==================== design 1
### src/rtl/csr_unit.sv
// rtl/csr_unit.sv - machine-mode CSR file and trap controller at the MW stage
// Reads are combinational; writes, trap entry and mret take effect at the clock edge.
module csr_unit #(
  parameter int              XLEN      = 32,
  parameter logic [XLEN-1:0] MTVEC_RST = '0
) (
  input  logic            clk,
  input  logic            reset,
  input  logic            CSR_reg_wr,
  input  logic            CSR_reg_rd,
  input  logic            is_mret,
  input  logic            instr_valid,
  input  logic [11:0]     csr_addr,
  input  logic [XLEN-1:0] csr_wdata,
  input  logic [XLEN-1:0] pc_mw,
  input  logic            timer_irq,
  input  logic            ext_irq,
  output logic [XLEN-1:0] csr_rdata,
  output logic            epc_taken,
  output logic [XLEN-1:0] epc_pc
);

  localparam logic [11:0] ADDR_MSTATUS = 12'h300;
  localparam logic [11:0] ADDR_MIE     = 12'h304;
  localparam logic [11:0] ADDR_MTVEC   = 12'h305;
  localparam logic [11:0] ADDR_MEPC    = 12'h341;
  localparam logic [11:0] ADDR_MCAUSE  = 12'h342;
  localparam logic [11:0] ADDR_MIP     = 12'h344;

  logic            r_mstatus_mie;
  logic            r_mstatus_mpie;
  logic            r_mie_mtie;
  logic            r_mie_meie;
  logic            r_mip_mtip;
  logic            r_mip_meip;
  logic [XLEN-1:0] r_mtvec;
  logic [XLEN-1:0] r_mepc;
  logic [XLEN-1:0] r_mcause;

  logic [XLEN-1:0] w_mstatus;
  logic [XLEN-1:0] w_mie;
  logic [XLEN-1:0] w_mip;
  logic [XLEN-1:0] w_rdata;
  logic [XLEN-1:0] w_base;
  logic [XLEN-1:0] w_trap_pc;
  logic [3:0]      w_cause;
  logic            w_ext_act;
  logic            w_tmr_act;
  logic            w_irq_pend;
  logic            w_mret_go;
  logic            w_wr_go;

  always_comb begin
    w_mstatus     = '0;
    w_mstatus[3]  = r_mstatus_mie;
    w_mstatus[7]  = r_mstatus_mpie;
    w_mie         = '0;
    w_mie[7]      = r_mie_mtie;
    w_mie[11]     = r_mie_meie;
    w_mip         = '0;
    w_mip[7]      = r_mip_mtip;
    w_mip[11]     = r_mip_meip;
  end

  assign w_ext_act  = r_mie_meie & r_mip_meip;
  assign w_tmr_act  = r_mie_mtie & r_mip_mtip;
  assign w_irq_pend = r_mstatus_mie & instr_valid & (w_ext_act | w_tmr_act);
  assign w_cause    = w_ext_act ? 4'd11 : 4'd7;
  assign w_mret_go  = is_mret & instr_valid & ~w_irq_pend;
  assign w_wr_go    = CSR_reg_wr & instr_valid & ~w_irq_pend;

  // Vectored mode offsets the base by 4*cause; direct mode jumps to the base.
  assign w_base    = {r_mtvec[XLEN-1:2], 2'b00};
  assign w_trap_pc = w_base + (r_mtvec[0] ? {{(XLEN-6){1'b0}}, w_cause, 2'b00} : '0);

  always_comb begin
    w_rdata = '0;
    if (CSR_reg_rd) begin
      case (csr_addr)
        ADDR_MSTATUS: w_rdata = w_mstatus;
        ADDR_MIE:     w_rdata = w_mie;
        ADDR_MTVEC:   w_rdata = r_mtvec;
        ADDR_MEPC:    w_rdata = r_mepc;
        ADDR_MCAUSE:  w_rdata = r_mcause;
        ADDR_MIP:     w_rdata = w_mip;
        default:      w_rdata = '0;
      endcase
    end
  end

  // Outputs are gated by reset so a redirect drops the moment reset asserts.
  assign csr_rdata = reset ? w_rdata : '0;
  assign epc_taken = reset & (w_irq_pend | w_mret_go);
  assign epc_pc    = !reset    ? '0 :
                     w_irq_pend ? w_trap_pc :
                     w_mret_go  ? r_mepc : '0;

  always_ff @(posedge clk or negedge reset) begin
    if (!reset) begin
      r_mstatus_mie  <= 1'b0;
      r_mstatus_mpie <= 1'b0;
      r_mie_mtie     <= 1'b0;
      r_mie_meie     <= 1'b0;
      r_mip_mtip     <= 1'b0;
      r_mip_meip     <= 1'b0;
      r_mtvec        <= MTVEC_RST;
      r_mepc         <= '0;
      r_mcause       <= '0;
    end else begin
      r_mip_mtip <= timer_irq;
      r_mip_meip <= ext_irq;
      if (w_irq_pend) begin
        r_mepc         <= {pc_mw[XLEN-1:2], 2'b00};
        r_mcause       <= {1'b1, {(XLEN-5){1'b0}}, w_cause};
        r_mstatus_mpie <= r_mstatus_mie;
        r_mstatus_mie  <= 1'b0;
      end else begin
        if (w_wr_go) begin
          case (csr_addr)
            ADDR_MSTATUS: begin
              r_mstatus_mie  <= csr_wdata[3];
              r_mstatus_mpie <= csr_wdata[7];
            end
            ADDR_MIE: begin
              r_mie_mtie <= csr_wdata[7];
              r_mie_meie <= csr_wdata[11];
            end
            ADDR_MTVEC:  r_mtvec  <= {csr_wdata[XLEN-1:2], 1'b0, csr_wdata[0]};
            ADDR_MEPC:   r_mepc   <= {csr_wdata[XLEN-1:2], 2'b00};
            ADDR_MCAUSE: r_mcause <= csr_wdata;
            default: ;
          endcase
        end
        if (w_mret_go) begin
          r_mstatus_mie  <= r_mstatus_mpie;
          r_mstatus_mpie <= 1'b1;
        end
      end
    end
  end

endmodule

### config.mk
export PLATFORM = sky130hd
export DESIGN_NAME = csr_unit
export DESIGN_NICKNAME = d
export VERILOG_FILES = /design/src/rtl/csr_unit.sv
export SDC_FILE = /design/constraint.sdc
export NUM_CORES = 1
export LEC_CHECK = 0
export CORE_MARGIN = 8
export CORE_UTILIZATION = 25
export CTS_CLUSTER_DIAMETER = 120
export DETAILED_ROUTE_END_ITERATION = 6
export GPL_ROUTABILITY_DRIVEN = 0
export GPL_TIMING_DRIVEN = 0
export PLACE_DENSITY = 0.55
export SLEW_MARGIN = 20
export SYNTH_ARGS = -nofsm -noshare
export SYNTH_HDL_FRONTEND = slang
export SYNTH_SLANG_ARGS = --single-unit
export TNS_END_PERCENT = 20
### constraint.sdc
create_clock -name clk -period 2.75 [get_ports clk]
set_clock_uncertainty 0.15 [all_clocks]
set_input_delay 0.55 -clock clk [delete_from_list [all_inputs] [get_ports clk]]
set_output_delay 0.55 -clock clk [all_outputs]
set_load 0.1 [all_outputs]
==================== design 2
<file path="src/rtl/xfer_gate_pkg.sv">
// Shared types and constants for the service-gate transfer sequencer:
// FSM states, requester ids, read-source codes and write-destination bit indices.
package xfer_gate_pkg;

    typedef enum logic [2:0] {
        ST_IDLE,
        ST_SETUP,
        ST_RT,
        ST_WT,
        ST_CT
    } xfer_state_t;

    typedef enum logic {
        REQ_SEQ = 1'b0,
        REQ_CNT = 1'b1
    } req_id_t;

    localparam logic [2:0] RSRC_NONE = 3'd0;
    localparam logic [2:0] RSRC_A    = 3'd1;
    localparam logic [2:0] RSRC_L    = 3'd2;
    localparam logic [2:0] RSRC_Q    = 3'd3;
    localparam logic [2:0] RSRC_Z    = 3'd4;
    localparam logic [2:0] RSRC_G    = 3'd5;
    localparam logic [2:0] RSRC_B    = 3'd6;
    localparam logic [2:0] RSRC_U    = 3'd7;

    localparam int WDST_A = 0;
    localparam int WDST_L = 1;
    localparam int WDST_Q = 2;
    localparam int WDST_Z = 3;
    localparam int WDST_G = 4;
    localparam int WDST_B = 5;
    localparam int WDST_S = 6;
    localparam int WDST_U = 7;

    // Code k pulls read-select bit k-1 low; code 0 selects nothing.
    function automatic logic [6:0] rsel_decode(input logic [2:0] code);
        logic [6:0] sel;
        sel = 7'h7F;
        if (code != RSRC_NONE) begin
            sel[code - 3'd1] = 1'b0;
        end
        return sel;
    endfunction

endpackage

</file>
<file path="src/rtl/xfer_arbiter.sv">
// Two-way fixed-priority arbiter (CNT first) with a burst counter that
// hands the gate to SEQ after CNT_BURST consecutive CNT grants.
module xfer_arbiter
    import xfer_gate_pkg::*;
#(
    parameter int CNT_BURST = 2
) (
    input  logic    clk,
    input  logic    rst,
    input  logic    window,
    input  logic    seq_valid,
    input  logic    cnt_valid,
    output logic    seq_ready,
    output logic    cnt_ready,
    output logic    grant,
    output req_id_t grant_id
);

    localparam int BW = $clog2(CNT_BURST + 1);
    localparam logic [BW-1:0] BURST_MAX = BW'(CNT_BURST);

    logic [BW-1:0] burst_cnt;
    logic          seq_forced;

    always_comb begin
        seq_forced = seq_valid && (burst_cnt == BURST_MAX);
        cnt_ready  = window && cnt_valid && !seq_forced;
        seq_ready  = window && seq_valid && !cnt_ready;
        grant      = seq_ready || cnt_ready;
        grant_id   = cnt_ready ? REQ_CNT : REQ_SEQ;
    end

    // Only a pending SEQ request keeps the burst count alive across windows.
    always_ff @(posedge clk) begin
        if (rst) begin
            burst_cnt <= '0;
        end else if (window) begin
            if (!seq_valid || seq_ready) begin
                burst_cnt <= '0;
            end else if (cnt_ready) begin
                burst_cnt <= burst_cnt + 1'b1;
            end
        end
    end

endmodule

</file>
<file path="src/rtl/xfer_gate_sequencer.sv">
// Register-transfer sequencer for the service-gate stage: arbitrates SEQ/CNT
// and drives registered RT/WT/CT strobes plus read/write selects per transfer.
module xfer_gate_sequencer
    import xfer_gate_pkg::*;
#(
    parameter int CNT_BURST = 2,
    parameter int WT_CYCLES = 1
) (
    input  logic       SIM_CLK,
    input  logic       SIM_RST,
    input  logic       SEQ_VALID,
    output logic       SEQ_READY,
    input  logic [2:0] SEQ_RSRC,
    input  logic [7:0] SEQ_WDST,
    input  logic       CNT_VALID,
    output logic       CNT_READY,
    input  logic [2:0] CNT_RSRC,
    input  logic [7:0] CNT_WDST,
    input  logic       HOLD,
    output logic       RT_n,
    output logic       WT_n,
    output logic       CT_n,
    output logic [6:0] RSEL_n,
    output logic [7:0] WSEL_n,
    output logic       DONE,
    output logic       DONE_ID,
    output logic       BUSY
);

    localparam logic [1:0] WT_LAST = 2'(WT_CYCLES - 1);

    xfer_state_t state;
    xfer_state_t state_next;
    logic [1:0]  phase;
    logic [1:0]  phase_next;
    logic [2:0]  rsrc_q;
    logic [7:0]  wdst_q;
    req_id_t     id_q;
    logic        window;
    logic        grant;
    req_id_t     grant_id;

    assign window = !SIM_RST && ((state == ST_IDLE) || (state == ST_CT));
    assign BUSY   = (state != ST_IDLE);

    xfer_arbiter #(
        .CNT_BURST (CNT_BURST)
    ) u_arbiter (
        .clk       (SIM_CLK),
        .rst       (SIM_RST),
        .window    (window),
        .seq_valid (SEQ_VALID),
        .cnt_valid (CNT_VALID),
        .seq_ready (SEQ_READY),
        .cnt_ready (CNT_READY),
        .grant     (grant),
        .grant_id  (grant_id)
    );

    always_comb begin
        state_next = state;
        phase_next = phase;
        case (state)
            ST_IDLE, ST_CT: begin
                state_next = grant ? ST_SETUP : ST_IDLE;
                phase_next = 2'd0;
            end
            ST_SETUP: begin
                if (!HOLD) begin
                    state_next = ST_RT;
                end
            end
            ST_RT: begin
                state_next = ST_WT;
                phase_next = 2'd0;
            end
            ST_WT: begin
                if (phase == WT_LAST) begin
                    state_next = ST_CT;
                end else begin
                    phase_next = phase + 2'd1;
                end
            end
            default: begin
                state_next = ST_IDLE;
                phase_next = 2'd0;
            end
        endcase
    end

    // Outputs are decoded from the next state so every strobe and select is a
    // flop that changes only at phase boundaries.
    always_ff @(posedge SIM_CLK) begin
        if (SIM_RST) begin
            state   <= ST_IDLE;
            phase   <= 2'd0;
            rsrc_q  <= RSRC_NONE;
            wdst_q  <= 8'h00;
            id_q    <= REQ_SEQ;
            RT_n    <= 1'b1;
            WT_n    <= 1'b1;
            CT_n    <= 1'b1;
            RSEL_n  <= 7'h7F;
            WSEL_n  <= 8'hFF;
            DONE    <= 1'b0;
            DONE_ID <= 1'b0;
        end else begin
            state <= state_next;
            phase <= phase_next;
            if (grant) begin
                rsrc_q <= (grant_id == REQ_CNT) ? CNT_RSRC : SEQ_RSRC;
                wdst_q <= (grant_id == REQ_CNT) ? CNT_WDST : SEQ_WDST;
                id_q   <= grant_id;
            end
            RT_n    <= !((state_next == ST_RT) || (state_next == ST_WT));
            WT_n    <= !(state_next == ST_WT);
            CT_n    <= !(state_next == ST_CT);
            RSEL_n  <= ((state_next == ST_RT) || (state_next == ST_WT)) ? rsel_decode(rsrc_q) : 7'h7F;
            WSEL_n  <= ((state_next == ST_WT) || (state_next == ST_CT)) ? ~wdst_q : 8'hFF;
            DONE    <= (state_next == ST_CT);
            DONE_ID <= (state_next == ST_CT) && (id_q == REQ_CNT);
        end
    end

endmodule

</file>
<file path="config.mk">
export PLATFORM = sky130hd
export DESIGN_NAME = xfer_gate_sequencer
export DESIGN_NICKNAME = d
export VERILOG_FILES = /design/src/rtl/xfer_gate_pkg.sv /design/src/rtl/xfer_arbiter.sv /design/src/rtl/xfer_gate_sequencer.sv
export SDC_FILE = /design/constraint.sdc
export NUM_CORES = 1
export LEC_CHECK = 0
export CORE_MARGIN = 1.5
export CORE_UTILIZATION = 39
export CTS_CLUSTER_DIAMETER = 120
export CTS_CLUSTER_SIZE = 25
export DETAILED_ROUTE_END_ITERATION = 10
export PLACE_DENSITY = 0.69
export SYNTH_ARGS = -nofsm -noshare
export SYNTH_HDL_FRONTEND = slang
export SYNTH_SLANG_ARGS = --single-unit
</file>
<file path="constraint.sdc">
create_clock -name SIM_CLK -period 1.95 [get_ports SIM_CLK]
set_input_delay 0.39 -clock SIM_CLK [delete_from_list [all_inputs] [get_ports SIM_CLK]]
set_output_delay 0.39 -clock SIM_CLK [all_outputs]
set_load 0.05 [all_outputs]
</file>
==================== design 3
[src/rtl/intc_prio_if.sv]
// intc_prio_if: Avalon-MM slave bus plus raw interrupt inputs for intc_prio.
interface intc_prio_if #(parameter int N_IRQ = 8);
    logic [N_IRQ-1:0] irq_in;
    logic [2:0]       avl_address;
    logic             avl_read;
    logic             avl_write;
    logic [31:0]      avl_writedata;
    logic [31:0]      avl_readdata;
    logic             avl_irq;
    modport master (
        output irq_in, avl_address, avl_read, avl_write, avl_writedata,
        input  avl_readdata, avl_irq
    );
    modport slave (
        input  irq_in, avl_address, avl_read, avl_write, avl_writedata,
        output avl_readdata, avl_irq
    );
endinterface

[src/rtl/intc_prio.sv]
// intc_prio: level/edge interrupt controller with mask, ack and fixed-priority claim.
module intc_prio #(
    parameter int N_IRQ = 8,
    parameter bit SYNC  = 1
) (
    input logic clk,
    input logic rst,
    intc_prio_if.slave bus
);
    logic [N_IRQ-1:0] s, prev, pending, mask, edge_mode, ack, status;
    logic [4:0]       idx;
    logic [31:0]      rdata;
    generate
        if (SYNC) begin : g_sync
            logic [N_IRQ-1:0] s1, s2;
            always_ff @(posedge clk or posedge rst) begin
                if (rst) begin
                    s1 <= '0;
                    s2 <= '0;
                end else begin
                    s1 <= bus.irq_in;
                    s2 <= s1;
                end
            end
            assign s = s2;
        end else begin : g_direct
            assign s = bus.irq_in;
        end
    endgenerate
    assign ack    = (bus.avl_write && bus.avl_address == 3'd4) ? bus.avl_writedata[N_IRQ-1:0] : '0;
    assign status = pending & mask;
    // Descending scan so the lowest set index wins.
    always_comb begin
        idx = '0;
        for (int i = N_IRQ - 1; i >= 0; i--)
            if (status[i]) idx = 5'(i);
    end
    always_comb begin
        rdata = '0;
        case (bus.avl_address)
            3'd0:    rdata = 32'(status);
            3'd1:    rdata = 32'(mask);
            3'd2:    rdata = 32'(pending);
            3'd3:    rdata = 32'(edge_mode);
            3'd5:    rdata = {|status, 26'd0, idx};
            default: rdata = '0;
        endcase
    end
    always_ff @(posedge clk or posedge rst) begin
        if (rst) begin
            prev             <= '0;
            pending          <= '0;
            mask             <= '0;
            edge_mode        <= '0;
            bus.avl_irq      <= 1'b0;
            bus.avl_readdata <= '0;
        end else begin
            prev        <= s;
            // A new rising edge overrides a simultaneous ack.
            pending     <= (edge_mode & ((pending & ~ack) | (s & ~prev))) | (~edge_mode & s);
            bus.avl_irq <= |status;
            if (bus.avl_write && bus.avl_address == 3'd1) mask <= bus.avl_writedata[N_IRQ-1:0];
            if (bus.avl_write && bus.avl_address == 3'd3) edge_mode <= bus.avl_writedata[N_IRQ-1:0];
            if (bus.avl_read) bus.avl_readdata <= rdata;
        end
    end
endmodule

[src/flat_wrapper.sv]
// flat-port wrapper written by rule: the top's interface ports become plain ports
module intc_prio_flat 
#(
    parameter int N_IRQ = 8,
    parameter bit SYNC  = 1
)
  (clk, rst, bus_irq_in, bus_avl_address, bus_avl_read, bus_avl_write, bus_avl_writedata, bus_avl_readdata, bus_avl_irq);
  intc_prio_if #(.N_IRQ(N_IRQ)) bus_i ();
  input logic clk;
  input logic rst;
  input wire logic [$bits(bus_i.irq_in)-1:0] bus_irq_in;
  input wire logic [$bits(bus_i.avl_address)-1:0] bus_avl_address;
  input wire logic [$bits(bus_i.avl_read)-1:0] bus_avl_read;
  input wire logic [$bits(bus_i.avl_write)-1:0] bus_avl_write;
  input wire logic [$bits(bus_i.avl_writedata)-1:0] bus_avl_writedata;
  output wire logic [$bits(bus_i.avl_readdata)-1:0] bus_avl_readdata;
  output wire logic [$bits(bus_i.avl_irq)-1:0] bus_avl_irq;
  assign bus_i.irq_in = bus_irq_in;
  assign bus_i.avl_address = bus_avl_address;
  assign bus_i.avl_read = bus_avl_read;
  assign bus_i.avl_write = bus_avl_write;
  assign bus_i.avl_writedata = bus_avl_writedata;
  assign bus_avl_readdata = bus_i.avl_readdata;
  assign bus_avl_irq = bus_i.avl_irq;
  intc_prio #(.N_IRQ(N_IRQ), .SYNC(SYNC)) u_core (.clk(clk), .rst(rst), .bus(bus_i));
endmodule
[config.mk]
export PLATFORM = sky130hd
export DESIGN_NAME = intc_prio_flat
export DESIGN_NICKNAME = d
export VERILOG_FILES = /design/src/rtl/intc_prio_if.sv /design/src/rtl/intc_prio.sv /design/src/flat_wrapper.sv
export SDC_FILE = /design/constraint.sdc
export NUM_CORES = 1
export LEC_CHECK = 0
export CORE_AREA = 2 2 65 98
export DETAILED_ROUTE_END_ITERATION = 16
export DIE_AREA = 0 0 67 100
export PLACE_DENSITY = 0.75
export SLEW_MARGIN = 25
export SYNTH_ARGS = -nofsm -noshare
export SYNTH_HDL_FRONTEND = slang
export SYNTH_SLANG_ARGS = --single-unit
[constraint.sdc]
create_clock -name clk -period 2 [get_ports clk]
set_input_delay 0.5 -clock clk [delete_from_list [all_inputs] [get_ports clk]]
set_output_delay 0.5 -clock clk [all_outputs]
set_load 0.005 [all_outputs]
==================== design 4
--- src/rtl/digit_link_pkg.sv ---
// Shared constants and types for the 7-segment digit link (transmitter and receiver sides).
package digit_link_pkg;

    localparam int unsigned DIGIT_BITS = 8;
    localparam int unsigned SEG_BITS   = 7;
    localparam int unsigned CNT_W      = 3;

    typedef struct packed {
        logic                dp;
        logic [SEG_BITS-1:0] led;
    } digit_t;

    typedef enum logic [1:0] {
        IDLE  = 2'd0,
        SHIFT = 2'd1,
        DONE  = 2'd2
    } rx_state_t;

    // Digit index width; a single-digit display still needs a one-bit index.
    function automatic int unsigned idx_width(input int unsigned n);
        return (n > 1) ? int'($clog2(n)) : 1;
    endfunction

endpackage

--- src/rtl/digit_deserializer.sv ---
// Rebuilds one LSB-first digit byte per load; strobes the completing byte combinationally.
module digit_deserializer
    import digit_link_pkg::*;
(
    input  logic   clk,
    input  logic   rst_n,
    input  logic   i_en,
    input  logic   i_load,
    input  logic   i_serial_in,
    output digit_t o_byte_c,
    output logic   o_byte_done_c,
    output logic   o_short_c,
    output logic   o_overrun_c
);

    rx_state_t               r_state;
    logic [CNT_W-1:0]        r_bit_cnt;
    logic [DIGIT_BITS-1:0]   r_sr;

    logic                    w_shift;
    logic                    w_last_bit;
    logic [DIGIT_BITS-1:0]   w_sr_next;

    assign w_shift    = i_en && !i_load;
    assign w_last_bit = (r_bit_cnt == CNT_W'(DIGIT_BITS - 1));
    assign w_sr_next  = {i_serial_in, r_sr[DIGIT_BITS-1:1]};

    // The byte is exposed on the edge that takes its 8th bit so the top can register it there.
    assign o_byte_c      = digit_t'(w_sr_next);
    assign o_byte_done_c = w_shift && (r_state == SHIFT) && w_last_bit;
    assign o_short_c     = i_en && i_load && (r_state == SHIFT) && (r_bit_cnt != '0);
    assign o_overrun_c   = w_shift && (r_state == DONE);

    always_ff @(posedge clk or negedge rst_n) begin
        if (!rst_n) begin
            r_state   <= IDLE;
            r_bit_cnt <= '0;
            r_sr      <= '0;
        end else if (i_en) begin
            if (i_load) begin
                r_state   <= SHIFT;
                r_bit_cnt <= '0;
            end else begin
                case (r_state)
                    SHIFT: begin
                        r_sr      <= w_sr_next;
                        r_bit_cnt <= r_bit_cnt + CNT_W'(1);
                        if (w_last_bit) begin
                            r_state <= DONE;
                        end
                    end
                    default: begin
                    end
                endcase
            end
        end
    end

endmodule

--- src/rtl/digit_shift_receiver.sv ---
// Receiver end of the digit link: collects digits into a staging image and publishes whole frames.
module digit_shift_receiver
    import digit_link_pkg::*;
#(
    parameter  int unsigned NUM_DIGITS = 4,
    localparam int unsigned DW         = idx_width(NUM_DIGITS),
    localparam int unsigned IMG_W      = DIGIT_BITS * NUM_DIGITS
) (
    input  logic                clk,
    input  logic                rst_n,
    input  logic                en,
    input  logic                load,
    input  logic                sync,
    input  logic                serial_in,
    output logic                digit_valid,
    output logic [DW-1:0]       digit_idx,
    output logic [SEG_BITS-1:0] led_out,
    output logic                dp_out,
    output logic                frame_valid,
    output logic [IMG_W-1:0]    display,
    output logic                frame_err,
    output logic                overrun
);

    localparam logic [DW-1:0] LAST_IDX = DW'(NUM_DIGITS - 1);

    digit_t             w_byte;
    logic               w_done;
    logic               w_short;
    logic               w_overrun;
    logic               w_last_digit;
    logic [IMG_W-1:0]   w_merged;

    logic [DW-1:0]      r_didx;
    logic [IMG_W-1:0]   r_staging;

    digit_deserializer u_deser (
        .clk           (clk),
        .rst_n         (rst_n),
        .i_en          (en),
        .i_load        (load),
        .i_serial_in   (serial_in),
        .o_byte_c      (w_byte),
        .o_byte_done_c (w_done),
        .o_short_c     (w_short),
        .o_overrun_c   (w_overrun)
    );

    assign w_last_digit = (r_didx == LAST_IDX);

    // Staging image with the completing byte dropped into its slot.
    always_comb begin
        w_merged = r_staging;
        for (int unsigned k = 0; k < NUM_DIGITS; k++) begin
            if (r_didx == DW'(k)) begin
                w_merged[k*DIGIT_BITS +: DIGIT_BITS] = w_byte;
            end
        end
    end

    // Per-digit report and frame publish; sync is applied after the completion it coincides with.
    always_ff @(posedge clk or negedge rst_n) begin
        if (!rst_n) begin
            digit_valid <= 1'b0;
            frame_valid <= 1'b0;
            digit_idx   <= '0;
            led_out     <= '0;
            dp_out      <= 1'b0;
            display     <= '0;
            r_didx      <= '0;
            r_staging   <= '0;
        end else begin
            digit_valid <= w_done;
            frame_valid <= w_done && w_last_digit;
            if (w_done) begin
                digit_idx <= r_didx;
                led_out   <= w_byte.led;
                dp_out    <= w_byte.dp;
                r_staging <= w_merged;
                if (w_last_digit) begin
                    display <= w_merged;
                    r_didx  <= '0;
                end else begin
                    r_didx  <= r_didx + DW'(1);
                end
            end
            if (sync) begin
                r_didx    <= '0;
                r_staging <= '0;
            end
        end
    end

    // Sticky link errors, cleared only by a frame sync.
    always_ff @(posedge clk or negedge rst_n) begin
        if (!rst_n) begin
            frame_err <= 1'b0;
            overrun   <= 1'b0;
        end else if (sync) begin
            frame_err <= 1'b0;
            overrun   <= 1'b0;
        end else begin
            if (w_short) begin
                frame_err <= 1'b1;
            end
            if (w_overrun) begin
                overrun <= 1'b1;
            end
        end
    end

endmodule

--- config.mk ---
export PLATFORM = sky130hd
export DESIGN_NAME = digit_shift_receiver
export DESIGN_NICKNAME = d
export VERILOG_FILES = /design/src/rtl/digit_link_pkg.sv /design/src/rtl/digit_deserializer.sv /design/src/rtl/digit_shift_receiver.sv
export SDC_FILE = /design/constraint.sdc
export NUM_CORES = 1
export LEC_CHECK = 0
export ABC_CLOCK_PERIOD_IN_PS = 1800
export CAP_MARGIN = 20
export CORE_ASPECT_RATIO = 0.7
export CORE_UTILIZATION = 49
export CTS_CLUSTER_SIZE = 25
export DETAILED_ROUTE_END_ITERATION = 10
export GPL_TIMING_DRIVEN = 0
export MAX_ROUTING_LAYER = met4
export PLACE_DENSITY = 0.72
export SLEW_MARGIN = 40
export SYNTH_ARGS = -nofsm -noshare
export SYNTH_HDL_FRONTEND = slang
export SYNTH_SLANG_ARGS = --single-unit
--- constraint.sdc ---
create_clock -name clk -period 1.8 [get_ports clk]
set_input_delay 0.27 -clock clk [delete_from_list [all_inputs] [get_ports clk]]
set_output_delay 0.27 -clock clk [all_outputs]
set_load 0.05 [all_outputs]

==> notes/layouts.md <==
Pictures saved along the way, in no particular order.

Local utilization.
shot_01.png
(3 px per µm) 7 x 10 tiles, from dark purple (low) to yellow (high), 0 to 100% covered.
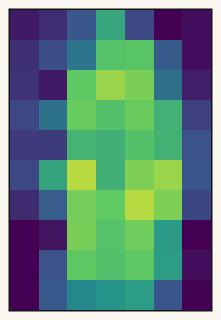
shot_02.png
(2 px per µm) 11 x 8 tiles, from dark purple (low) to yellow (high), 0 to 100% covered.
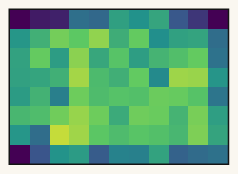
shot_03.png
(1.5 px per µm) 17 x 17 tiles, from dark purple (low) to yellow (high), 0 to 100% covered.
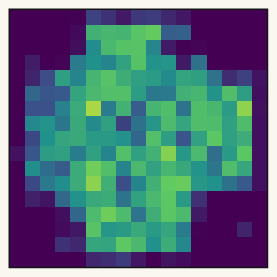
shot_04.png
(4 px per µm) 7 x 7 tiles, from dark purple (low) to yellow (high), 0 to 100% covered.
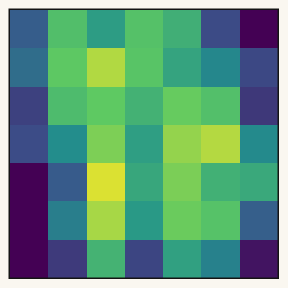
shot_01.png is design 3.
shot_02.png is design 4.
shot_03.png is design 1.
shot_04.png is design 2.
- smallest die: shot_04.png

Key to shot_04.png:
nearly empty tiles = 8.2%
mean over tiles = 51%
emptiest ninth of the die = lower left
fullest tile = 95%
tiles over 75% full = 18%

Fig. 1: design 1, logic cells by family
(3 px per µm)
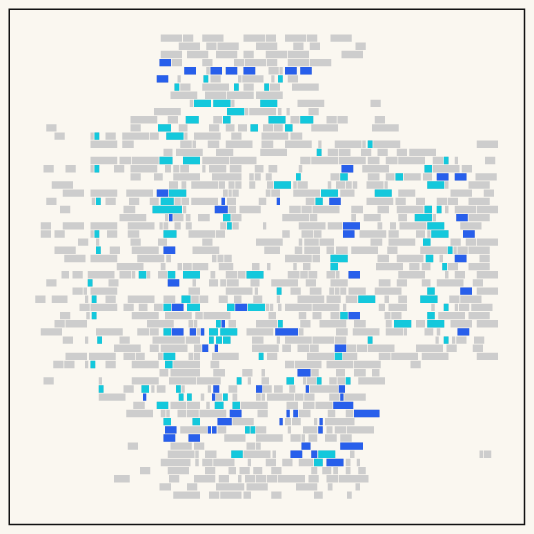
NOR gates -> blue  # cells 65
inverting AOI/OAI gates -> cyan  # cells 110
Non-Filler Instances: 1,135
most frequent logic cell in the layout: dfrtp_1
Comb area share: 0.411

==> impl_metrics.tcl, design 1 <==
# yosys + openroad results
set metrics [dict create \
    async_reset_ff_frac 1.00 \
    dp_hpwl_um 17200 \
    cp_slowest_cell "dfrtp_1" \
    common_cells "dfrtp_1 (99), nand2_1 (74), o21ai_0 (56), nor2_1 (47), a22o_1 (39)" \
    wl_met3_um 1390 \
    die-area_um2 29300 \
    use_met1 0.218 \
    worst_slack_ps -619 \
    outcome "finished with violations" \
    overflow 0 \
    setup_violations 60 \
    cts_setup_buffers 16 \
    tool_warnings 31 \
    violations "setup timing" \
    clockRootBuffer "clkbuf_16" \
]
-- design 1: registers in the layout, summed over array words and instances, names as in the netlist --
name and cells:
r_mcause 32, r_mtvec 31, r_mepc 30, r_mie_meie 1, r_mie_mtie 1, r_mip_meip 1, r_mip_mtip 1, r_mstatus_mie 1
r_mstatus_mpie 1
-- design 1: cells by family after synthesis --
logic type	count (synthesis)	share of synthesized area
flip-flops	99	0.411
multiplexers	70	0.123
AND/OR/NAND/NOR	204	0.170
other	1	0.000623
adder cells (fa/ha/maj)	5	0.0116
XOR/XNOR	25	0.0364
AND-OR/OR-AND	171	0.200
buffers and inverters	57	0.0465
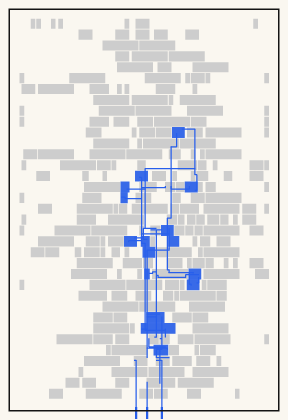
Fig. 2. Port wiring (design 3).
(4 px per µm)
bus_avl_address -> blue  # bits 3, direction input, edge bottom, end cells 16, buffers 7, wire 343 µm

==> impl_metrics.tcl, design 3 <==
# yosys + openroad results
set metrics [dict create \
    outcome "completed" \
    dp_cells 301 \
    netlist_area_um2 2360 \
    lay_top_cells "dfrtp_1 (58), clkdlybuf4s50_1 (32), nand2_1 (25)" \
    syn_area_per_cell_um2 12.6 \
    clk_pin_slew_ps 60 \
    finalCritPeriodShare 0.856 \
    switching_power_mw 0.733 \
    fin_area_um2 2960 \
    synthCells 188 \
    cts_tree "yes" \
    fp_util 0.396 \
    reg2reg_slack_ps 640 \
    fillers 560 \
    muxShareOfSynthArea 0.0764 \
    reg2reg_to "u_core.bus.avl_readdata[31]$_DFFE_PP0P_" \
    drc 0 \
    setup_violations 0 \
    intPower_mw 2.17 \
    clk_latency_ps 330 \
    ys_ff 58 \
    topCellsByArea "dfrtp_1 (62%), mux2_2 (7.6%), buf_4 (7.3%), a32o_1 (4.2%), nand2_1 (4.0%)" \
    final_common_cell "dfrtp_1" \
    edf_count 0 \
    path_depth 1 \
    crit_family "buffers and inverters" \
    common_cells "dfrtp_1 (58), nand2_1 (25), buf_4 (23), mux2_2 (16), a32o_1 (10)" \
    worst_slack_ps 288 \
    seq_power_share 0.507 \
    cts-buffers-inserted 9 \
]
==> design 3: layout make-up <==
| cell class | instances | area share |
|---|---|---|
| Clock buffer | 13 | 0.0605 |
| Clock inverter | 2 | 0.00338 |
| Inverter | 7 | 0.00888 |
| Multi-Input combinational cell | 117 | 0.260 |
| Sequential cell | 58 | 0.491 |
| Tap cell | 74 | 0.0313 |
| Timing Repair Buffer | 45 | 0.146 |
==> design 3: layer usage <==
metal  global-route usage  vias to the layer above
met5                    0                        -
met4               0.0989                        0
met3               0.0437                       10
met2                0.256                       48
met1                0.171                      787
li1                     -                      730
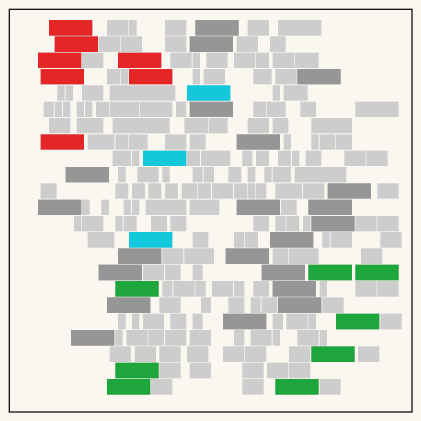
Fig. 3. Where the registers sit (design 2).
(6 px per µm) Other sequential cells in the stronger grey, the rest of the logic in the fainter grey.
RSEL_n -> red  # placed flops 7, where upper left
state -> cyan  # placed flops 3
WSEL_n -> green  # placed flops 8
not coloured = 21

==> impl_metrics.tcl, design 2 <==
# yosys + openroad results
set metrics [dict create \
    coreArea_um2 3970 \
    top_power_group "sequential cells" \
    clk_pin_slew_ps 80 \
    place.gp.congestion 0.831 \
    outcome "completed" \
    num_rows 23 \
    reg2reg_slack_ps 160 \
    simple_gate_area_frac 0.219 \
    worst_slack_ps 57.4 \
    drv_cap 0 \
    muxShareOfSynthArea 0.0692 \
    hold_end "WSEL_n[2]$_SDFF_PP1_" \
    ys_chip_area_um2 1590 \
    relSlewSlack 0.665 \
    drc 0 \
]
[design 2: cells in the final DEF, fill, tap and decap left out, types with 2 or more instances in the layout]
master and n:
clkdlybuf4s50_1 45, dfxtp_1 39, nand2_1 18, mux2i_1 11, buf_4 11, nor3_1 10, a211oi_1 10, inv_1 8
nor2_1 8, clkbuf_8 5, a21oi_1 4, ha_1 4, or3_1 3, nor2b_1 3, nand2b_1 3, and3_1 3
a21bo_2 2, or2_2 2, buf_12 2
[design 2: worst reg2reg max path, stage by stage (launching register included)]
cell and delay, ps:
dfxtp_1 450, inv_1 120, ha_1 210, or3b_2 450, a221oi_2 330, nand3_1 120
Fig. 4: design 4, clock wiring as the flow saved it
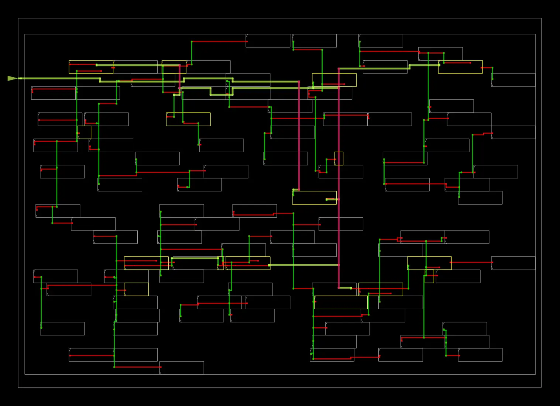
clkbuf count: 12
clk pwr: 1.87 mW
Clock Skew: 6.23 ps
flop count: 84
CTS sink cnt: 84

==> impl_metrics.tcl, design 4 <==
# yosys + openroad results
set metrics [dict create \
    outcome "completed" \
    peakVddDrop_v 0.000622 \
    nNetsFinal 348 \
    inv_count 7 \
    dominant_cells "sequential cells" \
    common_cells "dfrtp_1 (84), mux2_2 (44), nand2b_1 (34), mux2_4 (31), mux2i_1 (24)" \
    setup_violations 0 \
    instances_no_fill 438 \
    crit_required_ps 1530 \
    hold_viol 0 \
    clockRootBuffer "clkbuf_16" \
    final_util 0.661 \
    antenna_found_initial 0 \
    synthXorXnorAreaFrac 0 \
    crit_chain "clkdlybuf4s50_1" \
    tool_warnings 30 \
    postRouteAntennaNets 0 \
    start_kind "flip-flop" \
    setup-tns-final_ps 0 \
    grt_usage 0.219 \
    tapCellCount 98 \
    place_area_um2 4570 \
    antennaDiodeCount 0 \
    power_mw 4.44 \
    rr_startpoint "u_deser.r_bit_cnt[0]$_DFFE_PN0P_" \
    cts_max_level 3 \
    hold_buffers 1 \
    clock_tree_area_fraction 0.0612 \
]
design 4: power by group through the flow:
stage / sequential, mW / clock (mW) / combinational [mW]
3_3_place_gp: 2.19 / 0 / 0.397
4_1_cts: 2.16 / 1.91 / 0.416
2_1_floorplan: 2.15 / 0 / 0.235
5_1_grt: 2.18 / 1.98 / 0.449
3_5_place_dp: 2.19 / 0 / 0.413
6_report: 2.16 / 1.87 / 0.408
design 4: routing by layer:
layer,part of all wire,up-vias,GRT usage
met5,0,-,-
met4,0.0091,0,0.0554
met3,0.050,9,0.0723
met2,0.43,52,0.298
met1,0.51,1179,0.312
li1,-,1074,-

==================== design 5
Fig. 5: design 5, port wiring
(4 px per µm)
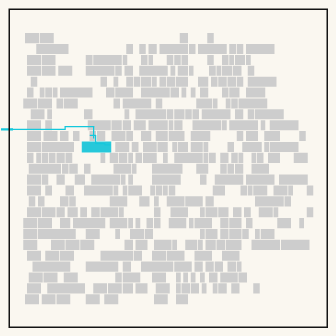

**config.mk**
```make
export PLATFORM = sky130hd
export DESIGN_NAME = uart_tx_arbiter
export DESIGN_NICKNAME = d
export VERILOG_FILES = /design/src/rtl/uart_pkg.sv /design/src/rtl/uart_rr_pick.sv /design/src/rtl/uart_tx_arbiter.sv
export SDC_FILE = /design/constraint.sdc
export NUM_CORES = 1
export LEC_CHECK = 0
export CAP_MARGIN = 20
export CORE_MARGIN = 3
export CORE_UTILIZATION = 45
export CTS_CLUSTER_DIAMETER = 50
export DETAILED_ROUTE_END_ITERATION = 12
export PLACE_DENSITY = 0.75
export SLEW_MARGIN = 40
export SYNTH_ARGS = -nofsm -noshare
export SYNTH_HDL_FRONTEND = slang
export SYNTH_HIERARCHICAL = 1
export SYNTH_SLANG_ARGS = --single-unit
```
**constraint.sdc**
```tcl
create_clock -name clk -period 5.95 [get_ports clk]
set_input_delay 1.19 -clock clk [delete_from_list [all_inputs] [get_ports clk]]
set_output_delay 1.19 -clock clk [all_outputs]
set_load 0.1 [all_outputs]
```
**src/rtl/uart_pkg.sv**
```systemverilog
// Shared types and helpers for the UART TX arbiter.
// State encoding, default header base and one-hot decode.
package uart_pkg;

    typedef enum logic [1:0] {
        IDLE,
        HDR,
        DATA
    } state_t;

    localparam logic [7:0] HDR_BASE_DEF = 8'hA0;

    // Index of the set bit of a one-hot vector of up to 8 bits.
    function automatic logic [2:0] onehot_to_idx(
        input logic [7:0] oh
    );
        logic [2:0] r;
        r = '0;
        for (int i = 0; i < 8; i++) begin
            if (oh[i]) begin
                r = r | 3'(i);
            end
        end
        return r;
    endfunction

endpackage

```
**src/rtl/uart_rr_pick.sv**
```systemverilog
// Combinational round-robin picker.
// Searches upward from ptr+1 with wrap-around.
module uart_rr_pick
    import uart_pkg::*;
#(
    parameter int N_REQ = 4,
    parameter int IW = $clog2(N_REQ)
) (
    input  logic [N_REQ-1:0] req,
    input  logic [IW-1:0]    ptr,
    output logic [N_REQ-1:0] gnt,
    output logic [IW-1:0]    idx,
    output logic             found
);

    int            pos;
    logic [IW-1:0] sel;
    logic [7:0]    g8;

    // First requester after the last winner takes the grant.
    always_comb begin
        gnt   = '0;
        found = 1'b0;
        pos   = 0;
        sel   = '0;
        for (int k = 1; k <= N_REQ; k++) begin
            pos = int'(ptr) + k;
            if (pos >= N_REQ) begin
                pos = pos - N_REQ;
            end
            sel = pos[IW-1:0];
            if (!found && req[sel]) begin
                found    = 1'b1;
                gnt[sel] = 1'b1;
            end
        end
    end

    // Widen the grant so the shared decoder can turn it into an index.
    always_comb begin
        g8             = '0;
        g8[N_REQ-1:0]  = gnt;
        idx            = IW'(onehot_to_idx(g8));
    end

endmodule

```
**src/rtl/uart_tx_arbiter.sv**
```systemverilog
// Message-locked round-robin arbiter for one UART TX byte port.
// Optional per-message source header, length cap and stall watchdog.
module uart_tx_arbiter
    import uart_pkg::*;
#(
    parameter int N_REQ = 4,
    parameter int DI_WIDTH = 8,
    parameter int HDR_EN = 1,
    parameter logic [DI_WIDTH-1:0] HDR_BASE = DI_WIDTH'(HDR_BASE_DEF),
    parameter int MAX_LEN = 64,
    parameter int TIMEOUT = 1024
) (
    input  logic                      clk,
    input  logic                      rst,
    input  logic [N_REQ*DI_WIDTH-1:0] req_data,
    input  logic [N_REQ-1:0]          req_vld,
    input  logic [N_REQ-1:0]          req_last,
    output logic [N_REQ-1:0]          req_rdy,
    output logic [DI_WIDTH-1:0]       tx_din,
    output logic                      tx_din_vld,
    input  logic                      tx_rfd,
    output logic [N_REQ-1:0]          gnt,
    output logic                      busy,
    output logic                      abort,
    output logic                      trunc
);

    localparam int IW = $clog2(N_REQ);
    localparam int BW = $clog2(MAX_LEN + 1);
    localparam int SW = $clog2(TIMEOUT + 1);

    state_t              state;
    logic [IW-1:0]       ptr;
    logic [BW-1:0]       byte_cnt;
    logic [SW-1:0]       stall_cnt;

    logic [N_REQ-1:0]    pick_gnt;
    logic [IW-1:0]       pick_idx;
    logic                pick_found;

    logic [DI_WIDTH-1:0] lane [N_REQ];
    logic [DI_WIDTH-1:0] hdr_byte;
    logic                cur_vld;
    logic                cur_last;
    logic                xfer;
    logic                at_max;
    logic                stall_max;

    for (genvar i = 0; i < N_REQ; i++) begin : g_lane
        assign lane[i] = req_data[i*DI_WIDTH +: DI_WIDTH];
    end

    uart_rr_pick #(
        .N_REQ (N_REQ),
        .IW    (IW)
    ) u_pick (
        .req   (req_vld),
        .ptr   (ptr),
        .gnt   (pick_gnt),
        .idx   (pick_idx),
        .found (pick_found)
    );

    assign hdr_byte  = HDR_BASE + DI_WIDTH'(ptr);
    assign cur_vld   = req_vld[ptr];
    assign cur_last  = req_last[ptr];
    assign xfer      = tx_din_vld && tx_rfd;
    assign at_max    = (byte_cnt == BW'(MAX_LEN - 1));
    assign stall_max = (stall_cnt == SW'(TIMEOUT - 1));
    assign busy      = (state != IDLE);

    // Byte port mux: header in HDR, granted requester passed through in DATA.
    always_comb begin
        tx_din     = '0;
        tx_din_vld = 1'b0;
        req_rdy    = '0;
        unique case (state)
            HDR: begin
                tx_din     = hdr_byte;
                tx_din_vld = 1'b1;
            end
            DATA: begin
                tx_din       = lane[ptr];
                tx_din_vld   = cur_vld;
                req_rdy[ptr] = tx_rfd;
            end
            default: begin
            end
        endcase
    end

    // Grant FSM with length cap and stall watchdog.
    always_ff @(posedge clk) begin
        if (!rst) begin
            state     <= IDLE;
            gnt       <= '0;
            ptr       <= IW'(N_REQ - 1);
            byte_cnt  <= '0;
            stall_cnt <= '0;
            abort     <= 1'b0;
            trunc     <= 1'b0;
        end else begin
            abort <= 1'b0;
            trunc <= 1'b0;
            unique case (state)
                IDLE: begin
                    if (pick_found) begin
                        state     <= (HDR_EN != 0) ? HDR : DATA;
                        gnt       <= pick_gnt;
                        ptr       <= pick_idx;
                        byte_cnt  <= '0;
                        stall_cnt <= '0;
                    end
                end
                HDR: begin
                    if (xfer) begin
                        state <= DATA;
                    end
                end
                DATA: begin
                    if (xfer) begin
                        stall_cnt <= '0;
                        if (cur_last) begin
                            state <= IDLE;
                            gnt   <= '0;
                        end else if (at_max) begin
                            state <= IDLE;
                            gnt   <= '0;
                            trunc <= 1'b1;
                        end else begin
                            byte_cnt <= byte_cnt + 1'b1;
                        end
                    end else if (!cur_vld) begin
                        if (stall_max) begin
                            state <= IDLE;
                            gnt   <= '0;
                            abort <= 1'b1;
                        end else begin
                            stall_cnt <= stall_cnt + 1'b1;
                        end
                    end
                end
                default: begin
                    state <= IDLE;
                end
            endcase
        end
    end

endmodule

```
==================== design 6
## config.mk

```make
export PLATFORM = sky130hd
export DESIGN_NAME = cpu_controller
export DESIGN_NICKNAME = d
export VERILOG_FILES = /design/src/rtl/cpu_controller.sv
export SDC_FILE = /design/constraint.sdc
export NUM_CORES = 1
export LEC_CHECK = 0
export CAP_MARGIN = 5
export CORE_MARGIN = 2
export CORE_UTILIZATION = 37
export DETAILED_ROUTE_END_ITERATION = 10
export MAX_ROUTING_LAYER = met4
export PLACE_DENSITY = 0.79
export SLEW_MARGIN = 20
export SYNTH_ARGS = -nofsm -noshare
export SYNTH_HDL_FRONTEND = slang
export SYNTH_SLANG_ARGS = --single-unit
export TNS_END_PERCENT = 1
```

## constraint.sdc

```tcl
create_clock -name clk -period 1.7 [get_ports clk]
set_input_delay 0.17 -clock clk [delete_from_list [all_inputs] [get_ports clk]]
set_output_delay 0.17 -clock clk [all_outputs]
set_load 0.02 [all_outputs]
```

## src/rtl/cpu_controller.sv

```systemverilog
`default_nettype none
// ============================================================================
// Module      : cpu_controller
// Description : Instruction register, decoder and control FSM for the simple
//               RISC machine. Latches a 16-bit instruction, decodes it and
//               sequences every datapath control input one instruction at a
//               time under a start/wait handshake.
// Ports       : clk, reset           - clock, synchronous active-high reset
//               in[15:0], load       - instruction word and IR capture strobe
//               s / w                - start request / idle indication
//               readnum, writenum    - register-file read/write indices
//               write                - register-file write enable
//               loada..loads         - datapath register load enables
//               asel, bsel           - operand mux selects
//               shift, ALUop         - shifter and ALU controls
//               vsel[3:0]            - one-hot writeback select
//               sximm5, sximm8       - sign-extended immediates
// Revision    : 1.0 - initial release
// ============================================================================
module cpu_controller (
    input  logic        clk,
    input  logic        reset,
    input  logic [15:0] in,
    input  logic        load,
    input  logic        s,
    output logic        w,
    output logic [2:0]  readnum,
    output logic [2:0]  writenum,
    output logic        write,
    output logic        loada,
    output logic        loadb,
    output logic        loadc,
    output logic        loads,
    output logic        asel,
    output logic        bsel,
    output logic [1:0]  shift,
    output logic [1:0]  ALUop,
    output logic [3:0]  vsel,
    output logic [15:0] sximm5,
    output logic [15:0] sximm8
);

    typedef enum logic [2:0] {
        S_WAIT      = 3'd0,
        S_DECODE    = 3'd1,
        S_WRITE_IMM = 3'd2,
        S_GET_A     = 3'd3,
        S_GET_B     = 3'd4,
        S_ALU       = 3'd5,
        S_WRITE_REG = 3'd6
    } state_t;

    localparam logic [3:0] c_VSEL_SXIMM8 = 4'b0100;
    localparam logic [3:0] c_VSEL_C      = 4'b0001;

    state_t      r_state;
    state_t      w_next_state;
    logic [15:0] r_ir;

    // IR field extraction
    logic [2:0] w_opcode;
    logic [1:0] w_op;
    logic [2:0] w_rn;
    logic [2:0] w_rd;
    logic [2:0] w_rm;
    logic       w_is_mov_imm;
    logic       w_is_mov_reg;
    logic       w_is_alu;
    logic       w_is_cmp;

    assign w_opcode     = r_ir[15:13];
    assign w_op         = r_ir[12:11];
    assign w_rn         = r_ir[10:8];
    assign w_rd         = r_ir[7:5];
    assign w_rm         = r_ir[2:0];
    assign w_is_mov_imm = (w_opcode == 3'b110) && (w_op == 2'b10);
    assign w_is_mov_reg = (w_opcode == 3'b110) && (w_op == 2'b00);
    assign w_is_alu     = (w_opcode == 3'b101);
    assign w_is_cmp     = w_is_alu && (w_op == 2'b01);

    // Always-on outputs taken straight from the IR
    assign sximm8 = {{8{r_ir[7]}}, r_ir[7:0]};
    assign sximm5 = {{11{r_ir[4]}}, r_ir[4:0]};
    assign shift  = r_ir[4:3];
    assign ALUop  = w_is_alu ? w_op : 2'b00;
    assign bsel   = 1'b0;

    // State register and IR. The IR only accepts a new word while idle so an
    // instruction in flight can never be altered; a simultaneous load and
    // start lets DECODE see the freshly loaded word.
    always_ff @(posedge clk) begin
        if (reset) begin
            r_state <= S_WAIT;
            r_ir    <= 16'h0000;
        end else begin
            r_state <= w_next_state;
            if (load && (r_state == S_WAIT)) begin
                r_ir <= in;
            end
        end
    end

    // Next-state and Moore outputs
    always_comb begin
        w_next_state = r_state;
        w            = 1'b0;
        readnum      = 3'd0;
        writenum     = 3'd0;
        write        = 1'b0;
        loada        = 1'b0;
        loadb        = 1'b0;
        loadc        = 1'b0;
        loads        = 1'b0;
        asel         = 1'b0;
        vsel         = 4'b0000;

        case (r_state)
            S_WAIT: begin
                w = 1'b1;
                if (s) begin
                    w_next_state = S_DECODE;
                end
            end
            S_DECODE: begin
                if (w_is_mov_imm)      w_next_state = S_WRITE_IMM;
                else if (w_is_mov_reg) w_next_state = S_GET_B;
                else if (w_is_alu)     w_next_state = S_GET_A;
                else                   w_next_state = S_WAIT;
            end
            S_WRITE_IMM: begin
                writenum     = w_rn;
                vsel         = c_VSEL_SXIMM8;
                write        = 1'b1;
                w_next_state = S_WAIT;
            end
            S_GET_A: begin
                readnum      = w_rn;
                loada        = 1'b1;
                w_next_state = S_GET_B;
            end
            S_GET_B: begin
                readnum      = w_rm;
                loadb        = 1'b1;
                w_next_state = S_ALU;
            end
            S_ALU: begin
                loadc = 1'b1;
                // MOV reg passes B through, so the A operand is forced to 0
                asel  = w_is_mov_reg;
                loads = w_is_cmp;
                // CMP only updates status; nothing to write back
                w_next_state = w_is_cmp ? S_WAIT : S_WRITE_REG;
            end
            S_WRITE_REG: begin
                writenum     = w_rd;
                vsel         = c_VSEL_C;
                write        = 1'b1;
                w_next_state = S_WAIT;
            end
            default: begin
                w_next_state = S_WAIT;
            end
        endcase
    end

endmodule
`default_nettype wire

```

==================== design 7
`src/rtl/bramsd.sv`:
```
// bramsd -- simple-dual-port block RAM with byte-lane write enables.
//
// One write port (we/waddr/wdata/wbe) and one independent read port
// (re/raddr -> rdata/rvalid) on a single clock. The memory array carries no
// reset, so it can map onto block RAM. A clearing sweep can zero every word
// after reset.
//
// Parameters
//   ADDR_      address width; depth is 2**ADDR_ words
//   DATA_      word width; must be a multiple of BYTES_
//   BYTES_     number of byte lanes (lane width DATA_/BYTES_)
//   READ_REG_  0: read latency 1, 1: extra output register (latency 2)
//   RDW_NEW_   1: a same-address read during a write returns the merged
//              new data; 0: it returns the old data
//   CLEAR_     1: zero all words after reset; 0: contents survive reset
//
// Ports
//   clk     clock, rising edge
//   rst     synchronous active-high reset
//   we      write enable
//   waddr   write address
//   wdata   write data
//   wbe     per-lane write enables
//   re      read enable
//   raddr   read address
//   rdata   read data; holds its value between completed reads
//   rvalid  one-cycle pulse when rdata carries a completed read
//   busy    clearing sweep in progress; we and re are ignored
module bramsd #(
  parameter int ADDR_     = 8,
  parameter int DATA_     = 8,
  parameter int BYTES_    = 1,
  parameter int READ_REG_ = 0,
  parameter int RDW_NEW_  = 1,
  parameter int CLEAR_    = 1
) (
  input  logic              clk,
  input  logic              rst,
  input  logic              we,
  input  logic [ADDR_-1:0]  waddr,
  input  logic [DATA_-1:0]  wdata,
  input  logic [BYTES_-1:0] wbe,
  input  logic              re,
  input  logic [ADDR_-1:0]  raddr,
  output logic [DATA_-1:0]  rdata,
  output logic              rvalid,
  output logic              busy
);

  localparam int LANE_  = DATA_ / BYTES_;
  localparam int DEPTH_ = 1 << ADDR_;

  // ---------------------------------------------------------------------
  // Clearing sweep FSM
  // ---------------------------------------------------------------------
  typedef enum logic {
    ST_IDLE  = 1'b0,
    ST_CLEAR = 1'b1
  } state_t;

  state_t           state_reg, state_next;
  logic [ADDR_-1:0] cnt_reg, cnt_next;
  logic             sweep_we;

  always_ff @(posedge clk) begin
    if (rst) begin
      state_reg <= (CLEAR_ != 0) ? ST_CLEAR : ST_IDLE;
      cnt_reg   <= '0;
    end else begin
      state_reg <= state_next;
      cnt_reg   <= cnt_next;
    end
  end

  always_comb begin
    state_next = state_reg;
    cnt_next   = cnt_reg;
    sweep_we   = 1'b0;
    case (state_reg)
      ST_CLEAR: begin
        sweep_we = 1'b1;
        cnt_next = cnt_reg + 1'b1;
        if (cnt_reg == {ADDR_{1'b1}}) begin
          state_next = ST_IDLE;
        end
      end
      default: begin
        state_next = ST_IDLE;
      end
    endcase
  end

  assign busy = (state_reg == ST_CLEAR);

  // User requests are dropped (not queued) while sweeping or in reset.
  logic user_we, user_re;
  assign user_we = we & ~busy & ~rst;
  assign user_re = re & ~busy & ~rst;

  // ---------------------------------------------------------------------
  // Memory array: single write port shared by the sweep and the user
  // ---------------------------------------------------------------------
  logic [DATA_-1:0]  mem [0:DEPTH_-1];
  logic [ADDR_-1:0]  mem_addr;
  logic [DATA_-1:0]  mem_din;
  logic [BYTES_-1:0] mem_lane_we;

  assign mem_addr    = busy ? cnt_reg : waddr;
  assign mem_din     = busy ? '0 : wdata;
  assign mem_lane_we = busy ? {BYTES_{sweep_we & ~rst}}
                            : (user_we ? wbe : '0);

  always_ff @(posedge clk) begin
    for (int i = 0; i < BYTES_; i++) begin
      if (mem_lane_we[i]) begin
        mem[mem_addr][i*LANE_ +: LANE_] <= mem_din[i*LANE_ +: LANE_];
      end
    end
  end

  // ---------------------------------------------------------------------
  // Read port. The raw RAM output register always sees the old contents;
  // a new-data collision is handled by registering the colliding lanes and
  // the write data beside it and merging after the RAM, so the array keeps
  // a plain registered read.
  // ---------------------------------------------------------------------
  logic [DATA_-1:0]  ram_q_reg;
  logic [DATA_-1:0]  byp_data_reg;
  logic [BYTES_-1:0] byp_mask_reg;
  logic [BYTES_-1:0] collide;
  logic              rv1_reg;
  logic [DATA_-1:0]  rd_merged;

  genvar gi;
  generate
    for (gi = 0; gi < BYTES_; gi++) begin : g_lane
      assign collide[gi] = (RDW_NEW_ != 0) && user_we && user_re &&
                           wbe[gi] && (waddr == raddr);
      assign rd_merged[gi*LANE_ +: LANE_] =
        byp_mask_reg[gi] ? byp_data_reg[gi*LANE_ +: LANE_]
                         : ram_q_reg[gi*LANE_ +: LANE_];
    end
  endgenerate

  always_ff @(posedge clk) begin
    if (rst) begin
      ram_q_reg    <= '0;
      byp_data_reg <= '0;
      byp_mask_reg <= '0;
      rv1_reg      <= 1'b0;
    end else begin
      rv1_reg <= user_re;
      // Only an accepted read updates the stage, so rdata holds otherwise.
      if (user_re) begin
        ram_q_reg    <= mem[raddr];
        byp_data_reg <= wdata;
        byp_mask_reg <= collide;
      end
    end
  end

  generate
    if (READ_REG_ != 0) begin : g_out_reg
      logic [DATA_-1:0] rd2_reg;
      logic             rv2_reg;

      always_ff @(posedge clk) begin
        if (rst) begin
          rd2_reg <= '0;
          rv2_reg <= 1'b0;
        end else begin
          rv2_reg <= rv1_reg;
          if (rv1_reg) begin
            rd2_reg <= rd_merged;
          end
        end
      end

      assign rdata  = rd2_reg;
      assign rvalid = rv2_reg;
    end else begin : g_out_direct
      assign rdata  = rd_merged;
      assign rvalid = rv1_reg;
    end
  endgenerate

endmodule

```
`config.mk`:
```
export PLATFORM = sky130hd
export DESIGN_NAME = bramsd
export DESIGN_NICKNAME = d
export VERILOG_FILES = /design/src/rtl/bramsd.sv
export SDC_FILE = /design/constraint.sdc
export NUM_CORES = 2
export LEC_CHECK = 0
export ABC_AREA = 0
export CORE_MARGIN = 8
export CORE_UTILIZATION = 40
export CTS_CLUSTER_SIZE = 40
export DETAILED_ROUTE_END_ITERATION = 10
export GPL_TIMING_DRIVEN = 0
export PLACE_DENSITY = 0.52
export SETUP_SLACK_MARGIN = 0.3
export SYNTH_ARGS = -nofsm -noshare
export SYNTH_HDL_FRONTEND = slang
export SYNTH_SLANG_ARGS = --single-unit
```
`constraint.sdc`:
```
create_clock -name clk -period 25.1 [get_ports clk]
set_input_delay 3.765 -clock clk [delete_from_list [all_inputs] [get_ports clk]]
set_output_delay 3.765 -clock clk [all_outputs]
set_load 0.1 [all_outputs]
```
==================== design 8
File: src/rtl/bullet_pool.sv
// Bullet record pool: DEPTH slots with per-slot valid bits, lowest-free allocator,
// 1-cycle random read port and a scanner that reports only occupied slots.
module bullet_pool #(
   parameter int DATA_WIDTH    = 32,
   parameter int ADDRESS_WIDTH = 6,
   parameter int DEPTH         = 64
) (
   input  logic                     clk,
   input  logic                     reset_n,
   input  logic                     alloc_req,
   input  logic [DATA_WIDTH-1:0]    alloc_data,
   output logic                     alloc_ack,
   output logic                     alloc_fail,
   output logic [ADDRESS_WIDTH-1:0] alloc_addr,
   output logic                     full,
   output logic [ADDRESS_WIDTH:0]   count,
   input  logic                     wEn,
   input  logic [ADDRESS_WIDTH-1:0] wAddr,
   input  logic [DATA_WIDTH-1:0]    dataIn,
   input  logic                     free_req,
   input  logic [ADDRESS_WIDTH-1:0] free_addr,
   input  logic                     readEn,
   input  logic [ADDRESS_WIDTH-1:0] rAddr,
   output logic [DATA_WIDTH-1:0]    dataOut,
   output logic                     rValid,
   input  logic                     scan_start,
   output logic                     scan_busy,
   output logic                     scan_valid,
   output logic [ADDRESS_WIDTH-1:0] scan_addr,
   output logic [DATA_WIDTH-1:0]    scan_data,
   output logic                     scan_done
);
   localparam int CW = ADDRESS_WIDTH + 1;

   typedef enum logic {IDLE, RUN} scan_state_t;

   logic [DATA_WIDTH-1:0]    mem [DEPTH];
   logic [DEPTH-1:0]         valid;
   logic [DEPTH-1:0]         valid_nxt;
   logic [ADDRESS_WIDTH-1:0] cand;
   logic                     do_alloc;
   logic                     do_free;
   logic                     do_upd;

   scan_state_t              state, state_nxt;
   logic [ADDRESS_WIDTH-1:0] idx, idx_nxt;
   logic                     last;
   logic                     report;

   always_comb begin
      cand = '0;
      for (int i = DEPTH - 1; i >= 0; i--)
         if (!valid[i]) cand = ADDRESS_WIDTH'(i);
   end

   assign full     = &valid;
   assign do_alloc = alloc_req & ~full;
   assign do_free  = free_req & valid[free_addr];
   // A kill on the same slot as an update drops the update.
   assign do_upd   = wEn & valid[wAddr] & ~(free_req && (free_addr == wAddr));

   always_comb begin
      valid_nxt = valid;
      if (do_alloc) valid_nxt[cand] = 1'b1;
      if (do_free)  valid_nxt[free_addr] = 1'b0;
   end

   always_ff @(posedge clk or negedge reset_n) begin
      if (!reset_n) begin
         valid <= '0;
         count <= '0;
      end else begin
         valid <= valid_nxt;
         count <= count + CW'(do_alloc) - CW'(do_free);
      end
   end

   // The alloc candidate is always an invalid slot, so it never collides with an update.
   always_ff @(posedge clk) begin
      if (do_alloc) mem[cand]  <= alloc_data;
      if (do_upd)   mem[wAddr] <= dataIn;
   end

   always_ff @(posedge clk or negedge reset_n) begin
      if (!reset_n) begin
         alloc_ack  <= 1'b0;
         alloc_fail <= 1'b0;
         alloc_addr <= '0;
         dataOut    <= '0;
         rValid     <= 1'b0;
      end else begin
         alloc_ack  <= do_alloc;
         alloc_fail <= alloc_req & full;
         if (do_alloc) alloc_addr <= cand;
         if (readEn) begin
            dataOut <= mem[rAddr];
            rValid  <= valid[rAddr];
         end
      end
   end

   always_ff @(posedge clk or negedge reset_n) begin
      if (!reset_n) begin
         state <= IDLE;
         idx   <= '0;
      end else begin
         state <= state_nxt;
         idx   <= idx_nxt;
      end
   end

   always_comb begin
      state_nxt = state;
      idx_nxt   = idx;
      case (state)
         IDLE: if (scan_start) begin
            state_nxt = RUN;
            idx_nxt   = '0;
         end
         RUN: begin
            idx_nxt = idx + ADDRESS_WIDTH'(1);
            if (last) state_nxt = IDLE;
         end
         default: state_nxt = IDLE;
      endcase
   end

   always_comb begin
      scan_busy = (state == RUN);
      last      = (state == RUN) && (idx == ADDRESS_WIDTH'(DEPTH - 1));
      report    = (state == RUN) && valid[idx];
   end

   always_ff @(posedge clk or negedge reset_n) begin
      if (!reset_n) begin
         scan_valid <= 1'b0;
         scan_done  <= 1'b0;
         scan_addr  <= '0;
         scan_data  <= '0;
      end else begin
         scan_valid <= report;
         scan_done  <= last;
         if (report) begin
            scan_addr <= idx;
            scan_data <= mem[idx];
         end
      end
   end
endmodule

File: config.mk
export PLATFORM = sky130hd
export DESIGN_NAME = bullet_pool
export DESIGN_NICKNAME = d
export VERILOG_FILES = /design/src/rtl/bullet_pool.sv
export SDC_FILE = /design/constraint.sdc
export NUM_CORES = 2
export LEC_CHECK = 0
export CORE_UTILIZATION = 62
export DETAILED_ROUTE_END_ITERATION = 10
export HOLD_SLACK_MARGIN = 0.02
export PLACE_DENSITY = 0.76
export REMOVE_ABC_BUFFERS = 1
export SLEW_MARGIN = 20
export SYNTH_ARGS = -nofsm -noshare
export SYNTH_HDL_FRONTEND = slang
export SYNTH_SLANG_ARGS = --single-unit
File: constraint.sdc
create_clock -name clk -period 7.8 [get_ports clk]
set_input_delay 0.78 -clock clk [delete_from_list [all_inputs] [get_ports clk]]
set_output_delay 0.78 -clock clk [all_outputs]
set_load 0.02 [all_outputs]
Fig. 6: design 8, port wiring
(1 px per µm)
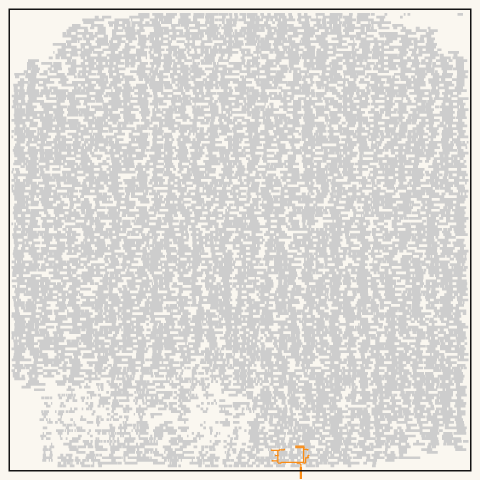
scan_busy -> orange  # bits 1, direction output, edge bottom, end cells 1, buffers 1, wire 111 µm

Fig. 7: design 8, local utilization
(0.5 px per µm) 23 x 23 tiles, from dark purple (low) to yellow (high), 0 to 100% covered.
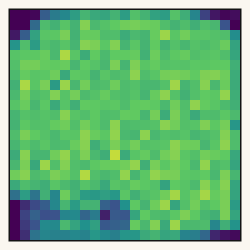
emptiest ninth of the die = lower left
mean over tiles = 66%
nearly empty tiles = 2.1%

==> impl_metrics.tcl, design 8 <==
# yosys + openroad results
set metrics [dict create \
    place_area_um2 134000 \
    place.gp.congestion 0.950 \
    fmax_mhz 162 \
    antenna_found_initial 26 \
    port_buffers 178 \
    drt-met1-wl_um 157000 \
    p_sw_frac 0.341 \
    finalCritPeriodShare 0.791 \
    clockBufferDepth 3 \
    avgViaCountPerCell 8.09 \
    fa_ha_area_frac 0.000924 \
    final_common_cell "edfxtp_1" \
    outcome "completed" \
    routedWlPerCell_um 46.0 \
    hold_viol 0 \
    ys_chip_area_um2 130000 \
    power.density_nw_per_um2 274 \
    inv_count 75 \
    drive_above_1_share 0.457 \
    cpPeakStageDelay_ps 1040 \
    gr-max-usage-layer "met2" \
    met2_usage 0.658 \
    grt_first_pass_wirelength_um 658000 \
    logic_family "multiplexers" \
]
-- design 8: power groups by stage --
stage          sequential [mW]  combinational (mW)  clock, mW
2_1_floorplan             15.1                7.74          0
3_3_place_gp              14.5                12.8          0
3_5_place_dp              14.5                12.9          0
4_1_cts                   14.3                13.0       11.2
5_1_grt                   14.3                13.6       11.6
6_report                  14.3                13.4       11.2
-- design 8: sequential cells by signal, summed over array words and instances (netlist names), 6 cells and up --
| register | cells |
|---|---|
| alloc_addr | 6 |
| count | 7 |
| dataOut | 32 |
| scan_addr | 6 |
| idx | 6 |
| valid | 64 |
| mem | 2048 |
| scan_data | 32 |
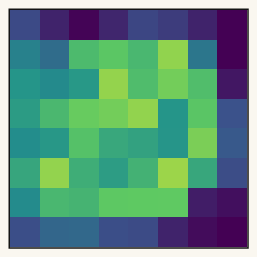
Fig. 8. Local utilization (design 5).
(3 px per µm) 8 x 8 tiles, from dark purple (low) to yellow (high), 0 to 100% covered.
nearly empty tiles = 6.2%
mean over tiles = 47%
densest ninth of the die = centre
fullest tile = 85%
emptiest ninth of the die = lower right
tiles over 75% full = 17%
final core utilization: 0.607
core box area: 4940 µm²
fp util: 0.487

Fig. 9: design 5, logic cells by family
(6 px per µm)
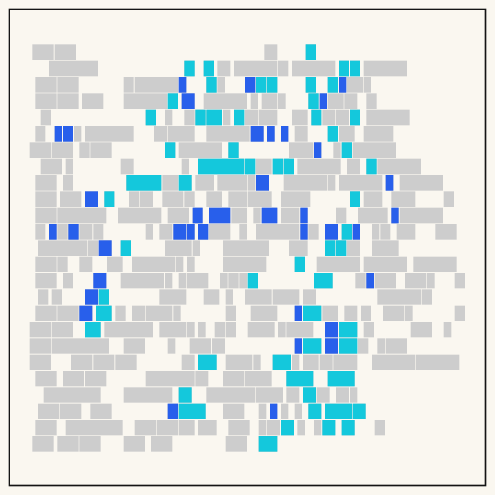
NOR gates -> blue  # cells 38
inverting AOI/OAI gates -> cyan  # cells 59
Non-Filler Instances: 406
most frequent logic cell in the layout: clkdlybuf4s50_1

## Picture notes: Fig. 5
trunc -> cyan  # bits 1, direction output, edge left, end cells 1, buffers 1, wire 31.5 µm

==> impl_metrics.tcl, design 5 <==
# yosys + openroad results
set metrics [dict create \
    outcome "completed" \
    reg2reg_to "ptr[1]$_SDFFE_PN1P_" \
    cts_max_level 1 \
    hold_buffers 0 \
    io_pins 63 \
    avgViaCountPerCell 5.86 \
    ys_chip_area_um2 2410 \
    cp.arrival_ps 2860 \
    die-area_um2 6260 \
    dominant_cells "multi-input combinational cells" \
    comb_share 0.575 \
    worst_pin_slew_ps 716 \
    synthCells 287 \
    antennaDiodeCount 0 \
    clk_pin_slew_ps 90 \
    reg2regPathDepth 10 \
    n_all_buffers 63 \
    num_rows 25 \
]
-- design 5: worst min-delay path: stages, from the launching register on --
cell	delay, ps
dfxtp_1	320
nand2_1	50
mux2i_1	50
-- design 5: routing by layer --
metal  global-route usage  vias to the layer above  share of wire
met5                    0                        -              0
met4               0.0344                        0         0.0089
met3               0.0544                        6          0.083
met2                0.344                      102           0.45
met1                0.266                     1093           0.46
li1                     -                     1180              -
-- design 5: where the power goes --
part | switching (mW) | total [mW] | internal, mW
combinational | 0.630 | 0.947 | 0.317
clock | 0.0580 | 0.117 | 0.0593
sequential | 0.0461 | 0.263 | 0.217
total | 0.735 | 1.33 | 0.593
Fig. 10: design 6, logic cells by family
(8 px per µm)
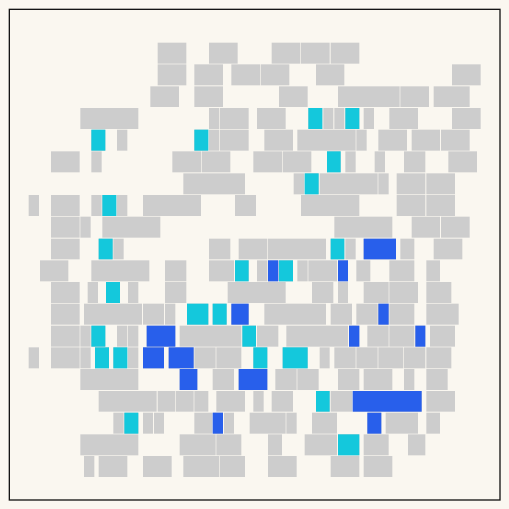
inverting AOI/OAI gates -> cyan  # cells 23
NOR gates -> blue  # cells 15
Non-Filler Instances: 249
Comb area share: 0.287
most frequent logic cell in the layout: clkdlybuf4s50_1

==> impl_metrics.tcl, design 6 <==
# yosys + openroad results
set metrics [dict create \
    outcome "completed" \
    yosysCellCount 156 \
    cp_max_fo 4 \
    dp_hpwl_um 2430 \
    num_rows 20 \
    setup_violations 0 \
    dominant_cells "buffers" \
    antennaDiodeCount 0 \
    cp.arrival_ps 1440 \
    routedWlPerCell_um 12.1 \
    area_growth_pct 49.8 \
    setup-tns-final_ps 0 \
    drive_above_1_share 0.185 \
    topCellsByArea "dfxtp_1 (31%), buf_4 (24%), nand2_1 (9.9%), a21oi_1 (7.9%), mux2i_1 (2.5%)" \
    yosysUniqueCellTypes 31 \
    tool_warnings 27 \
    maxSlewViolCount 0 \
    clkbuf_count 4 \
    min_from "in[4]" \
    nNetsFinal 226 \
    seq_area_um2 387 \
    fillers 306 \
    path_buffers 1 \
    fp_util 0.393 \
    most_common_cell "buf_4" \
]
[design 6: registers in the layout, indices dropped and copies added, names as in the netlist]
| name | count |
|---|---|
| r_state | 3 |
| r_ir | 16 |
[design 6: cell families after synthesis]
| family | share of synthesized area |
|---|---|
| multiplexers | 0.0248 |
| AND/OR/NAND/NOR | 0.253 |
| AND-OR/OR-AND | 0.131 |
| other | 0.00310 |
| buffers and inverters | 0.273 |
| flip-flops | 0.315 |
[design 6: per-layer routing]
metal,up-vias,share of wire,GRT usage
met2,41,0.50,0.299
met1,490,0.41,0.199
met3,4,0.065,0.0294
li1,575,-,-
met4,0,0.017,0.0590
met5,-,0,-
Fig. 11: design 7, where the registers sit
(1 px per µm) Other sequential cells in the stronger grey, the rest of the logic in the fainter grey.
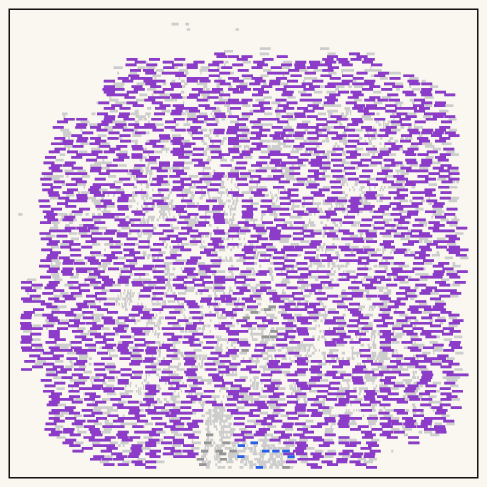
byp_data_reg -> blue  # placed flops 8, where bottom centre
mem -> purple  # placed flops 2,048, where all over the die

==> impl_metrics.tcl, design 7 <==
# yosys + openroad results
set metrics [dict create \
    n_all_buffers 350 \
    seq_area_um2 62000 \
    overflow 0 \
    seq_area_frac 0.664 \
    relSlewSlack -0.154 \
    io_pins 39 \
    port_buffers 36 \
    flops 2075 \
    logic_gates 1720 \
    maxSlewViolCount 190 \
    min_from "byp_data_reg[1]$_SDFFE_PP0N_" \
    fmax_mhz 102 \
    end_kind "flip-flop" \
    gr-max-usage-layer "met2" \
    reg2reg_to "mem[143][1]$_DFFE_PP_" \
    outcome "finished with violations" \
    grt_first_pass_wirelength_um 439000 \
    cts_setup_buffers 0 \
    place_area_um2 86700 \
    drv_cap 21 \
    dp_slack_ps 15010 \
    drc 0 \
    ys_chip_area_um2 81300 \
    clkSinkCount 2075 \
    worst_pin_slew_ps 1730 \
    violations "capacitance limit, slew limit" \
    die-area_um2 218000 \
]
-- design 7: cells by family (layout without fill, tap and decap cells) --
family,Yosys count,after routing,synth area share
AOI/OAI and AO/OA,406,406,0.0354
xor gates and xnor gates,13,13,0.00140
adders and majority gates,1,1,0.000154
buffers and inverters,254,737,0.0185
DFF,2075,2075,0.763
muxes,696,696,0.150
other,0,23,0
and+or+nand+nor,604,604,0.0323
-- design 7: critical path: cells and delay by family --
| family | cells | cell delay, ps |
|---|---|---|
| buffers and inverters | 6 | 4090 |
| AOI/OAI and AO/OA | 2 | 1780 |
| muxes | 1 | 570 |
| and+or+nand+nor | 2 | 320 |

==================== design 9
Fig. 12: design 9, local utilization
(2 px per µm) 12 x 12 tiles, from dark purple (low) to yellow (high), 0 to 100% covered.
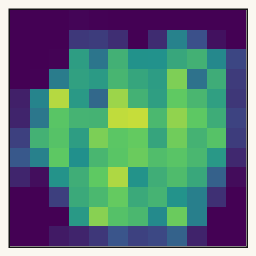

$ cat src/rtl/udivider_pipe_param_if.sv
// udivider_pipe_param_if: request/result bundle for the iterative divider.
// Signals:
//   iDIVVLD    request valid (level)          oREADY     unit idle / can accept
//   iSIGNED    two's-complement mode          iDIVIDEND  dividend, DW bits
//   iDIVISOR   divisor, VW bits               oQUOTIENT  quotient, DW bits
//   oREMAINDER remainder, VW bits             oDIVZERO   divisor was zero
//   oOVF       signed overflow                oDONE      one-cycle result pulse
// master drives requests, slave is the divider.
interface udivider_pipe_param_if #(
    parameter int DW = 16,
    parameter int VW = 8
);
    logic          iDIVVLD;
    logic          oREADY;
    logic          iSIGNED;
    logic [DW-1:0] iDIVIDEND;
    logic [VW-1:0] iDIVISOR;
    logic [DW-1:0] oQUOTIENT;
    logic [VW-1:0] oREMAINDER;
    logic          oDIVZERO;
    logic          oOVF;
    logic          oDONE;
    modport master (
        output iDIVVLD, iSIGNED, iDIVIDEND, iDIVISOR,
        input  oREADY, oQUOTIENT, oREMAINDER, oDIVZERO, oOVF, oDONE
    );
    modport slave (
        input  iDIVVLD, iSIGNED, iDIVIDEND, iDIVISOR,
        output oREADY, oQUOTIENT, oREMAINDER, oDIVZERO, oOVF, oDONE
    );
endinterface

$ cat src/rtl/udivider_pipe_param.sv
// udivider_pipe_param: iterative restoring divider, one quotient bit per cycle.
// Ports:
//   CLK       clock, all state on posedge
//   iRESET_N  asynchronous active-low reset
//   bus       udivider_pipe_param_if.slave (request handshake, operands, results, flags)
// Latency is DW+2 cycles from accept to oDONE in every case; results and flags
// hold until the next oDONE.
module udivider_pipe_param #(
    parameter int DW = 16,
    parameter int VW = 8
) (
    input logic                  CLK,
    input logic                  iRESET_N,
    udivider_pipe_param_if.slave bus
);
    localparam int CW = $clog2(DW + 1);
    typedef enum logic [1:0] {IDLE, ITER, FIX} stateT;
    stateT         state, nextState;
    logic [CW-1:0] count;
    logic [DW-1:0] quoReg;
    logic [VW-1:0] remReg, divReg, diff;
    logic [VW:0]   shifted;
    logic          negQuo, negRem, zeroDiv, ovfDiv;
    logic          accept, borrow, dividendNeg, divisorNeg;
    assign accept      = bus.iDIVVLD && bus.oREADY;
    assign bus.oREADY  = state == IDLE;
    assign dividendNeg = bus.iSIGNED && bus.iDIVIDEND[DW-1];
    assign divisorNeg  = bus.iSIGNED && bus.iDIVISOR[VW-1];
    // quoReg holds the not-yet-consumed dividend bits in its top and the
    // quotient bits shifted in at its bottom
    assign shifted = {remReg, quoReg[DW-1]};
    assign borrow  = shifted < {1'b0, divReg};
    // the kept difference is always below the divisor, so VW bits suffice
    assign diff    = shifted[VW-1:0] - divReg;
    always_ff @(posedge CLK or negedge iRESET_N) begin
        if (!iRESET_N)
            state <= IDLE;
        else
            state <= nextState;
    end
    always_comb begin
        nextState = state == IDLE ? (accept ? ITER : IDLE)
                  : state == ITER ? (count == CW'(1) ? FIX : ITER)
                  : IDLE;
    end
    always_ff @(posedge CLK or negedge iRESET_N) begin
        if (!iRESET_N) begin
            count          <= '0;
            quoReg         <= '0;
            remReg         <= '0;
            divReg         <= '0;
            negQuo         <= 1'b0;
            negRem         <= 1'b0;
            zeroDiv        <= 1'b0;
            ovfDiv         <= 1'b0;
            bus.oQUOTIENT  <= '0;
            bus.oREMAINDER <= '0;
            bus.oDIVZERO   <= 1'b0;
            bus.oOVF       <= 1'b0;
            bus.oDONE      <= 1'b0;
        end else begin
            bus.oDONE <= 1'b0;
            if (accept) begin
                count   <= CW'(DW);
                quoReg  <= dividendNeg ? -bus.iDIVIDEND : bus.iDIVIDEND;
                remReg  <= '0;
                divReg  <= divisorNeg ? -bus.iDIVISOR : bus.iDIVISOR;
                negQuo  <= dividendNeg ^ divisorNeg;
                negRem  <= dividendNeg;
                zeroDiv <= bus.iDIVISOR == '0;
                ovfDiv  <= bus.iSIGNED && bus.iDIVIDEND == {1'b1, {(DW-1){1'b0}}} && &bus.iDIVISOR;
            end else if (state == ITER) begin
                count  <= count - 1'b1;
                remReg <= borrow ? shifted[VW-1:0] : diff;
                quoReg <= {quoReg[DW-2:0], ~borrow};
            end else if (state == FIX) begin
                // overflow needs no override: |min| / 1 already yields the min bit pattern
                bus.oQUOTIENT  <= zeroDiv ? '1 : negQuo ? -quoReg : quoReg;
                bus.oREMAINDER <= zeroDiv ? '0 : negRem ? -remReg : remReg;
                bus.oDIVZERO   <= zeroDiv;
                bus.oOVF       <= ovfDiv;
                bus.oDONE      <= 1'b1;
            end
        end
    end
endmodule

$ cat src/flat_wrapper.sv
// flat-port wrapper written by rule: the top's interface ports become plain ports
module udivider_pipe_param_flat 
#(
    parameter int DW = 16,
    parameter int VW = 8
)
  (CLK, iRESET_N, bus_iDIVVLD, bus_iSIGNED, bus_iDIVIDEND, bus_iDIVISOR, bus_oREADY, bus_oQUOTIENT, bus_oREMAINDER, bus_oDIVZERO, bus_oOVF, bus_oDONE);
  udivider_pipe_param_if #(.DW(DW), .VW(VW)) bus_i ();
  input logic CLK;
  input logic iRESET_N;
  input wire logic [$bits(bus_i.iDIVVLD)-1:0] bus_iDIVVLD;
  input wire logic [$bits(bus_i.iSIGNED)-1:0] bus_iSIGNED;
  input wire logic [$bits(bus_i.iDIVIDEND)-1:0] bus_iDIVIDEND;
  input wire logic [$bits(bus_i.iDIVISOR)-1:0] bus_iDIVISOR;
  output wire logic [$bits(bus_i.oREADY)-1:0] bus_oREADY;
  output wire logic [$bits(bus_i.oQUOTIENT)-1:0] bus_oQUOTIENT;
  output wire logic [$bits(bus_i.oREMAINDER)-1:0] bus_oREMAINDER;
  output wire logic [$bits(bus_i.oDIVZERO)-1:0] bus_oDIVZERO;
  output wire logic [$bits(bus_i.oOVF)-1:0] bus_oOVF;
  output wire logic [$bits(bus_i.oDONE)-1:0] bus_oDONE;
  assign bus_i.iDIVVLD = bus_iDIVVLD;
  assign bus_i.iSIGNED = bus_iSIGNED;
  assign bus_i.iDIVIDEND = bus_iDIVIDEND;
  assign bus_i.iDIVISOR = bus_iDIVISOR;
  assign bus_oREADY = bus_i.oREADY;
  assign bus_oQUOTIENT = bus_i.oQUOTIENT;
  assign bus_oREMAINDER = bus_i.oREMAINDER;
  assign bus_oDIVZERO = bus_i.oDIVZERO;
  assign bus_oOVF = bus_i.oOVF;
  assign bus_oDONE = bus_i.oDONE;
  udivider_pipe_param #(.DW(DW), .VW(VW)) u_core (.CLK(CLK), .iRESET_N(iRESET_N), .bus(bus_i));
endmodule
$ cat config.mk
export PLATFORM = sky130hd
export DESIGN_NAME = udivider_pipe_param_flat
export DESIGN_NICKNAME = d
export VERILOG_FILES = /design/src/rtl/udivider_pipe_param_if.sv /design/src/rtl/udivider_pipe_param.sv /design/src/flat_wrapper.sv
export SDC_FILE = /design/constraint.sdc
export NUM_CORES = 1
export LEC_CHECK = 0
export CAP_MARGIN = 25
export CORE_MARGIN = 4
export CORE_UTILIZATION = 35
export DETAILED_ROUTE_END_ITERATION = 8
export GPL_TIMING_DRIVEN = 0
export PLACE_DENSITY = 0.67
export SYNTH_ARGS = -nofsm -noshare
export SYNTH_HDL_FRONTEND = slang
export SYNTH_SLANG_ARGS = --single-unit
export TNS_END_PERCENT = 20
$ cat constraint.sdc
create_clock -name CLK -period 2.1 [get_ports CLK]
set_clock_uncertainty 0.1 [all_clocks]
set_input_delay 0.525 -clock CLK [delete_from_list [all_inputs] [get_ports CLK]]
set_output_delay 0.525 -clock CLK [all_outputs]
set_load 0.01 [all_outputs]
==================== design 10
## src/rtl/conv_pkg.sv

```systemverilog
// Geometry and width constants shared by the conv engine and its post-processing stages.
package conv_pkg;
  localparam int IMG_W_IN  = 32;
  localparam int KERNEL    = 5;
  localparam int CONV_W    = IMG_W_IN - KERNEL + 1;
  localparam int BW_ACT    = 8;
  localparam int BW_CONV   = 16;
  localparam int POOL      = 2;
  localparam int REQ_SHIFT = 4;
endpackage

```

## src/rtl/pool_linebuf.sv

```systemverilog
// One pooled-row line buffer: synchronous write, combinational read, no reset.
module pool_linebuf #(
  parameter int DEPTH = 14,
  parameter int DW    = 15,
  parameter int AW    = 4
) (
  input  logic          iCLK,
  input  logic          iWe,
  input  logic [AW-1:0] iAddr,
  input  logic [DW-1:0] iD,
  input  logic [AW-1:0] iRaddr,
  output logic [DW-1:0] oQ
);
  logic [DW-1:0] mem_q [DEPTH];

  always_ff @(posedge iCLK) begin
    if (iWe) mem_q[iAddr] <= iD;
  end

  assign oQ = mem_q[iRaddr];
endmodule

```

## src/rtl/relu_maxpool2x2.sv

```systemverilog
// ReLU + 2x2/stride-2 max-pool + shift/saturate requantization on a raster conv stream.
module relu_maxpool2x2
  import conv_pkg::*;
#(
  parameter int BW_IN  = BW_CONV,
  parameter int BW_OUT = BW_ACT,
  parameter int IMG_W  = CONV_W,
  parameter int IMG_H  = CONV_W,
  parameter int SHIFT  = REQ_SHIFT
) (
  input  logic                     iCLK,
  input  logic                     iRSTn,
  input  logic                     iValid,
  input  logic signed [BW_IN-1:0]  iY,
  output logic                     oValid,
  output logic signed [BW_OUT-1:0] oP,
  output logic                     oFrameDone
);
  localparam int UW  = BW_IN - 1;
  localparam int CW  = (IMG_W > 1) ? $clog2(IMG_W) : 1;
  localparam int RW  = (IMG_H > 1) ? $clog2(IMG_H) : 1;
  localparam int LBD = IMG_W / POOL;
  localparam int AW  = (LBD > 1) ? $clog2(LBD) : 1;

  localparam logic [CW-1:0] COL_LAST = CW'(IMG_W - 1);
  localparam logic [RW-1:0] ROW_LAST = RW'(IMG_H - 1);
  localparam logic [UW-1:0] P_LIM    = UW'((1 << (BW_OUT - 1)) - 1);

  logic [CW-1:0]     col_q, col_d;
  logic [RW-1:0]     row_q, row_d;
  logic [UW-1:0]     hreg_q, hreg_d;
  logic              vld_q, done_q;
  logic [BW_OUT-1:0] p_q, p_d;

  logic [UW-1:0] r, hmax, lb_q, pmax, q;
  logic [AW-1:0] lb_addr;
  logic          col_last, row_last, lb_we, fire;

  // Non-negative after ReLU, so the sign bit is dropped from here on.
  assign r        = iY[BW_IN-1] ? '0 : iY[UW-1:0];
  assign hmax     = (hreg_q > r) ? hreg_q : r;
  assign col_last = (col_q == COL_LAST);
  assign row_last = (row_q == ROW_LAST);
  assign lb_addr  = AW'(col_q >> 1);
  assign lb_we    = iValid & col_q[0] & ~row_q[0];
  assign fire     = iValid & col_q[0] & row_q[0];

  pool_linebuf #(.DEPTH(LBD), .DW(UW), .AW(AW)) u_lb (
    .iCLK  (iCLK),
    .iWe   (lb_we),
    .iAddr (lb_addr),
    .iD    (hmax),
    .iRaddr(lb_addr),
    .oQ    (lb_q)
  );

  assign pmax = (lb_q > hmax) ? lb_q : hmax;
  assign q    = pmax >> SHIFT;
  assign p_d  = (q > P_LIM) ? BW_OUT'(P_LIM) : BW_OUT'(q);

  always_comb begin
    col_d  = col_q;
    row_d  = row_q;
    hreg_d = hreg_q;
    if (iValid) begin
      if (!col_q[0]) hreg_d = r;
      col_d = col_last ? '0 : col_q + CW'(1);
      if (col_last) row_d = row_last ? '0 : row_q + RW'(1);
    end
  end

  always_ff @(posedge iCLK) begin
    if (!iRSTn) begin
      col_q  <= '0;
      row_q  <= '0;
      hreg_q <= '0;
      vld_q  <= 1'b0;
      done_q <= 1'b0;
      p_q    <= '0;
    end else begin
      col_q  <= col_d;
      row_q  <= row_d;
      hreg_q <= hreg_d;
      vld_q  <= fire;
      done_q <= fire & col_last & row_last;
      if (fire) p_q <= p_d;
    end
  end

  assign oValid     = vld_q;
  assign oFrameDone = done_q;
  assign oP         = p_q;
endmodule

```

## config.mk

```make
export PLATFORM = sky130hd
export DESIGN_NAME = relu_maxpool2x2
export DESIGN_NICKNAME = d
export VERILOG_FILES = /design/src/rtl/conv_pkg.sv /design/src/rtl/pool_linebuf.sv /design/src/rtl/relu_maxpool2x2.sv
export SDC_FILE = /design/constraint.sdc
export NUM_CORES = 1
export LEC_CHECK = 0
export CORE_ASPECT_RATIO = 1.2
export CORE_MARGIN = 10
export CORE_UTILIZATION = 27
export CTS_BUF_LIST = sky130_fd_sc_hd__clkbuf_4
export DETAILED_ROUTE_END_ITERATION = 8
export PLACE_DENSITY_LB_ADDON = 0.05
export SYNTH_ARGS = -nofsm -noshare
export SYNTH_HDL_FRONTEND = slang
export SYNTH_SLANG_ARGS = --single-unit
export TNS_END_PERCENT = 10
```

## constraint.sdc

```tcl
create_clock -name iCLK -period 14.7 [get_ports iCLK]
set_input_delay 2.94 -clock iCLK [delete_from_list [all_inputs] [get_ports iCLK]]
set_output_delay 2.94 -clock iCLK [all_outputs]
set_load 0.01 [all_outputs]
```

==================== design 11
==> src/rtl/pipeline_pkg.sv <==
// Shared pipeline definitions: register index width, multi-cycle unit FSM
// states, the hard-wired zero register and forwarding-mux select encodings.
package pipeline_pkg;

  localparam int REG_AW = 5;

  typedef enum logic [1:0] {
    IDLE = 2'd0,
    BUSY = 2'd1,
    WB   = 2'd2
  } mc_state_t;

  localparam logic [REG_AW-1:0] X0 = 5'd0;

  localparam logic [1:0] FWD_NONE = 2'b00;
  localparam logic [1:0] FWD_WB   = 2'b01;
  localparam logic [1:0] FWD_MEM  = 2'b10;

endpackage

==> src/rtl/mc_latency_counter.sv <==
// Down-counter for the multi-cycle unit: load to MC_LAT-1 on issue, decrement
// while the op is in flight, flag zero to signal that the next cycle is WB.
module mc_latency_counter #(
  parameter int MC_LAT = 4,
  parameter int CW     = $clog2(MC_LAT + 1)
) (
  input  logic          clk,
  input  logic          rst_n,
  input  logic          load,
  input  logic          dec,
  output logic [CW-1:0] count,
  output logic          zero
);

  logic [CW-1:0] count_reg;

  // Load has priority; decrement stops at zero.
  always_ff @(posedge clk or negedge rst_n) begin
    if (!rst_n) begin
      count_reg <= '0;
    end else if (load) begin
      count_reg <= CW'(MC_LAT - 1);
    end else if (dec && (count_reg != '0)) begin
      count_reg <= count_reg - CW'(1);
    end
  end

  assign count = count_reg;
  assign zero  = (count_reg == '0);

endmodule

==> src/rtl/hazard_scoreboard.sv <==
// ID-stage hazard scoreboard. Stalls the front end on load-use, on RAW/WAW
// against registers owned by the multi-cycle unit, and on structural conflict
// with that unit; tracks the single in-flight multi-cycle op to writeback.
// Optional feature macro: HAZARD_PERF_CNT_EN (saturating stall-cycle counter).
module hazard_scoreboard
  import pipeline_pkg::*;
#(
  parameter int REG_AW = 5,
  parameter int MC_LAT = 4,
  parameter int CNT_W  = 32
) (
  input  logic                 clk,
  input  logic                 rst_n,
  input  logic [REG_AW-1:0]    RS1_ID,
  input  logic [REG_AW-1:0]    RS2_ID,
  input  logic                 Use_RS1_ID,
  input  logic                 Use_RS2_ID,
  input  logic [REG_AW-1:0]    RD_ID,
  input  logic                 RegWrite_ID,
  input  logic                 MultiCycle_ID,
  input  logic                 Valid_ID,
  input  logic [REG_AW-1:0]    RD_EX,
  input  logic                 MemRead_EX,
  input  logic                 Flush,
  output logic                 Stall,
  output logic                 Bubble,
  output logic                 MC_Busy,
  output logic                 MC_WB,
  output logic [REG_AW-1:0]    MC_RD,
  output logic [2**REG_AW-1:0] Pending_Mask,
  output logic [CNT_W-1:0]     Stall_Cycles
);

  localparam int MASK_W = 2**REG_AW;
  localparam int CW     = $clog2(MC_LAT + 1);
  localparam logic [REG_AW-1:0] ZERO_REG = REG_AW'(X0);

  mc_state_t          state_reg;
  mc_state_t          state_next;
  logic [REG_AW-1:0]  mc_rd_reg;
  logic [MASK_W-1:0]  mask_reg;
  logic [MASK_W-1:0]  mask_next;
  logic [MASK_W-1:0]  wb_clear_vec;
  logic [MASK_W-1:0]  waw_mask;

  logic               cnt_load;
  logic               cnt_dec;
  logic               cnt_zero;
  logic [CW-1:0]      cnt_value;

  logic               id_live;
  logic               load_use;
  logic               raw_hit;
  logic               waw_hit;
  logic               struct_hit;
  logic               stall_int;
  logic               issue;

  mc_latency_counter #(
    .MC_LAT (MC_LAT),
    .CW     (CW)
  ) u_lat_cnt (
    .clk   (clk),
    .rst_n (rst_n),
    .load  (cnt_load),
    .dec   (cnt_dec),
    .count (cnt_value),
    .zero  (cnt_zero)
  );

  // Bit owned by the op that writes back this cycle; it is released at the edge.
  always_comb begin
    wb_clear_vec = '0;
    if (state_reg == WB) begin
      wb_clear_vec[mc_rd_reg] = 1'b1;
    end
  end

  // WAW ignores the register being written back right now: any new writer
  // lands strictly later, so ordering is already correct. This is what lets a
  // same-destination multi-cycle op issue back-to-back in the WB cycle.
  assign waw_mask = mask_reg & ~wb_clear_vec;

  // Hazard detection; every term is gated by a live (valid, unflushed) ID slot.
  always_comb begin
    id_live    = Valid_ID & ~Flush;
    load_use   = MemRead_EX & (RD_EX != ZERO_REG) &
                 ((Use_RS1_ID & (RS1_ID == RD_EX)) |
                  (Use_RS2_ID & (RS2_ID == RD_EX)));
    // RAW still sees the bit during WB: the result is only usable afterwards.
    raw_hit    = (Use_RS1_ID & (RS1_ID != ZERO_REG) & mask_reg[RS1_ID]) |
                 (Use_RS2_ID & (RS2_ID != ZERO_REG) & mask_reg[RS2_ID]);
    waw_hit    = RegWrite_ID & (RD_ID != ZERO_REG) & waw_mask[RD_ID];
    struct_hit = MultiCycle_ID & (state_reg == BUSY);
    stall_int  = id_live & (load_use | raw_hit | waw_hit | struct_hit);
    issue      = Valid_ID & MultiCycle_ID & ~stall_int & ~Flush;
  end

  assign Stall  = stall_int;
  assign Bubble = stall_int;

  // FSM next-state and counter control.
  always_comb begin
    state_next = state_reg;
    cnt_load   = 1'b0;
    cnt_dec    = 1'b0;
    case (state_reg)
      IDLE: begin
        if (issue) begin
          state_next = BUSY;
          cnt_load   = 1'b1;
        end
      end
      BUSY: begin
        if (cnt_zero) begin
          state_next = WB;
        end else begin
          cnt_dec = 1'b1;
        end
      end
      WB: begin
        if (issue) begin
          state_next = BUSY;
          cnt_load   = 1'b1;
        end else begin
          state_next = IDLE;
        end
      end
      default: begin
        state_next = IDLE;
      end
    endcase
  end

  // Ownership mask update: clear on writeback, then set on issue (set wins).
  always_comb begin
    mask_next = mask_reg & ~wb_clear_vec;
    if (issue && RegWrite_ID && (RD_ID != ZERO_REG)) begin
      mask_next[RD_ID] = 1'b1;
    end
  end

  // State, destination and mask registers; reset aborts any in-flight op.
  always_ff @(posedge clk or negedge rst_n) begin
    if (!rst_n) begin
      state_reg <= IDLE;
      mc_rd_reg <= '0;
      mask_reg  <= '0;
    end else begin
      state_reg <= state_next;
      mask_reg  <= mask_next;
      if (issue) begin
        mc_rd_reg <= RD_ID;
      end
    end
  end

  assign MC_Busy      = (state_reg == BUSY) || (state_reg == WB);
  assign MC_WB        = (state_reg == WB);
  assign MC_RD        = mc_rd_reg;
  assign Pending_Mask = mask_reg;

`ifdef HAZARD_PERF_CNT_EN
  logic [CNT_W-1:0] stall_cnt_reg;

  // Saturating count of cycles in which the front end was held.
  always_ff @(posedge clk or negedge rst_n) begin
    if (!rst_n) begin
      stall_cnt_reg <= '0;
    end else if (stall_int && (stall_cnt_reg != {CNT_W{1'b1}})) begin
      stall_cnt_reg <= stall_cnt_reg + CNT_W'(1);
    end
  end

  assign Stall_Cycles = stall_cnt_reg;
`else
  assign Stall_Cycles = '0;
`endif

endmodule

==> config.mk <==
export PLATFORM = sky130hd
export DESIGN_NAME = hazard_scoreboard
export DESIGN_NICKNAME = d
export VERILOG_FILES = /design/src/rtl/pipeline_pkg.sv /design/src/rtl/mc_latency_counter.sv /design/src/rtl/hazard_scoreboard.sv
export SDC_FILE = /design/constraint.sdc
export NUM_CORES = 1
export LEC_CHECK = 0
export ABC_AREA = 1
export CAP_MARGIN = 20
export CORE_ASPECT_RATIO = 1.5
export CORE_MARGIN = 2
export CORE_UTILIZATION = 28
export DETAILED_ROUTE_END_ITERATION = 7
export GPL_TIMING_DRIVEN = 0
export PLACE_DENSITY = 0.54
export SLEW_MARGIN = 20
export SYNTH_ARGS = -nofsm -noshare
export SYNTH_HDL_FRONTEND = slang
export SYNTH_SLANG_ARGS = --single-unit
==> constraint.sdc <==
create_clock -name clk -period 3 [get_ports clk]
set_clock_uncertainty 0.05 [all_clocks]
set_input_delay 0.45 -clock clk [delete_from_list [all_inputs] [get_ports clk]]
set_output_delay 0.45 -clock clk [all_outputs]
set_load 0.03 [all_outputs]
==================== design 12
[config.mk]
export PLATFORM = sky130hd
export DESIGN_NAME = multicycle_control_fsm
export DESIGN_NICKNAME = d
export VERILOG_FILES = /design/src/rtl/multicycle_control_fsm.sv
export SDC_FILE = /design/constraint.sdc
export NUM_CORES = 1
export LEC_CHECK = 0
export ABC_CLOCK_PERIOD_IN_PS = 2450
export CAP_MARGIN = 5
export CORE_MARGIN = 1.5
export CORE_UTILIZATION = 48
export DETAILED_ROUTE_END_ITERATION = 10
export GPL_ROUTABILITY_DRIVEN = 0
export GPL_TIMING_DRIVEN = 0
export PLACE_DENSITY = 0.78
export SYNTH_ARGS = -nofsm -noshare
export SYNTH_HDL_FRONTEND = slang
export SYNTH_SLANG_ARGS = --single-unit
[constraint.sdc]
create_clock -name clk -period 2.45 [get_ports clk]
set_clock_uncertainty 0.1 [all_clocks]
set_input_delay 0.245 -clock clk [delete_from_list [all_inputs] [get_ports clk]]
set_output_delay 0.245 -clock clk [all_outputs]
set_load 0.005 [all_outputs]
[src/rtl/multicycle_control_fsm.sv]
// Multicycle RV32I sequencing controller.
// A Moore/Mealy FSM drives the shared ALU, the unified memory port and the
// IR/PC/register-file write enables. It also contains a memory-wait watchdog
// and a sticky trap state that only reset can leave.
module multicycle_control_fsm #(
    parameter int MEM_TIMEOUT = 16
) (
    input  logic       clk,
    input  logic       rst_n,
    input  logic [6:0] op,
    input  logic       branch_taken,
    input  logic       mem_ready,
    output logic       mem_req,
    output logic       MemWrite,
    output logic       AdrSrc,
    output logic       IRWrite,
    output logic       PCWrite,
    output logic       RegWrite,
    output logic [1:0] ResultSrc,
    output logic [1:0] ALUSrcA,
    output logic [1:0] ALUSrcB,
    output logic [1:0] ALUOp,
    output logic [2:0] ImmSrc,
    output logic       instr_done,
    output logic       trap,
    output logic [1:0] trap_cause
);

    // Opcode encodings shared with the single-cycle decoder
    localparam logic [6:0] OP_LOAD   = 7'd3;
    localparam logic [6:0] OP_OPIMM  = 7'd19;
    localparam logic [6:0] OP_AUIPC  = 7'd23;
    localparam logic [6:0] OP_STORE  = 7'd35;
    localparam logic [6:0] OP_R      = 7'd51;
    localparam logic [6:0] OP_LUI    = 7'd55;
    localparam logic [6:0] OP_BRANCH = 7'd99;
    localparam logic [6:0] OP_JALR   = 7'd103;
    localparam logic [6:0] OP_JAL    = 7'd111;

    localparam logic [2:0] IMM_I    = 3'b000;
    localparam logic [2:0] IMM_U    = 3'b001;
    localparam logic [2:0] IMM_S    = 3'b010;
    localparam logic [2:0] IMM_B    = 3'b011;
    localparam logic [2:0] IMM_J    = 3'b100;
    localparam logic [2:0] IMM_NONE = 3'b111;

    localparam logic [1:0] CAUSE_ILLEGAL = 2'b01;
    localparam logic [1:0] CAUSE_TIMEOUT = 2'b10;

    // Counter only needs to hold MEM_TIMEOUT-1 waits before the trap fires
    localparam int CW = (MEM_TIMEOUT > 0) ? $clog2(MEM_TIMEOUT + 1) : 1;
    localparam logic [CW-1:0] WAIT_LIMIT = CW'(MEM_TIMEOUT - 1);

    typedef enum logic [3:0] {
        S_FETCH,
        S_DECODE,
        S_MEMADR,
        S_MEMREAD,
        S_MEMWB,
        S_MEMWRITE,
        S_EXEC_R,
        S_EXEC_I,
        S_ALUWB,
        S_BRANCH,
        S_JALR,
        S_JAL,
        S_LUI,
        S_TRAP
    } state_t;

    state_t        state;
    state_t        next_state;
    logic [CW-1:0] wait_cnt;
    logic [CW-1:0] wait_cnt_next;
    logic          trap_q;
    logic [1:0]    cause_q;
    logic [1:0]    next_cause;
    logic          pc_update;
    logic          branch;
    logic          in_mem;
    logic          timeout_hit;

    assign in_mem      = (state == S_FETCH) || (state == S_MEMREAD) || (state == S_MEMWRITE);
    assign timeout_hit = (MEM_TIMEOUT > 0) && in_mem && !mem_ready && (wait_cnt == WAIT_LIMIT);

    // State register, wait counter and sticky trap flag; reset aborts any instruction
    always_ff @(posedge clk) begin
        if (!rst_n) begin
            state    <= S_FETCH;
            wait_cnt <= '0;
            trap_q   <= 1'b0;
            cause_q  <= 2'b00;
        end else begin
            state    <= next_state;
            wait_cnt <= wait_cnt_next;
            if ((state != S_TRAP) && (next_state == S_TRAP)) begin
                trap_q  <= 1'b1;
                cause_q <= next_cause;
            end
        end
    end

    // Wait counter counts unanswered memory cycles and clears otherwise, so every
    // fresh memory state starts from zero
    always_comb begin
        wait_cnt_next = '0;
        if ((MEM_TIMEOUT > 0) && in_mem && !mem_ready) begin
            wait_cnt_next = wait_cnt + CW'(1);
        end
    end

    // Next-state and control outputs; every output is forced low while reset is held
    always_comb begin
        next_state = state;
        next_cause = 2'b00;
        pc_update  = 1'b0;
        branch     = 1'b0;
        mem_req    = 1'b0;
        MemWrite   = 1'b0;
        AdrSrc     = 1'b0;
        IRWrite    = 1'b0;
        RegWrite   = 1'b0;
        ResultSrc  = 2'b00;
        ALUSrcA    = 2'b00;
        ALUSrcB    = 2'b00;
        ALUOp      = 2'b00;
        ImmSrc     = IMM_NONE;
        instr_done = 1'b0;

        case (state)
            S_FETCH: begin
                mem_req = 1'b1;
                if (mem_ready) begin
                    IRWrite    = 1'b1;
                    pc_update  = 1'b1;
                    ALUSrcB    = 2'b10;
                    ResultSrc  = 2'b10;
                    next_state = S_DECODE;
                end
            end
            S_DECODE: begin
                ALUSrcA = 2'b01;
                ALUSrcB = 2'b01;
                case (op)
                    OP_LOAD, OP_OPIMM, OP_JALR: ImmSrc = IMM_I;
                    OP_AUIPC, OP_LUI:           ImmSrc = IMM_U;
                    OP_STORE:                   ImmSrc = IMM_S;
                    OP_BRANCH:                  ImmSrc = IMM_B;
                    OP_JAL:                     ImmSrc = IMM_J;
                    default:                    ImmSrc = IMM_NONE;
                endcase
                // AUIPC already has OldPC+imm in ALUOut here, so it goes straight to writeback
                case (op)
                    OP_LOAD, OP_STORE: next_state = S_MEMADR;
                    OP_R:              next_state = S_EXEC_R;
                    OP_OPIMM:          next_state = S_EXEC_I;
                    OP_BRANCH:         next_state = S_BRANCH;
                    OP_JAL:            next_state = S_JAL;
                    OP_JALR:           next_state = S_JALR;
                    OP_LUI:            next_state = S_LUI;
                    OP_AUIPC:          next_state = S_ALUWB;
                    default: begin
                        next_state = S_TRAP;
                        next_cause = CAUSE_ILLEGAL;
                    end
                endcase
            end
            S_MEMADR: begin
                ALUSrcA = 2'b10;
                ALUSrcB = 2'b01;
                if (op == OP_STORE) begin
                    ImmSrc     = IMM_S;
                    next_state = S_MEMWRITE;
                end else begin
                    ImmSrc     = IMM_I;
                    next_state = S_MEMREAD;
                end
            end
            S_MEMREAD: begin
                mem_req = 1'b1;
                AdrSrc  = 1'b1;
                if (mem_ready) begin
                    next_state = S_MEMWB;
                end
            end
            S_MEMWB: begin
                ResultSrc  = 2'b01;
                RegWrite   = 1'b1;
                instr_done = 1'b1;
                next_state = S_FETCH;
            end
            S_MEMWRITE: begin
                mem_req  = 1'b1;
                MemWrite = 1'b1;
                AdrSrc   = 1'b1;
                if (mem_ready) begin
                    instr_done = 1'b1;
                    next_state = S_FETCH;
                end
            end
            S_EXEC_R: begin
                ALUSrcA    = 2'b10;
                ALUSrcB    = 2'b00;
                ALUOp      = 2'b10;
                next_state = S_ALUWB;
            end
            S_EXEC_I: begin
                ALUSrcA    = 2'b10;
                ALUSrcB    = 2'b01;
                ALUOp      = 2'b10;
                ImmSrc     = IMM_I;
                next_state = S_ALUWB;
            end
            S_ALUWB: begin
                ResultSrc  = 2'b00;
                RegWrite   = 1'b1;
                instr_done = 1'b1;
                next_state = S_FETCH;
            end
            S_BRANCH: begin
                ALUSrcA    = 2'b10;
                ALUSrcB    = 2'b00;
                ALUOp      = 2'b01;
                ResultSrc  = 2'b00;
                branch     = 1'b1;
                instr_done = 1'b1;
                next_state = S_FETCH;
            end
            S_JALR: begin
                ALUSrcA    = 2'b10;
                ALUSrcB    = 2'b01;
                ImmSrc     = IMM_I;
                ALUOp      = 2'b00;
                next_state = S_JAL;
            end
            S_JAL: begin
                ALUSrcA    = 2'b01;
                ALUSrcB    = 2'b10;
                ResultSrc  = 2'b00;
                pc_update  = 1'b1;
                next_state = S_ALUWB;
            end
            S_LUI: begin
                ImmSrc     = IMM_U;
                ResultSrc  = 2'b11;
                RegWrite   = 1'b1;
                instr_done = 1'b1;
                next_state = S_FETCH;
            end
            S_TRAP: begin
                next_state = S_TRAP;
            end
            default: begin
                next_state = S_TRAP;
                next_cause = CAUSE_ILLEGAL;
            end
        endcase

        // Watchdog expiry overrides whatever the memory state wanted to do
        if (timeout_hit) begin
            next_state = S_TRAP;
            next_cause = CAUSE_TIMEOUT;
        end

        PCWrite    = pc_update | (branch & branch_taken);
        trap       = trap_q;
        trap_cause = cause_q;

        if (!rst_n) begin
            mem_req    = 1'b0;
            MemWrite   = 1'b0;
            AdrSrc     = 1'b0;
            IRWrite    = 1'b0;
            PCWrite    = 1'b0;
            RegWrite   = 1'b0;
            ResultSrc  = 2'b00;
            ALUSrcA    = 2'b00;
            ALUSrcB    = 2'b00;
            ALUOp      = 2'b00;
            ImmSrc     = 3'b000;
            instr_done = 1'b0;
            trap       = 1'b0;
            trap_cause = 2'b00;
        end
    end

endmodule

Fig. 13: design 9, clock wiring as the flow saved it
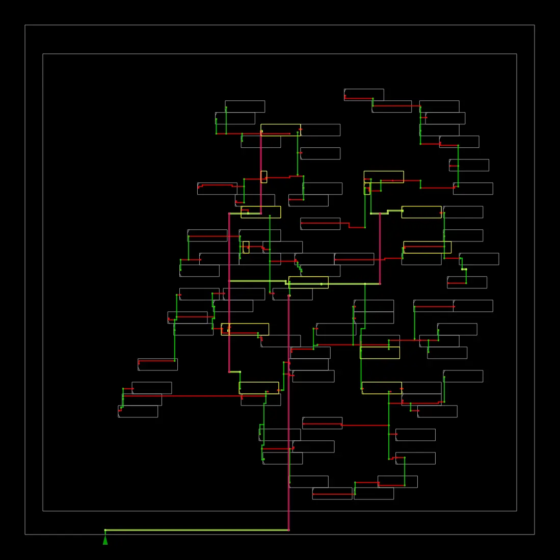
flop count: 70
clkbuf count: 12
CTS buffer count: 9
clk latency of the worst-skew pair: 320 ps

About Fig. 12:
densest ninth of the die = centre
emptiest ninth of the die = upper left
tiles over 75% full = 11%
core box area: 11,700 µm²
fp util: 0.365
final core utilization: 0.476

==> impl_metrics.tcl, design 9 <==
# yosys + openroad results
set metrics [dict create \
    reg_top3 "u_core.bus.oQUOTIENT x16, u_core.quoReg x16" \
    reg2reg_slack_ps -90 \
    worst_slack_ps -88.0 \
    pwr-share-comb 0.537 \
    crit_family "simple AND/OR/NAND/NOR gates" \
    start_kind "flip-flop" \
    cpPeakStageDelay_ps 540 \
    port_buffers 54 \
    outcome "finished with violations" \
    hold_buffers 0 \
    wl_met3_um 541 \
    firstDrtPassIters 4 \
    via_count 3787 \
    reg2reg_to "u_core.bus.oQUOTIENT[15]$_DFFE_PN0P_" \
    grt_first_pass_wirelength_um 18100 \
    violations "setup timing" \
    routedWlPerCell_um 15.6 \
    top_power_group "combinational logic" \
    peakVddDrop_v 0.000504 \
    netlist_area_um2 4250 \
    hold_viol 0 \
    power.density_nw_per_um2 1510 \
    postRouteAntennaNets 0 \
    tool_warnings 31 \
    topCellsByArea "dfrtp_1 (41%), nand2_1 (5.5%), xor2_1 (4.5%), ha_1 (4.4%), xnor2_1 (4.1%)" \
    grt_usage 0.158 \
    cts_tree "yes" \
    setup_violations 3 \
    edf_count 0 \
]
## design 9: what timing repair did
action,CTS,global route
pin swaps,2,9
setup buffers,2,6
setup endpoints to repair,26,31
gates cloned,1,0
resized,36,31
## design 9: stage by stage
stage	area, µm²	util	setup slack (ps)	cells	TNS (ps)
2_1_floorplan	4270	-	-4.51	489	-5.04
3_3_place_gp	4980	0.427	-1940	686	-146870
3_5_place_dp	4980	0.427	-784	686	-12700
4_1_cts	5380	0.462	-103	703	-280
5_1_grt	5550	0.476	-163	709	-517
6_report	5550	0.476	-88.0	709	-208
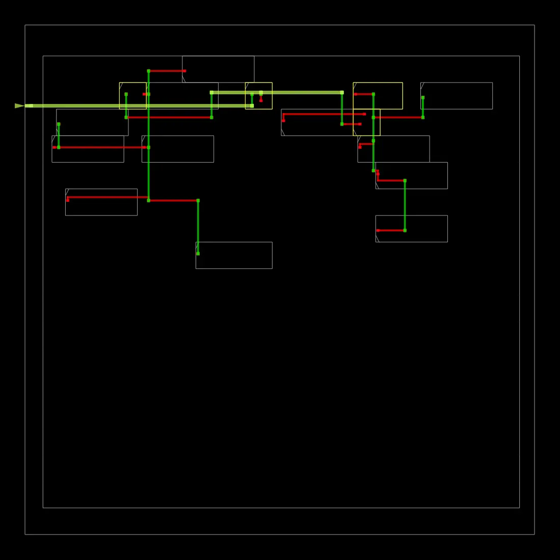
Fig. 14. Clock wiring as the flow saved it (design 12).
flop count: 12
clkbuf count: 4
CTS sink cnt: 12
clk latency of the worst-skew pair: 270 ps
clk pwr: 0.154 mW

==> impl_metrics.tcl, design 12 <==
# yosys + openroad results
set metrics [dict create \
    met2_usage 0.422 \
    rr_startpoint "wait_cnt[0]$_SDFF_PN0_" \
    port_buffers 28 \
    reg2reg_slack_ps 200 \
    area_growth_pct 38.0 \
    num_rows 17 \
    seq_power_share 0.324 \
    async_reset_ff_frac 0 \
    clockBufferDepth 2 \
    hold_viol 0 \
    maxSlewViolCount 0 \
    topCellsByArea "dfxtp_1 (21%), nor2_1 (6.5%), o21ai_0 (5.2%), a21oi_1 (4.8%), nor3_1 (4.8%)" \
    outcome "completed" \
    setup_violations 0 \
    avgViaCountPerCell 5.92 \
    final_util 0.709 \
    p_leak_nw 0.633 \
    clkPwrFrac 0.239 \
    crit_required_ps 2110 \
    p_sw_frac 0.349 \
]
[design 12: kinds of logic after synthesis]
family | synth area share
XOR/XNOR | 0.0378
AND/OR/NAND/NOR | 0.392
flip-flops | 0.207
AND-OR/OR-AND | 0.265
adder cells (fa/ha/maj) | 0.0216
buffers and inverters | 0.0767
[design 12: per-stage QoR]
step           power, mW  setup slack, ps  hold slack (ps)  TNS (ps)
2_1_floorplan      0.378              454              318         0
3_3_place_gp       0.464             -228              329      -228
3_5_place_dp       0.471             -264              354      -288
4_1_cts            0.629            -13.0              371     -13.0
5_1_grt            0.688            -26.1              385     -51.9
6_report           0.647             78.1              370         0
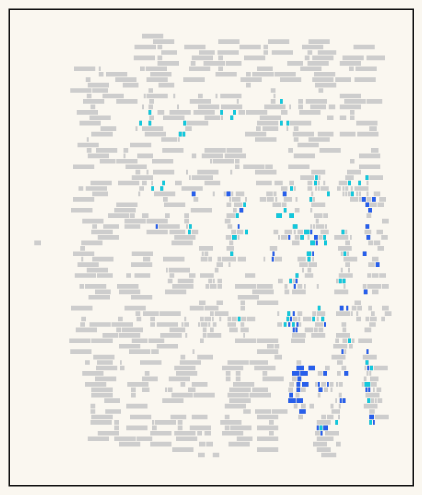
Fig. 15. Logic cells by family (design 10).
(2 px per µm)
inverting AOI/OAI gates -> cyan  # cells 64
NOR gates -> blue  # cells 62

==> impl_metrics.tcl, design 10 <==
# yosys + openroad results
set metrics [dict create \
    final_common_cell "edfxtp_1" \
    outcome "completed" \
    routedWlPerCell_um 22.1 \
    tool_warnings 26 \
    reg2reg_slack_ps 10100 \
    grt_first_pass_wirelength_um 44600 \
    cts_resized 0 \
    top_area_frac 0.593 \
    switching_power_mw 0.353 \
    cts_tree "yes" \
    die-area_um2 47800 \
    seq_area_frac_synth 0.666 \
    antenna_found_initial 1 \
    top_register "u_lb.mem_q" \
    power.density_nw_per_um2 122 \
]
## design 10: final cells by class
cell class / instances / area [µm²]
sequential: 249 / 7090
inverter: 29 / 109
tap: 526 / 658
antenna: 2 / 5.00
timing repair buffer: 47 / 423
clock buffer: 108 / 811
clock inverter: 12 / 98.8
multi-input combinational: 382 / 3360
fill: 3847 / 26300
## design 10: routing by layer
| metal | up-vias | share of wire |
|---|---|---|
| met4 | 0 | 0.022 |
| met3 | 39 | 0.043 |
| met2 | 151 | 0.51 |
| met5 | - | 0 |
| met1 | 3216 | 0.43 |
| li1 | 2880 | - |
Fig. 16: design 11, where the registers sit
(3 px per µm) Other sequential cells in the stronger grey, the rest of the logic in the fainter grey.
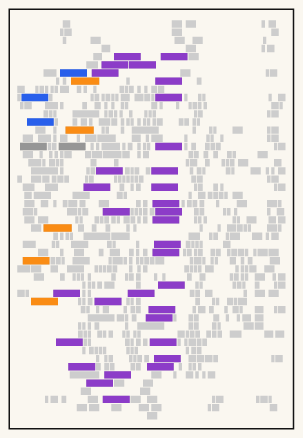
MC_RD -> orange  # placed flops 5
u_lat_cnt.count -> blue  # placed flops 3
Pending_Mask -> purple  # placed flops 32
not coloured = 2

==> impl_metrics.tcl, design 11 <==
# yosys + openroad results
set metrics [dict create \
    outcome "completed" \
    async_reset_ff_frac 1.00 \
    wl_met3_um 777 \
    crit_chain "dlygate4sd2_1 > nor2_2 > buf_2 > nand2_1 > nand2_1 > o21ai_1 > nand2_1 > nor2_2 > nand3_2 > and2_4 > nor3_4 > buf_4 > buf_6" \
    fa_ha_area_frac 0.0220 \
    clkPwrFrac 0.175 \
    most_common_cell "nand2_1" \
    crit_required_ps 2500 \
    grt_first_pass_wirelength_um 19400 \
    path_buffers 4 \
    routedWlPerCell_um 15.5 \
    reg2regPathDepth 14 \
    postRouteAntennaNets 0 \
    cts_max_level 2 \
    clock_tree_area_fraction 0.0281 \
    worst_pin_slew_ps 522 \
    met2WireLength_um 6410 \
    hp-class "in -> async" \
    logic_gates 422 \
    place_area_um2 4430 \
    p_sw_frac 0.465 \
    fmax_mhz 346 \
    final_common_cell "nand2_1" \
    antennaDiodeCount 0 \
    die-area_um2 13100 \
    gr-max-usage-layer "met2" \
    largest_reg_flops 32 \
    logic_family "simple AND/OR/NAND/NOR gates" \
]
-- design 11: worst max-delay path by stage --
stage | end | slack [ps]
2_1_floorplan | Stall | 120
3_3_place_gp | Stall | -830
3_5_place_dp | Stall | -800
4_1_cts | Bubble | 10
5_1_grt | Stall | -10
6_report | Stall | 110
-- design 11: power by group through the flow --
stage	Sequential (mW)	Clock [mW]	Combinational [mW]
finish	0.914	0.519	1.53
global placement	0.895	0	1.37
floorplan	1.07	0	0.662
CTS	0.901	0.532	1.44
global route	0.932	0.556	1.66
detailed placement	0.897	0	1.38

==================== design 13
Fig. 17: design 13, logic cells by family
(4 px per µm)
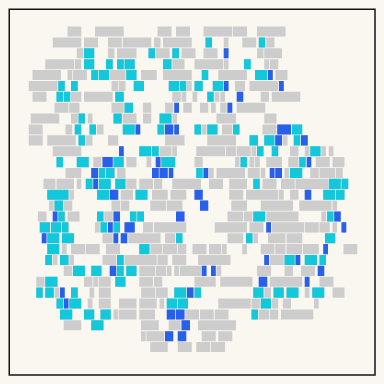

File: src/rtl/rr_arbiter8.sv
// 8-way round-robin arbiter with hold limit; registered grant one cycle after request.
// A requester may be preempted after MAX_HOLD cycles only while another request is pending.
module rr_arbiter8 #(
    parameter int MAX_HOLD = 4
) (
    input  logic       clk,
    input  logic       rst_n,
    input  logic [7:0] req,
    output logic [7:0] gnt,
    output logic [2:0] gnt_idx,
    output logic       gnt_vld
);

    typedef enum logic {IDLE, GRANT} state_t;

    localparam logic [3:0] HOLD_LIM = 4'(MAX_HOLD);

    state_t     state, state_nxt;
    logic [2:0] ptr, ptr_nxt;
    logic [2:0] owner, owner_nxt;
    logic [3:0] hcnt, hcnt_nxt;
    logic [7:0] gnt_nxt;
    logic [2:0] idx_nxt;
    logic       vld_nxt;
    logic [7:0] others;

    // First set bit of r visiting base, base+1, ... (mod 8); the loop runs
    // backwards so the smallest offset from base is the last assignment.
    function automatic logic [2:0] rr_pick(input logic [7:0] r, input logic [2:0] base);
        logic [2:0] sel;
        sel = '0;
        for (int i = 7; i >= 0; i--) begin
            if (r[base + 3'(i)]) sel = base + 3'(i);
        end
        return sel;
    endfunction

    always_comb begin
        state_nxt = state;
        ptr_nxt   = ptr;
        owner_nxt = owner;
        hcnt_nxt  = hcnt;
        gnt_nxt   = '0;
        idx_nxt   = '0;
        vld_nxt   = 1'b0;
        others    = req & ~(8'd1 << owner);
        case (state)
            IDLE: begin
                if (|req) begin
                    state_nxt = GRANT;
                    owner_nxt = rr_pick(req, ptr);
                    hcnt_nxt  = 4'd1;
                    gnt_nxt   = 8'd1 << owner_nxt;
                    idx_nxt   = owner_nxt;
                    vld_nxt   = 1'b1;
                end
            end
            GRANT: begin
                // Release and preemption share the hand-off path; the owner is
                // searched last because the search starts just after it.
                if (!req[owner] || (hcnt >= HOLD_LIM && |others)) begin
                    ptr_nxt = owner + 3'd1;
                    if (|others) begin
                        owner_nxt = rr_pick(others, owner + 3'd1);
                        hcnt_nxt  = 4'd1;
                        gnt_nxt   = 8'd1 << owner_nxt;
                        idx_nxt   = owner_nxt;
                        vld_nxt   = 1'b1;
                    end else begin
                        state_nxt = IDLE;
                        hcnt_nxt  = '0;
                    end
                end else begin
                    hcnt_nxt = (hcnt == 4'hF) ? hcnt : hcnt + 4'd1;
                    gnt_nxt  = gnt;
                    idx_nxt  = gnt_idx;
                    vld_nxt  = gnt_vld;
                end
            end
            default: state_nxt = IDLE;
        endcase
    end

    always_ff @(posedge clk) begin
        if (!rst_n) begin
            state   <= IDLE;
            ptr     <= '0;
            owner   <= '0;
            hcnt    <= '0;
            gnt     <= '0;
            gnt_idx <= '0;
            gnt_vld <= 1'b0;
        end else begin
            state   <= state_nxt;
            ptr     <= ptr_nxt;
            owner   <= owner_nxt;
            hcnt    <= hcnt_nxt;
            gnt     <= gnt_nxt;
            gnt_idx <= idx_nxt;
            gnt_vld <= vld_nxt;
        end
    end

endmodule

File: config.mk
export PLATFORM = sky130hd
export DESIGN_NAME = rr_arbiter8
export DESIGN_NICKNAME = d
export VERILOG_FILES = /design/src/rtl/rr_arbiter8.sv
export SDC_FILE = /design/constraint.sdc
export NUM_CORES = 1
export LEC_CHECK = 0
export CAP_MARGIN = 20
export CELL_PAD_IN_SITES_DETAIL_PLACEMENT = 0
export CELL_PAD_IN_SITES_GLOBAL_PLACEMENT = 1
export CORE_MARGIN = 4
export CORE_UTILIZATION = 49
export DETAILED_ROUTE_END_ITERATION = 7
export PLACE_DENSITY = 0.9
export SLEW_MARGIN = 20
export SYNTH_ARGS = -nofsm -noshare
export SYNTH_HDL_FRONTEND = slang
export SYNTH_SLANG_ARGS = --single-unit
export TNS_END_PERCENT = 1
File: constraint.sdc
create_clock -name clk -period 7 [get_ports clk]
set_clock_uncertainty 0.15 [all_clocks]
set_input_delay 1.4 -clock clk [delete_from_list [all_inputs] [get_ports clk]]
set_output_delay 1.4 -clock clk [all_outputs]
set_load 0.005 [all_outputs]
==================== design 14
File: config.mk
export PLATFORM = sky130hd
export DESIGN_NAME = c2c_data_arb
export DESIGN_NICKNAME = d
export VERILOG_FILES = /design/src/rtl/c2c_data_arb.sv
export SDC_FILE = /design/constraint.sdc
export NUM_CORES = 1
export LEC_CHECK = 0
export ABC_AREA = 0
export CORE_AREA = 2 2 165 167
export DETAILED_ROUTE_END_ITERATION = 10
export DIE_AREA = 0 0 167 169
export PLACE_DENSITY_LB_ADDON = 0.1
export SLEW_MARGIN = 20
export SYNTH_ARGS = -nofsm -noshare
export SYNTH_HDL_FRONTEND = slang
export SYNTH_SLANG_ARGS = --single-unit
File: constraint.sdc
create_clock -name clk -period 2.48 [get_ports clk]
set_input_delay 0.248 -clock clk [delete_from_list [all_inputs] [get_ports clk]]
set_output_delay 0.248 -clock clk [all_outputs]
set_load 0.02 [all_outputs]
File: src/rtl/c2c_data_arb.sv
// rtl/c2c_data_arb.sv - round-robin N-channel arbiter for the core-to-cache data bus
//
// Merges NCH master request channels onto one cache-side slave channel with one
// outstanding transaction at a time. Arbitration happens in IDLE, the winner is
// registered onto s_* and held through BUSY until the cache acks.
//
// Parameters: XLEN (data/address width), NCH (2..16 channels), TIMEOUT (ack
// timeout in cycles, only used when C2C_ARB_TIMEOUT_EN is defined).
//
// Optional feature macro: C2C_ARB_TIMEOUT_EN - adds a BUSY-cycle counter that
// completes the transaction with m_err=1 if the cache does not ack in time.
//
// Ports:
//   clk, reset              clock, synchronous active-high reset
//   m_re, m_we              per-channel read/write request (NCH)
//   m_sel, m_addr, m_data_w per-channel byte selects/address/write data, packed
//   m_ack                   one-hot completion pulse to the granted channel
//   m_data_r, m_err         shared read data and error flag, valid with m_ack
//   s_re, s_we, s_sel,
//   s_addr, s_data_w        registered request to the cache
//   s_ack, s_data_r         cache completion pulse and read data
module c2c_data_arb #(
    parameter int XLEN    = 32,
    parameter int NCH     = 4,
    parameter int TIMEOUT = 255
) (
    input  logic                   clk,
    input  logic                   reset,
    input  logic [NCH-1:0]         m_re,
    input  logic [NCH-1:0]         m_we,
    input  logic [NCH*XLEN/8-1:0]  m_sel,
    input  logic [NCH*XLEN-1:0]    m_addr,
    input  logic [NCH*XLEN-1:0]    m_data_w,
    output logic [NCH-1:0]         m_ack,
    output logic [XLEN-1:0]        m_data_r,
    output logic                   m_err,
    output logic                   s_re,
    output logic                   s_we,
    output logic [XLEN/8-1:0]      s_sel,
    output logic [XLEN-1:0]        s_addr,
    output logic [XLEN-1:0]        s_data_w,
    input  logic                   s_ack,
    input  logic [XLEN-1:0]        s_data_r
);

    localparam int SW = XLEN / 8;
    localparam int PW = $clog2(NCH);

    typedef enum logic {
        IDLE = 1'b0,
        BUSY = 1'b1
    } state_e;

    state_e            state_q, state_d;
    logic [PW-1:0]     rr_ptr_q, rr_ptr_d;
    logic [PW-1:0]     grant_q, grant_d;
    logic              s_re_q, s_re_d;
    logic              s_we_q, s_we_d;
    logic [SW-1:0]     s_sel_q, s_sel_d;
    logic [XLEN-1:0]   s_addr_q, s_addr_d;
    logic [XLEN-1:0]   s_data_w_q, s_data_w_d;

    logic [NCH-1:0]    req;
    logic              any_req;
    logic [PW-1:0]     win;
    logic [PW-1:0]     scan_idx;
    logic [SW-1:0]     win_sel;
    logic [XLEN-1:0]   win_addr;
    logic [XLEN-1:0]   win_data_w;
    logic              ack_ok;
    logic              timeout_hit;

    assign req    = m_re | m_we;
    assign ack_ok = (state_q == BUSY) && s_ack;

    // Round-robin pick: scan from the highest offset down so the last hit,
    // which is the one nearest rr_ptr, wins.
    always_comb begin
        any_req  = 1'b0;
        win      = '0;
        scan_idx = '0;
        for (int k = NCH - 1; k >= 0; k--) begin
            scan_idx = PW'((int'(rr_ptr_q) + k) % NCH);
            if (req[scan_idx]) begin
                any_req = 1'b1;
                win     = scan_idx;
            end
        end
    end

    always_comb begin
        win_sel    = '0;
        win_addr   = '0;
        win_data_w = '0;
        for (int i = 0; i < NCH; i++) begin
            if (win == PW'(i)) begin
                win_sel    = m_sel[i*SW +: SW];
                win_addr   = m_addr[i*XLEN +: XLEN];
                win_data_w = m_data_w[i*XLEN +: XLEN];
            end
        end
    end

`ifdef C2C_ARB_TIMEOUT_EN
    localparam int CW = $clog2(TIMEOUT + 1);

    logic [CW-1:0] tmo_cnt_q, tmo_cnt_d;

    // Held at zero outside BUSY so it is clear on every entry to BUSY;
    // saturates at TIMEOUT since the transaction ends that cycle anyway.
    always_comb begin
        tmo_cnt_d = tmo_cnt_q;
        if (state_q != BUSY) begin
            tmo_cnt_d = '0;
        end else if (!s_ack && (tmo_cnt_q != CW'(TIMEOUT))) begin
            tmo_cnt_d = tmo_cnt_q + CW'(1);
        end
    end

    always_ff @(posedge clk) begin
        if (reset) begin
            tmo_cnt_q <= '0;
        end else begin
            tmo_cnt_q <= tmo_cnt_d;
        end
    end

    // s_ack has priority over a coincident timeout.
    assign timeout_hit = (state_q == BUSY) && !s_ack && (tmo_cnt_q == CW'(TIMEOUT));
`else
    logic unused_timeout;

    assign timeout_hit    = 1'b0;
    assign unused_timeout = ^TIMEOUT;
`endif

    always_comb begin
        state_d    = state_q;
        rr_ptr_d   = rr_ptr_q;
        grant_d    = grant_q;
        s_re_d     = s_re_q;
        s_we_d     = s_we_q;
        s_sel_d    = s_sel_q;
        s_addr_d   = s_addr_q;
        s_data_w_d = s_data_w_q;
        case (state_q)
            IDLE: begin
                if (any_req) begin
                    state_d    = BUSY;
                    grant_d    = win;
                    s_re_d     = m_re[win];
                    s_we_d     = m_we[win];
                    s_sel_d    = win_sel;
                    s_addr_d   = win_addr;
                    s_data_w_d = win_data_w;
                end
            end
            BUSY: begin
                if (ack_ok || timeout_hit) begin
                    state_d  = IDLE;
                    s_re_d   = 1'b0;
                    s_we_d   = 1'b0;
                    rr_ptr_d = (grant_q == PW'(NCH - 1)) ? '0 : grant_q + PW'(1);
                end
            end
            default: state_d = IDLE;
        endcase
    end

    always_ff @(posedge clk) begin
        if (reset) begin
            state_q    <= IDLE;
            rr_ptr_q   <= '0;
            grant_q    <= '0;
            s_re_q     <= 1'b0;
            s_we_q     <= 1'b0;
            s_sel_q    <= '0;
            s_addr_q   <= '0;
            s_data_w_q <= '0;
        end else begin
            state_q    <= state_d;
            rr_ptr_q   <= rr_ptr_d;
            grant_q    <= grant_d;
            s_re_q     <= s_re_d;
            s_we_q     <= s_we_d;
            s_sel_q    <= s_sel_d;
            s_addr_q   <= s_addr_d;
            s_data_w_q <= s_data_w_d;
        end
    end

    // Completion is combinational from s_ack so the master sees it the same cycle.
    always_comb begin
        m_ack    = '0;
        m_data_r = '0;
        m_err    = 1'b0;
        if (ack_ok) begin
            m_ack[grant_q] = 1'b1;
            m_data_r       = s_data_r;
        end else if (timeout_hit) begin
            m_ack[grant_q] = 1'b1;
            m_err          = 1'b1;
        end
    end

    assign s_re     = s_re_q;
    assign s_we     = s_we_q;
    assign s_sel    = s_sel_q;
    assign s_addr   = s_addr_q;
    assign s_data_w = s_data_w_q;

endmodule
Fig. 18: design 14, port wiring
(2 px per µm)
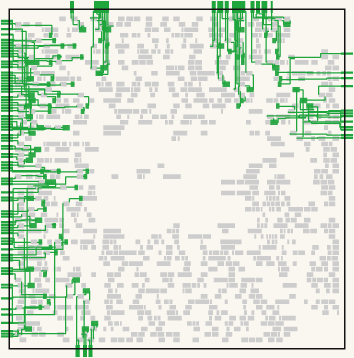
m_data_w -> green  # bits 128, direction input, edge 78 left, 32 top, 12 right, 6 bottom, end cells 96, buffers 128, wire 3,120 µm

Fig. 19: design 14, where the registers sit
(2 px per µm) Other sequential cells in the stronger grey, the rest of the logic in the fainter grey.
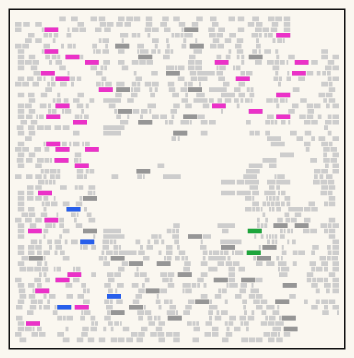
s_data_w -> magenta  # placed flops 32, where all over the die
s_sel -> blue  # placed flops 4, where lower left
rr_ptr_q -> green  # placed flops 2

==> impl_metrics.tcl, design 14 <==
# yosys + openroad results
set metrics [dict create \
    common_cells "dfxtp_1 (75), nand2_1 (74), nand3_1 (72), o21ai_0 (72), a21o_1 (70)" \
    reg2reg_slack_ps 340 \
    place.gp.congestion 0.789 \
    port_buffers 420 \
    outcome "completed" \
    peakVddDrop_v 0.000279 \
    ys_warn_count 0 \
    synth.net_count 976 \
    drt-met1-wl_um 10200 \
    maxSlewViolCount 0 \
    grt_pass1_vias 6533 \
    synthCells 657 \
    hold_buffers 0 \
    top_area_frac 0.287 \
    dp_hpwl_um 19600 \
    routedWlPerCell_um 19.2 \
    cp_max_fo 31 \
    clockRootBuffer "clkbuf_16" \
    finalCritPeriodShare 0.866 \
    postRouteAntennaNets 0 \
    finClkSkew_ps 10.1 \
    whs_ps 471 \
]
[design 14: area by class of cell]
type                    count  area, µm²  share of cell area
diodes                      2       5.00            0.000487
inverters                   3       11.3             0.00110
clock inverters             4       97.6             0.00950
multi-input cells         509       3420               0.333
flip-flops and latches     75       1500               0.146
well taps                 341        427              0.0415
clock buffers              11        253              0.0246
repair buffers            445       4550               0.443
[design 14: cell families after synthesis]
| family | share of synthesized area |
|---|---|
| adders and majority gates | 0.00955 |
| muxes | 0.130 |
| other | 0.000716 |
| DFF | 0.287 |
| AOI/OAI and AO/OA | 0.320 |
| buffers and inverters | 0.0630 |
| and+or+nand+nor | 0.190 |
Fig. 20: design 13, clock wiring as the flow saved it
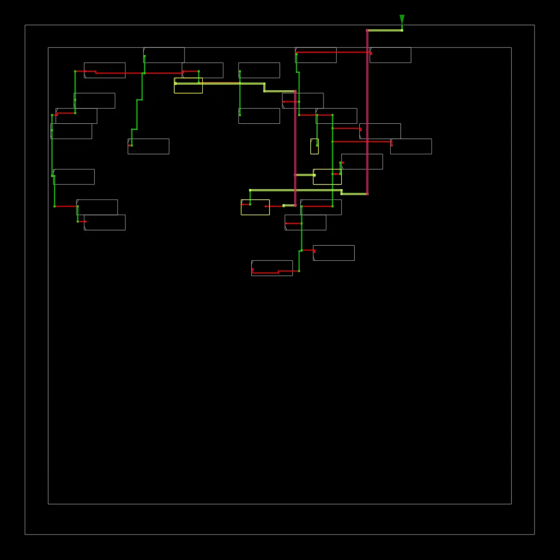
clkbuf count: 4
CTS buffer count: 3
clk latency of the worst-skew pair: 270 ps
flop count: 23

Fig. 21: design 13, port wiring
(4 px per µm)
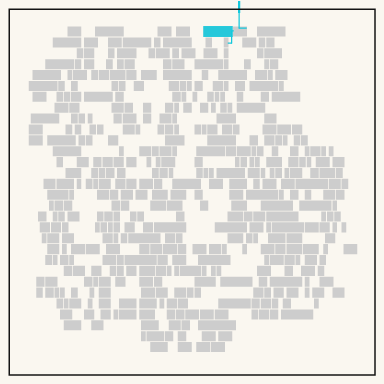
gnt_vld -> cyan  # bits 1, direction output, edge top, end cells 1, buffers 1, wire 10.5 µm

## Picture notes: Fig. 17
NOR gates -> blue  # cells 57
inverting AOI/OAI gates -> cyan  # cells 119
Comb area share: 0.756
most frequent logic cell in the layout: nand2_1
Non-Filler Instances: 510

==> impl_metrics.tcl, design 13 <==
# yosys + openroad results
set metrics [dict create \
    outcome "completed" \
    crit_required_ps 7030 \
    wl_um 9590 \
    setup-tns-final_ps 0 \
    p_leak_nw 1.28 \
    worst_slack_ps 2110 \
    final_util 0.537 \
    p_clk_mw 0.0838 \
    crit_path_end "gnt[3]$_SDFFE_PN0N_" \
    hold_viol 0 \
    postRouteAntennaNets 0 \
    grt_pass1_vias 3179 \
    muxShareOfSynthArea 0.234 \
    drt_iter0_markers 266 \
    ys.flop_type "dfxtp_1" \
    seq_area_frac 0.127 \
    routedWlPerCell_um 18.8 \
    whs_ps 309 \
    fin_crit_ps 4890 \
    synth.net_count 452 \
    common_cells "nand2_1 (39), nor2_1 (29), a21oi_1 (27), o21ai_0 (26), mux2i_1 (24)" \
    cts_tree "yes" \
]
-- design 13: state kept, by name (all words and copies together) (netlist names) --
| signal | cells |
|---|---|
| gnt_idx | 3 |
| owner | 3 |
| gnt | 8 |
| state | 1 |
| hcnt | 4 |
| gnt_vld | 1 |
| ptr | 3 |
-- design 13: routing by layer --
metal	global-route usage	wire (µm)	up-vias	part of all wire
li1	-	-	1670	-
met1	0.326	4330	1654	0.45
met2	0.369	4550	118	0.47
met3	0.0249	526	15	0.055
met4	0.0590	184	0	0.019
met5	0	0	-	0

## Gallery

Local utilization.
Plate I
(3 px per µm) 9 x 9 tiles, from dark purple (low) to yellow (high), 0 to 100% covered.
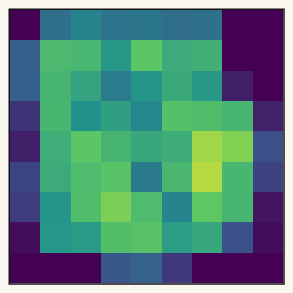
Plate II
(1.5 px per µm) 17 x 17 tiles, from dark purple (low) to yellow (high), 0 to 100% covered.
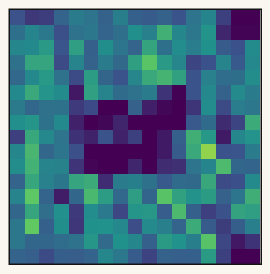
Of these, highest utilization: Plate I
Plate II: design 14
Plate I: design 13

Key to Plate I:
fullest tile = 89%
tiles over 75% full = 4.9%
mean over tiles = 43%
emptiest ninth of the die = upper right
nearly empty tiles = 15%


==================== design 15
Fig. 22: design 15, clock wiring as the flow saved it
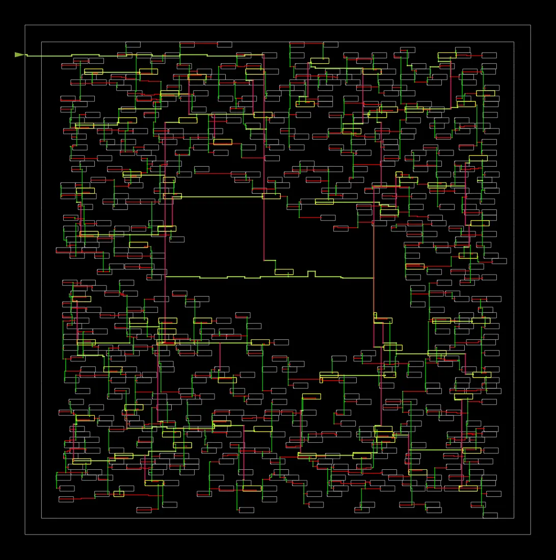

## config.mk

```make
export PLATFORM = sky130hd
export DESIGN_NAME = line_fill_engine
export DESIGN_NICKNAME = d
export VERILOG_FILES = /design/src/rtl/line_fill_engine.sv
export SDC_FILE = /design/constraint.sdc
export NUM_CORES = 1
export LEC_CHECK = 0
export CAP_MARGIN = 10
export CORE_AREA = 8 8 246 248
export CTS_CLUSTER_DIAMETER = 200
export CTS_CLUSTER_SIZE = 10
export DETAILED_ROUTE_END_ITERATION = 8
export DIE_AREA = 0 0 254 256
export HOLD_SLACK_MARGIN = 0.15
export MAX_ROUTING_LAYER = met4
export PLACE_DENSITY_LB_ADDON = 0.25
export SLEW_MARGIN = 20
export SYNTH_ARGS = -nofsm -noshare
export SYNTH_HDL_FRONTEND = slang
export SYNTH_SLANG_ARGS = --single-unit
```

## constraint.sdc

```tcl
create_clock -name clk -period 4.5 [get_ports clk]
set_clock_uncertainty 0.1 [all_clocks]
set_input_delay 0.9 -clock clk [delete_from_list [all_inputs] [get_ports clk]]
set_output_delay 0.9 -clock clk [all_outputs]
set_load 0.02 [all_outputs]
```

## src/rtl/line_fill_engine.sv

```systemverilog
// Line fill / write-back sequencer: splits one cache-line request into word
// transfers on the peripherals io channel and reports completion with one pulse.
module line_fill_engine #(
  parameter int         XLEN           = 32,
  parameter int         LINE_BYTES     = 32,
  parameter logic [1:0] IO_WORD_SIZE   = 2'd0,
  parameter int         TIMEOUT_CYCLES = 255
) (
  input  logic                    clk,
  input  logic                    rst,
  input  logic                    line_read_en,
  input  logic                    line_write_en,
  input  logic [XLEN-1:0]         line_addr,
  input  logic [LINE_BYTES*8-1:0] line_wdata,
  output logic [LINE_BYTES*8-1:0] line_rdata,
  output logic                    line_ready,
  output logic                    line_err,
  output logic                    line_busy,
  output logic [XLEN-1:0]         io_addr,
  output logic                    io_read,
  output logic                    io_write,
  output logic [XLEN-1:0]         io_wdata,
  output logic [1:0]              io_byte_size,
  input  logic [XLEN-1:0]         io_rdata,
  input  logic                    io_ready
);

  localparam int WB  = XLEN / 8;
  localparam int N   = LINE_BYTES / WB;
  localparam int IW  = (N > 1) ? $clog2(N) : 1;
  localparam int WBS = $clog2(WB);
  localparam int TW  = $clog2(TIMEOUT_CYCLES + 1);

  typedef enum logic [1:0] {IDLE, ISSUE, WAIT, DONE} state_t;

  state_t                  state_q, state_d;
  logic                    is_wr_q, is_wr_d;
  logic                    err_q, err_d;
  logic [XLEN-1:0]         base_q, base_d;
  logic [IW-1:0]           idx_q, idx_d;
  logic [TW-1:0]           tcnt_q, tcnt_d;
  logic [N-1:0][XLEN-1:0]  wbuf_q, wbuf_d;
  logic [N-1:0][XLEN-1:0]  rdata_q, rdata_d;
  logic [XLEN-1:0]         io_addr_q, io_addr_d;
  logic                    io_read_q, io_read_d;
  logic                    io_write_q, io_write_d;
  logic [XLEN-1:0]         io_wdata_q, io_wdata_d;
  logic [1:0]              io_size_q, io_size_d;

  logic [XLEN-1:0]         idx_ext;
  logic [XLEN-1:0]         word_addr;

  assign idx_ext   = XLEN'(idx_q);
  assign word_addr = base_q + (idx_ext << WBS);

  // State register (all sequential state lives here)
  always_ff @(posedge clk) begin
    if (!rst) begin
      state_q    <= IDLE;
      is_wr_q    <= 1'b0;
      err_q      <= 1'b0;
      base_q     <= '0;
      idx_q      <= '0;
      tcnt_q     <= '0;
      wbuf_q     <= '0;
      rdata_q    <= '0;
      io_addr_q  <= '0;
      io_read_q  <= 1'b0;
      io_write_q <= 1'b0;
      io_wdata_q <= '0;
      io_size_q  <= '0;
    end else begin
      state_q    <= state_d;
      is_wr_q    <= is_wr_d;
      err_q      <= err_d;
      base_q     <= base_d;
      idx_q      <= idx_d;
      tcnt_q     <= tcnt_d;
      wbuf_q     <= wbuf_d;
      rdata_q    <= rdata_d;
      io_addr_q  <= io_addr_d;
      io_read_q  <= io_read_d;
      io_write_q <= io_write_d;
      io_wdata_q <= io_wdata_d;
      io_size_q  <= io_size_d;
    end
  end

  // Next-state and datapath
  always_comb begin
    state_d    = state_q;
    is_wr_d    = is_wr_q;
    err_d      = err_q;
    base_d     = base_q;
    idx_d      = idx_q;
    tcnt_d     = tcnt_q;
    wbuf_d     = wbuf_q;
    rdata_d    = rdata_q;
    io_addr_d  = io_addr_q;
    io_read_d  = io_read_q;
    io_write_d = io_write_q;
    io_wdata_d = io_wdata_q;
    io_size_d  = io_size_q;

    case (state_q)
      IDLE: begin
        if (line_write_en || line_read_en) begin
          state_d = ISSUE;
          is_wr_d = line_write_en;
          err_d   = 1'b0;
          idx_d   = '0;
          base_d  = line_addr & ~XLEN'(LINE_BYTES - 1);
          if (line_write_en) begin
            wbuf_d = line_wdata;
          end
        end
      end
      // Strobes are registered, so the ISSUE cycle is the strobe-low gap
      ISSUE: begin
        io_addr_d  = word_addr;
        io_size_d  = IO_WORD_SIZE;
        io_read_d  = !is_wr_q;
        io_write_d = is_wr_q;
        io_wdata_d = is_wr_q ? wbuf_q[idx_q] : '0;
        tcnt_d     = '0;
        state_d    = WAIT;
      end
      WAIT: begin
        if (io_ready) begin
          if (!is_wr_q) begin
            rdata_d[idx_q] = io_rdata;
          end
          io_read_d  = 1'b0;
          io_write_d = 1'b0;
          if (idx_q == IW'(N - 1)) begin
            state_d = DONE;
          end else begin
            idx_d   = idx_q + IW'(1);
            state_d = ISSUE;
          end
        end else if (tcnt_q == TW'(TIMEOUT_CYCLES - 1)) begin
          io_read_d  = 1'b0;
          io_write_d = 1'b0;
          err_d      = 1'b1;
          state_d    = DONE;
        end else begin
          tcnt_d = tcnt_q + TW'(1);
        end
      end
      DONE: begin
        err_d   = 1'b0;
        state_d = IDLE;
      end
      default: state_d = IDLE;
    endcase
  end

  // Outputs
  always_comb begin
    line_busy    = (state_q != IDLE);
    line_ready   = (state_q == DONE);
    line_err     = (state_q == DONE) && err_q;
    line_rdata   = rdata_q;
    io_addr      = io_addr_q;
    io_read      = io_read_q;
    io_write     = io_write_q;
    io_wdata     = io_wdata_q;
    io_byte_size = io_size_q;
  end

endmodule

```

==================== design 16
## src/rtl/uart_tx_arbiter_pkg.sv

```systemverilog
// Shared debug-unit definitions for the UART transmitter arbiter: FSM states,
// requester lane indices and the index-width helper.
package uart_tx_arbiter_pkg;

  typedef enum logic [1:0] {
    IDLE = 2'd0,
    LOAD = 2'd1,
    WAIT = 2'd2
  } arb_state_e;

  localparam int unsigned N_REQ_DEF = 3;

  localparam int unsigned REQ_SEND = 0;
  localparam int unsigned REQ_ACK  = 1;
  localparam int unsigned REQ_ERR  = 2;

  function automatic int unsigned idx_w(input int unsigned n);
    return (n > 1) ? $clog2(n) : 1;
  endfunction

endpackage

```

## src/rtl/uart_tx_arbiter_rr_pick.sv

```systemverilog
// Combinational round-robin selector: the search starts one past ptr and
// returns the first active requester as one-hot grant plus encoded index.
module rr_pick
  import uart_tx_arbiter_pkg::*;
#(
  parameter int unsigned N  = N_REQ_DEF,
  parameter int unsigned IW = idx_w(N)
) (
  input  logic [N-1:0]  req,
  input  logic [IW-1:0] ptr,
  output logic [N-1:0]  grant,
  output logic [IW-1:0] idx
);

  always_comb begin
    logic        found;
    int unsigned c;
    grant = '0;
    idx   = '0;
    found = 1'b0;
    c     = 0;
    for (int unsigned k = 1; k <= N; k++) begin
      c = (32'(ptr) + k) % N;
      if (!found && req[c]) begin
        found    = 1'b1;
        grant[c] = 1'b1;
        idx      = IW'(c);
      end
    end
  end

endmodule

```

## src/rtl/uart_tx_arbiter.sv

```systemverilog
// Frame-atomic round-robin arbiter sharing one UART transmitter among
// N_REQ byte-stream requesters; all outputs are registered.
module uart_tx_arbiter
  import uart_tx_arbiter_pkg::*;
#(
  parameter int unsigned N_REQ  = N_REQ_DEF,
  parameter int unsigned DATA_W = 8
) (
  input  logic                    clk,
  input  logic                    rst,
  input  logic [N_REQ-1:0]        i_req,
  input  logic [N_REQ*DATA_W-1:0] i_data,
  input  logic [N_REQ-1:0]        i_last,
  output logic [N_REQ-1:0]        o_ack,
  output logic [N_REQ-1:0]        o_grant,
  output logic [DATA_W-1:0]       o_tx_data,
  output logic                    os_tx_start,
  input  logic                    is_tx_done,
  output logic                    o_busy
);

  localparam int unsigned IW = idx_w(N_REQ);

  arb_state_e        state_q, state_d;
  logic [IW-1:0]     ptr_q, ptr_d;
  logic [IW-1:0]     owner_q, owner_d;
  logic              last_q, last_d;
  logic [N_REQ-1:0]  grant_d, ack_d;
  logic [DATA_W-1:0] data_d;
  logic              start_d;

  logic [N_REQ-1:0]  pick_grant;
  logic [IW-1:0]     pick_idx;
  logic              own_req, own_last;
  logic [DATA_W-1:0] own_data;

  rr_pick #(
    .N  (N_REQ),
    .IW (IW)
  ) u_pick (
    .req   (i_req),
    .ptr   (ptr_q),
    .grant (pick_grant),
    .idx   (pick_idx)
  );

  // Owner lane view, only consulted in LOAD
  always_comb begin
    own_req  = 1'b0;
    own_last = 1'b0;
    own_data = '0;
    for (int unsigned i = 0; i < N_REQ; i++) begin
      if (owner_q == IW'(i)) begin
        own_req  = i_req[i];
        own_last = i_last[i];
        own_data = i_data[i*DATA_W +: DATA_W];
      end
    end
  end

  always_comb begin
    state_d = state_q;
    ptr_d   = ptr_q;
    owner_d = owner_q;
    last_d  = last_q;
    grant_d = o_grant;
    data_d  = o_tx_data;
    ack_d   = '0;
    start_d = 1'b0;
    case (state_q)
      IDLE: begin
        if (|i_req) begin
          grant_d = pick_grant;
          owner_d = pick_idx;
          state_d = LOAD;
        end
      end
      LOAD: begin
        if (own_req) begin
          data_d  = own_data;
          start_d = 1'b1;
          ack_d   = o_grant;
          last_d  = own_last;
          state_d = WAIT;
        end
      end
      WAIT: begin
        if (is_tx_done) begin
          if (last_q) begin
            ptr_d   = owner_q;
            grant_d = '0;
            state_d = IDLE;
          end else begin
            state_d = LOAD;
          end
        end
      end
      default: begin
        grant_d = '0;
        state_d = IDLE;
      end
    endcase
  end

  always_ff @(posedge clk or negedge rst) begin
    if (!rst) begin
      state_q     <= IDLE;
      ptr_q       <= IW'(N_REQ - 1);
      owner_q     <= '0;
      last_q      <= 1'b0;
      o_grant     <= '0;
      o_ack       <= '0;
      os_tx_start <= 1'b0;
      o_tx_data   <= '0;
      o_busy      <= 1'b0;
    end else begin
      state_q     <= state_d;
      ptr_q       <= ptr_d;
      owner_q     <= owner_d;
      last_q      <= last_d;
      o_grant     <= grant_d;
      o_ack       <= ack_d;
      os_tx_start <= start_d;
      o_tx_data   <= data_d;
      o_busy      <= (state_d != IDLE);
    end
  end

endmodule

```

## config.mk

```make
export PLATFORM = sky130hd
export DESIGN_NAME = uart_tx_arbiter
export DESIGN_NICKNAME = d
export VERILOG_FILES = /design/src/rtl/uart_tx_arbiter_pkg.sv /design/src/rtl/uart_tx_arbiter_rr_pick.sv /design/src/rtl/uart_tx_arbiter.sv
export SDC_FILE = /design/constraint.sdc
export NUM_CORES = 1
export LEC_CHECK = 0
export CORE_ASPECT_RATIO = 1.2
export CORE_UTILIZATION = 48
export DETAILED_ROUTE_END_ITERATION = 6
export GPL_TIMING_DRIVEN = 0
export HOLD_SLACK_MARGIN = 0.08
export PLACE_DENSITY = 0.82
export SYNTH_ARGS = -nofsm -noshare
export SYNTH_HDL_FRONTEND = slang
export SYNTH_SLANG_ARGS = --single-unit
```

## constraint.sdc

```tcl
create_clock -name clk -period 4.1 [get_ports clk]
set_clock_uncertainty 0.05 [all_clocks]
set_input_delay 1.025 -clock clk [delete_from_list [all_inputs] [get_ports clk]]
set_output_delay 1.025 -clock clk [all_outputs]
set_load 0.02 [all_outputs]
```

Fig. 23: design 16, where the registers sit
(6 px per µm) Other sequential cells in the stronger grey, the rest of the logic in the fainter grey.
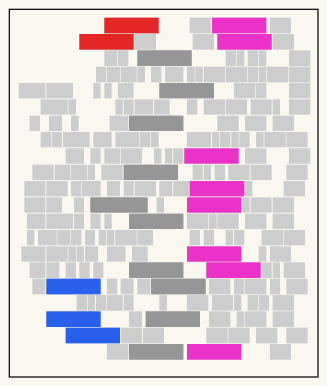
o_grant -> blue  # placed flops 3
state_q -> red  # placed flops 2
o_tx_data -> magenta  # placed flops 8
P_seq: 0.398 mW
final core utilization: 0.695
sequential cell area share: 0.298
sequential cell area: 577 µm²

Fig. 24: design 16, logic cells by family
(8 px per µm)
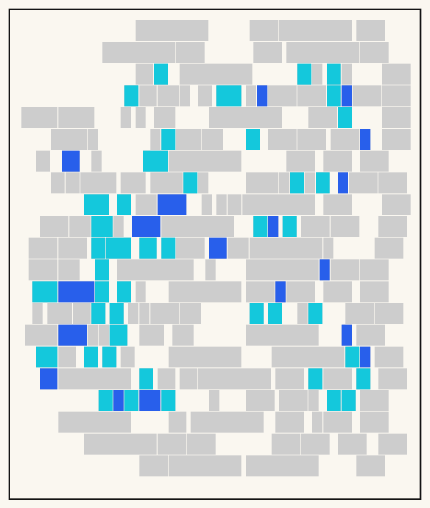
NOR gates -> blue  # cells 18
inverting AOI/OAI gates -> cyan  # cells 44
Comb area share: 0.377
Non-Filler Instances: 239
most frequent logic cell in the layout: clkdlybuf4s50_1

==> impl_metrics.tcl, design 16 <==
# yosys + openroad results
set metrics [dict create \
    power_mw 1.32 \
    ys.flop_type "dfrtp_1" \
    finalCritPeriodShare 0.613 \
    crit_path_end "o_grant[0]$_DFFE_PN0P_" \
    pwr-share-comb 0.622 \
    logic_gates 114 \
    switching_power_mw 0.586 \
    cts_resized 0 \
    grt_pass1_vias 1353 \
    crit_chain "clkdlybuf4s50_1 > nor3_2 > or3_2 > a221oi_1 > a21oi_1" \
    cts_setup_buffers 0 \
    min_from "o_tx_data[4]$_DFFE_PN0P_" \
    fin_crit_ps 2520 \
    whs_ps 455 \
    outcome "completed" \
    top_area_frac 0.395 \
    reg2reg_to "o_grant[0]$_DFFE_PN0P_" \
    dominant_cells "multi-input combinational cells" \
    netlist_area_um2 1400 \
    fp_util 0.501 \
]
design 16: cells in the final DEF, fill, tap and decap left out, types with 3 or more instances in the layout:
| cell type | instances |
|---|---|
| nor2b_1 | 3 |
| inv_1 | 8 |
| nor3_2 | 3 |
| o21ai_0 | 6 |
| a21oi_1 | 17 |
| and2_1 | 3 |
| buf_2 | 5 |
| nand2b_1 | 3 |
| clkbuf_4 | 3 |
| clkdlybuf4s50_1 | 47 |
| nand2_1 | 17 |
| dfrtp_1 | 22 |
| o21ai_1 | 12 |
| mux2i_1 | 12 |
| ha_1 | 4 |
| nor2_1 | 10 |
Fig. 25: design 15, where the registers sit
(1.5 px per µm) Other sequential cells in the stronger grey, the rest of the logic in the fainter grey.
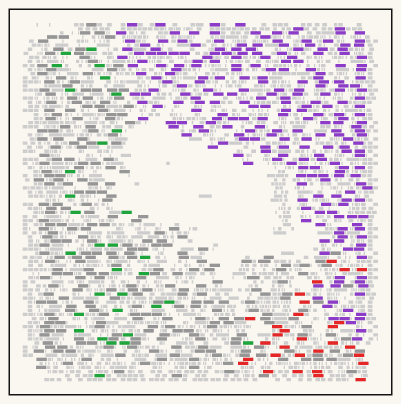
io_addr -> red  # placed flops 30, where lower right
io_wdata -> green  # placed flops 32, where a vertical strip on the left
line_rdata -> purple  # placed flops 256
not coloured = 300
sequential cell area share: 0.372
P_seq: 5.79 mW
sequential cell area: 12,400 µm²
final core utilization: 0.586

## Picture notes: Fig. 22
flop count: 618
CTS buffer count: 71
clkbuf count: 76

==> impl_metrics.tcl, design 15 <==
# yosys + openroad results
set metrics [dict create \
    peakVddDrop_v 0.000285 \
    port_buffers 642 \
    clock_tree_area_fraction 0.0567 \
    cp_slowest_cell "clkdlybuf4s50_1" \
    simple_gate_area_frac 0.201 \
    postRouteAntennaNets 0 \
    drc 0 \
    reg2reg_to "line_rdata[25]$_SDFFE_PN0P_" \
    ys_sh_aoi 0.187 \
    tapCellCount 765 \
    outcome "completed" \
    place_area_um2 31400 \
    reg2reg_slack_ps 1740 \
    grt_max_degree 252 \
    cts_max_level 3 \
    switching_power_mw 2.83 \
    hp-class "reg -> reg" \
    drv_cap 0 \
    via_count 21656 \
    comb-power_mw 1.17 \
    dp_hpwl_um 60700 \
    comb_share 0.338 \
    avgViaCountPerCell 5.23 \
    most_common_cell "nand2_1" \
    synthCells 2855 \
    worst_slack_ps 1410 \
    routedWlPerCell_um 20.4 \
]
==> design 15: state kept, by name, indices dropped and copies added (netlist names) <==
name and count:
line_rdata 256, wbuf_q 256, io_wdata 32, io_addr 30, base_q 27, tcnt_q 8, idx_q 3, state_q 2
err_q 1, io_read 1, io_write 1, is_wr_q 1
==> design 15: critical path: cells and delay by family, from the launching register on <==
| family | cells | cell delay, ps |
|---|---|---|
| AND/OR/NAND/NOR | 1 | 170 |
| flip-flops | 1 | 590 |
| buffers and inverters | 2 | 750 |

==================== design 17
Fig. 26: design 17, local utilization
(4 px per µm) 8 x 8 tiles, from dark purple (low) to yellow (high), 0 to 100% covered.
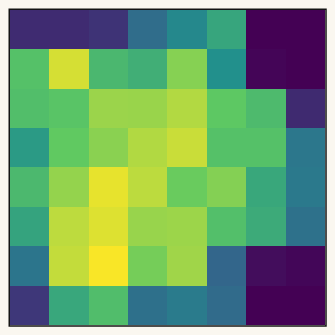

--- src/rtl/audio_rom_player.sv ---
`default_nettype none
// ============================================================================
//  Module   : audio_rom_player
//  Brief    : Plays an address window of a synchronous sample ROM at a fixed
//             sample rate (one-shot or loop), muting to IDLE_LEVEL when idle.
//  Revision : 1.0
// ============================================================================
module audio_rom_player #(
    parameter int DATA_W     = 8,
    parameter int ADDR_W     = 8,
    parameter int DIV        = 4,
    parameter int IDLE_LEVEL = 128
) (
    input  logic              clk,
    input  logic              rst_n,
    input  logic              ena,
    input  logic              start,
    input  logic              stop,
    input  logic              loop_en,
    input  logic [ADDR_W-1:0] start_addr,
    input  logic [ADDR_W-1:0] end_addr,
    output logic [ADDR_W-1:0] rom_addr,
    input  logic [DATA_W-1:0] rom_data,
    output logic [DATA_W-1:0] audio_out,
    output logic              audio_valid,
    output logic              busy,
    output logic              done
);

    localparam int                 c_CNT_W    = (DIV > 2) ? $clog2(DIV) : 1;
    localparam logic [c_CNT_W-1:0] c_DIV_LAST = c_CNT_W'(DIV - 1);
    localparam logic [DATA_W-1:0]  c_IDLE     = DATA_W'(IDLE_LEVEL);

    generate
        if (DIV < 2) begin : g_div_check
            $error("audio_rom_player: DIV must be >= 2");
        end
    endgenerate

    typedef enum logic [1:0] {
        ST_IDLE  = 2'd0,
        ST_PRIME = 2'd1,
        ST_PLAY  = 2'd2,
        ST_DRAIN = 2'd3
    } state_t;

    state_t              r_state;
    state_t              w_next_state;
    logic [c_CNT_W-1:0]  r_div_cnt;
    logic [ADDR_W-1:0]   r_addr;
    logic [ADDR_W-1:0]   r_start;
    logic [ADDR_W-1:0]   r_end;
    logic                r_loop;
    logic [DATA_W-1:0]   r_audio;
    logic                r_valid;
    logic                r_done;

    logic w_tick;
    logic w_start_go;
    logic w_stop_go;
    logic w_at_end;

    // start/stop bypass ena; only sample-rate progress is gated
    assign w_tick     = ((r_state == ST_PLAY) || (r_state == ST_DRAIN)) && ena
                        && (r_div_cnt == c_DIV_LAST);
    assign w_start_go = (r_state == ST_IDLE) && start && !stop;
    assign w_stop_go  = (r_state != ST_IDLE) && stop;
    assign w_at_end   = (r_addr == r_end);

    always_ff @(posedge clk or negedge rst_n) begin
        if (!rst_n) begin
            r_state <= ST_IDLE;
        end else begin
            r_state <= w_next_state;
        end
    end

    always_comb begin
        w_next_state = r_state;
        if (w_stop_go) begin
            w_next_state = ST_IDLE;
        end else begin
            case (r_state)
                ST_IDLE:  if (w_start_go) w_next_state = ST_PRIME;
                ST_PRIME: w_next_state = ST_PLAY;
                ST_PLAY:  if (w_tick && w_at_end && !r_loop) w_next_state = ST_DRAIN;
                ST_DRAIN: if (w_tick) w_next_state = ST_IDLE;
                default:  w_next_state = ST_IDLE;
            endcase
        end
    end

    always_ff @(posedge clk or negedge rst_n) begin
        if (!rst_n) begin
            r_div_cnt <= '0;
            r_addr    <= '0;
            r_start   <= '0;
            r_end     <= '0;
            r_loop    <= 1'b0;
            r_audio   <= c_IDLE;
            r_valid   <= 1'b0;
            r_done    <= 1'b0;
        end else begin
            r_valid <= 1'b0;
            r_done  <= 1'b0;
            if (w_stop_go) begin
                r_audio   <= c_IDLE;
                r_div_cnt <= '0;
            end else begin
                case (r_state)
                    ST_IDLE: begin
                        if (w_start_go) begin
                            r_start <= start_addr;
                            r_end   <= end_addr;
                            r_loop  <= loop_en;
                            r_addr  <= start_addr;
                        end
                    end
                    // preload so the first enabled PLAY cycle is a tick
                    ST_PRIME: r_div_cnt <= c_DIV_LAST;
                    ST_PLAY, ST_DRAIN: begin
                        if (w_tick) begin
                            r_div_cnt <= '0;
                            if (r_state == ST_PLAY) begin
                                r_audio <= rom_data;
                                r_valid <= 1'b1;
                                if (!w_at_end) begin
                                    r_addr <= r_addr + ADDR_W'(1);
                                end else if (r_loop) begin
                                    r_addr <= r_start;
                                end
                            end else begin
                                r_audio <= c_IDLE;
                                r_done  <= 1'b1;
                            end
                        end else if (ena) begin
                            r_div_cnt <= r_div_cnt + c_CNT_W'(1);
                        end
                    end
                    default: r_div_cnt <= '0;
                endcase
            end
        end
    end

    assign rom_addr    = r_addr;
    assign audio_out   = r_audio;
    assign audio_valid = r_valid;
    assign done        = r_done;
    assign busy        = (r_state != ST_IDLE);

endmodule
`default_nettype wire

--- config.mk ---
export PLATFORM = sky130hd
export DESIGN_NAME = audio_rom_player
export DESIGN_NICKNAME = d
export VERILOG_FILES = /design/src/rtl/audio_rom_player.sv
export SDC_FILE = /design/constraint.sdc
export NUM_CORES = 1
export LEC_CHECK = 0
export ABC_AREA = 1
export CAP_MARGIN = 25
export CORE_MARGIN = 2
export CORE_UTILIZATION = 40
export DETAILED_ROUTE_END_ITERATION = 8
export PLACE_DENSITY = 0.8
export SLEW_MARGIN = 20
export SYNTH_ARGS = -nofsm -noshare
export SYNTH_HDL_FRONTEND = slang
export SYNTH_SLANG_ARGS = --single-unit
--- constraint.sdc ---
create_clock -name clk -period 1.5 [get_ports clk]
set_input_delay 0.3 -clock clk [delete_from_list [all_inputs] [get_ports clk]]
set_output_delay 0.3 -clock clk [all_outputs]
set_load 0.05 [all_outputs]
==================== design 18
==> src/rtl/md_unit.sv <==
// md_unit: iterative multiply/divide unit producing the HI/LO result pair.
//   Signed and unsigned multiply use shift-add on a 2W-bit accumulator.
//   Signed and unsigned divide use restoring division.
//   Signed operations run on operand magnitudes, and the signs are applied in one final cycle.
// Ports:
//   CLK, RST_N      clock and synchronous active-low reset
//   START, OP, A, B request (START is sampled in IDLE only), op code, operands
//   FLUSH           abandons an operation that is in CALC or SIGN
//   RES_HI, RES_LO  registered result (product or remainder, quotient)
//   BUSY            high in every non-IDLE state
//   DONE            one-cycle pulse in FIN; used as the HI/LO write enable
module md_unit #(
  parameter int WIDTH = 32
) (
  input  logic             CLK,
  input  logic             RST_N,
  input  logic             START,
  input  logic [1:0]       OP,
  input  logic [WIDTH-1:0] A,
  input  logic [WIDTH-1:0] B,
  input  logic             FLUSH,
  output logic [WIDTH-1:0] RES_HI,
  output logic [WIDTH-1:0] RES_LO,
  output logic             BUSY,
  output logic             DONE
);

  localparam int CW = $clog2(WIDTH);

  typedef enum logic [1:0] {IDLE, CALC, SIGN, FIN} state_t;

  state_t             state_q, state_d;
  logic [CW-1:0]      cnt_q, cnt_d;
  logic [1:0]         op_q, op_d;
  logic               neg_a_q, neg_a_d, neg_b_q, neg_b_d, dz_q, dz_d;
  logic [WIDTH-1:0]   opnd_q, opnd_d, a_raw_q, a_raw_d;
  logic [2*WIDTH-1:0] acc_q, acc_d;
  logic [WIDTH-1:0]   res_hi_q, res_hi_d, res_lo_q, res_lo_d;
  logic               busy_q, busy_d, done_q, done_d;

  // Magnitude is formed in W+1 bits so that |most-negative| survives.
  function automatic logic [WIDTH-1:0] mag(input logic [WIDTH-1:0] x, input logic is_signed);
    logic signed [WIDTH:0] ext;
    logic signed [WIDTH:0] neg;
    ext = {x[WIDTH-1], x};
    neg = -ext;
    return (is_signed && x[WIDTH-1]) ? neg[WIDTH-1:0] : x;
  endfunction

  function automatic logic [WIDTH-1:0] neg_w(input logic [WIDTH-1:0] x);
    return ~x + WIDTH'(1);
  endfunction

  function automatic logic [2*WIDTH-1:0] neg_2w(input logic [2*WIDTH-1:0] x);
    return ~x + (2*WIDTH)'(1);
  endfunction

  logic [WIDTH:0]     mul_sum, div_shift, div_diff;
  logic [WIDTH-1:0]   a_mag, b_mag, quo, rem;
  logic [2*WIDTH-1:0] prod;

  always_comb begin
    state_d  = state_q;
    cnt_d    = cnt_q;
    op_d     = op_q;
    neg_a_d  = neg_a_q;
    neg_b_d  = neg_b_q;
    dz_d     = dz_q;
    opnd_d   = opnd_q;
    a_raw_d  = a_raw_q;
    acc_d    = acc_q;
    res_hi_d = res_hi_q;
    res_lo_d = res_lo_q;
    a_mag    = mag(A, ~OP[0]);
    b_mag    = mag(B, ~OP[0]);
    // Multiply step: conditionally add the multiplicand to the high half, then shift right.
    mul_sum  = {1'b0, acc_q[2*WIDTH-1:WIDTH]} + (acc_q[0] ? {1'b0, opnd_q} : '0);
    // Divide step: shift in the next dividend bit, then trial-subtract.
    // A borrow (bit W set) means restore.
    div_shift = {acc_q[2*WIDTH-1:WIDTH], acc_q[WIDTH-1]};
    div_diff  = div_shift - {1'b0, opnd_q};
    prod = acc_q;
    quo  = acc_q[WIDTH-1:0];
    rem  = acc_q[2*WIDTH-1:WIDTH];

    unique case (state_q)
      IDLE: begin
        if (START) begin
          op_d    = OP;
          neg_a_d = ~OP[0] & A[WIDTH-1];
          neg_b_d = ~OP[0] & B[WIDTH-1];
          dz_d    = (B == '0);
          a_raw_d = A;
          // The accumulator's low half holds the shifting operand.
          // That is the multiplier for a multiply and the dividend for a divide.
          acc_d   = OP[1] ? {{WIDTH{1'b0}}, a_mag} : {{WIDTH{1'b0}}, b_mag};
          opnd_d  = OP[1] ? b_mag : a_mag;
          cnt_d   = '0;
          state_d = CALC;
        end
      end
      CALC: begin
        if (op_q[1]) begin
          if (!div_diff[WIDTH])
            acc_d = {div_diff[WIDTH-1:0], acc_q[WIDTH-2:0], 1'b1};
          else
            acc_d = {div_shift[WIDTH-1:0], acc_q[WIDTH-2:0], 1'b0};
        end else begin
          acc_d = {mul_sum, acc_q[WIDTH-1:1]};
        end
        cnt_d = cnt_q + CW'(1);
        if (FLUSH)
          state_d = IDLE;
        else if (cnt_q == CW'(WIDTH - 1))
          state_d = SIGN;
      end
      SIGN: begin
        if (FLUSH) begin
          state_d = IDLE;
        end else begin
          if (op_q[1]) begin
            if (neg_a_q ^ neg_b_q) quo = neg_w(quo);
            if (neg_a_q)           rem = neg_w(rem);
            res_lo_d = dz_q ? '1 : quo;
            res_hi_d = dz_q ? a_raw_q : rem;
          end else begin
            if (neg_a_q ^ neg_b_q) prod = neg_2w(prod);
            res_hi_d = prod[2*WIDTH-1:WIDTH];
            res_lo_d = prod[WIDTH-1:0];
          end
          state_d = FIN;
        end
      end
      FIN: state_d = IDLE;
      default: state_d = IDLE;
    endcase

    busy_d = (state_d != IDLE);
    done_d = (state_d == FIN);
  end

  always_ff @(posedge CLK) begin
    if (!RST_N) begin
      state_q  <= IDLE;
      cnt_q    <= '0;
      res_hi_q <= '0;
      res_lo_q <= '0;
      busy_q   <= 1'b0;
      done_q   <= 1'b0;
    end else begin
      state_q  <= state_d;
      cnt_q    <= cnt_d;
      res_hi_q <= res_hi_d;
      res_lo_q <= res_lo_d;
      busy_q   <= busy_d;
      done_q   <= done_d;
    end
  end

  always_ff @(posedge CLK) begin
    op_q    <= op_d;
    neg_a_q <= neg_a_d;
    neg_b_q <= neg_b_d;
    dz_q    <= dz_d;
    opnd_q  <= opnd_d;
    a_raw_q <= a_raw_d;
    acc_q   <= acc_d;
  end

  assign RES_HI = res_hi_q;
  assign RES_LO = res_lo_q;
  assign BUSY   = busy_q;
  assign DONE   = done_q;

endmodule

==> config.mk <==
export PLATFORM = sky130hd
export DESIGN_NAME = md_unit
export DESIGN_NICKNAME = d
export VERILOG_FILES = /design/src/rtl/md_unit.sv
export SDC_FILE = /design/constraint.sdc
export NUM_CORES = 1
export LEC_CHECK = 0
export CORE_MARGIN = 1
export CORE_UTILIZATION = 55
export CTS_BUF_LIST = sky130_fd_sc_hd__clkbuf_4
export DETAILED_ROUTE_END_ITERATION = 12
export GPL_TIMING_DRIVEN = 0
export MAX_ROUTING_LAYER = met4
export PLACE_DENSITY = 0.76
export SLEW_MARGIN = 20
export SYNTH_ARGS = -nofsm -noshare
export SYNTH_HDL_FRONTEND = slang
export SYNTH_SLANG_ARGS = --single-unit
==> constraint.sdc <==
create_clock -name CLK -period 5.75 [get_ports CLK]
set_clock_uncertainty 0.1 [all_clocks]
set_input_delay 0.575 -clock CLK [delete_from_list [all_inputs] [get_ports CLK]]
set_output_delay 0.575 -clock CLK [all_outputs]
set_load 0.005 [all_outputs]
Fig. 27: design 17, port wiring
(4 px per µm)
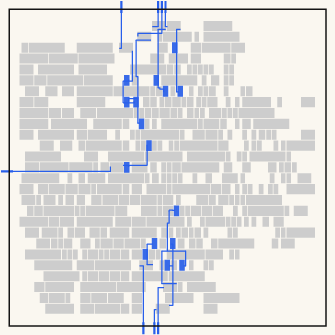
start_addr -> blue  # bits 8, direction input, edge 4 top, 3 bottom, 1 left, end cells 16, buffers 8, wire 241 µm
Ports: 49
port buffer count: 48

Fig. 28: design 17, clock wiring as the flow saved it
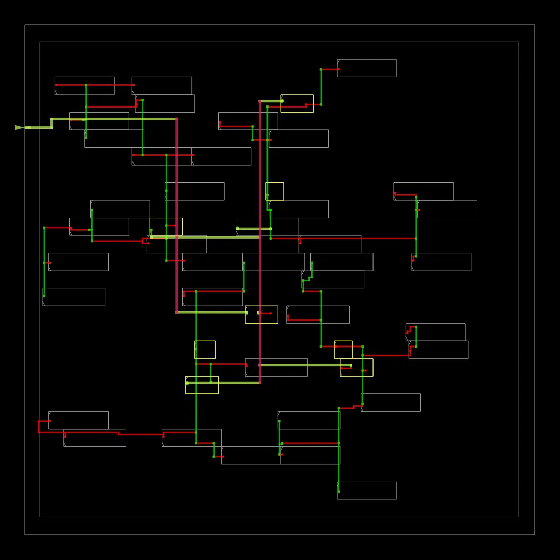
clk pwr: 0.759 mW
Clock Skew: 1.44 ps
CTS sink cnt: 39
CTS buffer count: 5
clk latency of the worst-skew pair: 300 ps

About Fig. 26:
nearly empty tiles = 11%
tiles over 75% full = 34%
densest ninth of the die = centre
mean over tiles = 56%
fullest tile = 99%
fp util: 0.411
final core utilization: 0.660
core box area: 5440 µm²

==> impl_metrics.tcl, design 17 <==
# yosys + openroad results
set metrics [dict create \
    die-area_um2 6210 \
    clockBufferDepth 2 \
    top_area_frac 0.425 \
    outcome "finished with violations" \
    cp-startpoint "r_state[1]$_DFFE_PN0P_" \
    rsz0062_at_grt "true" \
    pwr-share-comb 0.648 \
    setup_violations 20 \
    ys_chip_area_um2 2240 \
    antennaDiodeCount 0 \
    grt_pass1_vias 2223 \
    path_class "reg -> reg" \
    yosysUniqueCellTypes 28 \
    crit_family "simple AND/OR/NAND/NOR gates" \
    violations "setup timing" \
    setup-tns-final_ps -2070 \
    seq_power_share 0.249 \
    worst_slack_ps -158 \
]
-- design 17: Yosys cell counts --
cell,count
inv_1,35
a22o_1,8
nor2_8,1
nand2_1,99
ha_1,6
a21oi_1,20
inv_4,1
nand3_1,22
xnor2_1,1
nor2_4,3
clkbuf_1,3
o31ai_1,1
nor3_4,1
nand3b_1,1
o21ai_1,1
inv_2,8
nand3_4,1
nor2_2,4
nand3_2,3
dfrtp_1,38
nor3_1,1
nand2_4,1
dfstp_2,1
xor2_1,3
nand2_2,4
o21ai_0,3
nor2_1,24
buf_2,2
Fig. 29: design 18, local utilization
(1.5 px per µm) 17 x 17 tiles, from dark purple (low) to yellow (high), 0 to 100% covered.
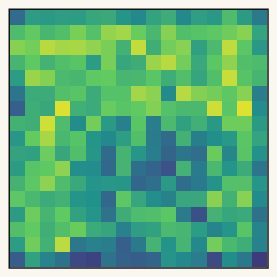
fullest tile = 95%
tiles over 75% full = 20%
mean over tiles = 61%
core box area: 28,000 µm²
final core utilization: 0.661
fp util: 0.564

==> impl_metrics.tcl, design 18 <==
# yosys + openroad results
set metrics [dict create \
    end_kind "flip-flop" \
    die-area_um2 29400 \
    use_met1 0.554 \
    cts-buffers-inserted 57 \
    die_w_um 171 \
    outcome "completed" \
    fmax_mhz 204 \
    seq_power_share 0.369 \
    cp.arrival_ps 5380 \
    start_kind "flip-flop" \
    crit_path_frequent_cell "o21ai_0" \
    hold_path_depth 2 \
    nNetsFinal 2180 \
    min_from "RES_HI[0]$_SDFFE_PN0P_" \
    grt_first_pass_wirelength_um 85900 \
    power_mw 5.00 \
    reg2reg_to "RES_HI[10]$_SDFFE_PN0P_" \
    largest_reg_flops 64 \
    hold_viol 0 \
    most_common_cell "a21oi_1" \
    synth.net_count 1982 \
    via_count 15699 \
    seq_area_frac_synth 0.343 \
    fin_area_um2 18500 \
    dp_hpwl_um 45100 \
    num_rows 61 \
    logic_family "AND-OR/OR-AND gates" \
]
-- design 18: critical path, delay by kind of cell, from the launching register on --
family	cells	cell delay, ps
simple gates	4	1550
buf+inv	3	1260
compound gates	3	900
flops	1	480
fa+ha+maj	1	360
xor+xnor	1	100
-- design 18: final cells by class --
cell class / count / area, µm²
antenna: 3 / 7.51
buffer: 110 / 428
clock buffer: 89 / 668
clock inverter: 17 / 98.8
fill: 2436 / 9510
inverter: 66 / 250
multi-input combinational: 1459 / 9710
sequential: 205 / 5430
tap: 378 / 473
timing repair buffer: 139 / 1450

==> screenshots <==
Logic cells by family.
(a)
(6 px per µm)
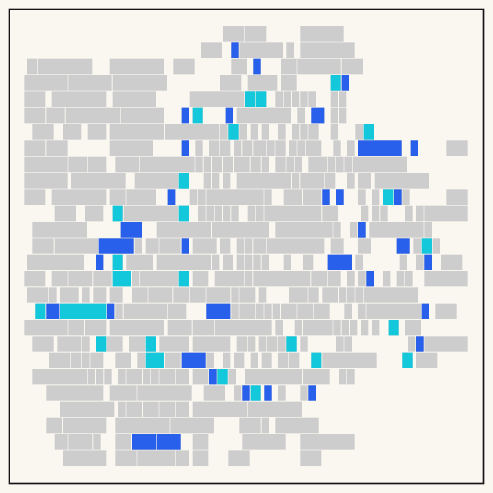
(b)
(3 px per µm)
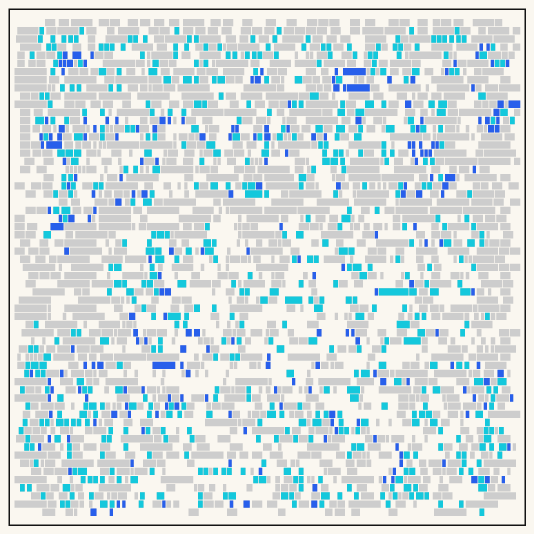
- most cells: (b)
- largest die: (b)
- design 17 = (a)
- design 18 = (b)


==================== design 19
$ cat src/rtl/topk_pkg.sv
// rtl/topk_pkg.sv - shared widths, bit positions and FSM states for the top-K engine
package topk_pkg;
    localparam int META_W      = 88;
    localparam int DATA_W      = 512;
    localparam int VAL_W       = 32;
    localparam int PKT_W       = 601;
    localparam int LAST_BIT    = 512;
    localparam int META_LSB    = 513;
    localparam int SESSION_LSB = 0;
    localparam int SESSION_W   = 16;
    localparam int LANES       = DATA_W / VAL_W;

    typedef enum logic [1:0] {
        ST_IDLE,
        ST_INSERT,
        ST_EMIT
    } state_t;
endpackage

$ cat src/rtl/topk_insert_array.sv
// rtl/topk_insert_array.sv - K sorted slots with single-cycle parallel compare/shift insert
module topk_insert_array
    import topk_pkg::*;
#(
    parameter int K = 8
) (
    input  logic               clk,
    input  logic               rst,
    input  logic               clear,
    input  logic               ins_valid,
    input  logic [VAL_W-1:0]   ins_value,
    output logic [VAL_W*K-1:0] values_out
);
    logic [VAL_W-1:0] slot_val [K];
    logic [K-1:0]     slot_vld;
    logic [K-1:0]     hit;
    logic [K-1:0]     prev_hit;

    // Slots stay sorted with a valid prefix, so hit is monotonic: the first
    // hit takes the value and every slot below it shifts down. Equal values
    // do not hit, so a new value lands below existing equals.
    always_comb begin
        hit      = '0;
        prev_hit = '0;
        for (int i = 0; i < K; i++) begin
            hit[i] = !slot_vld[i] || (ins_value > slot_val[i]);
        end
        for (int i = 1; i < K; i++) begin
            prev_hit[i] = hit[i-1];
        end
    end

    always_ff @(posedge clk) begin
        if (rst || clear) begin
            for (int i = 0; i < K; i++) begin
                slot_val[i] <= '0;
            end
            slot_vld <= '0;
        end else if (ins_valid) begin
            if (hit[0]) begin
                slot_val[0] <= ins_value;
                slot_vld[0] <= 1'b1;
            end
            for (int i = 1; i < K; i++) begin
                if (prev_hit[i]) begin
                    slot_val[i] <= slot_val[i-1];
                    slot_vld[i] <= slot_vld[i-1];
                end else if (hit[i]) begin
                    slot_val[i] <= ins_value;
                    slot_vld[i] <= 1'b1;
                end
            end
        end
    end

    always_comb begin
        values_out = '0;
        for (int i = 0; i < K; i++) begin
            values_out[VAL_W*i +: VAL_W] = slot_vld[i] ? slot_val[i] : '0;
        end
    end
endmodule

$ cat src/rtl/pkt_topk_engine.sv
// rtl/pkt_topk_engine.sv - per-message descending top-K over 32-bit lanes of a 512-bit stream
module pkt_topk_engine
    import topk_pkg::*;
#(
    parameter int K = 8
) (
    input  logic                         clk,
    input  logic                         rst,
    input  logic [PKT_W-1:0]             s_axis_pkt_TDATA,
    input  logic                         s_axis_pkt_TVALID,
    output logic                         s_axis_pkt_TREADY,
    output logic [SESSION_W+VAL_W*K-1:0] m_axis_topk_TDATA,
    output logic                         m_axis_topk_TVALID,
    input  logic                         m_axis_topk_TREADY
);
    localparam int CNT_W = $clog2(LANES);

    state_t              state, state_nx;
    logic [DATA_W-1:0]   lane_sr;
    logic [CNT_W-1:0]    lane_cnt;
    logic                last_q;
    logic                first_beat;
    logic [SESSION_W-1:0] session;
    logic                accept;
    logic                emit_done;
    logic                ins_valid;
    logic [VAL_W*K-1:0]  values;
    logic                meta_unused;

    assign meta_unused = ^s_axis_pkt_TDATA[PKT_W-1:META_LSB+SESSION_W];

    always_ff @(posedge clk) begin
        if (rst) begin
            state <= ST_IDLE;
        end else begin
            state <= state_nx;
        end
    end

    always_comb begin
        state_nx           = state;
        s_axis_pkt_TREADY  = 1'b0;
        m_axis_topk_TVALID = 1'b0;
        ins_valid          = 1'b0;
        accept             = 1'b0;
        emit_done          = 1'b0;
        case (state)
            ST_IDLE: begin
                s_axis_pkt_TREADY = !rst;
                if (s_axis_pkt_TVALID && !rst) begin
                    accept   = 1'b1;
                    state_nx = ST_INSERT;
                end
            end
            ST_INSERT: begin
                ins_valid = 1'b1;
                if (lane_cnt == CNT_W'(LANES - 1)) begin
                    state_nx = last_q ? ST_EMIT : ST_IDLE;
                end
            end
            ST_EMIT: begin
                m_axis_topk_TVALID = !rst;
                if (m_axis_topk_TREADY && !rst) begin
                    emit_done = 1'b1;
                    state_nx  = ST_IDLE;
                end
            end
            default: state_nx = ST_IDLE;
        endcase
    end

    always_ff @(posedge clk) begin
        if (rst) begin
            lane_sr    <= '0;
            lane_cnt   <= '0;
            last_q     <= 1'b0;
            first_beat <= 1'b1;
            session    <= '0;
        end else begin
            if (accept) begin
                lane_sr    <= s_axis_pkt_TDATA[DATA_W-1:0];
                last_q     <= s_axis_pkt_TDATA[LAST_BIT];
                lane_cnt   <= '0;
                first_beat <= 1'b0;
                if (first_beat) begin
                    session <= s_axis_pkt_TDATA[META_LSB+SESSION_LSB +: SESSION_W];
                end
            end
            if (ins_valid) begin
                lane_sr  <= lane_sr >> VAL_W;
                lane_cnt <= lane_cnt + 1'b1;
            end
            if (emit_done) begin
                first_beat <= 1'b1;
            end
        end
    end

    topk_insert_array #(.K(K)) u_array (
        .clk        (clk),
        .rst        (rst),
        .clear      (emit_done),
        .ins_valid  (ins_valid),
        .ins_value  (lane_sr[VAL_W-1:0]),
        .values_out (values)
    );

    assign m_axis_topk_TDATA = m_axis_topk_TVALID ? {values, session} : '0;
endmodule
$ cat config.mk
export PLATFORM = sky130hd
export DESIGN_NAME = pkt_topk_engine
export DESIGN_NICKNAME = d
export VERILOG_FILES = /design/src/rtl/topk_pkg.sv /design/src/rtl/topk_insert_array.sv /design/src/rtl/pkt_topk_engine.sv
export SDC_FILE = /design/constraint.sdc
export NUM_CORES = 2
export LEC_CHECK = 0
export CAP_MARGIN = 10
export CORE_AREA = 2 2 340 342
export DETAILED_ROUTE_END_ITERATION = 16
export DIE_AREA = 0 0 342 344
export PLACE_DENSITY = 0.78
export SYNTH_ARGS = -nofsm -noshare
export SYNTH_HDL_FRONTEND = slang
export SYNTH_HIERARCHICAL = 1
export SYNTH_SLANG_ARGS = --single-unit
$ cat constraint.sdc
create_clock -name clk -period 4.8 [get_ports clk]
set_input_delay 1.2 -clock clk [delete_from_list [all_inputs] [get_ports clk]]
set_output_delay 1.2 -clock clk [all_outputs]
set_load 0.01 [all_outputs]
==================== design 20
## src/rtl/alu_pkg.sv

```systemverilog
// Shared definitions for the bit-serial ALU: ALUCtrl op codes, sequencer
// state encoding and small op-classification helpers.
package alu_pkg;

  // ALUCtrl encodings as issued by the control unit
  localparam logic [3:0] ALU_AND = 4'b0000;
  localparam logic [3:0] ALU_OR  = 4'b0001;
  localparam logic [3:0] ALU_ADD = 4'b0010;
  localparam logic [3:0] ALU_SUB = 4'b0110;
  localparam logic [3:0] ALU_SLT = 4'b0111;
  localparam logic [3:0] ALU_NOR = 4'b1100;

  // Sequencer states
  typedef enum logic [1:0] {
    ST_IDLE   = 2'd0,
    ST_RUN    = 2'd1,
    ST_SLTFIX = 2'd2,
    ST_DONE   = 2'd3
  } alu_state_e;

  // True for the six supported op codes
  function automatic logic is_valid_op(input logic [3:0] op);
    return op inside {ALU_AND, ALU_OR, ALU_ADD, ALU_SUB, ALU_SLT, ALU_NOR};
  endfunction

  // True for ops whose signed overflow is reported
  function automatic logic is_addsub(input logic [3:0] op);
    return op inside {ALU_ADD, ALU_SUB};
  endfunction

  // True for pure bitwise ops
  function automatic logic is_logic_op(input logic [3:0] op);
    return op inside {ALU_AND, ALU_OR, ALU_NOR};
  endfunction

endpackage

```

## src/rtl/alu_bit_slice.sv

```systemverilog
// Combinational 1-bit ALU slice. Operands are optionally inverted, then
// op selects AND (00), OR (01), sum (10). Op 11 (SLT) also passes the sum;
// the sequencer replaces the word result once the MSB has been seen.
module alu_bit_slice (
  input  logic       i_a,
  input  logic       i_b,
  input  logic       i_cin,
  input  logic       i_a_inv,
  input  logic       i_b_inv,
  input  logic [1:0] i_op,
  output logic       o_res,
  output logic       o_cout
);

  logic w_a;
  logic w_b;
  logic w_sum;

  assign w_a    = i_a ^ i_a_inv;
  assign w_b    = i_b ^ i_b_inv;
  assign w_sum  = w_a ^ w_b ^ i_cin;
  assign o_cout = (w_a & w_b) | (i_cin & (w_a ^ w_b));

  // Result select for this bit
  always_comb begin
    o_res = 1'b0;
    case (i_op)
      2'b00:   o_res = w_a & w_b;
      2'b01:   o_res = w_a | w_b;
      default: o_res = w_sum;
    endcase
  end

endmodule

```

## src/rtl/alu_bitserial_seq.sv

```systemverilog
// Bit-serial ALU sequencer: latches operands on start, runs one alu_bit_slice
// over WIDTH cycles LSB first, resolves SLT from the MSB sum and overflow,
// and presents result/zero/overflow with a one-cycle done pulse.
// Optional build macro ALU_FAST_LOGIC_EN: AND/OR/NOR are computed word-wide
// at accept and skip the serial run (done in the following cycle).
module alu_bitserial_seq #(
  parameter int WIDTH = 32
) (
  input  logic             clk_i,
  input  logic             rst_i,
  input  logic             start_i,
  input  logic [3:0]       ctrl_i,
  input  logic [WIDTH-1:0] src1_i,
  input  logic [WIDTH-1:0] src2_i,
  output logic             busy_o,
  output logic             done_o,
  output logic [WIDTH-1:0] result_o,
  output logic             zero_o,
  output logic             overflow_o
);

  import alu_pkg::*;

  localparam int CNT_W = $clog2(WIDTH);

  alu_state_e       r_state;
  alu_state_e       w_next_state;
  logic [CNT_W-1:0] r_cnt;
  logic [3:0]       r_ctrl;
  logic [WIDTH-1:0] r_a;
  logic [WIDTH-1:0] r_b;
  logic [WIDTH-2:0] r_sh;
  logic             r_carry;
  logic             r_ovf;
  logic [WIDTH-1:0] r_result;
  logic             r_overflow;

  logic             w_accept;
  logic             w_fast_accept;
  logic             w_last;
  logic             w_bit_res;
  logic             w_bit_cout;
  logic             w_msb_ovf;
  logic [WIDTH-1:0] w_sh_next;

  assign w_accept  = (r_state == ST_IDLE) && start_i;
  assign w_last    = (r_cnt == CNT_W'(WIDTH - 1));
  assign w_msb_ovf = r_carry ^ w_bit_cout;
  // Bits collected so far plus the bit produced this cycle, LSB-aligned once
  // the MSB cycle is reached.
  assign w_sh_next = {w_bit_res, r_sh};

`ifdef ALU_FAST_LOGIC_EN
  logic [WIDTH-1:0] w_fast_result;

  assign w_fast_accept = is_logic_op(ctrl_i);

  // Word-wide bitwise result for the bypass path
  always_comb begin
    w_fast_result = '0;
    case (ctrl_i)
      ALU_AND: w_fast_result = src1_i & src2_i;
      ALU_OR:  w_fast_result = src1_i | src2_i;
      ALU_NOR: w_fast_result = ~(src1_i | src2_i);
      default: w_fast_result = '0;
    endcase
  end
`else
  assign w_fast_accept = 1'b0;
`endif

  alu_bit_slice u_slice (
    .i_a     (r_a[0]),
    .i_b     (r_b[0]),
    .i_cin   (r_carry),
    .i_a_inv (r_ctrl[3]),
    .i_b_inv (r_ctrl[2]),
    .i_op    (r_ctrl[1:0]),
    .o_res   (w_bit_res),
    .o_cout  (w_bit_cout)
  );

  // State register
  always_ff @(posedge clk_i) begin
    if (rst_i) r_state <= ST_IDLE;
    else       r_state <= w_next_state;
  end

  // Next-state decode
  always_comb begin
    w_next_state = r_state;
    case (r_state)
      ST_IDLE:   if (start_i) w_next_state = w_fast_accept ? ST_DONE : ST_RUN;
      ST_RUN:    if (w_last)  w_next_state = (r_ctrl == ALU_SLT) ? ST_SLTFIX : ST_DONE;
      ST_SLTFIX: w_next_state = ST_DONE;
      ST_DONE:   w_next_state = ST_IDLE;
      default:   w_next_state = ST_IDLE;
    endcase
  end

  // Handshake outputs decoded from state
  always_comb begin
    busy_o = (r_state != ST_IDLE);
    done_o = (r_state == ST_DONE);
  end

  // Operand latch, serial datapath and result/flag capture
  always_ff @(posedge clk_i) begin
    if (rst_i) begin
      r_cnt      <= '0;
      r_ctrl     <= '0;
      r_a        <= '0;
      r_b        <= '0;
      r_sh       <= '0;
      r_carry    <= 1'b0;
      r_ovf      <= 1'b0;
      r_result   <= '0;
      r_overflow <= 1'b0;
    end else if (w_accept) begin
      r_cnt   <= '0;
      r_ctrl  <= ctrl_i;
      r_a     <= src1_i;
      r_b     <= src2_i;
      r_carry <= (ctrl_i == ALU_SUB) || (ctrl_i == ALU_SLT);
      r_ovf   <= 1'b0;
`ifdef ALU_FAST_LOGIC_EN
      if (w_fast_accept) begin
        r_result   <= w_fast_result;
        r_overflow <= 1'b0;
      end
`endif
    end else if (r_state == ST_RUN) begin
      r_cnt   <= r_cnt + 1'b1;
      r_a     <= r_a >> 1;
      r_b     <= r_b >> 1;
      r_sh    <= w_sh_next[WIDTH-1:1];
      r_carry <= w_bit_cout;
      if (w_last) begin
        r_ovf <= w_msb_ovf;
        // SLT defers its result write to SLTFIX, where MSB sum and overflow are both stable
        if (r_ctrl != ALU_SLT) begin
          r_result   <= is_valid_op(r_ctrl) ? w_sh_next : '0;
          r_overflow <= is_addsub(r_ctrl) & w_msb_ovf;
        end
      end
    end else if (r_state == ST_SLTFIX) begin
      r_result   <= {{(WIDTH-1){1'b0}}, r_sh[WIDTH-2] ^ r_ovf};
      r_overflow <= 1'b0;
    end
  end

  assign result_o   = r_result;
  assign zero_o     = (r_result == '0);
  assign overflow_o = r_overflow;

endmodule

```

## config.mk

```make
export PLATFORM = sky130hd
export DESIGN_NAME = alu_bitserial_seq
export DESIGN_NICKNAME = d
export VERILOG_FILES = /design/src/rtl/alu_pkg.sv /design/src/rtl/alu_bit_slice.sv /design/src/rtl/alu_bitserial_seq.sv
export SDC_FILE = /design/constraint.sdc
export NUM_CORES = 1
export LEC_CHECK = 0
export ABC_AREA = 1
export CORE_AREA = 2 2 179 146
export DETAILED_ROUTE_END_ITERATION = 8
export DIE_AREA = 0 0 181 148
export MAX_ROUTING_LAYER = met4
export PLACE_DENSITY_LB_ADDON = 0.1
export REMOVE_ABC_BUFFERS = 1
export SYNTH_ARGS = -nofsm -noshare
export SYNTH_HDL_FRONTEND = slang
export SYNTH_HIERARCHICAL = 1
export SYNTH_SLANG_ARGS = --single-unit
```

## constraint.sdc

```tcl
create_clock -name clk_i -period 4.7 [get_ports clk_i]
set_input_delay 0.94 -clock clk_i [delete_from_list [all_inputs] [get_ports clk_i]]
set_output_delay 0.94 -clock clk_i [all_outputs]
set_load 0.01 [all_outputs]
```

==================== design 21
$ cat src/rtl/sqrt_seq_unit_pkg.sv
// Shared definitions for the sequential square-root engine: FSM state
// encoding and the width helper for the iteration counter.
package sqrt_seq_unit_pkg;

  typedef enum logic {
    ST_IDLE = 1'b0,
    ST_CALC = 1'b1
  } state_e;

  function automatic int clog2(input int value);
    int res;
    res = 0;
    while ((1 << res) < value) res++;
    return res;
  endfunction

endpackage

$ cat src/rtl/sqrt_seq_unit_iter_step.sv
// One radix-4 digit of the restoring square root: brings in two radicand
// bits and retires one root bit.
module sqrt_iter_step #(
  parameter int HALF = 8
) (
  input  logic [HALF+1:0] rem,
  input  logic [HALF-1:0] root,
  input  logic [1:0]      bits,
  output logic [HALF+1:0] nxt_rem,
  output logic [HALF-1:0] nxt_root
);

  logic [HALF+1:0] shifted;
  logic [HALF+1:0] trial;

  always_comb begin
    shifted  = (rem << 2) | (HALF+2)'(bits);
    trial    = {root, 2'b01};
    nxt_rem  = shifted;
    nxt_root = root << 1;
    if (shifted >= trial) begin
      nxt_rem  = shifted - trial;
      nxt_root = (root << 1) | HALF'(1);
    end
  end

endmodule

$ cat src/rtl/sqrt_seq_unit.sv
// Sequential integer square root, two radicand bits per clock, with a
// start/busy/done handshake and optional round-to-nearest with saturation.
module sqrt_seq_unit
  import sqrt_seq_unit_pkg::*;
#(
  parameter int WIDTH = 16,
  parameter int ROUND = 0
) (
  input  logic               i_clk,
  input  logic               i_Reset,
  input  logic               i_Start,
  input  logic [WIDTH-1:0]   i_Radicand,
  output logic               o_Busy,
  output logic               o_Done,
  output logic [WIDTH/2-1:0] o_Root,
  output logic [WIDTH/2:0]   o_Remainder,
  output logic               o_Sat
);

  localparam int HALF  = WIDTH / 2;
  localparam int ITER  = HALF;
  localparam int CNT_W = (clog2(ITER) < 1) ? 1 : clog2(ITER);

  state_e           state;
  logic [WIDTH-1:0] rad_sr;
  logic [HALF+1:0]  work_rem;
  logic [HALF-1:0]  work_root;
  logic [CNT_W-1:0] count;

  logic [HALF+1:0]  nxt_rem;
  logic [HALF-1:0]  nxt_root;
  logic [HALF:0]    rnd;

  // Returns {sat, root}; the remainder always stays relative to the floor root.
  function automatic logic [HALF:0] round_root(input logic [HALF-1:0] froot,
                                               input logic [HALF+1:0] rem);
    logic [HALF-1:0] r;
    logic            sat;
    r   = froot;
    sat = 1'b0;
    if ((ROUND != 0) && (rem > {2'b00, froot})) begin
      if (froot == {HALF{1'b1}}) sat = 1'b1;
      else                       r   = froot + 1'b1;
    end
    return {sat, r};
  endfunction

  sqrt_iter_step #(.HALF(HALF)) u_step (
    .rem      (work_rem),
    .root     (work_root),
    .bits     (rad_sr[WIDTH-1 -: 2]),
    .nxt_rem  (nxt_rem),
    .nxt_root (nxt_root)
  );

  always_comb rnd = round_root(nxt_root, nxt_rem);

  always_ff @(posedge i_clk) begin
    if (i_Reset) begin
      state       <= ST_IDLE;
      rad_sr      <= '0;
      work_rem    <= '0;
      work_root   <= '0;
      count       <= '0;
      o_Busy      <= 1'b0;
      o_Done      <= 1'b0;
      o_Root      <= '0;
      o_Remainder <= '0;
      o_Sat       <= 1'b0;
    end else begin
      o_Done <= 1'b0;
      case (state)
        ST_IDLE: begin
          if (i_Start) begin
            rad_sr    <= i_Radicand;
            work_rem  <= '0;
            work_root <= '0;
            count     <= CNT_W'(ITER - 1);
            o_Busy    <= 1'b1;
            state     <= ST_CALC;
          end
        end
        ST_CALC: begin
          rad_sr    <= rad_sr << 2;
          work_rem  <= nxt_rem;
          work_root <= nxt_root;
          if (count == '0) begin
            // Final digit: publish straight from the step outputs.
            state       <= ST_IDLE;
            o_Busy      <= 1'b0;
            o_Done      <= 1'b1;
            o_Root      <= rnd[HALF-1:0];
            o_Sat       <= rnd[HALF];
            o_Remainder <= nxt_rem[HALF:0];
          end else begin
            count <= count - 1'b1;
          end
        end
        default: state <= ST_IDLE;
      endcase
    end
  end

endmodule
$ cat config.mk
export PLATFORM = sky130hd
export DESIGN_NAME = sqrt_seq_unit
export DESIGN_NICKNAME = d
export VERILOG_FILES = /design/src/rtl/sqrt_seq_unit_pkg.sv /design/src/rtl/sqrt_seq_unit_iter_step.sv /design/src/rtl/sqrt_seq_unit.sv
export SDC_FILE = /design/constraint.sdc
export NUM_CORES = 1
export LEC_CHECK = 0
export ABC_AREA = 1
export CORE_MARGIN = 4
export CORE_UTILIZATION = 49
export CTS_CLUSTER_DIAMETER = 40
export DETAILED_ROUTE_END_ITERATION = 8
export GPL_TIMING_DRIVEN = 0
export HOLD_SLACK_MARGIN = 0.06
export PLACE_DENSITY = 0.75
export REMOVE_ABC_BUFFERS = 1
export SETUP_SLACK_MARGIN = 0.3
export SYNTH_ARGS = -nofsm -noshare
export SYNTH_HDL_FRONTEND = slang
export SYNTH_SLANG_ARGS = --single-unit
$ cat constraint.sdc
create_clock -name i_clk -period 1.7 [get_ports i_clk]
set_input_delay 0.34 -clock i_clk [delete_from_list [all_inputs] [get_ports i_clk]]
set_output_delay 0.34 -clock i_clk [all_outputs]
set_load 0.1 [all_outputs]
Fig. 30: design 19, where the registers sit
(1 px per µm) Other sequential cells in the stronger grey, the rest of the logic in the fainter grey.
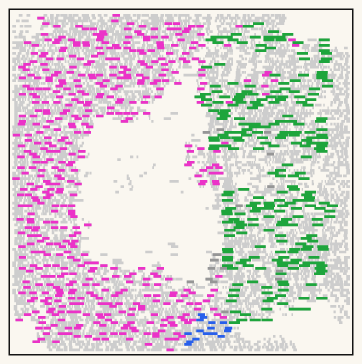
session -> blue  # placed flops 16, where bottom centre
lane_sr -> magenta  # placed flops 512
u_array/slot_val -> green  # placed flops 256
P_seq: 8.39 mW
sequential cell area share: 0.307
sequential cell area: 18,600 µm²
final core utilization: 0.532

Fig. 31: design 19, port wiring
(1 px per µm)
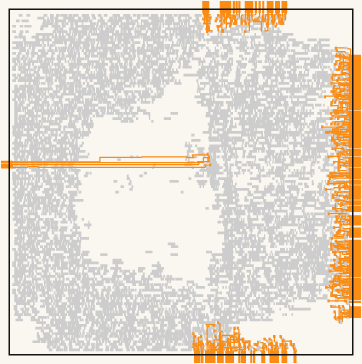
m_axis_topk_TDATA -> orange  # bits 272, direction output, edge 173 right, 53 bottom, 42 top, 4 left, end cells 272, buffers 272, wire 4,970 µm
Ports: 879
port buffer count: 806

==> impl_metrics.tcl, design 19 <==
# yosys + openroad results
set metrics [dict create \
    firstDrtPassIters 5 \
    clkbuf_count 115 \
    fp_util 0.424 \
    ys_warn_count 6 \
    tool_warnings 131 \
    yosysUniqueCellTypes 60 \
    finalCritPeriodShare 0.871 \
    p_leak_nw 23.9 \
    clk_pin_slew_ps 60 \
    cp_max_fo 228 \
    cp.arrival_ps 2980 \
    rsz0062_at_grt "false" \
    drive_above_1_share 0.0627 \
    drt_iter0_markers 4790 \
    tapCellCount 1512 \
    outcome "completed" \
    die_w_um 342 \
]
[design 19: worst paths after layout]
path,endpoint,cells past startpoint,slack (ps),start
worst max-delay path,m_axis_topk_TDATA[148],5,620,rst
worst min-delay path,lane_sr[502]$_SDFFE_PP0P_,2,450,lane_sr[502]$_SDFFE_PP0P_
worst max register to register,u_array/slot_val[1][66]$_SDFFCE_PP0P_,10,800,lane_sr[30]$_SDFFE_PP0P_
worst min register to register,lane_sr[502]$_SDFFE_PP0P_,2,450,lane_sr[502]$_SDFFE_PP0P_
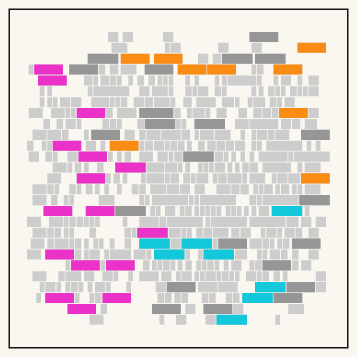
Fig. 32. Where the registers sit (design 21).
(4 px per µm) Other sequential cells in the stronger grey, the rest of the logic in the fainter grey.
rad_sr -> magenta  # placed flops 16
o_Remainder -> orange  # placed flops 9
work_root -> cyan  # placed flops 8
not coloured = 22
P_seq: 1.55 mW
sequential cell area share: 0.293
sequential cell area: 1130 µm²
final core utilization: 0.690

Fig. 33: design 21, clock wiring as the flow saved it
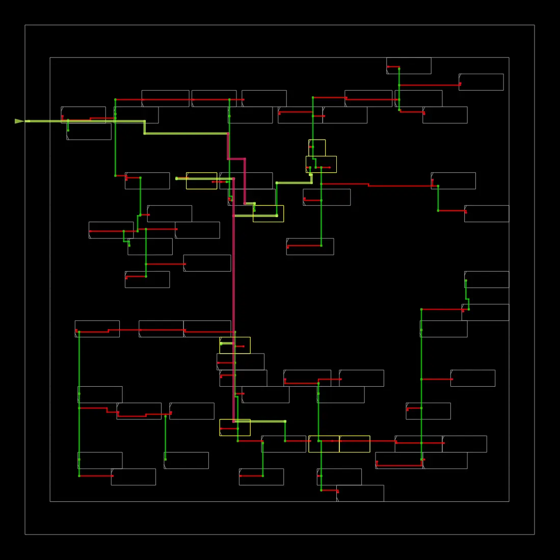
CTS buffer count: 5
flop count: 55
CTS sink cnt: 55
clk pwr: 0.792 mW
clk latency of the worst-skew pair: 310 ps

==> impl_metrics.tcl, design 21 <==
# yosys + openroad results
set metrics [dict create \
    async_reset_ff_frac 0 \
    lay_top_cells "nand2_1 (91), inv_1 (54), buf_4 (43)" \
    crit_required_ps 1920 \
    outcome "finished with violations" \
    reg2regPathDepth 11 \
    violations "setup timing" \
    clk_pin_slew_ps 90 \
    fmax_mhz 585 \
    gr-max-usage-layer "met2" \
    fin_crit_ps 1710 \
    hold_path_depth 2 \
    comb_share 0.426 \
    met3_usage 0.0363 \
    hold_buffers 0 \
    crit_path_end "o_Remainder[2]$_SDFFE_PP0P_" \
    netlist_area_um2 2850 \
    worst_slack_ps -8.71 \
    intPower_mw 3.23 \
    ys_warn_count 0 \
    setup_violations 2 \
    bufAreaShareNonClock 0.160 \
    simple_gate_area_frac 0.291 \
]
design 21: timing repair:
action                                 4_1_cts  5_1_grt
setup endpoints to repair                   74       34
cloned                                       1        0
pin swaps                                   35       18
buffers inserted                            30        2
endpoints found under the hold margin        0        0
gates resized                              182       29
design 21: flip-flops by register name (all words and copies together) (netlist names):
name / count
rad_sr: 16
o_Remainder: 9
o_Root: 8
work_rem: 8
work_root: 8
count: 3
o_Busy: 1
o_Done: 1
state: 1
design 21: through the flow:
stage	utilization	instance area, µm²
global route	0.690	3850
detailed placement	0.580	3230
finish	0.690	3850
CTS	0.674	3760
floorplan	-	2750
global placement	0.577	3210
Fig. 34: design 20, where the registers sit
(2 px per µm) Other sequential cells in the stronger grey, the rest of the logic in the fainter grey.
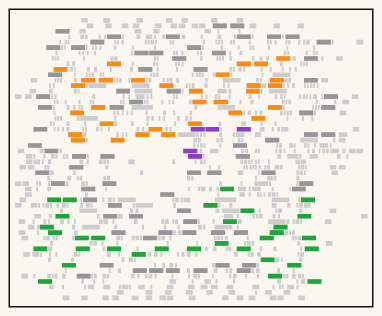
r_cnt -> purple  # placed flops 5, where centre
r_a -> green  # placed flops 32, where a band across the bottom
r_sh -> orange  # placed flops 31
P_seq: 1.66 mW
sequential cell area share: 0.355
final core utilization: 0.318

==> impl_metrics.tcl, design 20 <==
# yosys + openroad results
set metrics [dict create \
    peakVddDrop_v 0.000238 \
    comb_share 0.356 \
    relSlewSlack 0.259 \
    ys_chip_area_um2 6180 \
    inv_count 56 \
    via_count 5719 \
    cts_max_level 4 \
    top_layer "met4" \
    worst_slack_ps 1750 \
    instances_no_fill 1274 \
    logic_gates 610 \
    outcome "completed" \
    place_area_um2 7380 \
    crit_path_end "zero_o" \
    dp_cells 1244 \
    antenna_found_initial 1 \
    met2_usage 0.203 \
    grt_max_degree 74 \
    power_mw 4.91 \
    reg2reg_slack_ps 1840 \
    area_growth_pct 28.6 \
    avgViaCountPerCell 4.49 \
    grt_first_pass_wirelength_um 29100 \
    port_buffers 106 \
    hold_viol 0 \
    maxSlewViolCount 0 \
    clock_tree_area_fraction 0.0710 \
    finClkSkew_ps 8.05 \
    fin_crit_ps 2950 \
]
==> design 20: Yosys cell counts, types with 7 or more instances <==
cell type	count	area share
nor2_1	79	0.048
dfxtp_1	141	0.46
a31oi_1	60	0.061
buf_2	27	0.022
clkbuf_1	22	0.013
o21ai_0	12	0.0097
a21oi_1	79	0.064
ha_1	9	0.018
nor3_1	7	0.0057
nand2_1	277	0.17
inv_1	53	0.032
nand3_1	67	0.054
==> design 20: worst max-delay path, delay by kind of cell, from the launching register on <==
kind | cells | cell delay, ps
DFF | 1 | 330
buffers and inverters | 1 | 540
and+or+nand+nor | 3 | 720

==================== design 22
Fig. 35: design 22, where the registers sit
(4 px per µm) Other sequential cells in the stronger grey, the rest of the logic in the fainter grey.
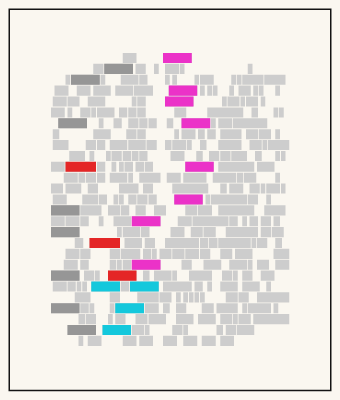

$ cat src/rtl/rob_pkg.sv
// Shared constants and helpers for the reorder-buffer controller.
package rob_pkg;

  localparam logic [1:0] ST_RUN      = 2'd0;
  localparam logic [1:0] ST_DRAINING = 2'd1;
  localparam logic [1:0] ST_DRAINED  = 2'd2;

  function automatic int unsigned rob_depth(input int unsigned addr_width);
    return 32'd1 << addr_width;
  endfunction

  // True when addr lies in the occupied window [head, head+count) modulo depth.
  function automatic logic in_window(input int unsigned head, input int unsigned count,
                                     input int unsigned addr, input int unsigned depth);
    return ((addr - head) & (depth - 32'd1)) < count;
  endfunction

endpackage

$ cat src/rtl/rob_entry_done.sv
// One ROB entry's done bit; set by any matching writeback lane, cleared on alloc/commit/flush.
module rob_entry_done #(
  parameter int unsigned ADDR_WIDTH = 3,
  parameter int unsigned NUM_LANES  = 4,
  parameter int unsigned IDX        = 0
) (
  input  logic                                 clk,
  input  logic                                 reset,
  input  logic                                 flush,
  input  logic [NUM_LANES-1:0]                 wb_set,
  input  logic [NUM_LANES-1:0][ADDR_WIDTH-1:0] wb_addr,
  input  logic                                 alloc_clr,
  input  logic                                 commit_clr,
  output logic                                 done
);

  logic done_q;
  logic done_d;
  logic hit;

  always_comb begin
    hit = 1'b0;
    for (int unsigned p = 0; p < NUM_LANES; p++) begin
      if (wb_set[p] && (wb_addr[p] == ADDR_WIDTH'(IDX))) hit = 1'b1;
    end
    done_d = done_q;
    if (hit) done_d = 1'b1;
    // Clearing has priority so a stale writeback cannot mark a fresh entry done.
    if (alloc_clr || commit_clr || flush) done_d = 1'b0;
  end

  always_ff @(posedge clk) begin
    if (reset) done_q <= 1'b0;
    else       done_q <= done_d;
  end

  assign done = done_q;

endmodule

$ cat src/rtl/rob_ctrl.sv
// Reorder-buffer pointer/occupancy/commit sequencer with drain handshake and flush.
// Define ROB_CTRL_STATS_EN to add commit_cnt / stall_cnt statistics outputs.
module rob_ctrl
  import rob_pkg::*;
#(
  parameter int unsigned ADDR_WIDTH   = 3,
  parameter int unsigned LOG_PORT_NUM = 2
) (
  input  logic                  clk,
  input  logic                  reset,
  input  logic                  alloc_req,
  output logic                  alloc_ok,
  output logic [ADDR_WIDTH-1:0] alloc_idx,
  input  logic                  wb_we_a,
  input  logic                  wb_we_b,
  input  logic                  wb_we_c,
  input  logic [ADDR_WIDTH-1:0] wb_addr_a,
  input  logic [ADDR_WIDTH-1:0] wb_addr_b,
  input  logic [ADDR_WIDTH-1:0] wb_addr_c,
  output logic                  commit_valid,
  output logic [ADDR_WIDTH-1:0] commit_idx,
  input  logic                  flush,
  input  logic                  drain_req,
  output logic                  drain_done,
  output logic                  full,
  output logic                  empty,
  output logic [ADDR_WIDTH:0]   count
`ifdef ROB_CTRL_STATS_EN
  ,
  output logic [31:0]           commit_cnt,
  output logic [31:0]           stall_cnt
`endif
);

  localparam int unsigned DEPTH     = rob_depth(ADDR_WIDTH);
  localparam int unsigned WB_LANES  = 32'd1 << LOG_PORT_NUM;
  localparam int unsigned CNT_W     = ADDR_WIDTH + 1;

  logic [ADDR_WIDTH-1:0] head_q, head_d, tail_q, tail_d;
  logic [CNT_W-1:0]      count_q, count_d;
  logic [1:0]            state_q, state_d;
  logic                  full_q, full_d, empty_q, empty_d;
  logic                  drain_done_q, drain_done_d;

  logic [DEPTH-1:0]                           done;
  logic [WB_LANES-1:0]                        wb_we_v, wb_set;
  logic [WB_LANES-1:0][ADDR_WIDTH-1:0]        wb_addr_v;

  // Writeback lanes beyond the three physical ports stay idle.
  always_comb begin
    wb_we_v      = '0;
    wb_addr_v    = '0;
    wb_we_v[0]   = wb_we_a;
    wb_we_v[1]   = wb_we_b;
    wb_we_v[2]   = wb_we_c;
    wb_addr_v[0] = wb_addr_a;
    wb_addr_v[1] = wb_addr_b;
    wb_addr_v[2] = wb_addr_c;
    for (int unsigned p = 0; p < WB_LANES; p++) begin
      wb_set[p] = wb_we_v[p] &&
                  in_window(32'(head_q), 32'(count_q), 32'(wb_addr_v[p]), DEPTH);
    end
  end

  assign alloc_ok     = alloc_req && !full_q && (state_q == ST_RUN) && !flush;
  assign commit_valid = !empty_q && done[head_q] && !flush;
  assign alloc_idx    = tail_q;
  assign commit_idx   = head_q;

  for (genvar i = 0; i < DEPTH; i++) begin : g_entry
    rob_entry_done #(
      .ADDR_WIDTH (ADDR_WIDTH),
      .NUM_LANES  (WB_LANES),
      .IDX        (i)
    ) u_done (
      .clk        (clk),
      .reset      (reset),
      .flush      (flush),
      .wb_set     (wb_set),
      .wb_addr    (wb_addr_v),
      .alloc_clr  (alloc_ok && (tail_q == ADDR_WIDTH'(i))),
      .commit_clr (commit_valid && (head_q == ADDR_WIDTH'(i))),
      .done       (done[i])
    );
  end

  always_comb begin
    head_d  = head_q;
    tail_d  = tail_q;
    count_d = count_q;
    state_d = state_q;
    if (flush) begin
      head_d  = '0;
      tail_d  = '0;
      count_d = '0;
      state_d = ((state_q != ST_RUN) && drain_req) ? ST_DRAINED : ST_RUN;
    end else begin
      if (alloc_ok)     tail_d = tail_q + ADDR_WIDTH'(1);
      if (commit_valid) head_d = head_q + ADDR_WIDTH'(1);
      count_d = count_q + CNT_W'(alloc_ok) - CNT_W'(commit_valid);
      case (state_q)
        ST_RUN:      if (drain_req) state_d = ST_DRAINING;
        ST_DRAINING: begin
          if (drain_req && (count_d == '0)) state_d = ST_DRAINED;
          else if (!drain_req)              state_d = ST_RUN;
        end
        ST_DRAINED:  if (!drain_req) state_d = ST_RUN;
        default:     state_d = ST_RUN;
      endcase
    end
    full_d       = (count_d == CNT_W'(DEPTH));
    empty_d      = (count_d == '0);
    drain_done_d = (state_d == ST_DRAINED);
  end

  always_ff @(posedge clk) begin
    if (reset) begin
      head_q       <= '0;
      tail_q       <= '0;
      count_q      <= '0;
      state_q      <= ST_RUN;
      full_q       <= 1'b0;
      empty_q      <= 1'b1;
      drain_done_q <= 1'b0;
    end else begin
      head_q       <= head_d;
      tail_q       <= tail_d;
      count_q      <= count_d;
      state_q      <= state_d;
      full_q       <= full_d;
      empty_q      <= empty_d;
      drain_done_q <= drain_done_d;
    end
  end

  assign full       = full_q;
  assign empty      = empty_q;
  assign count      = count_q;
  assign drain_done = drain_done_q;

`ifdef ROB_CTRL_STATS_EN
  logic [31:0] commit_cnt_q, commit_cnt_d, stall_cnt_q, stall_cnt_d;

  // Statistics survive flush; only reset clears them.
  always_comb begin
    commit_cnt_d = commit_cnt_q + 32'(commit_valid);
    stall_cnt_d  = stall_cnt_q + 32'(alloc_req && !alloc_ok);
  end

  always_ff @(posedge clk) begin
    if (reset) begin
      commit_cnt_q <= '0;
      stall_cnt_q  <= '0;
    end else begin
      commit_cnt_q <= commit_cnt_d;
      stall_cnt_q  <= stall_cnt_d;
    end
  end

  assign commit_cnt = commit_cnt_q;
  assign stall_cnt  = stall_cnt_q;
`endif

endmodule

$ cat config.mk
export PLATFORM = sky130hd
export DESIGN_NAME = rob_ctrl
export DESIGN_NICKNAME = d
export VERILOG_FILES = /design/src/rtl/rob_pkg.sv /design/src/rtl/rob_entry_done.sv /design/src/rtl/rob_ctrl.sv
export SDC_FILE = /design/constraint.sdc
export NUM_CORES = 1
export LEC_CHECK = 0
export CAP_MARGIN = 20
export CORE_ASPECT_RATIO = 1.25
export CORE_MARGIN = 10
export CORE_UTILIZATION = 45
export DETAILED_ROUTE_END_ITERATION = 12
export PLACE_DENSITY = 0.69
export RECOVER_POWER = 25
export SETUP_SLACK_MARGIN = 0.3
export SYNTH_ARGS = -nofsm -noshare
export SYNTH_HDL_FRONTEND = slang
export SYNTH_HIERARCHICAL = 1
export SYNTH_SLANG_ARGS = --single-unit
export TNS_END_PERCENT = 50
$ cat constraint.sdc
create_clock -name clk -period 3.2 [get_ports clk]
set_input_delay 0.96 -clock clk [delete_from_list [all_inputs] [get_ports clk]]
set_output_delay 0.96 -clock clk [all_outputs]
set_load 0.02 [all_outputs]
==================== design 23
File: config.mk
export PLATFORM = sky130hd
export DESIGN_NAME = bus_arbiter_flat
export DESIGN_NICKNAME = d
export VERILOG_FILES = /design/src/rtl/bus_arbiter_pkg.sv /design/src/rtl/bus_arbiter_if.sv /design/src/rtl/bus_arbiter_burst_counter.sv /design/src/rtl/bus_arbiter.sv /design/src/flat_wrapper.sv
export SDC_FILE = /design/constraint.sdc
export NUM_CORES = 1
export LEC_CHECK = 0
export CORE_ASPECT_RATIO = 2
export CORE_MARGIN = 1.5
export CORE_UTILIZATION = 48
export CTS_CLUSTER_DIAMETER = 120
export DETAILED_ROUTE_END_ITERATION = 12
export DONT_BUFFER_PORTS = 1
export HOLD_SLACK_MARGIN = 0.05
export PLACE_DENSITY = 0.63
export SLEW_MARGIN = 20
export SYNTH_ARGS = -nofsm -noshare
export SYNTH_HDL_FRONTEND = slang
export SYNTH_SLANG_ARGS = --single-unit
File: constraint.sdc
create_clock -name clock -period 3.3 [get_ports clock]
set_clock_uncertainty 0.1 [all_clocks]
set_input_delay 0.66 -clock clock [delete_from_list [all_inputs] [get_ports clock]]
set_output_delay 0.66 -clock clock [all_outputs]
set_load 0.05 [all_outputs]
File: src/rtl/bus_arbiter_pkg.sv
// Shared types and defaults for the two-requester bus arbiter.
// Holds the FSM state encoding, default sizing and small helpers.
package bus_arbiter_pkg;

  localparam int DEFAULT_WIDTH     = 16;
  localparam int DEFAULT_MAX_BURST = 4;

  typedef enum logic [1:0] {
    ST_IDLE   = 2'd0,
    ST_GRANT0 = 2'd1,
    ST_GRANT1 = 2'd2
  } state_t;

  // Counter width that stays legal even for a burst limit of one beat.
  function automatic int cnt_width(input int n);
    return (n > 1) ? $clog2(n) : 1;
  endfunction

  function automatic state_t grant_state(input logic idx);
    return idx ? ST_GRANT1 : ST_GRANT0;
  endfunction

endpackage

File: src/rtl/bus_arbiter_if.sv
// Bus between the two requesters, the sink and the arbiter.
// The master side drives requests/data/ready; the slave side is the arbiter.
interface bus_arbiter_if
  import bus_arbiter_pkg::*;
#(
  parameter int WIDTH = DEFAULT_WIDTH
);

  logic             req0;
  logic             req1;
  logic [WIDTH-1:0] data0;
  logic [WIDTH-1:0] data1;
  logic             ready;
  logic             grant0;
  logic             grant1;
  logic             sel;
  logic [WIDTH-1:0] out;
  logic             valid;

  modport master (
    output req0, req1, data0, data1, ready,
    input  grant0, grant1, sel, out, valid
  );

  modport slave (
    input  req0, req1, data0, data1, ready,
    output grant0, grant1, sel, out, valid
  );

endinterface

File: src/rtl/bus_arbiter_burst_counter.sv
// Beat counter for the current owner: counts 0..MAX_BURST-1 and flags the last slot.
// A clear wins over an increment so every ownership change starts a fresh burst.
module burst_counter
  import bus_arbiter_pkg::*;
#(
  parameter int MAX_BURST = DEFAULT_MAX_BURST
) (
  input  logic clock,
  input  logic reset,
  input  logic inc,
  input  logic clr,
  output logic wrap
);

  localparam int CW = cnt_width(MAX_BURST);
  localparam logic [CW-1:0] LAST = CW'(MAX_BURST - 1);

  logic [CW-1:0] count_q;
  logic [CW-1:0] count_d;

  assign wrap = (count_q == LAST);

  always_comb begin
    count_d = count_q;
    if (clr) begin
      count_d = '0;
    end else if (inc) begin
      count_d = wrap ? '0 : count_q + CW'(1);
    end
  end

  always_ff @(posedge clock) begin
    if (reset) begin
      count_q <= '0;
    end else begin
      count_q <= count_d;
    end
  end

endmodule

File: src/rtl/bus_arbiter.sv
// Two-requester bus arbiter with fair tie-break and a per-owner burst limit.
// Transferred beats are muxed by sel and registered onto out/valid.
module bus_arbiter
  import bus_arbiter_pkg::*;
#(
  parameter int WIDTH     = DEFAULT_WIDTH,
  parameter int MAX_BURST = DEFAULT_MAX_BURST
) (
  input  logic          clock,
  input  logic          reset,
  bus_arbiter_if.slave  bus
);

  state_t           state_q;
  state_t           state_d;
  logic             last_q;
  logic             last_d;
  logic             sel_q;
  logic             sel_d;
  logic [WIDTH-1:0] out_q;
  logic [WIDTH-1:0] out_d;
  logic             valid_q;
  logic             valid_d;

  logic             owner;
  logic             own_req;
  logic             other_req;
  logic             beat;
  logic             burst_clr;
  logic             burst_wrap;
  logic [WIDTH-1:0] mux_data;

  // Only meaningful in the grant states; in IDLE these values are ignored.
  assign owner     = (state_q == ST_GRANT1);
  assign own_req   = owner ? bus.req1 : bus.req0;
  assign other_req = owner ? bus.req0 : bus.req1;

  always_comb begin
    state_d = state_q;
    last_d  = last_q;
    beat    = 1'b0;
    case (state_q)
      ST_IDLE: begin
        if (bus.req0 && bus.req1) begin
          state_d = last_q ? ST_GRANT0 : ST_GRANT1;
        end else if (bus.req0) begin
          state_d = ST_GRANT0;
        end else if (bus.req1) begin
          state_d = ST_GRANT1;
        end
      end
      ST_GRANT0, ST_GRANT1: begin
        if (!own_req) begin
          last_d  = owner;
          state_d = other_req ? grant_state(~owner) : ST_IDLE;
        end else if (bus.ready) begin
          beat = 1'b1;
          // Burst limit reached with a waiter: hand over; otherwise the counter wraps.
          if (burst_wrap && other_req) begin
            last_d  = owner;
            state_d = grant_state(~owner);
          end
        end
      end
      default: begin
        state_d = ST_IDLE;
      end
    endcase
  end

  always_comb begin
    sel_d = sel_q;
    if (state_d == ST_GRANT0) begin
      sel_d = 1'b0;
    end else if (state_d == ST_GRANT1) begin
      sel_d = 1'b1;
    end
  end

  assign burst_clr = (state_d != state_q);

  burst_counter #(
    .MAX_BURST (MAX_BURST)
  ) u_burst_counter (
    .clock (clock),
    .reset (reset),
    .inc   (beat),
    .clr   (burst_clr),
    .wrap  (burst_wrap)
  );

  assign mux_data = sel_q ? bus.data1 : bus.data0;

  always_comb begin
    out_d   = beat ? mux_data : out_q;
    valid_d = beat;
  end

  always_ff @(posedge clock) begin
    if (reset) begin
      state_q <= ST_IDLE;
      last_q  <= 1'b1;
      sel_q   <= 1'b0;
      out_q   <= '0;
      valid_q <= 1'b0;
    end else begin
      state_q <= state_d;
      last_q  <= last_d;
      sel_q   <= sel_d;
      out_q   <= out_d;
      valid_q <= valid_d;
    end
  end

  assign bus.grant0 = (state_q == ST_GRANT0);
  assign bus.grant1 = (state_q == ST_GRANT1);
  assign bus.sel    = sel_q;
  assign bus.out    = out_q;
  assign bus.valid  = valid_q;

endmodule

File: src/flat_wrapper.sv
// flat-port wrapper written by rule: the top's interface ports become plain ports
module bus_arbiter_flat import bus_arbiter_pkg::*;
#(
  parameter int WIDTH     = DEFAULT_WIDTH,
  parameter int MAX_BURST = DEFAULT_MAX_BURST
)
  (clock, reset, bus_req0, bus_req1, bus_data0, bus_data1, bus_ready, bus_grant0, bus_grant1, bus_sel, bus_out, bus_valid);
  bus_arbiter_if #(.WIDTH(WIDTH)) bus_i ();
  input  logic clock;
  input  logic reset;
  input wire logic [$bits(bus_i.req0)-1:0] bus_req0;
  input wire logic [$bits(bus_i.req1)-1:0] bus_req1;
  input wire logic [$bits(bus_i.data0)-1:0] bus_data0;
  input wire logic [$bits(bus_i.data1)-1:0] bus_data1;
  input wire logic [$bits(bus_i.ready)-1:0] bus_ready;
  output wire logic [$bits(bus_i.grant0)-1:0] bus_grant0;
  output wire logic [$bits(bus_i.grant1)-1:0] bus_grant1;
  output wire logic [$bits(bus_i.sel)-1:0] bus_sel;
  output wire logic [$bits(bus_i.out)-1:0] bus_out;
  output wire logic [$bits(bus_i.valid)-1:0] bus_valid;
  assign bus_i.req0 = bus_req0;
  assign bus_i.req1 = bus_req1;
  assign bus_i.data0 = bus_data0;
  assign bus_i.data1 = bus_data1;
  assign bus_i.ready = bus_ready;
  assign bus_grant0 = bus_i.grant0;
  assign bus_grant1 = bus_i.grant1;
  assign bus_sel = bus_i.sel;
  assign bus_out = bus_i.out;
  assign bus_valid = bus_i.valid;
  bus_arbiter #(.WIDTH(WIDTH), .MAX_BURST(MAX_BURST)) u_core (.clock(clock), .reset(reset), .bus(bus_i));
endmodule
==================== design 24
`config.mk`:
```
export PLATFORM = sky130hd
export DESIGN_NAME = noc_inject_arbiter
export DESIGN_NICKNAME = d
export VERILOG_FILES = /design/src/rtl/noc_inject_arbiter.sv
export SDC_FILE = /design/constraint.sdc
export NUM_CORES = 1
export LEC_CHECK = 0
export ABC_CLOCK_PERIOD_IN_PS = 3400
export CORE_MARGIN = 4
export CORE_UTILIZATION = 30
export CTS_CLUSTER_DIAMETER = 100
export DETAILED_ROUTE_END_ITERATION = 12
export MAX_ROUTING_LAYER = met4
export PLACE_DENSITY = 0.7
export SKIP_CTS_REPAIR_TIMING = 1
export SLEW_MARGIN = 20
export SYNTH_ARGS = -nofsm -noshare
export SYNTH_HDL_FRONTEND = slang
export SYNTH_SLANG_ARGS = --single-unit
```
`constraint.sdc`:
```
create_clock -name noc_clk -period 3.4 [get_ports noc_clk]
set_input_delay 0.68 -clock noc_clk [delete_from_list [all_inputs] [get_ports noc_clk]]
set_output_delay 0.68 -clock noc_clk [all_outputs]
set_load 0.005 [all_outputs]
```
`src/rtl/noc_inject_arbiter.sv`:
```
// Packet-granular round-robin arbiter feeding one NoC local injection port.
// The grant is locked from header to tail; accepted flits land in a one-entry output slot.

`ifndef Noc_Data_Width
`define Noc_Data_Width 32
`endif

module noc_inject_arbiter #(
    parameter int NUM_REQ    = 4,
    parameter int DATA_WIDTH = `Noc_Data_Width,
    parameter int IDW        = $clog2(NUM_REQ)
) (
    input  logic                          noc_clk,
    input  logic                          noc_rst,
    input  logic [NUM_REQ-1:0]            req_valid,
    output logic [NUM_REQ-1:0]            req_ready,
    input  logic [NUM_REQ*DATA_WIDTH-1:0] req_flit,
    input  logic [NUM_REQ-1:0]            req_is_header,
    input  logic [NUM_REQ-1:0]            req_is_tail,
    output logic                          noc_valid,
    input  logic                          noc_ready,
    output logic [DATA_WIDTH-1:0]         noc_flit,
    output logic                          noc_is_header,
    output logic                          noc_is_tail,
    output logic [IDW-1:0]                grant_id,
    output logic                          busy,
    output logic                          err_orphan
);

    typedef enum logic {IDLE, LOCK} state_t;

    state_t                  state_reg;
    logic [IDW-1:0]          ptr_reg;
    logic [IDW-1:0]          owner_reg;
    logic                    gap_reg;
    logic                    noc_valid_reg;
    logic [DATA_WIDTH-1:0]   noc_flit_reg;
    logic                    noc_is_header_reg;
    logic                    noc_is_tail_reg;
    logic [IDW-1:0]          grant_reg;
    logic                    err_reg;

    logic [NUM_REQ-1:0]      cand;
    logic [NUM_REQ-1:0]      orphan;
    logic [DATA_WIDTH-1:0]   flit_arr [NUM_REQ];
    logic                    win_found;
    logic [IDW-1:0]          winner;
    logic [IDW-1:0]          sel;
    logic [IDW-1:0]          ptr_inc;
    logic                    slot_free;
    logic                    grant_en;
    logic                    accept;
    logic                    tail_sel;

    generate
        for (genvar gi = 0; gi < NUM_REQ; gi++) begin : g_req
            assign cand[gi]     = req_valid[gi] & req_is_header[gi];
            assign orphan[gi]   = req_valid[gi] & ~req_is_header[gi];
            assign flit_arr[gi] = req_flit[gi*DATA_WIDTH +: DATA_WIDTH];
        end
    endgenerate

    // Descending scan so the last hit is the candidate closest to ptr_reg.
    always_comb begin
        win_found = 1'b0;
        winner    = '0;
        for (int k = NUM_REQ - 1; k >= 0; k--) begin
            if (cand[(int'(ptr_reg) + k) % NUM_REQ]) begin
                win_found = 1'b1;
                winner    = IDW'((int'(ptr_reg) + k) % NUM_REQ);
            end
        end
    end

    assign slot_free = !noc_valid_reg || noc_ready;
    assign sel       = (state_reg == LOCK) ? owner_reg : winner;
    // gap_reg enforces the idle input cycle that follows every tail.
    assign grant_en  = !noc_rst && ((state_reg == LOCK) || (win_found && !gap_reg));
    assign req_ready = (grant_en && slot_free) ? (NUM_REQ'(1) << sel) : '0;
    assign accept    = |(req_ready & req_valid);
    assign tail_sel  = req_is_tail[sel];
    assign ptr_inc   = (sel == IDW'(NUM_REQ - 1)) ? '0 : sel + IDW'(1);

    always_ff @(posedge noc_clk) begin
        if (noc_rst) begin
            state_reg         <= IDLE;
            ptr_reg           <= '0;
            owner_reg         <= '0;
            gap_reg           <= 1'b0;
            noc_valid_reg     <= 1'b0;
            noc_flit_reg      <= '0;
            noc_is_header_reg <= 1'b0;
            noc_is_tail_reg   <= 1'b0;
            grant_reg         <= '0;
            err_reg           <= 1'b0;
        end else begin
            gap_reg <= accept && tail_sel;

            if (accept) begin
                noc_valid_reg     <= 1'b1;
                noc_flit_reg      <= flit_arr[sel];
                noc_is_header_reg <= req_is_header[sel];
                noc_is_tail_reg   <= tail_sel;
            end else if (noc_ready) begin
                noc_valid_reg <= 1'b0;
            end

            if (state_reg == IDLE && |orphan) begin
                err_reg <= 1'b1;
            end

            case (state_reg)
                IDLE: begin
                    if (accept) begin
                        grant_reg <= winner;
                        if (tail_sel) begin
                            ptr_reg <= ptr_inc;
                        end else begin
                            state_reg <= LOCK;
                            owner_reg <= winner;
                        end
                    end
                end
                LOCK: begin
                    if (accept && tail_sel) begin
                        state_reg <= IDLE;
                        ptr_reg   <= ptr_inc;
                    end
                end
                default: state_reg <= IDLE;
            endcase
        end
    end

    assign noc_valid     = noc_valid_reg;
    assign noc_flit      = noc_flit_reg;
    assign noc_is_header = noc_is_header_reg;
    assign noc_is_tail   = noc_is_tail_reg;
    assign grant_id      = grant_reg;
    assign busy          = (state_reg == LOCK);
    assign err_orphan    = err_reg;

endmodule

```
Fig. 36: design 23, port wiring
(6 px per µm)
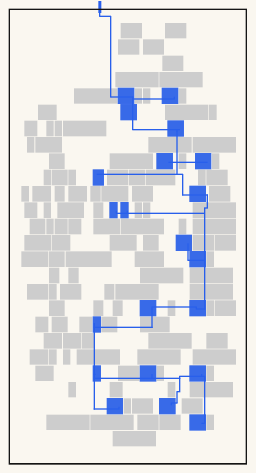
reset -> blue  # bits 1, direction input, edge top, end cells 21, buffers 0, wire 192 µm
Ports: 57
port buffer count: 0

==> impl_metrics.tcl, design 23 <==
# yosys + openroad results
set metrics [dict create \
    outcome "completed" \
    path_buffers 1 \
    crit_path_end "u_core.u_burst_counter.count_q[0]$_SDFFE_PP0P_" \
    drt-met1-wl_um 974 \
    hp-class "in -> reg" \
    overflow 0 \
    switching_power_mw 0.452 \
    final_util 0.523 \
    most_common_cell "dfxtp_1" \
    netlist_area_um2 1260 \
    hold_end "u_core.bus.out[13]$_SDFFE_PP0P_" \
    ys_sh_aoi 0.200 \
    hold_viol 0 \
    simple_gate_area_frac 0.195 \
    cts_tree "yes" \
    grt_first_pass_wirelength_um 4070 \
    pwr-share-comb 0.338 \
    cts-buffers-inserted 3 \
    maxSlewViolCount 0 \
    drive_above_1_share 0.0652 \
    avgViaCountPerCell 6.04 \
    common_cells "dfxtp_1 (23), nor2_1 (21), mux2i_1 (19), a211oi_1 (16), nand2_1 (7)" \
    nNetsFinal 181 \
    edf_count 0 \
    seq_area_frac_synth 0.365 \
]
design 23: area by class of cell:
cell class,instances,area share
clock buffers,4,0.0340
inverters,5,0.0142
multi-input cells,104,0.567
flip-flops and latches,23,0.347
well taps,28,0.0264
repair buffers,2,0.0113
design 23: metal layers:
layer / vias up / track usage
met5: - / 0
met4: 0 / 0.0690
met3: 2 / 0.0146
met2: 29 / 0.369
met1: 460 / 0.202
li1: 512 / -
design 23: registers in the layout (all words and copies together) (netlist names):
signal and flops:
u_core.bus.sel 1, u_core.u_burst_counter.count_q 2, u_core.bus.valid 1, u_core.last_q 1
u_core.bus.out 16, u_core.state_q 2
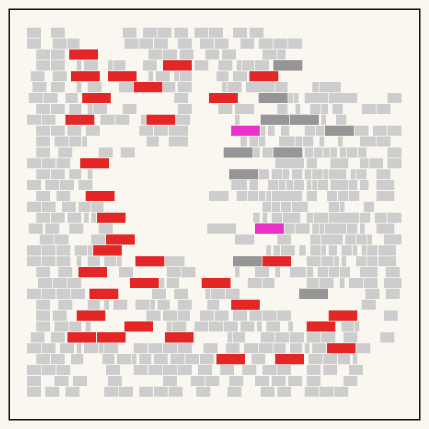
Fig. 37. Where the registers sit (design 24).
(4 px per µm) Other sequential cells in the stronger grey, the rest of the logic in the fainter grey.
noc_flit -> red  # placed flops 32
grant_id -> magenta  # placed flops 2

==> impl_metrics.tcl, design 24 <==
# yosys + openroad results
set metrics [dict create \
    fa_ha_area_frac 0.0188 \
    end_kind "primary output" \
    path_class "in -> out" \
    dp_slack_ps -208 \
    yosysUniqueCellTypes 39 \
    outcome "finished with violations" \
    setup_violations 1 \
    clk_pin_slew_ps 80 \
    ys_chip_area_um2 2670 \
    cp-startpoint "req_valid[1]" \
    muxShareOfSynthArea 0.264 \
    met2_usage 0.327 \
    synthCells 286 \
    ys_ff 44 \
    yosysTopAreaCell "dfxtp_1" \
    peakVddDrop_v 0.000228 \
    intPower_mw 1.53 \
    place_area_um2 4830 \
    netlist_area_um2 2670 \
    synth.net_count 433 \
    worst_slack_ps -48.6 \
    hold_path_depth 2 \
    fin_crit_ps 3450 \
    power_mw 2.26 \
    violations "setup timing" \
    ys.flop_type "dfxtp_1" \
    clkPwrFrac 0.145 \
    setup-tns-final_ps -48.6 \
    rr_startpoint "busy$_SDFF_PP0_" \
    synthXorXnorAreaFrac 0 \
]
-- design 24: worst max-delay path, delay by kind of cell --
family | cells | cell delay [ps]
AOI/OAI and AO/OA | 2 | 650
adders and majority gates | 1 | 220
buffers and inverters | 2 | 920
and+or+nand+nor | 2 | 300
-- design 24: final cells by class --
class                           instances  share of cell area
Clock buffer                            8              0.0181
Inverter                                8             0.00602
Multi-Input combinational cell        217               0.342
Sequential cell                        44               0.177
Tap cell                              108              0.0271
Timing Repair Buffer                  216               0.430
Fig. 38: design 22, clock wiring as the flow saved it
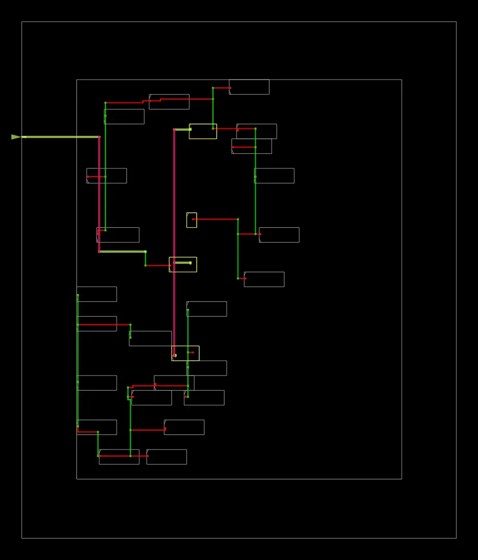
clk pwr: 0.184 mW
clk latency of the worst-skew pair: 270 ps
clkbuf count: 3
CTS buffer count: 3
CTS sink cnt: 23

About Fig. 35:
commit_idx -> red  # placed flops 3
count -> cyan  # placed flops 4
g_entry.u_done/done -> magenta  # placed flops 8
not coloured = 8
sequential cell area: 463 µm²
sequential cell area share: 0.158
final core utilization: 0.666

==> impl_metrics.tcl, design 22 <==
# yosys + openroad results
set metrics [dict create \
    outcome "completed" \
    instances_no_fill 367 \
    grt_max_degree 14 \
    topCellsByArea "dfxtp_1 (23%), ha_1 (15%), nor4bb_1 (5.4%), and3_1 (4.6%), fa_1 (4.0%)" \
    nNetsFinal 356 \
    finClkSkew_ps 4.30 \
    path_class "reg -> reg" \
    hold_buffers 0 \
    setup-tns-final_ps 0 \
    clockBufferDepth 2 \
    wl_met3_um 247 \
    place_area_um2 2630 \
    p_leak_nw 1.34 \
    die_h_um 95.0 \
    dp_slack_ps -500 \
    simple_gate_area_frac 0.329 \
    yosysCellCount 225 \
    ys_chip_area_um2 2020 \
    grt_pass1_vias 1822 \
    seq_power_mw 0.299 \
    met2WireLength_um 2900 \
    clockRootBuffer "clkbuf_8" \
    lay_top_cells "conb_1 (32), ha_1 (22), dfxtp_1 (21)" \
    met3_usage 0.0209 \
    start_kind "flip-flop" \
    async_reset_ff_frac 0 \
    largest_reg_flops 8 \
]
==> design 22: worst max-delay path, stage by stage (launching register included) <==
cell and delay, ps:
dfxtp_1 530, mux2_4 350, a2bb2oi_2 180, and3_4 200, ha_1 290, inv_1 60, ha_2 170, inv_1 50
fa_1 360, xor2_1 170, nand3b_1 140, inv_2 70, a32o_1 240
==> design 22: cell type report <==
class / count / area share
multi-input cells: 209 / 0.612
repair buffers: 54 / 0.164
flip-flops and latches: 23 / 0.158
inverters: 19 / 0.0252
well taps: 58 / 0.0248
clock buffers: 3 / 0.0141
clock inverters: 1 / 0.00171

==================== design 25
Fig. 39: design 25, clock wiring as the flow saved it
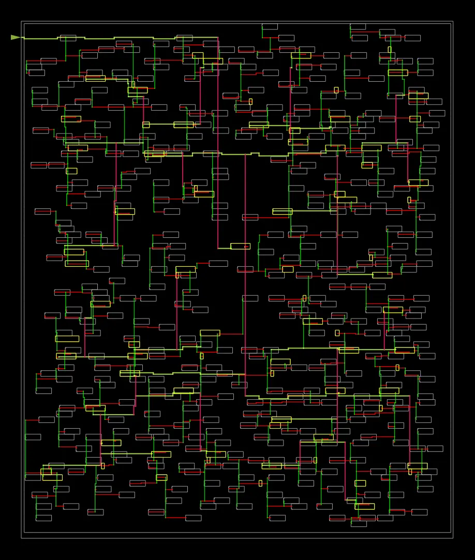

File: src/rtl/spi_pkg.sv
// Shared definitions for the SPI responder: frame width default, clock
// polarity, the responder state encoding and a counter-width helper.
package spi_pkg;

  // Default frame length in bits (rx and tx word width)
  localparam int SPI_FRAME_WIDTH = 136;

  // sclk idle level; the master drives sclk high between frames
  localparam logic SPI_CPOL = 1'b1;

  // Default synchronizer depth for the asynchronous SPI pins
  localparam int SPI_SYNC_STAGES = 2;

  typedef enum logic {
    IDLE   = 1'b0,
    ACTIVE = 1'b1
  } spi_state_e;

  // The bit counter must reach W+1 so a long frame is distinguishable
  // from an exact one without wrapping.
  function automatic int spi_cnt_width(input int w);
    return $clog2(w + 2);
  endfunction

endpackage

File: src/rtl/spi_sync_edge.sv
// Multi-flop synchronizer for one asynchronous input, followed by edge
// detection on the synchronized level. The strobes compare the last sync
// stage with a one-cycle delayed copy, so each is high for exactly one clk.
module spi_sync_edge #(
  parameter int   STAGES  = 2,
  parameter logic RST_VAL = 1'b0
) (
  input  logic clk,
  input  logic rst,
  input  logic d_i,
  output logic level_o,
  output logic rise_o,
  output logic fall_o
);

  logic [STAGES-1:0] sync_q;
  logic [STAGES-1:0] sync_d;
  logic              dly_q;
  logic              dly_d;

  // Shift the pin value through the sync chain; remember the previous level
  always_comb begin
    sync_d = {sync_q[STAGES-2:0], d_i};
    dly_d  = sync_q[STAGES-1];
  end

  // Sync chain and delay register, reset to the pin's idle level
  always_ff @(posedge clk) begin
    if (rst) begin
      sync_q <= {STAGES{RST_VAL}};
      dly_q  <= RST_VAL;
    end else begin
      sync_q <= sync_d;
      dly_q  <= dly_d;
    end
  end

  assign level_o = sync_q[STAGES-1];
  assign rise_o  =  sync_q[STAGES-1] & ~dly_q;
  assign fall_o  = ~sync_q[STAGES-1] &  dly_q;

endmodule

File: src/rtl/spi_slave.sv
// SPI responder, CPOL=1: samples mosi on sclk falling edges, shifts miso
// on sclk rising edges, one frame per ss low period, MSB first. All SPI
// pins are oversampled in the clk domain.
//
// Optional build macro: SPI_SLAVE_MISO_OE_EN adds a miso_oe output (equal
// to busy) and forces miso low whenever miso_oe is low.
//
// state  | meaning
// -------+-------------------------------------------------------------
// IDLE   | no frame; waiting for ss fall, sclk edges ignored
// ACTIVE | frame in progress; counting/sampling sclk edges until ss rise
module spi_slave
  import spi_pkg::*;
#(
  parameter int INPUT_WIDTH = SPI_FRAME_WIDTH,
  parameter int SYNC_STAGES = SPI_SYNC_STAGES
) (
  input  logic                   clk,
  input  logic                   rst,
  input  logic                   sclk,
  input  logic                   ss,
  input  logic                   mosi,
  output logic                   miso,
`ifdef SPI_SLAVE_MISO_OE_EN
  output logic                   miso_oe,
`endif
  input  logic [INPUT_WIDTH-1:0] tx_data,
  output logic [INPUT_WIDTH-1:0] rx_data,
  output logic                   rx_valid,
  output logic                   frame_err,
  output logic                   busy
);

  localparam int W  = INPUT_WIDTH;
  localparam int CW = spi_cnt_width(INPUT_WIDTH);

  localparam logic [CW-1:0] CNT_FULL = CW'(W);
  localparam logic [CW-1:0] CNT_SAT  = CW'(W + 1);

  logic sclk_s, sclk_rise, sclk_fall;
  logic ss_s, ss_rise, ss_fall;
  logic mosi_s, mosi_rise_unused, mosi_fall_unused;

  spi_sync_edge #(
    .STAGES  (SYNC_STAGES),
    .RST_VAL (SPI_CPOL)
  ) u_sync_sclk (
    .clk     (clk),
    .rst     (rst),
    .d_i     (sclk),
    .level_o (sclk_s),
    .rise_o  (sclk_rise),
    .fall_o  (sclk_fall)
  );

  // ss resets to "selected" so a select held low through reset produces
  // no falling edge and therefore never starts a frame.
  spi_sync_edge #(
    .STAGES  (SYNC_STAGES),
    .RST_VAL (1'b0)
  ) u_sync_ss (
    .clk     (clk),
    .rst     (rst),
    .d_i     (ss),
    .level_o (ss_s),
    .rise_o  (ss_rise),
    .fall_o  (ss_fall)
  );

  spi_sync_edge #(
    .STAGES  (SYNC_STAGES),
    .RST_VAL (1'b0)
  ) u_sync_mosi (
    .clk     (clk),
    .rst     (rst),
    .d_i     (mosi),
    .level_o (mosi_s),
    .rise_o  (mosi_rise_unused),
    .fall_o  (mosi_fall_unused)
  );

  spi_state_e      state_q, state_d;
  logic [W-1:0]    tx_shift_q, tx_shift_d;
  logic [W-1:0]    rx_shift_q, rx_shift_d;
  logic [W-1:0]    rx_data_q, rx_data_d;
  logic [CW-1:0]   bit_cnt_q, bit_cnt_d;
  logic            busy_q, busy_d;
  logic            ok_pend_q, ok_pend_d;
  logic            err_pend_q, err_pend_d;
  logic            rx_valid_q, rx_valid_d;
  logic            frame_err_q, frame_err_d;

  // Frame FSM: load on ss fall, shift on sclk edges, judge bit count on ss rise.
  // The verdict is staged one cycle before it becomes a pulse, so rx_data is
  // already stable when rx_valid is seen.
  always_comb begin
    state_d     = state_q;
    tx_shift_d  = tx_shift_q;
    rx_shift_d  = rx_shift_q;
    rx_data_d   = rx_data_q;
    bit_cnt_d   = bit_cnt_q;
    busy_d      = busy_q;
    ok_pend_d   = 1'b0;
    err_pend_d  = 1'b0;
    rx_valid_d  = ok_pend_q;
    frame_err_d = err_pend_q;

    unique case (state_q)
      IDLE: begin
        if (ss_fall) begin
          tx_shift_d = tx_data;
          rx_shift_d = '0;
          bit_cnt_d  = '0;
          busy_d     = 1'b1;
          state_d    = ACTIVE;
        end
      end

      ACTIVE: begin
        if (ss_rise) begin
          // End of frame takes priority over any coincident sclk edge
          busy_d  = 1'b0;
          state_d = IDLE;
          if (bit_cnt_q == CNT_FULL) begin
            rx_data_d = rx_shift_q;
            ok_pend_d = 1'b1;
          end else begin
            err_pend_d = 1'b1;
          end
        end else begin
          if (sclk_fall) begin
            rx_shift_d = {rx_shift_q[W-2:0], mosi_s};
            if (bit_cnt_q != CNT_SAT) begin
              bit_cnt_d = bit_cnt_q + CW'(1);
            end
          end
          if (sclk_rise) begin
            tx_shift_d = {tx_shift_q[W-2:0], 1'b0};
          end
        end
      end

      default: state_d = IDLE;
    endcase
  end

  // State and datapath registers
  always_ff @(posedge clk) begin
    if (rst) begin
      state_q     <= IDLE;
      tx_shift_q  <= '0;
      rx_shift_q  <= '0;
      rx_data_q   <= '0;
      bit_cnt_q   <= '0;
      busy_q      <= 1'b0;
      ok_pend_q   <= 1'b0;
      err_pend_q  <= 1'b0;
      rx_valid_q  <= 1'b0;
      frame_err_q <= 1'b0;
    end else begin
      state_q     <= state_d;
      tx_shift_q  <= tx_shift_d;
      rx_shift_q  <= rx_shift_d;
      rx_data_q   <= rx_data_d;
      bit_cnt_q   <= bit_cnt_d;
      busy_q      <= busy_d;
      ok_pend_q   <= ok_pend_d;
      err_pend_q  <= err_pend_d;
      rx_valid_q  <= rx_valid_d;
      frame_err_q <= frame_err_d;
    end
  end

  assign rx_data   = rx_data_q;
  assign rx_valid  = rx_valid_q;
  assign frame_err = frame_err_q;
  assign busy      = busy_q;

`ifdef SPI_SLAVE_MISO_OE_EN
  assign miso_oe = busy_q;
  assign miso    = busy_q & tx_shift_q[W-1];
`else
  assign miso    = tx_shift_q[W-1];
`endif

  // Synchronized sclk/ss levels are only consumed through their edge strobes
  logic sync_levels_unused;
  assign sync_levels_unused = sclk_s ^ ss_s;

endmodule

File: config.mk
export PLATFORM = sky130hd
export DESIGN_NAME = spi_slave
export DESIGN_NICKNAME = d
export VERILOG_FILES = /design/src/rtl/spi_pkg.sv /design/src/rtl/spi_sync_edge.sv /design/src/rtl/spi_slave.sv
export SDC_FILE = /design/constraint.sdc
export NUM_CORES = 1
export LEC_CHECK = 0
export ABC_AREA = 0
export CELL_PAD_IN_SITES_DETAIL_PLACEMENT = 1
export CELL_PAD_IN_SITES_GLOBAL_PLACEMENT = 2
export CORE_ASPECT_RATIO = 1.2
export CORE_MARGIN = 1
export CORE_UTILIZATION = 35
export CTS_CLUSTER_DIAMETER = 80
export DETAILED_ROUTE_END_ITERATION = 16
export GPL_TIMING_DRIVEN = 1
export PLACE_DENSITY_LB_ADDON = 0.1
export SLEW_MARGIN = 20
export SYNTH_ARGS = -nofsm -noshare
export SYNTH_HDL_FRONTEND = slang
export SYNTH_SLANG_ARGS = --single-unit
File: constraint.sdc
create_clock -name clk -period 3 [get_ports clk]
set_input_delay 0.45 -clock clk [delete_from_list [all_inputs] [get_ports clk]]
set_output_delay 0.45 -clock clk [all_outputs]
set_load 0.01 [all_outputs]
==================== design 26
**config.mk**
```make
export PLATFORM = sky130hd
export DESIGN_NAME = intf_rr_arb_flat
export DESIGN_NICKNAME = d
export VERILOG_FILES = /design/src/rtl/intf_rr_arb_if.sv /design/src/rtl/intf_rr_arb.sv /design/src/flat_wrapper.sv
export SDC_FILE = /design/constraint.sdc
export NUM_CORES = 1
export LEC_CHECK = 0
export CORE_ASPECT_RATIO = 0.8
export CORE_MARGIN = 4
export CORE_UTILIZATION = 43
export DETAILED_ROUTE_END_ITERATION = 8
export PLACE_DENSITY_LB_ADDON = 0.3
export SLEW_MARGIN = 20
export SYNTH_ARGS = -nofsm -noshare
export SYNTH_HDL_FRONTEND = slang
export SYNTH_SLANG_ARGS = --single-unit
```
**constraint.sdc**
```tcl
create_clock -name clk -period 2.2 [get_ports clk]
set_clock_uncertainty 0.15 [all_clocks]
set_input_delay 0.44 -clock clk [delete_from_list [all_inputs] [get_ports clk]]
set_output_delay 0.44 -clock clk [all_outputs]
set_load 0.02 [all_outputs]
```
**src/rtl/intf_rr_arb_if.sv**
```systemverilog
`default_nettype none
// ============================================================================
//  Module   : intf
//  Purpose  : Shared single-bit bus interface. One producer (the round-robin
//             arbiter) drives val; consumers read it through the mon modport.
//  Ports    : val - shared data bit
//  Revision : 1.0 - initial release
// ============================================================================
interface intf #(
   parameter int PARAM = 1
) ();
   logic val;

   modport drv (output val);
   modport mon (input  val);
endinterface
`default_nettype wire

```
**src/rtl/intf_rr_arb.sv**
```systemverilog
`default_nettype none
// ============================================================================
//  Module   : intf_rr_arb
//  Purpose  : Round-robin arbiter sharing intf.val among NREQ requesters.
//             Grants ownership for a burst (ended by last, a dropped request
//             or MAX_BURST beats), drives bus.val from the owner's data bit
//             and inserts one turnaround cycle between owners.
//  Ports    : clk   - clock, rising edge
//             rst   - synchronous active-high reset
//             req   - per-requester request level
//             dat   - per-requester data bit
//             last  - per-requester end-of-burst flag
//             gnt   - registered one-hot grant
//             busy  - bus owned (GRANT state)
//             tmo   - one-cycle pulse on forced (MAX_BURST) release
//             bus   - shared intf instance, val driven here only
//  Revision : 1.0 - initial release
// ============================================================================
module intf_rr_arb #(
   parameter int NREQ      = 4,
   parameter int MAX_BURST = 8,
   parameter int PARAM     = 1
) (
   input  logic            clk,
   input  logic            rst,
   input  logic [NREQ-1:0] req,
   input  logic [NREQ-1:0] dat,
   input  logic [NREQ-1:0] last,
   output logic [NREQ-1:0] gnt,
   output logic            busy,
   output logic            tmo,
   intf.drv                bus
);

   localparam int         IW      = (NREQ > 1) ? $clog2(NREQ) : 1;
   localparam logic [7:0] C_MAX   = 8'(MAX_BURST);
   localparam logic [7:0] C_SAT   = 8'hFF;

   localparam logic [1:0] S_IDLE  = 2'd0;
   localparam logic [1:0] S_GRANT = 2'd1;
   localparam logic [1:0] S_TURN  = 2'd2;

   // Elaboration-time parameter checks
   if (PARAM == 0) begin : g_chk_param
      $error("intf_rr_arb: PARAM must be nonzero");
   end
   if (NREQ < 2 || NREQ > 8) begin : g_chk_nreq
      $error("intf_rr_arb: NREQ must be in 2..8");
   end
   if (MAX_BURST < 1 || MAX_BURST > 255) begin : g_chk_burst
      $error("intf_rr_arb: MAX_BURST must be in 1..255");
   end

   logic [1:0]      r_state;
   logic [1:0]      w_next;
   logic [IW-1:0]   r_ptr;     // last winner; also the current owner in GRANT
   logic [7:0]      r_cnt;
   logic [NREQ-1:0] r_gnt;
   logic            r_tmo;

   logic            w_any;
   logic            w_found;
   logic [IW-1:0]   w_cand;
   logic [IW-1:0]   w_win;
   logic [NREQ-1:0] w_win_oh;
   logic            w_own_req;
   logic            w_own_last;
   logic            w_force;

   // Round-robin search starting just after the previous owner, so the
   // owner that was just released has the lowest priority.
   always_comb begin
      w_any   = |req;
      w_found = 1'b0;
      w_cand  = r_ptr;
      w_win   = r_ptr;
      for (int i = 1; i <= NREQ; i++) begin
         w_cand = IW'((int'(r_ptr) + i) % NREQ);
         if (!w_found && req[w_cand]) begin
            w_found = 1'b1;
            w_win   = w_cand;
         end
      end
      w_win_oh = {{(NREQ-1){1'b0}}, 1'b1} << w_win;
   end

   assign w_own_req  = req[r_ptr];
   assign w_own_last = last[r_ptr];

   // Forced release only when the owner is still requesting and did not
   // flag last; a dropped request or last at the limit ends quietly.
   assign w_force = (r_state == S_GRANT) && w_own_req && !w_own_last &&
                    (r_cnt == C_MAX);

   // State register and registered outputs
   always_ff @(posedge clk) begin
      if (rst) begin
         r_state <= S_IDLE;
         r_ptr   <= IW'(NREQ - 1);
         r_cnt   <= 8'd0;
         r_gnt   <= '0;
         r_tmo   <= 1'b0;
      end else begin
         r_state <= w_next;
         r_tmo   <= w_force;
         if (w_next == S_GRANT && r_state != S_GRANT) begin
            r_gnt <= w_win_oh;
            r_ptr <= w_win;
            r_cnt <= 8'd1;
         end else if (w_next == S_GRANT) begin
            if (r_cnt != C_SAT) begin
               r_cnt <= r_cnt + 8'd1;
            end
         end else begin
            r_gnt <= '0;
         end
      end
   end

   // Next-state logic
   always_comb begin
      w_next = r_state;
      case (r_state)
         S_IDLE: begin
            if (w_any) begin
               w_next = S_GRANT;
            end
         end
         S_GRANT: begin
            if (!w_own_req || w_own_last || (r_cnt == C_MAX)) begin
               w_next = S_TURN;
            end
         end
         S_TURN: begin
            w_next = w_any ? S_GRANT : S_IDLE;
         end
         default: begin
            w_next = S_IDLE;
         end
      endcase
   end

   // Outputs; bus.val follows the owner's data bit combinationally.
   always_comb begin
      busy    = (r_state == S_GRANT);
      gnt     = r_gnt;
      tmo     = r_tmo;
      bus.val = (r_state == S_GRANT) ? dat[r_ptr] : 1'b0;
   end

endmodule
`default_nettype wire

```
**src/flat_wrapper.sv**
```systemverilog
// flat-port wrapper written by rule: the top's interface ports become plain ports
module intf_rr_arb_flat 
#(
   parameter int NREQ      = 4,
   parameter int MAX_BURST = 8,
   parameter int PARAM     = 1
)
  (clk, rst, req, dat, last, gnt, busy, tmo, bus_val);
  intf #(.PARAM(PARAM)) bus_i ();
  input  logic clk;
  input  logic rst;
  input  logic [NREQ-1:0] req;
  input  logic [NREQ-1:0] dat;
  input  logic [NREQ-1:0] last;
  output logic [NREQ-1:0] gnt;
  output logic busy;
  output logic tmo;
  output wire logic [$bits(bus_i.val)-1:0] bus_val;
  assign bus_val = bus_i.val;
  intf_rr_arb #(.NREQ(NREQ), .MAX_BURST(MAX_BURST), .PARAM(PARAM)) u_core (.clk(clk), .rst(rst), .req(req), .dat(dat), .last(last), .gnt(gnt), .busy(busy), .tmo(tmo), .bus(bus_i));
endmodule
```
==================== design 27
$ cat config.mk
export PLATFORM = sky130hd
export DESIGN_NAME = load_pipe_ou
export DESIGN_NICKNAME = d
export VERILOG_FILES = /design/src/rtl/load_pipe_ou.sv
export SDC_FILE = /design/constraint.sdc
export NUM_CORES = 1
export LEC_CHECK = 0
export ABC_CLOCK_PERIOD_IN_PS = 6000
export CORE_ASPECT_RATIO = 1.2
export CORE_MARGIN = 4
export CORE_UTILIZATION = 40
export CTS_BUF_LIST = sky130_fd_sc_hd__clkbuf_16
export DETAILED_ROUTE_END_ITERATION = 10
export PLACE_DENSITY_LB_ADDON = 0.15
export SLEW_MARGIN = 20
export SYNTH_ARGS = -nofsm -noshare
export SYNTH_HDL_FRONTEND = slang
export SYNTH_SLANG_ARGS = --single-unit
$ cat constraint.sdc
create_clock -name clk -period 6 [get_ports clk]
set_input_delay 0.9 -clock clk [delete_from_list [all_inputs] [get_ports clk]]
set_output_delay 0.9 -clock clk [all_outputs]
set_load 0.005 [all_outputs]
$ cat src/rtl/load_pipe_ou.sv
// Load pipe: issues one LSQ load per operand and returns results in issue order through a small FIFO.
// Optional RCA_LOAD_PIPE_BYPASS_EN forwards a completion straight to data_out when the FIFO is empty.
module load_pipe_ou #(
    parameter int               XLEN            = 32,
    parameter logic [2:0]       LOAD_FN3        = 3'b001,  // LS_H_fn3
    parameter logic [XLEN-1:0]  ADDR_OFFSET     = '0,
    parameter int               MAX_OUTSTANDING = 4,
    parameter int               RESULT_DEPTH    = 4
) (
    input  logic            clk,
    input  logic            rst,
    input  logic [XLEN-1:0] data_in1,
    input  logic [XLEN-1:0] data_in2,
    input  logic            data_valid_in1,
    input  logic            data_valid_in2,
    output logic            data_in_ack1,
    output logic            data_in_ack2,
    output logic            uses_data_in1,
    output logic            uses_data_in2,
    output logic [XLEN-1:0] data_out,
    output logic            data_valid_out,
    input  logic            data_out_ack,
    output logic [XLEN-1:0] addr,
    output logic [XLEN-1:0] data,
    output logic [2:0]      fn3,
    output logic            load,
    output logic            store,
    output logic            new_request,
    input  logic            lsq_full,
    input  logic [XLEN-1:0] load_data,
    input  logic            load_complete
);

    localparam int PW = (RESULT_DEPTH > 1) ? $clog2(RESULT_DEPTH) : 1;
    localparam int CW = 5;

    logic [CW-1:0]   outstanding;
    logic [CW-1:0]   fifo_count;
    logic [CW:0]     in_flight;
    logic [PW-1:0]   wr_ptr;
    logic [PW-1:0]   rd_ptr;
    logic [XLEN-1:0] mem [RESULT_DEPTH];

    logic issue;
    logic accept;
    logic bypass;
    logic push;
    logic pop;
    logic fifo_empty;
    logic unused;

    assign unused = ^{data_in2, data_valid_in2};

    assign uses_data_in1 = 1'b1;
    assign uses_data_in2 = 1'b0;
    assign data_in_ack2  = 1'b0;
    assign data          = '0;
    assign fn3           = LOAD_FN3;
    assign load          = 1'b1;
    assign store         = 1'b0;
    assign addr          = data_in1 + ADDR_OFFSET;

    // Credits cover both the LSQ side and FIFO space, so a completion always has a slot.
    assign in_flight = {1'b0, outstanding} + {1'b0, fifo_count};
    assign issue     = !rst && data_valid_in1 && !lsq_full
                       && (outstanding < CW'(MAX_OUTSTANDING))
                       && (in_flight < (CW+1)'(RESULT_DEPTH));

    assign new_request  = issue;
    assign data_in_ack1 = issue;

    assign accept     = !rst && load_complete && (outstanding != '0);
    assign fifo_empty = (fifo_count == '0);

`ifdef RCA_LOAD_PIPE_BYPASS_EN
    assign bypass = accept && fifo_empty;
`else
    assign bypass = 1'b0;
`endif

    assign data_valid_out = !rst && (!fifo_empty || bypass);
    assign data_out       = bypass ? load_data : mem[rd_ptr];

    assign pop  = data_valid_out && data_out_ack && !fifo_empty;
    // A bypassed result that is taken immediately never touches the FIFO.
    assign push = accept && !(bypass && data_out_ack);

    always_ff @(posedge clk) begin
        if (rst) begin
            outstanding <= '0;
        end else begin
            case ({issue, accept})
                2'b10:   outstanding <= outstanding + 1'b1;
                2'b01:   outstanding <= outstanding - 1'b1;
                default: outstanding <= outstanding;
            endcase
        end
    end

    always_ff @(posedge clk) begin
        if (rst) begin
            fifo_count <= '0;
            wr_ptr     <= '0;
            rd_ptr     <= '0;
        end else begin
            case ({push, pop})
                2'b10:   fifo_count <= fifo_count + 1'b1;
                2'b01:   fifo_count <= fifo_count - 1'b1;
                default: fifo_count <= fifo_count;
            endcase
            if (push) begin
                wr_ptr <= wr_ptr + 1'b1;
            end
            if (pop) begin
                rd_ptr <= rd_ptr + 1'b1;
            end
        end
    end

    always_ff @(posedge clk) begin
        if (push) begin
            mem[wr_ptr] <= load_data;
        end
    end

endmodule

Fig. 40: design 25, local utilization
(1 px per µm) 20 x 24 tiles, from dark purple (low) to yellow (high), 0 to 100% covered.
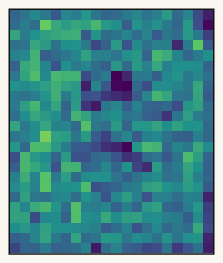
emptiest ninth of the die = centre
mean over tiles = 42%
tiles over 75% full = 0.40%

## Picture notes: Fig. 39
clkbuf count: 76
clk latency of the worst-skew pair: 570 ps
flop count: 430
Clock Skew: 13.9 ps

==> impl_metrics.tcl, design 25 <==
# yosys + openroad results
set metrics [dict create \
    reg2reg_slack_ps 730 \
    rsz0062_at_grt "false" \
    routedWlPerCell_um 16.4 \
    setup_violations 0 \
    overflow 0 \
    grt_max_degree 133 \
    port_buffers 280 \
    switching_power_mw 2.73 \
    logic_gates 1297 \
    dp_slack_ps 753 \
    seq_area_frac 0.397 \
    grt_usage 0.181 \
    crit_required_ps 3490 \
    bufAreaShareNonClock 0.150 \
    dominant_cells "sequential cells" \
    path_class "reg -> reg" \
    finalCritPeriodShare 0.757 \
    firstDrtPassIters 4 \
    cts_resized 0 \
    worst_slack_ps 729 \
    hold_viol 0 \
    outcome "completed" \
    nNetsFinal 2237 \
    crit_family "AND-OR/OR-AND gates" \
    fp_util 0.354 \
    hold_end "rx_data[13]$_SDFFE_PP0P_" \
    fin_area_um2 21700 \
    clkPwrFrac 0.463 \
]
design 25: metal layers:
layer	global-route usage	wire length [µm]	share of wire
met5	0	65	0.0014
met3	0.0475	2350	0.052
met1	0.230	20700	0.46
met4	0.0407	719	0.016
met2	0.306	21300	0.47
design 25: registers in the layout, summed over array words and instances, names as in the netlist, 2 cells and up:
register and count:
rx_data 136, rx_shift_q 136, u_sync_ss.sync_q 2, tx_shift_q 136, u_sync_sclk.sync_q 2, bit_cnt_q 8, u_sync_mosi.sync_q 2
Fig. 41: design 27, logic cells by family
(3 px per µm)
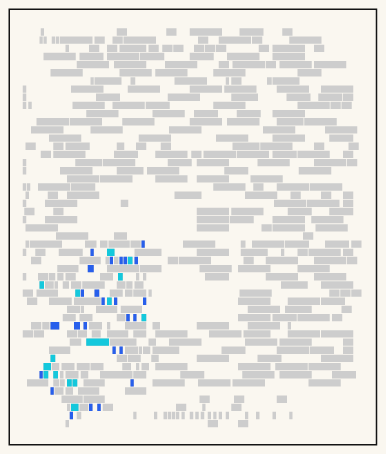
inverting AOI/OAI gates -> cyan  # cells 15, where lower left
NOR gates -> blue  # cells 25

Fig. 42: design 27, clock wiring as the flow saved it
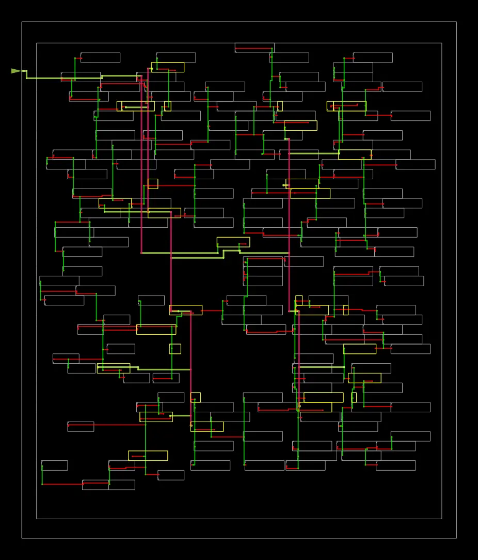
clkbuf count: 17
flop count: 144
CTS buffer count: 17
CTS sink cnt: 144
clk latency of the worst-skew pair: 410 ps

==> impl_metrics.tcl, design 27 <==
# yosys + openroad results
set metrics [dict create \
    outcome "completed" \
    place_area_um2 6770 \
    dp_cells 595 \
    intPower_mw 1.87 \
    end_kind "primary output" \
    final_util 0.487 \
    grt_max_degree 33 \
    fin_area_um2 7370 \
    drc 0 \
    cpPeakStageDelay_ps 600 \
    drive_above_1_share 0.173 \
    power_mw 2.32 \
    hold_buffers 0 \
    die_h_um 145 \
    fmax_mhz 267 \
    async_reset_ff_frac 0 \
    seq_power_mw 1.12 \
    seq_area_um2 4170 \
    reg2regPathDepth 11 \
    cp_slowest_cell "clkdlybuf4s50_1" \
    crit_path_frequent_cell "clkdlybuf4s50_1" \
    finClkSkew_ps 4.82 \
    fp_util 0.411 \
    synthXorXnorAreaFrac 0.00703 \
    min_from "rd_ptr[0]$_SDFFE_PP0P_" \
    clockBufferDepth 2 \
    worst_pin_slew_ps 972 \
]
## design 27: layer usage
metal	up-vias	GRT usage	routed length, µm
li1	1359	-	-
met1	1482	0.164	4590
met2	106	0.213	5400
met3	34	0.0428	710
met4	2	0.0702	291
met5	-	0	13
## design 27: final cells by class
cell class / count / area share
timing repair buffer: 74 / 0.0998
multi-input combinational: 164 / 0.214
clock buffer: 17 / 0.0577
inverter: 9 / 0.00458
clock inverter: 14 / 0.0236
sequential: 144 / 0.565
tap: 204 / 0.0346
## design 27: sequential cells by signal (all words and copies together) (netlist names), named ones only
name	count
wr_ptr	2
rd_ptr	2
mem	128
fifo_count	5
outstanding	5
Fig. 43: design 26, port wiring
(6 px per µm)
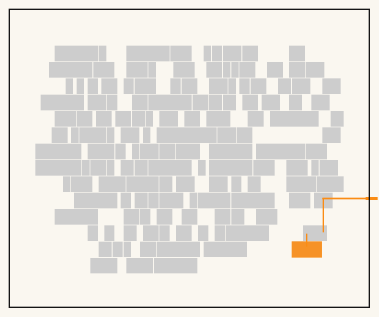
bus_val -> orange  # bits 1, direction output, edge right, end cells 1, buffers 1, wire 14.8 µm
port buffer count: 20
Ports: 21

==> impl_metrics.tcl, design 26 <==
# yosys + openroad results
set metrics [dict create \
    comb_share 0.460 \
    via_count 957 \
    reg2regPathDepth 7 \
    yosysUniqueCellTypes 39 \
    maxSlewViolCount 0 \
    topCellsByArea "dfxtp_1 (37%), nor2_1 (5.3%), mux4_2 (4.9%), nand2b_1 (4.7%), a21oi_1 (4.3%)" \
    ys_sh_aoi 0.213 \
    muxShareOfSynthArea 0.0597 \
    crit_path_end "bus_val" \
    async_reset_ff_frac 0 \
    wl_um 2400 \
    n_all_buffers 35 \
    common_cells "dfxtp_1 (17), nor2_1 (13), a21oi_1 (8), nand2b_1 (7)" \
    logic_gates 81 \
    cts_resized 23 \
    drive_above_1_share 0.268 \
    die-area_um2 2950 \
    finalCritPeriodShare 0.987 \
    path_buffers 2 \
    drv_cap 0 \
    ys_chip_area_um2 922 \
    area_growth_pct 46.4 \
    final_common_cell "dfxtp_1" \
    inv_count 5 \
    clockRootBuffer "clkbuf_4" \
    reg2reg_to "u_core.r_cnt[6]$_SDFFE_PP0P_" \
    gr-max-usage-layer "met2" \
    cp-startpoint "dat[3]" \
    outcome "completed" \
    relSlewSlack 0.780 \
]
-- design 26: metrics by stage --
step / setup slack [ps] / TNS (ps) / instance area, µm²
floorplan: 6.78 / 0 / 922
global placement: -397 / -3340 / 1230
detailed placement: -492 / -4310 / 1230
CTS: -8.03 / -8.03 / 1310
global route: -2.99 / -2.99 / 1350
finish: 27.8 / 0 / 1350
-- design 26: report_power, final --
group	internal [mW]	leakage, nW	switching [mW]
Clock	0.0678	0.0177	0.102
Sequential	0.325	0.139	0.0145
Combinational	0.124	0.370	0.103
Total	0.516	0.528	0.219

==> gallery <==
Where the registers sit.
picture 1
(6 px per µm) Other sequential cells in the stronger grey, the rest of the logic in the fainter grey.
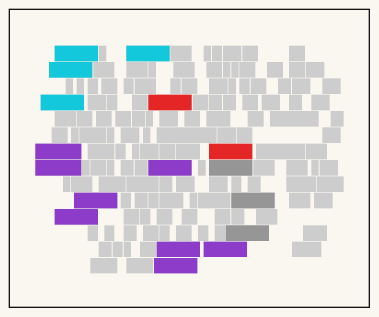
picture 2
(1.5 px per µm) Other sequential cells in the stronger grey, the rest of the logic in the fainter grey.
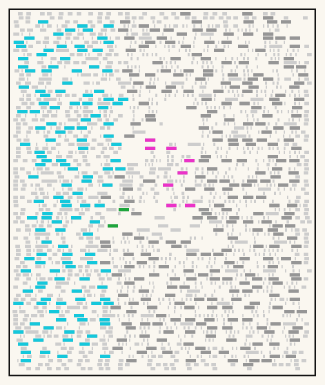
picture 3
(2 px per µm) Other sequential cells in the stronger grey, the rest of the logic in the fainter grey.
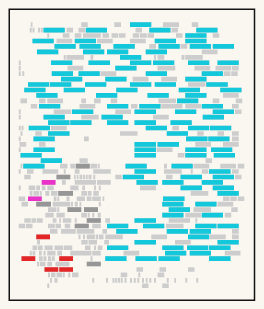
| picture | from |
|---|---|
| picture 1 | design 26 |
| picture 3 | design 27 |
| picture 2 | design 25 |
Of these, largest die: picture 2
Of these, fewest cells: picture 1



## Gallery

Port wiring.
image #1
(3 px per µm)
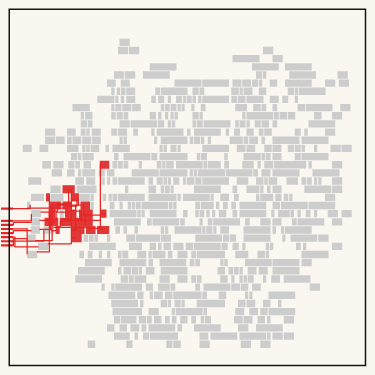
image #2
(1 px per µm)
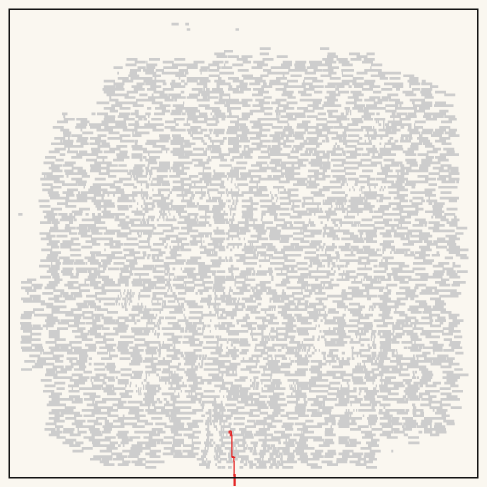
image #3
(1.5 px per µm)
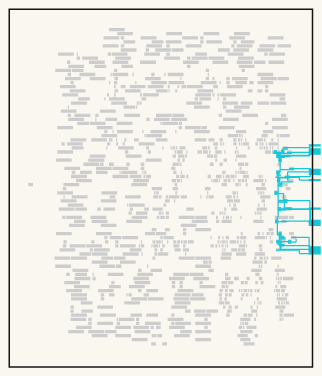
image #4
(4 px per µm)
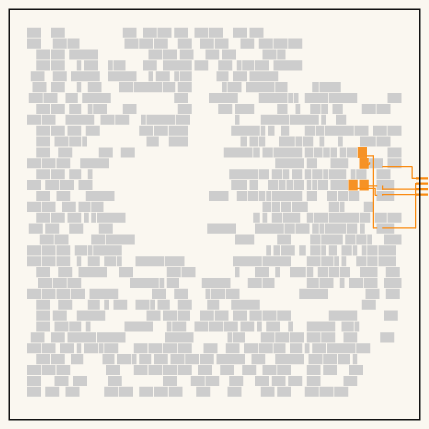
image #5
(3 px per µm)
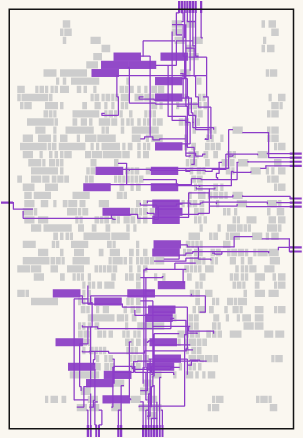
image #6
(2 px per µm)
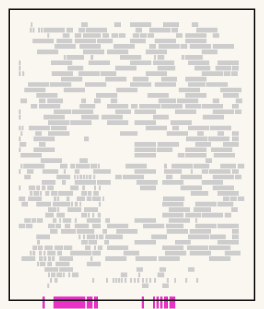
- design 9 = image #1
- design 27 = image #6
- design 11 = image #5
- design 10 = image #3
- design 24 = image #4
- design 7 = image #2
Of these, smallest die: image #4
Of these, most cells: image #2


## Gallery

Local utilization.
panel A
(1 px per µm) 25 x 26 tiles, from dark purple (low) to yellow (high), 0 to 100% covered.
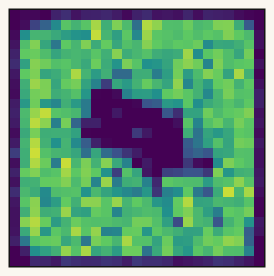
panel B
(2 px per µm) 12 x 14 tiles, from dark purple (low) to yellow (high), 0 to 100% covered.
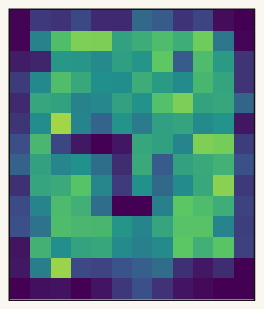
panel C
(4 px per µm) 5 x 6 tiles, from dark purple (low) to yellow (high), 0 to 100% covered.
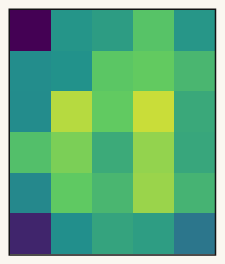
panel D
(3 px per µm) 10 x 10 tiles, from dark purple (low) to yellow (high), 0 to 100% covered.
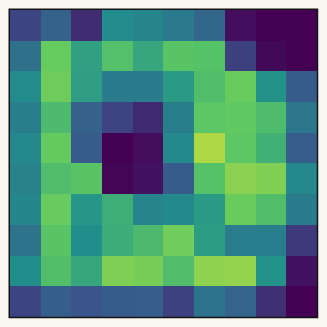
panel E
(4 px per µm) 6 x 6 tiles, from dark purple (low) to yellow (high), 0 to 100% covered.
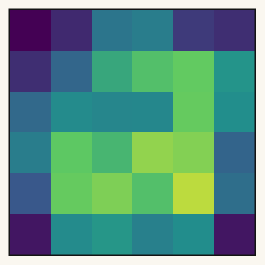
panel F
(0.5 px per µm) 23 x 23 tiles, from dark purple (low) to yellow (high), 0 to 100% covered.
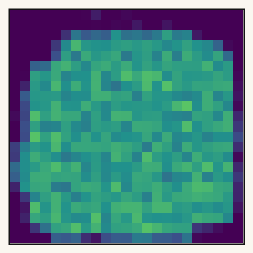
For design 15, see panel A.
For design 27, see panel B.
For design 7, see panel F.
For design 24, see panel D.
For design 16, see panel C.
For design 6, see panel E.
- highest utilization: panel C
- largest die: panel F

Key to panel F:
mean over tiles = 41%
emptiest ninth of the die = upper left
fullest tile = 73%
nearly empty tiles = 17%

No activity file was given, so power comes from the tool's default toggle rates.
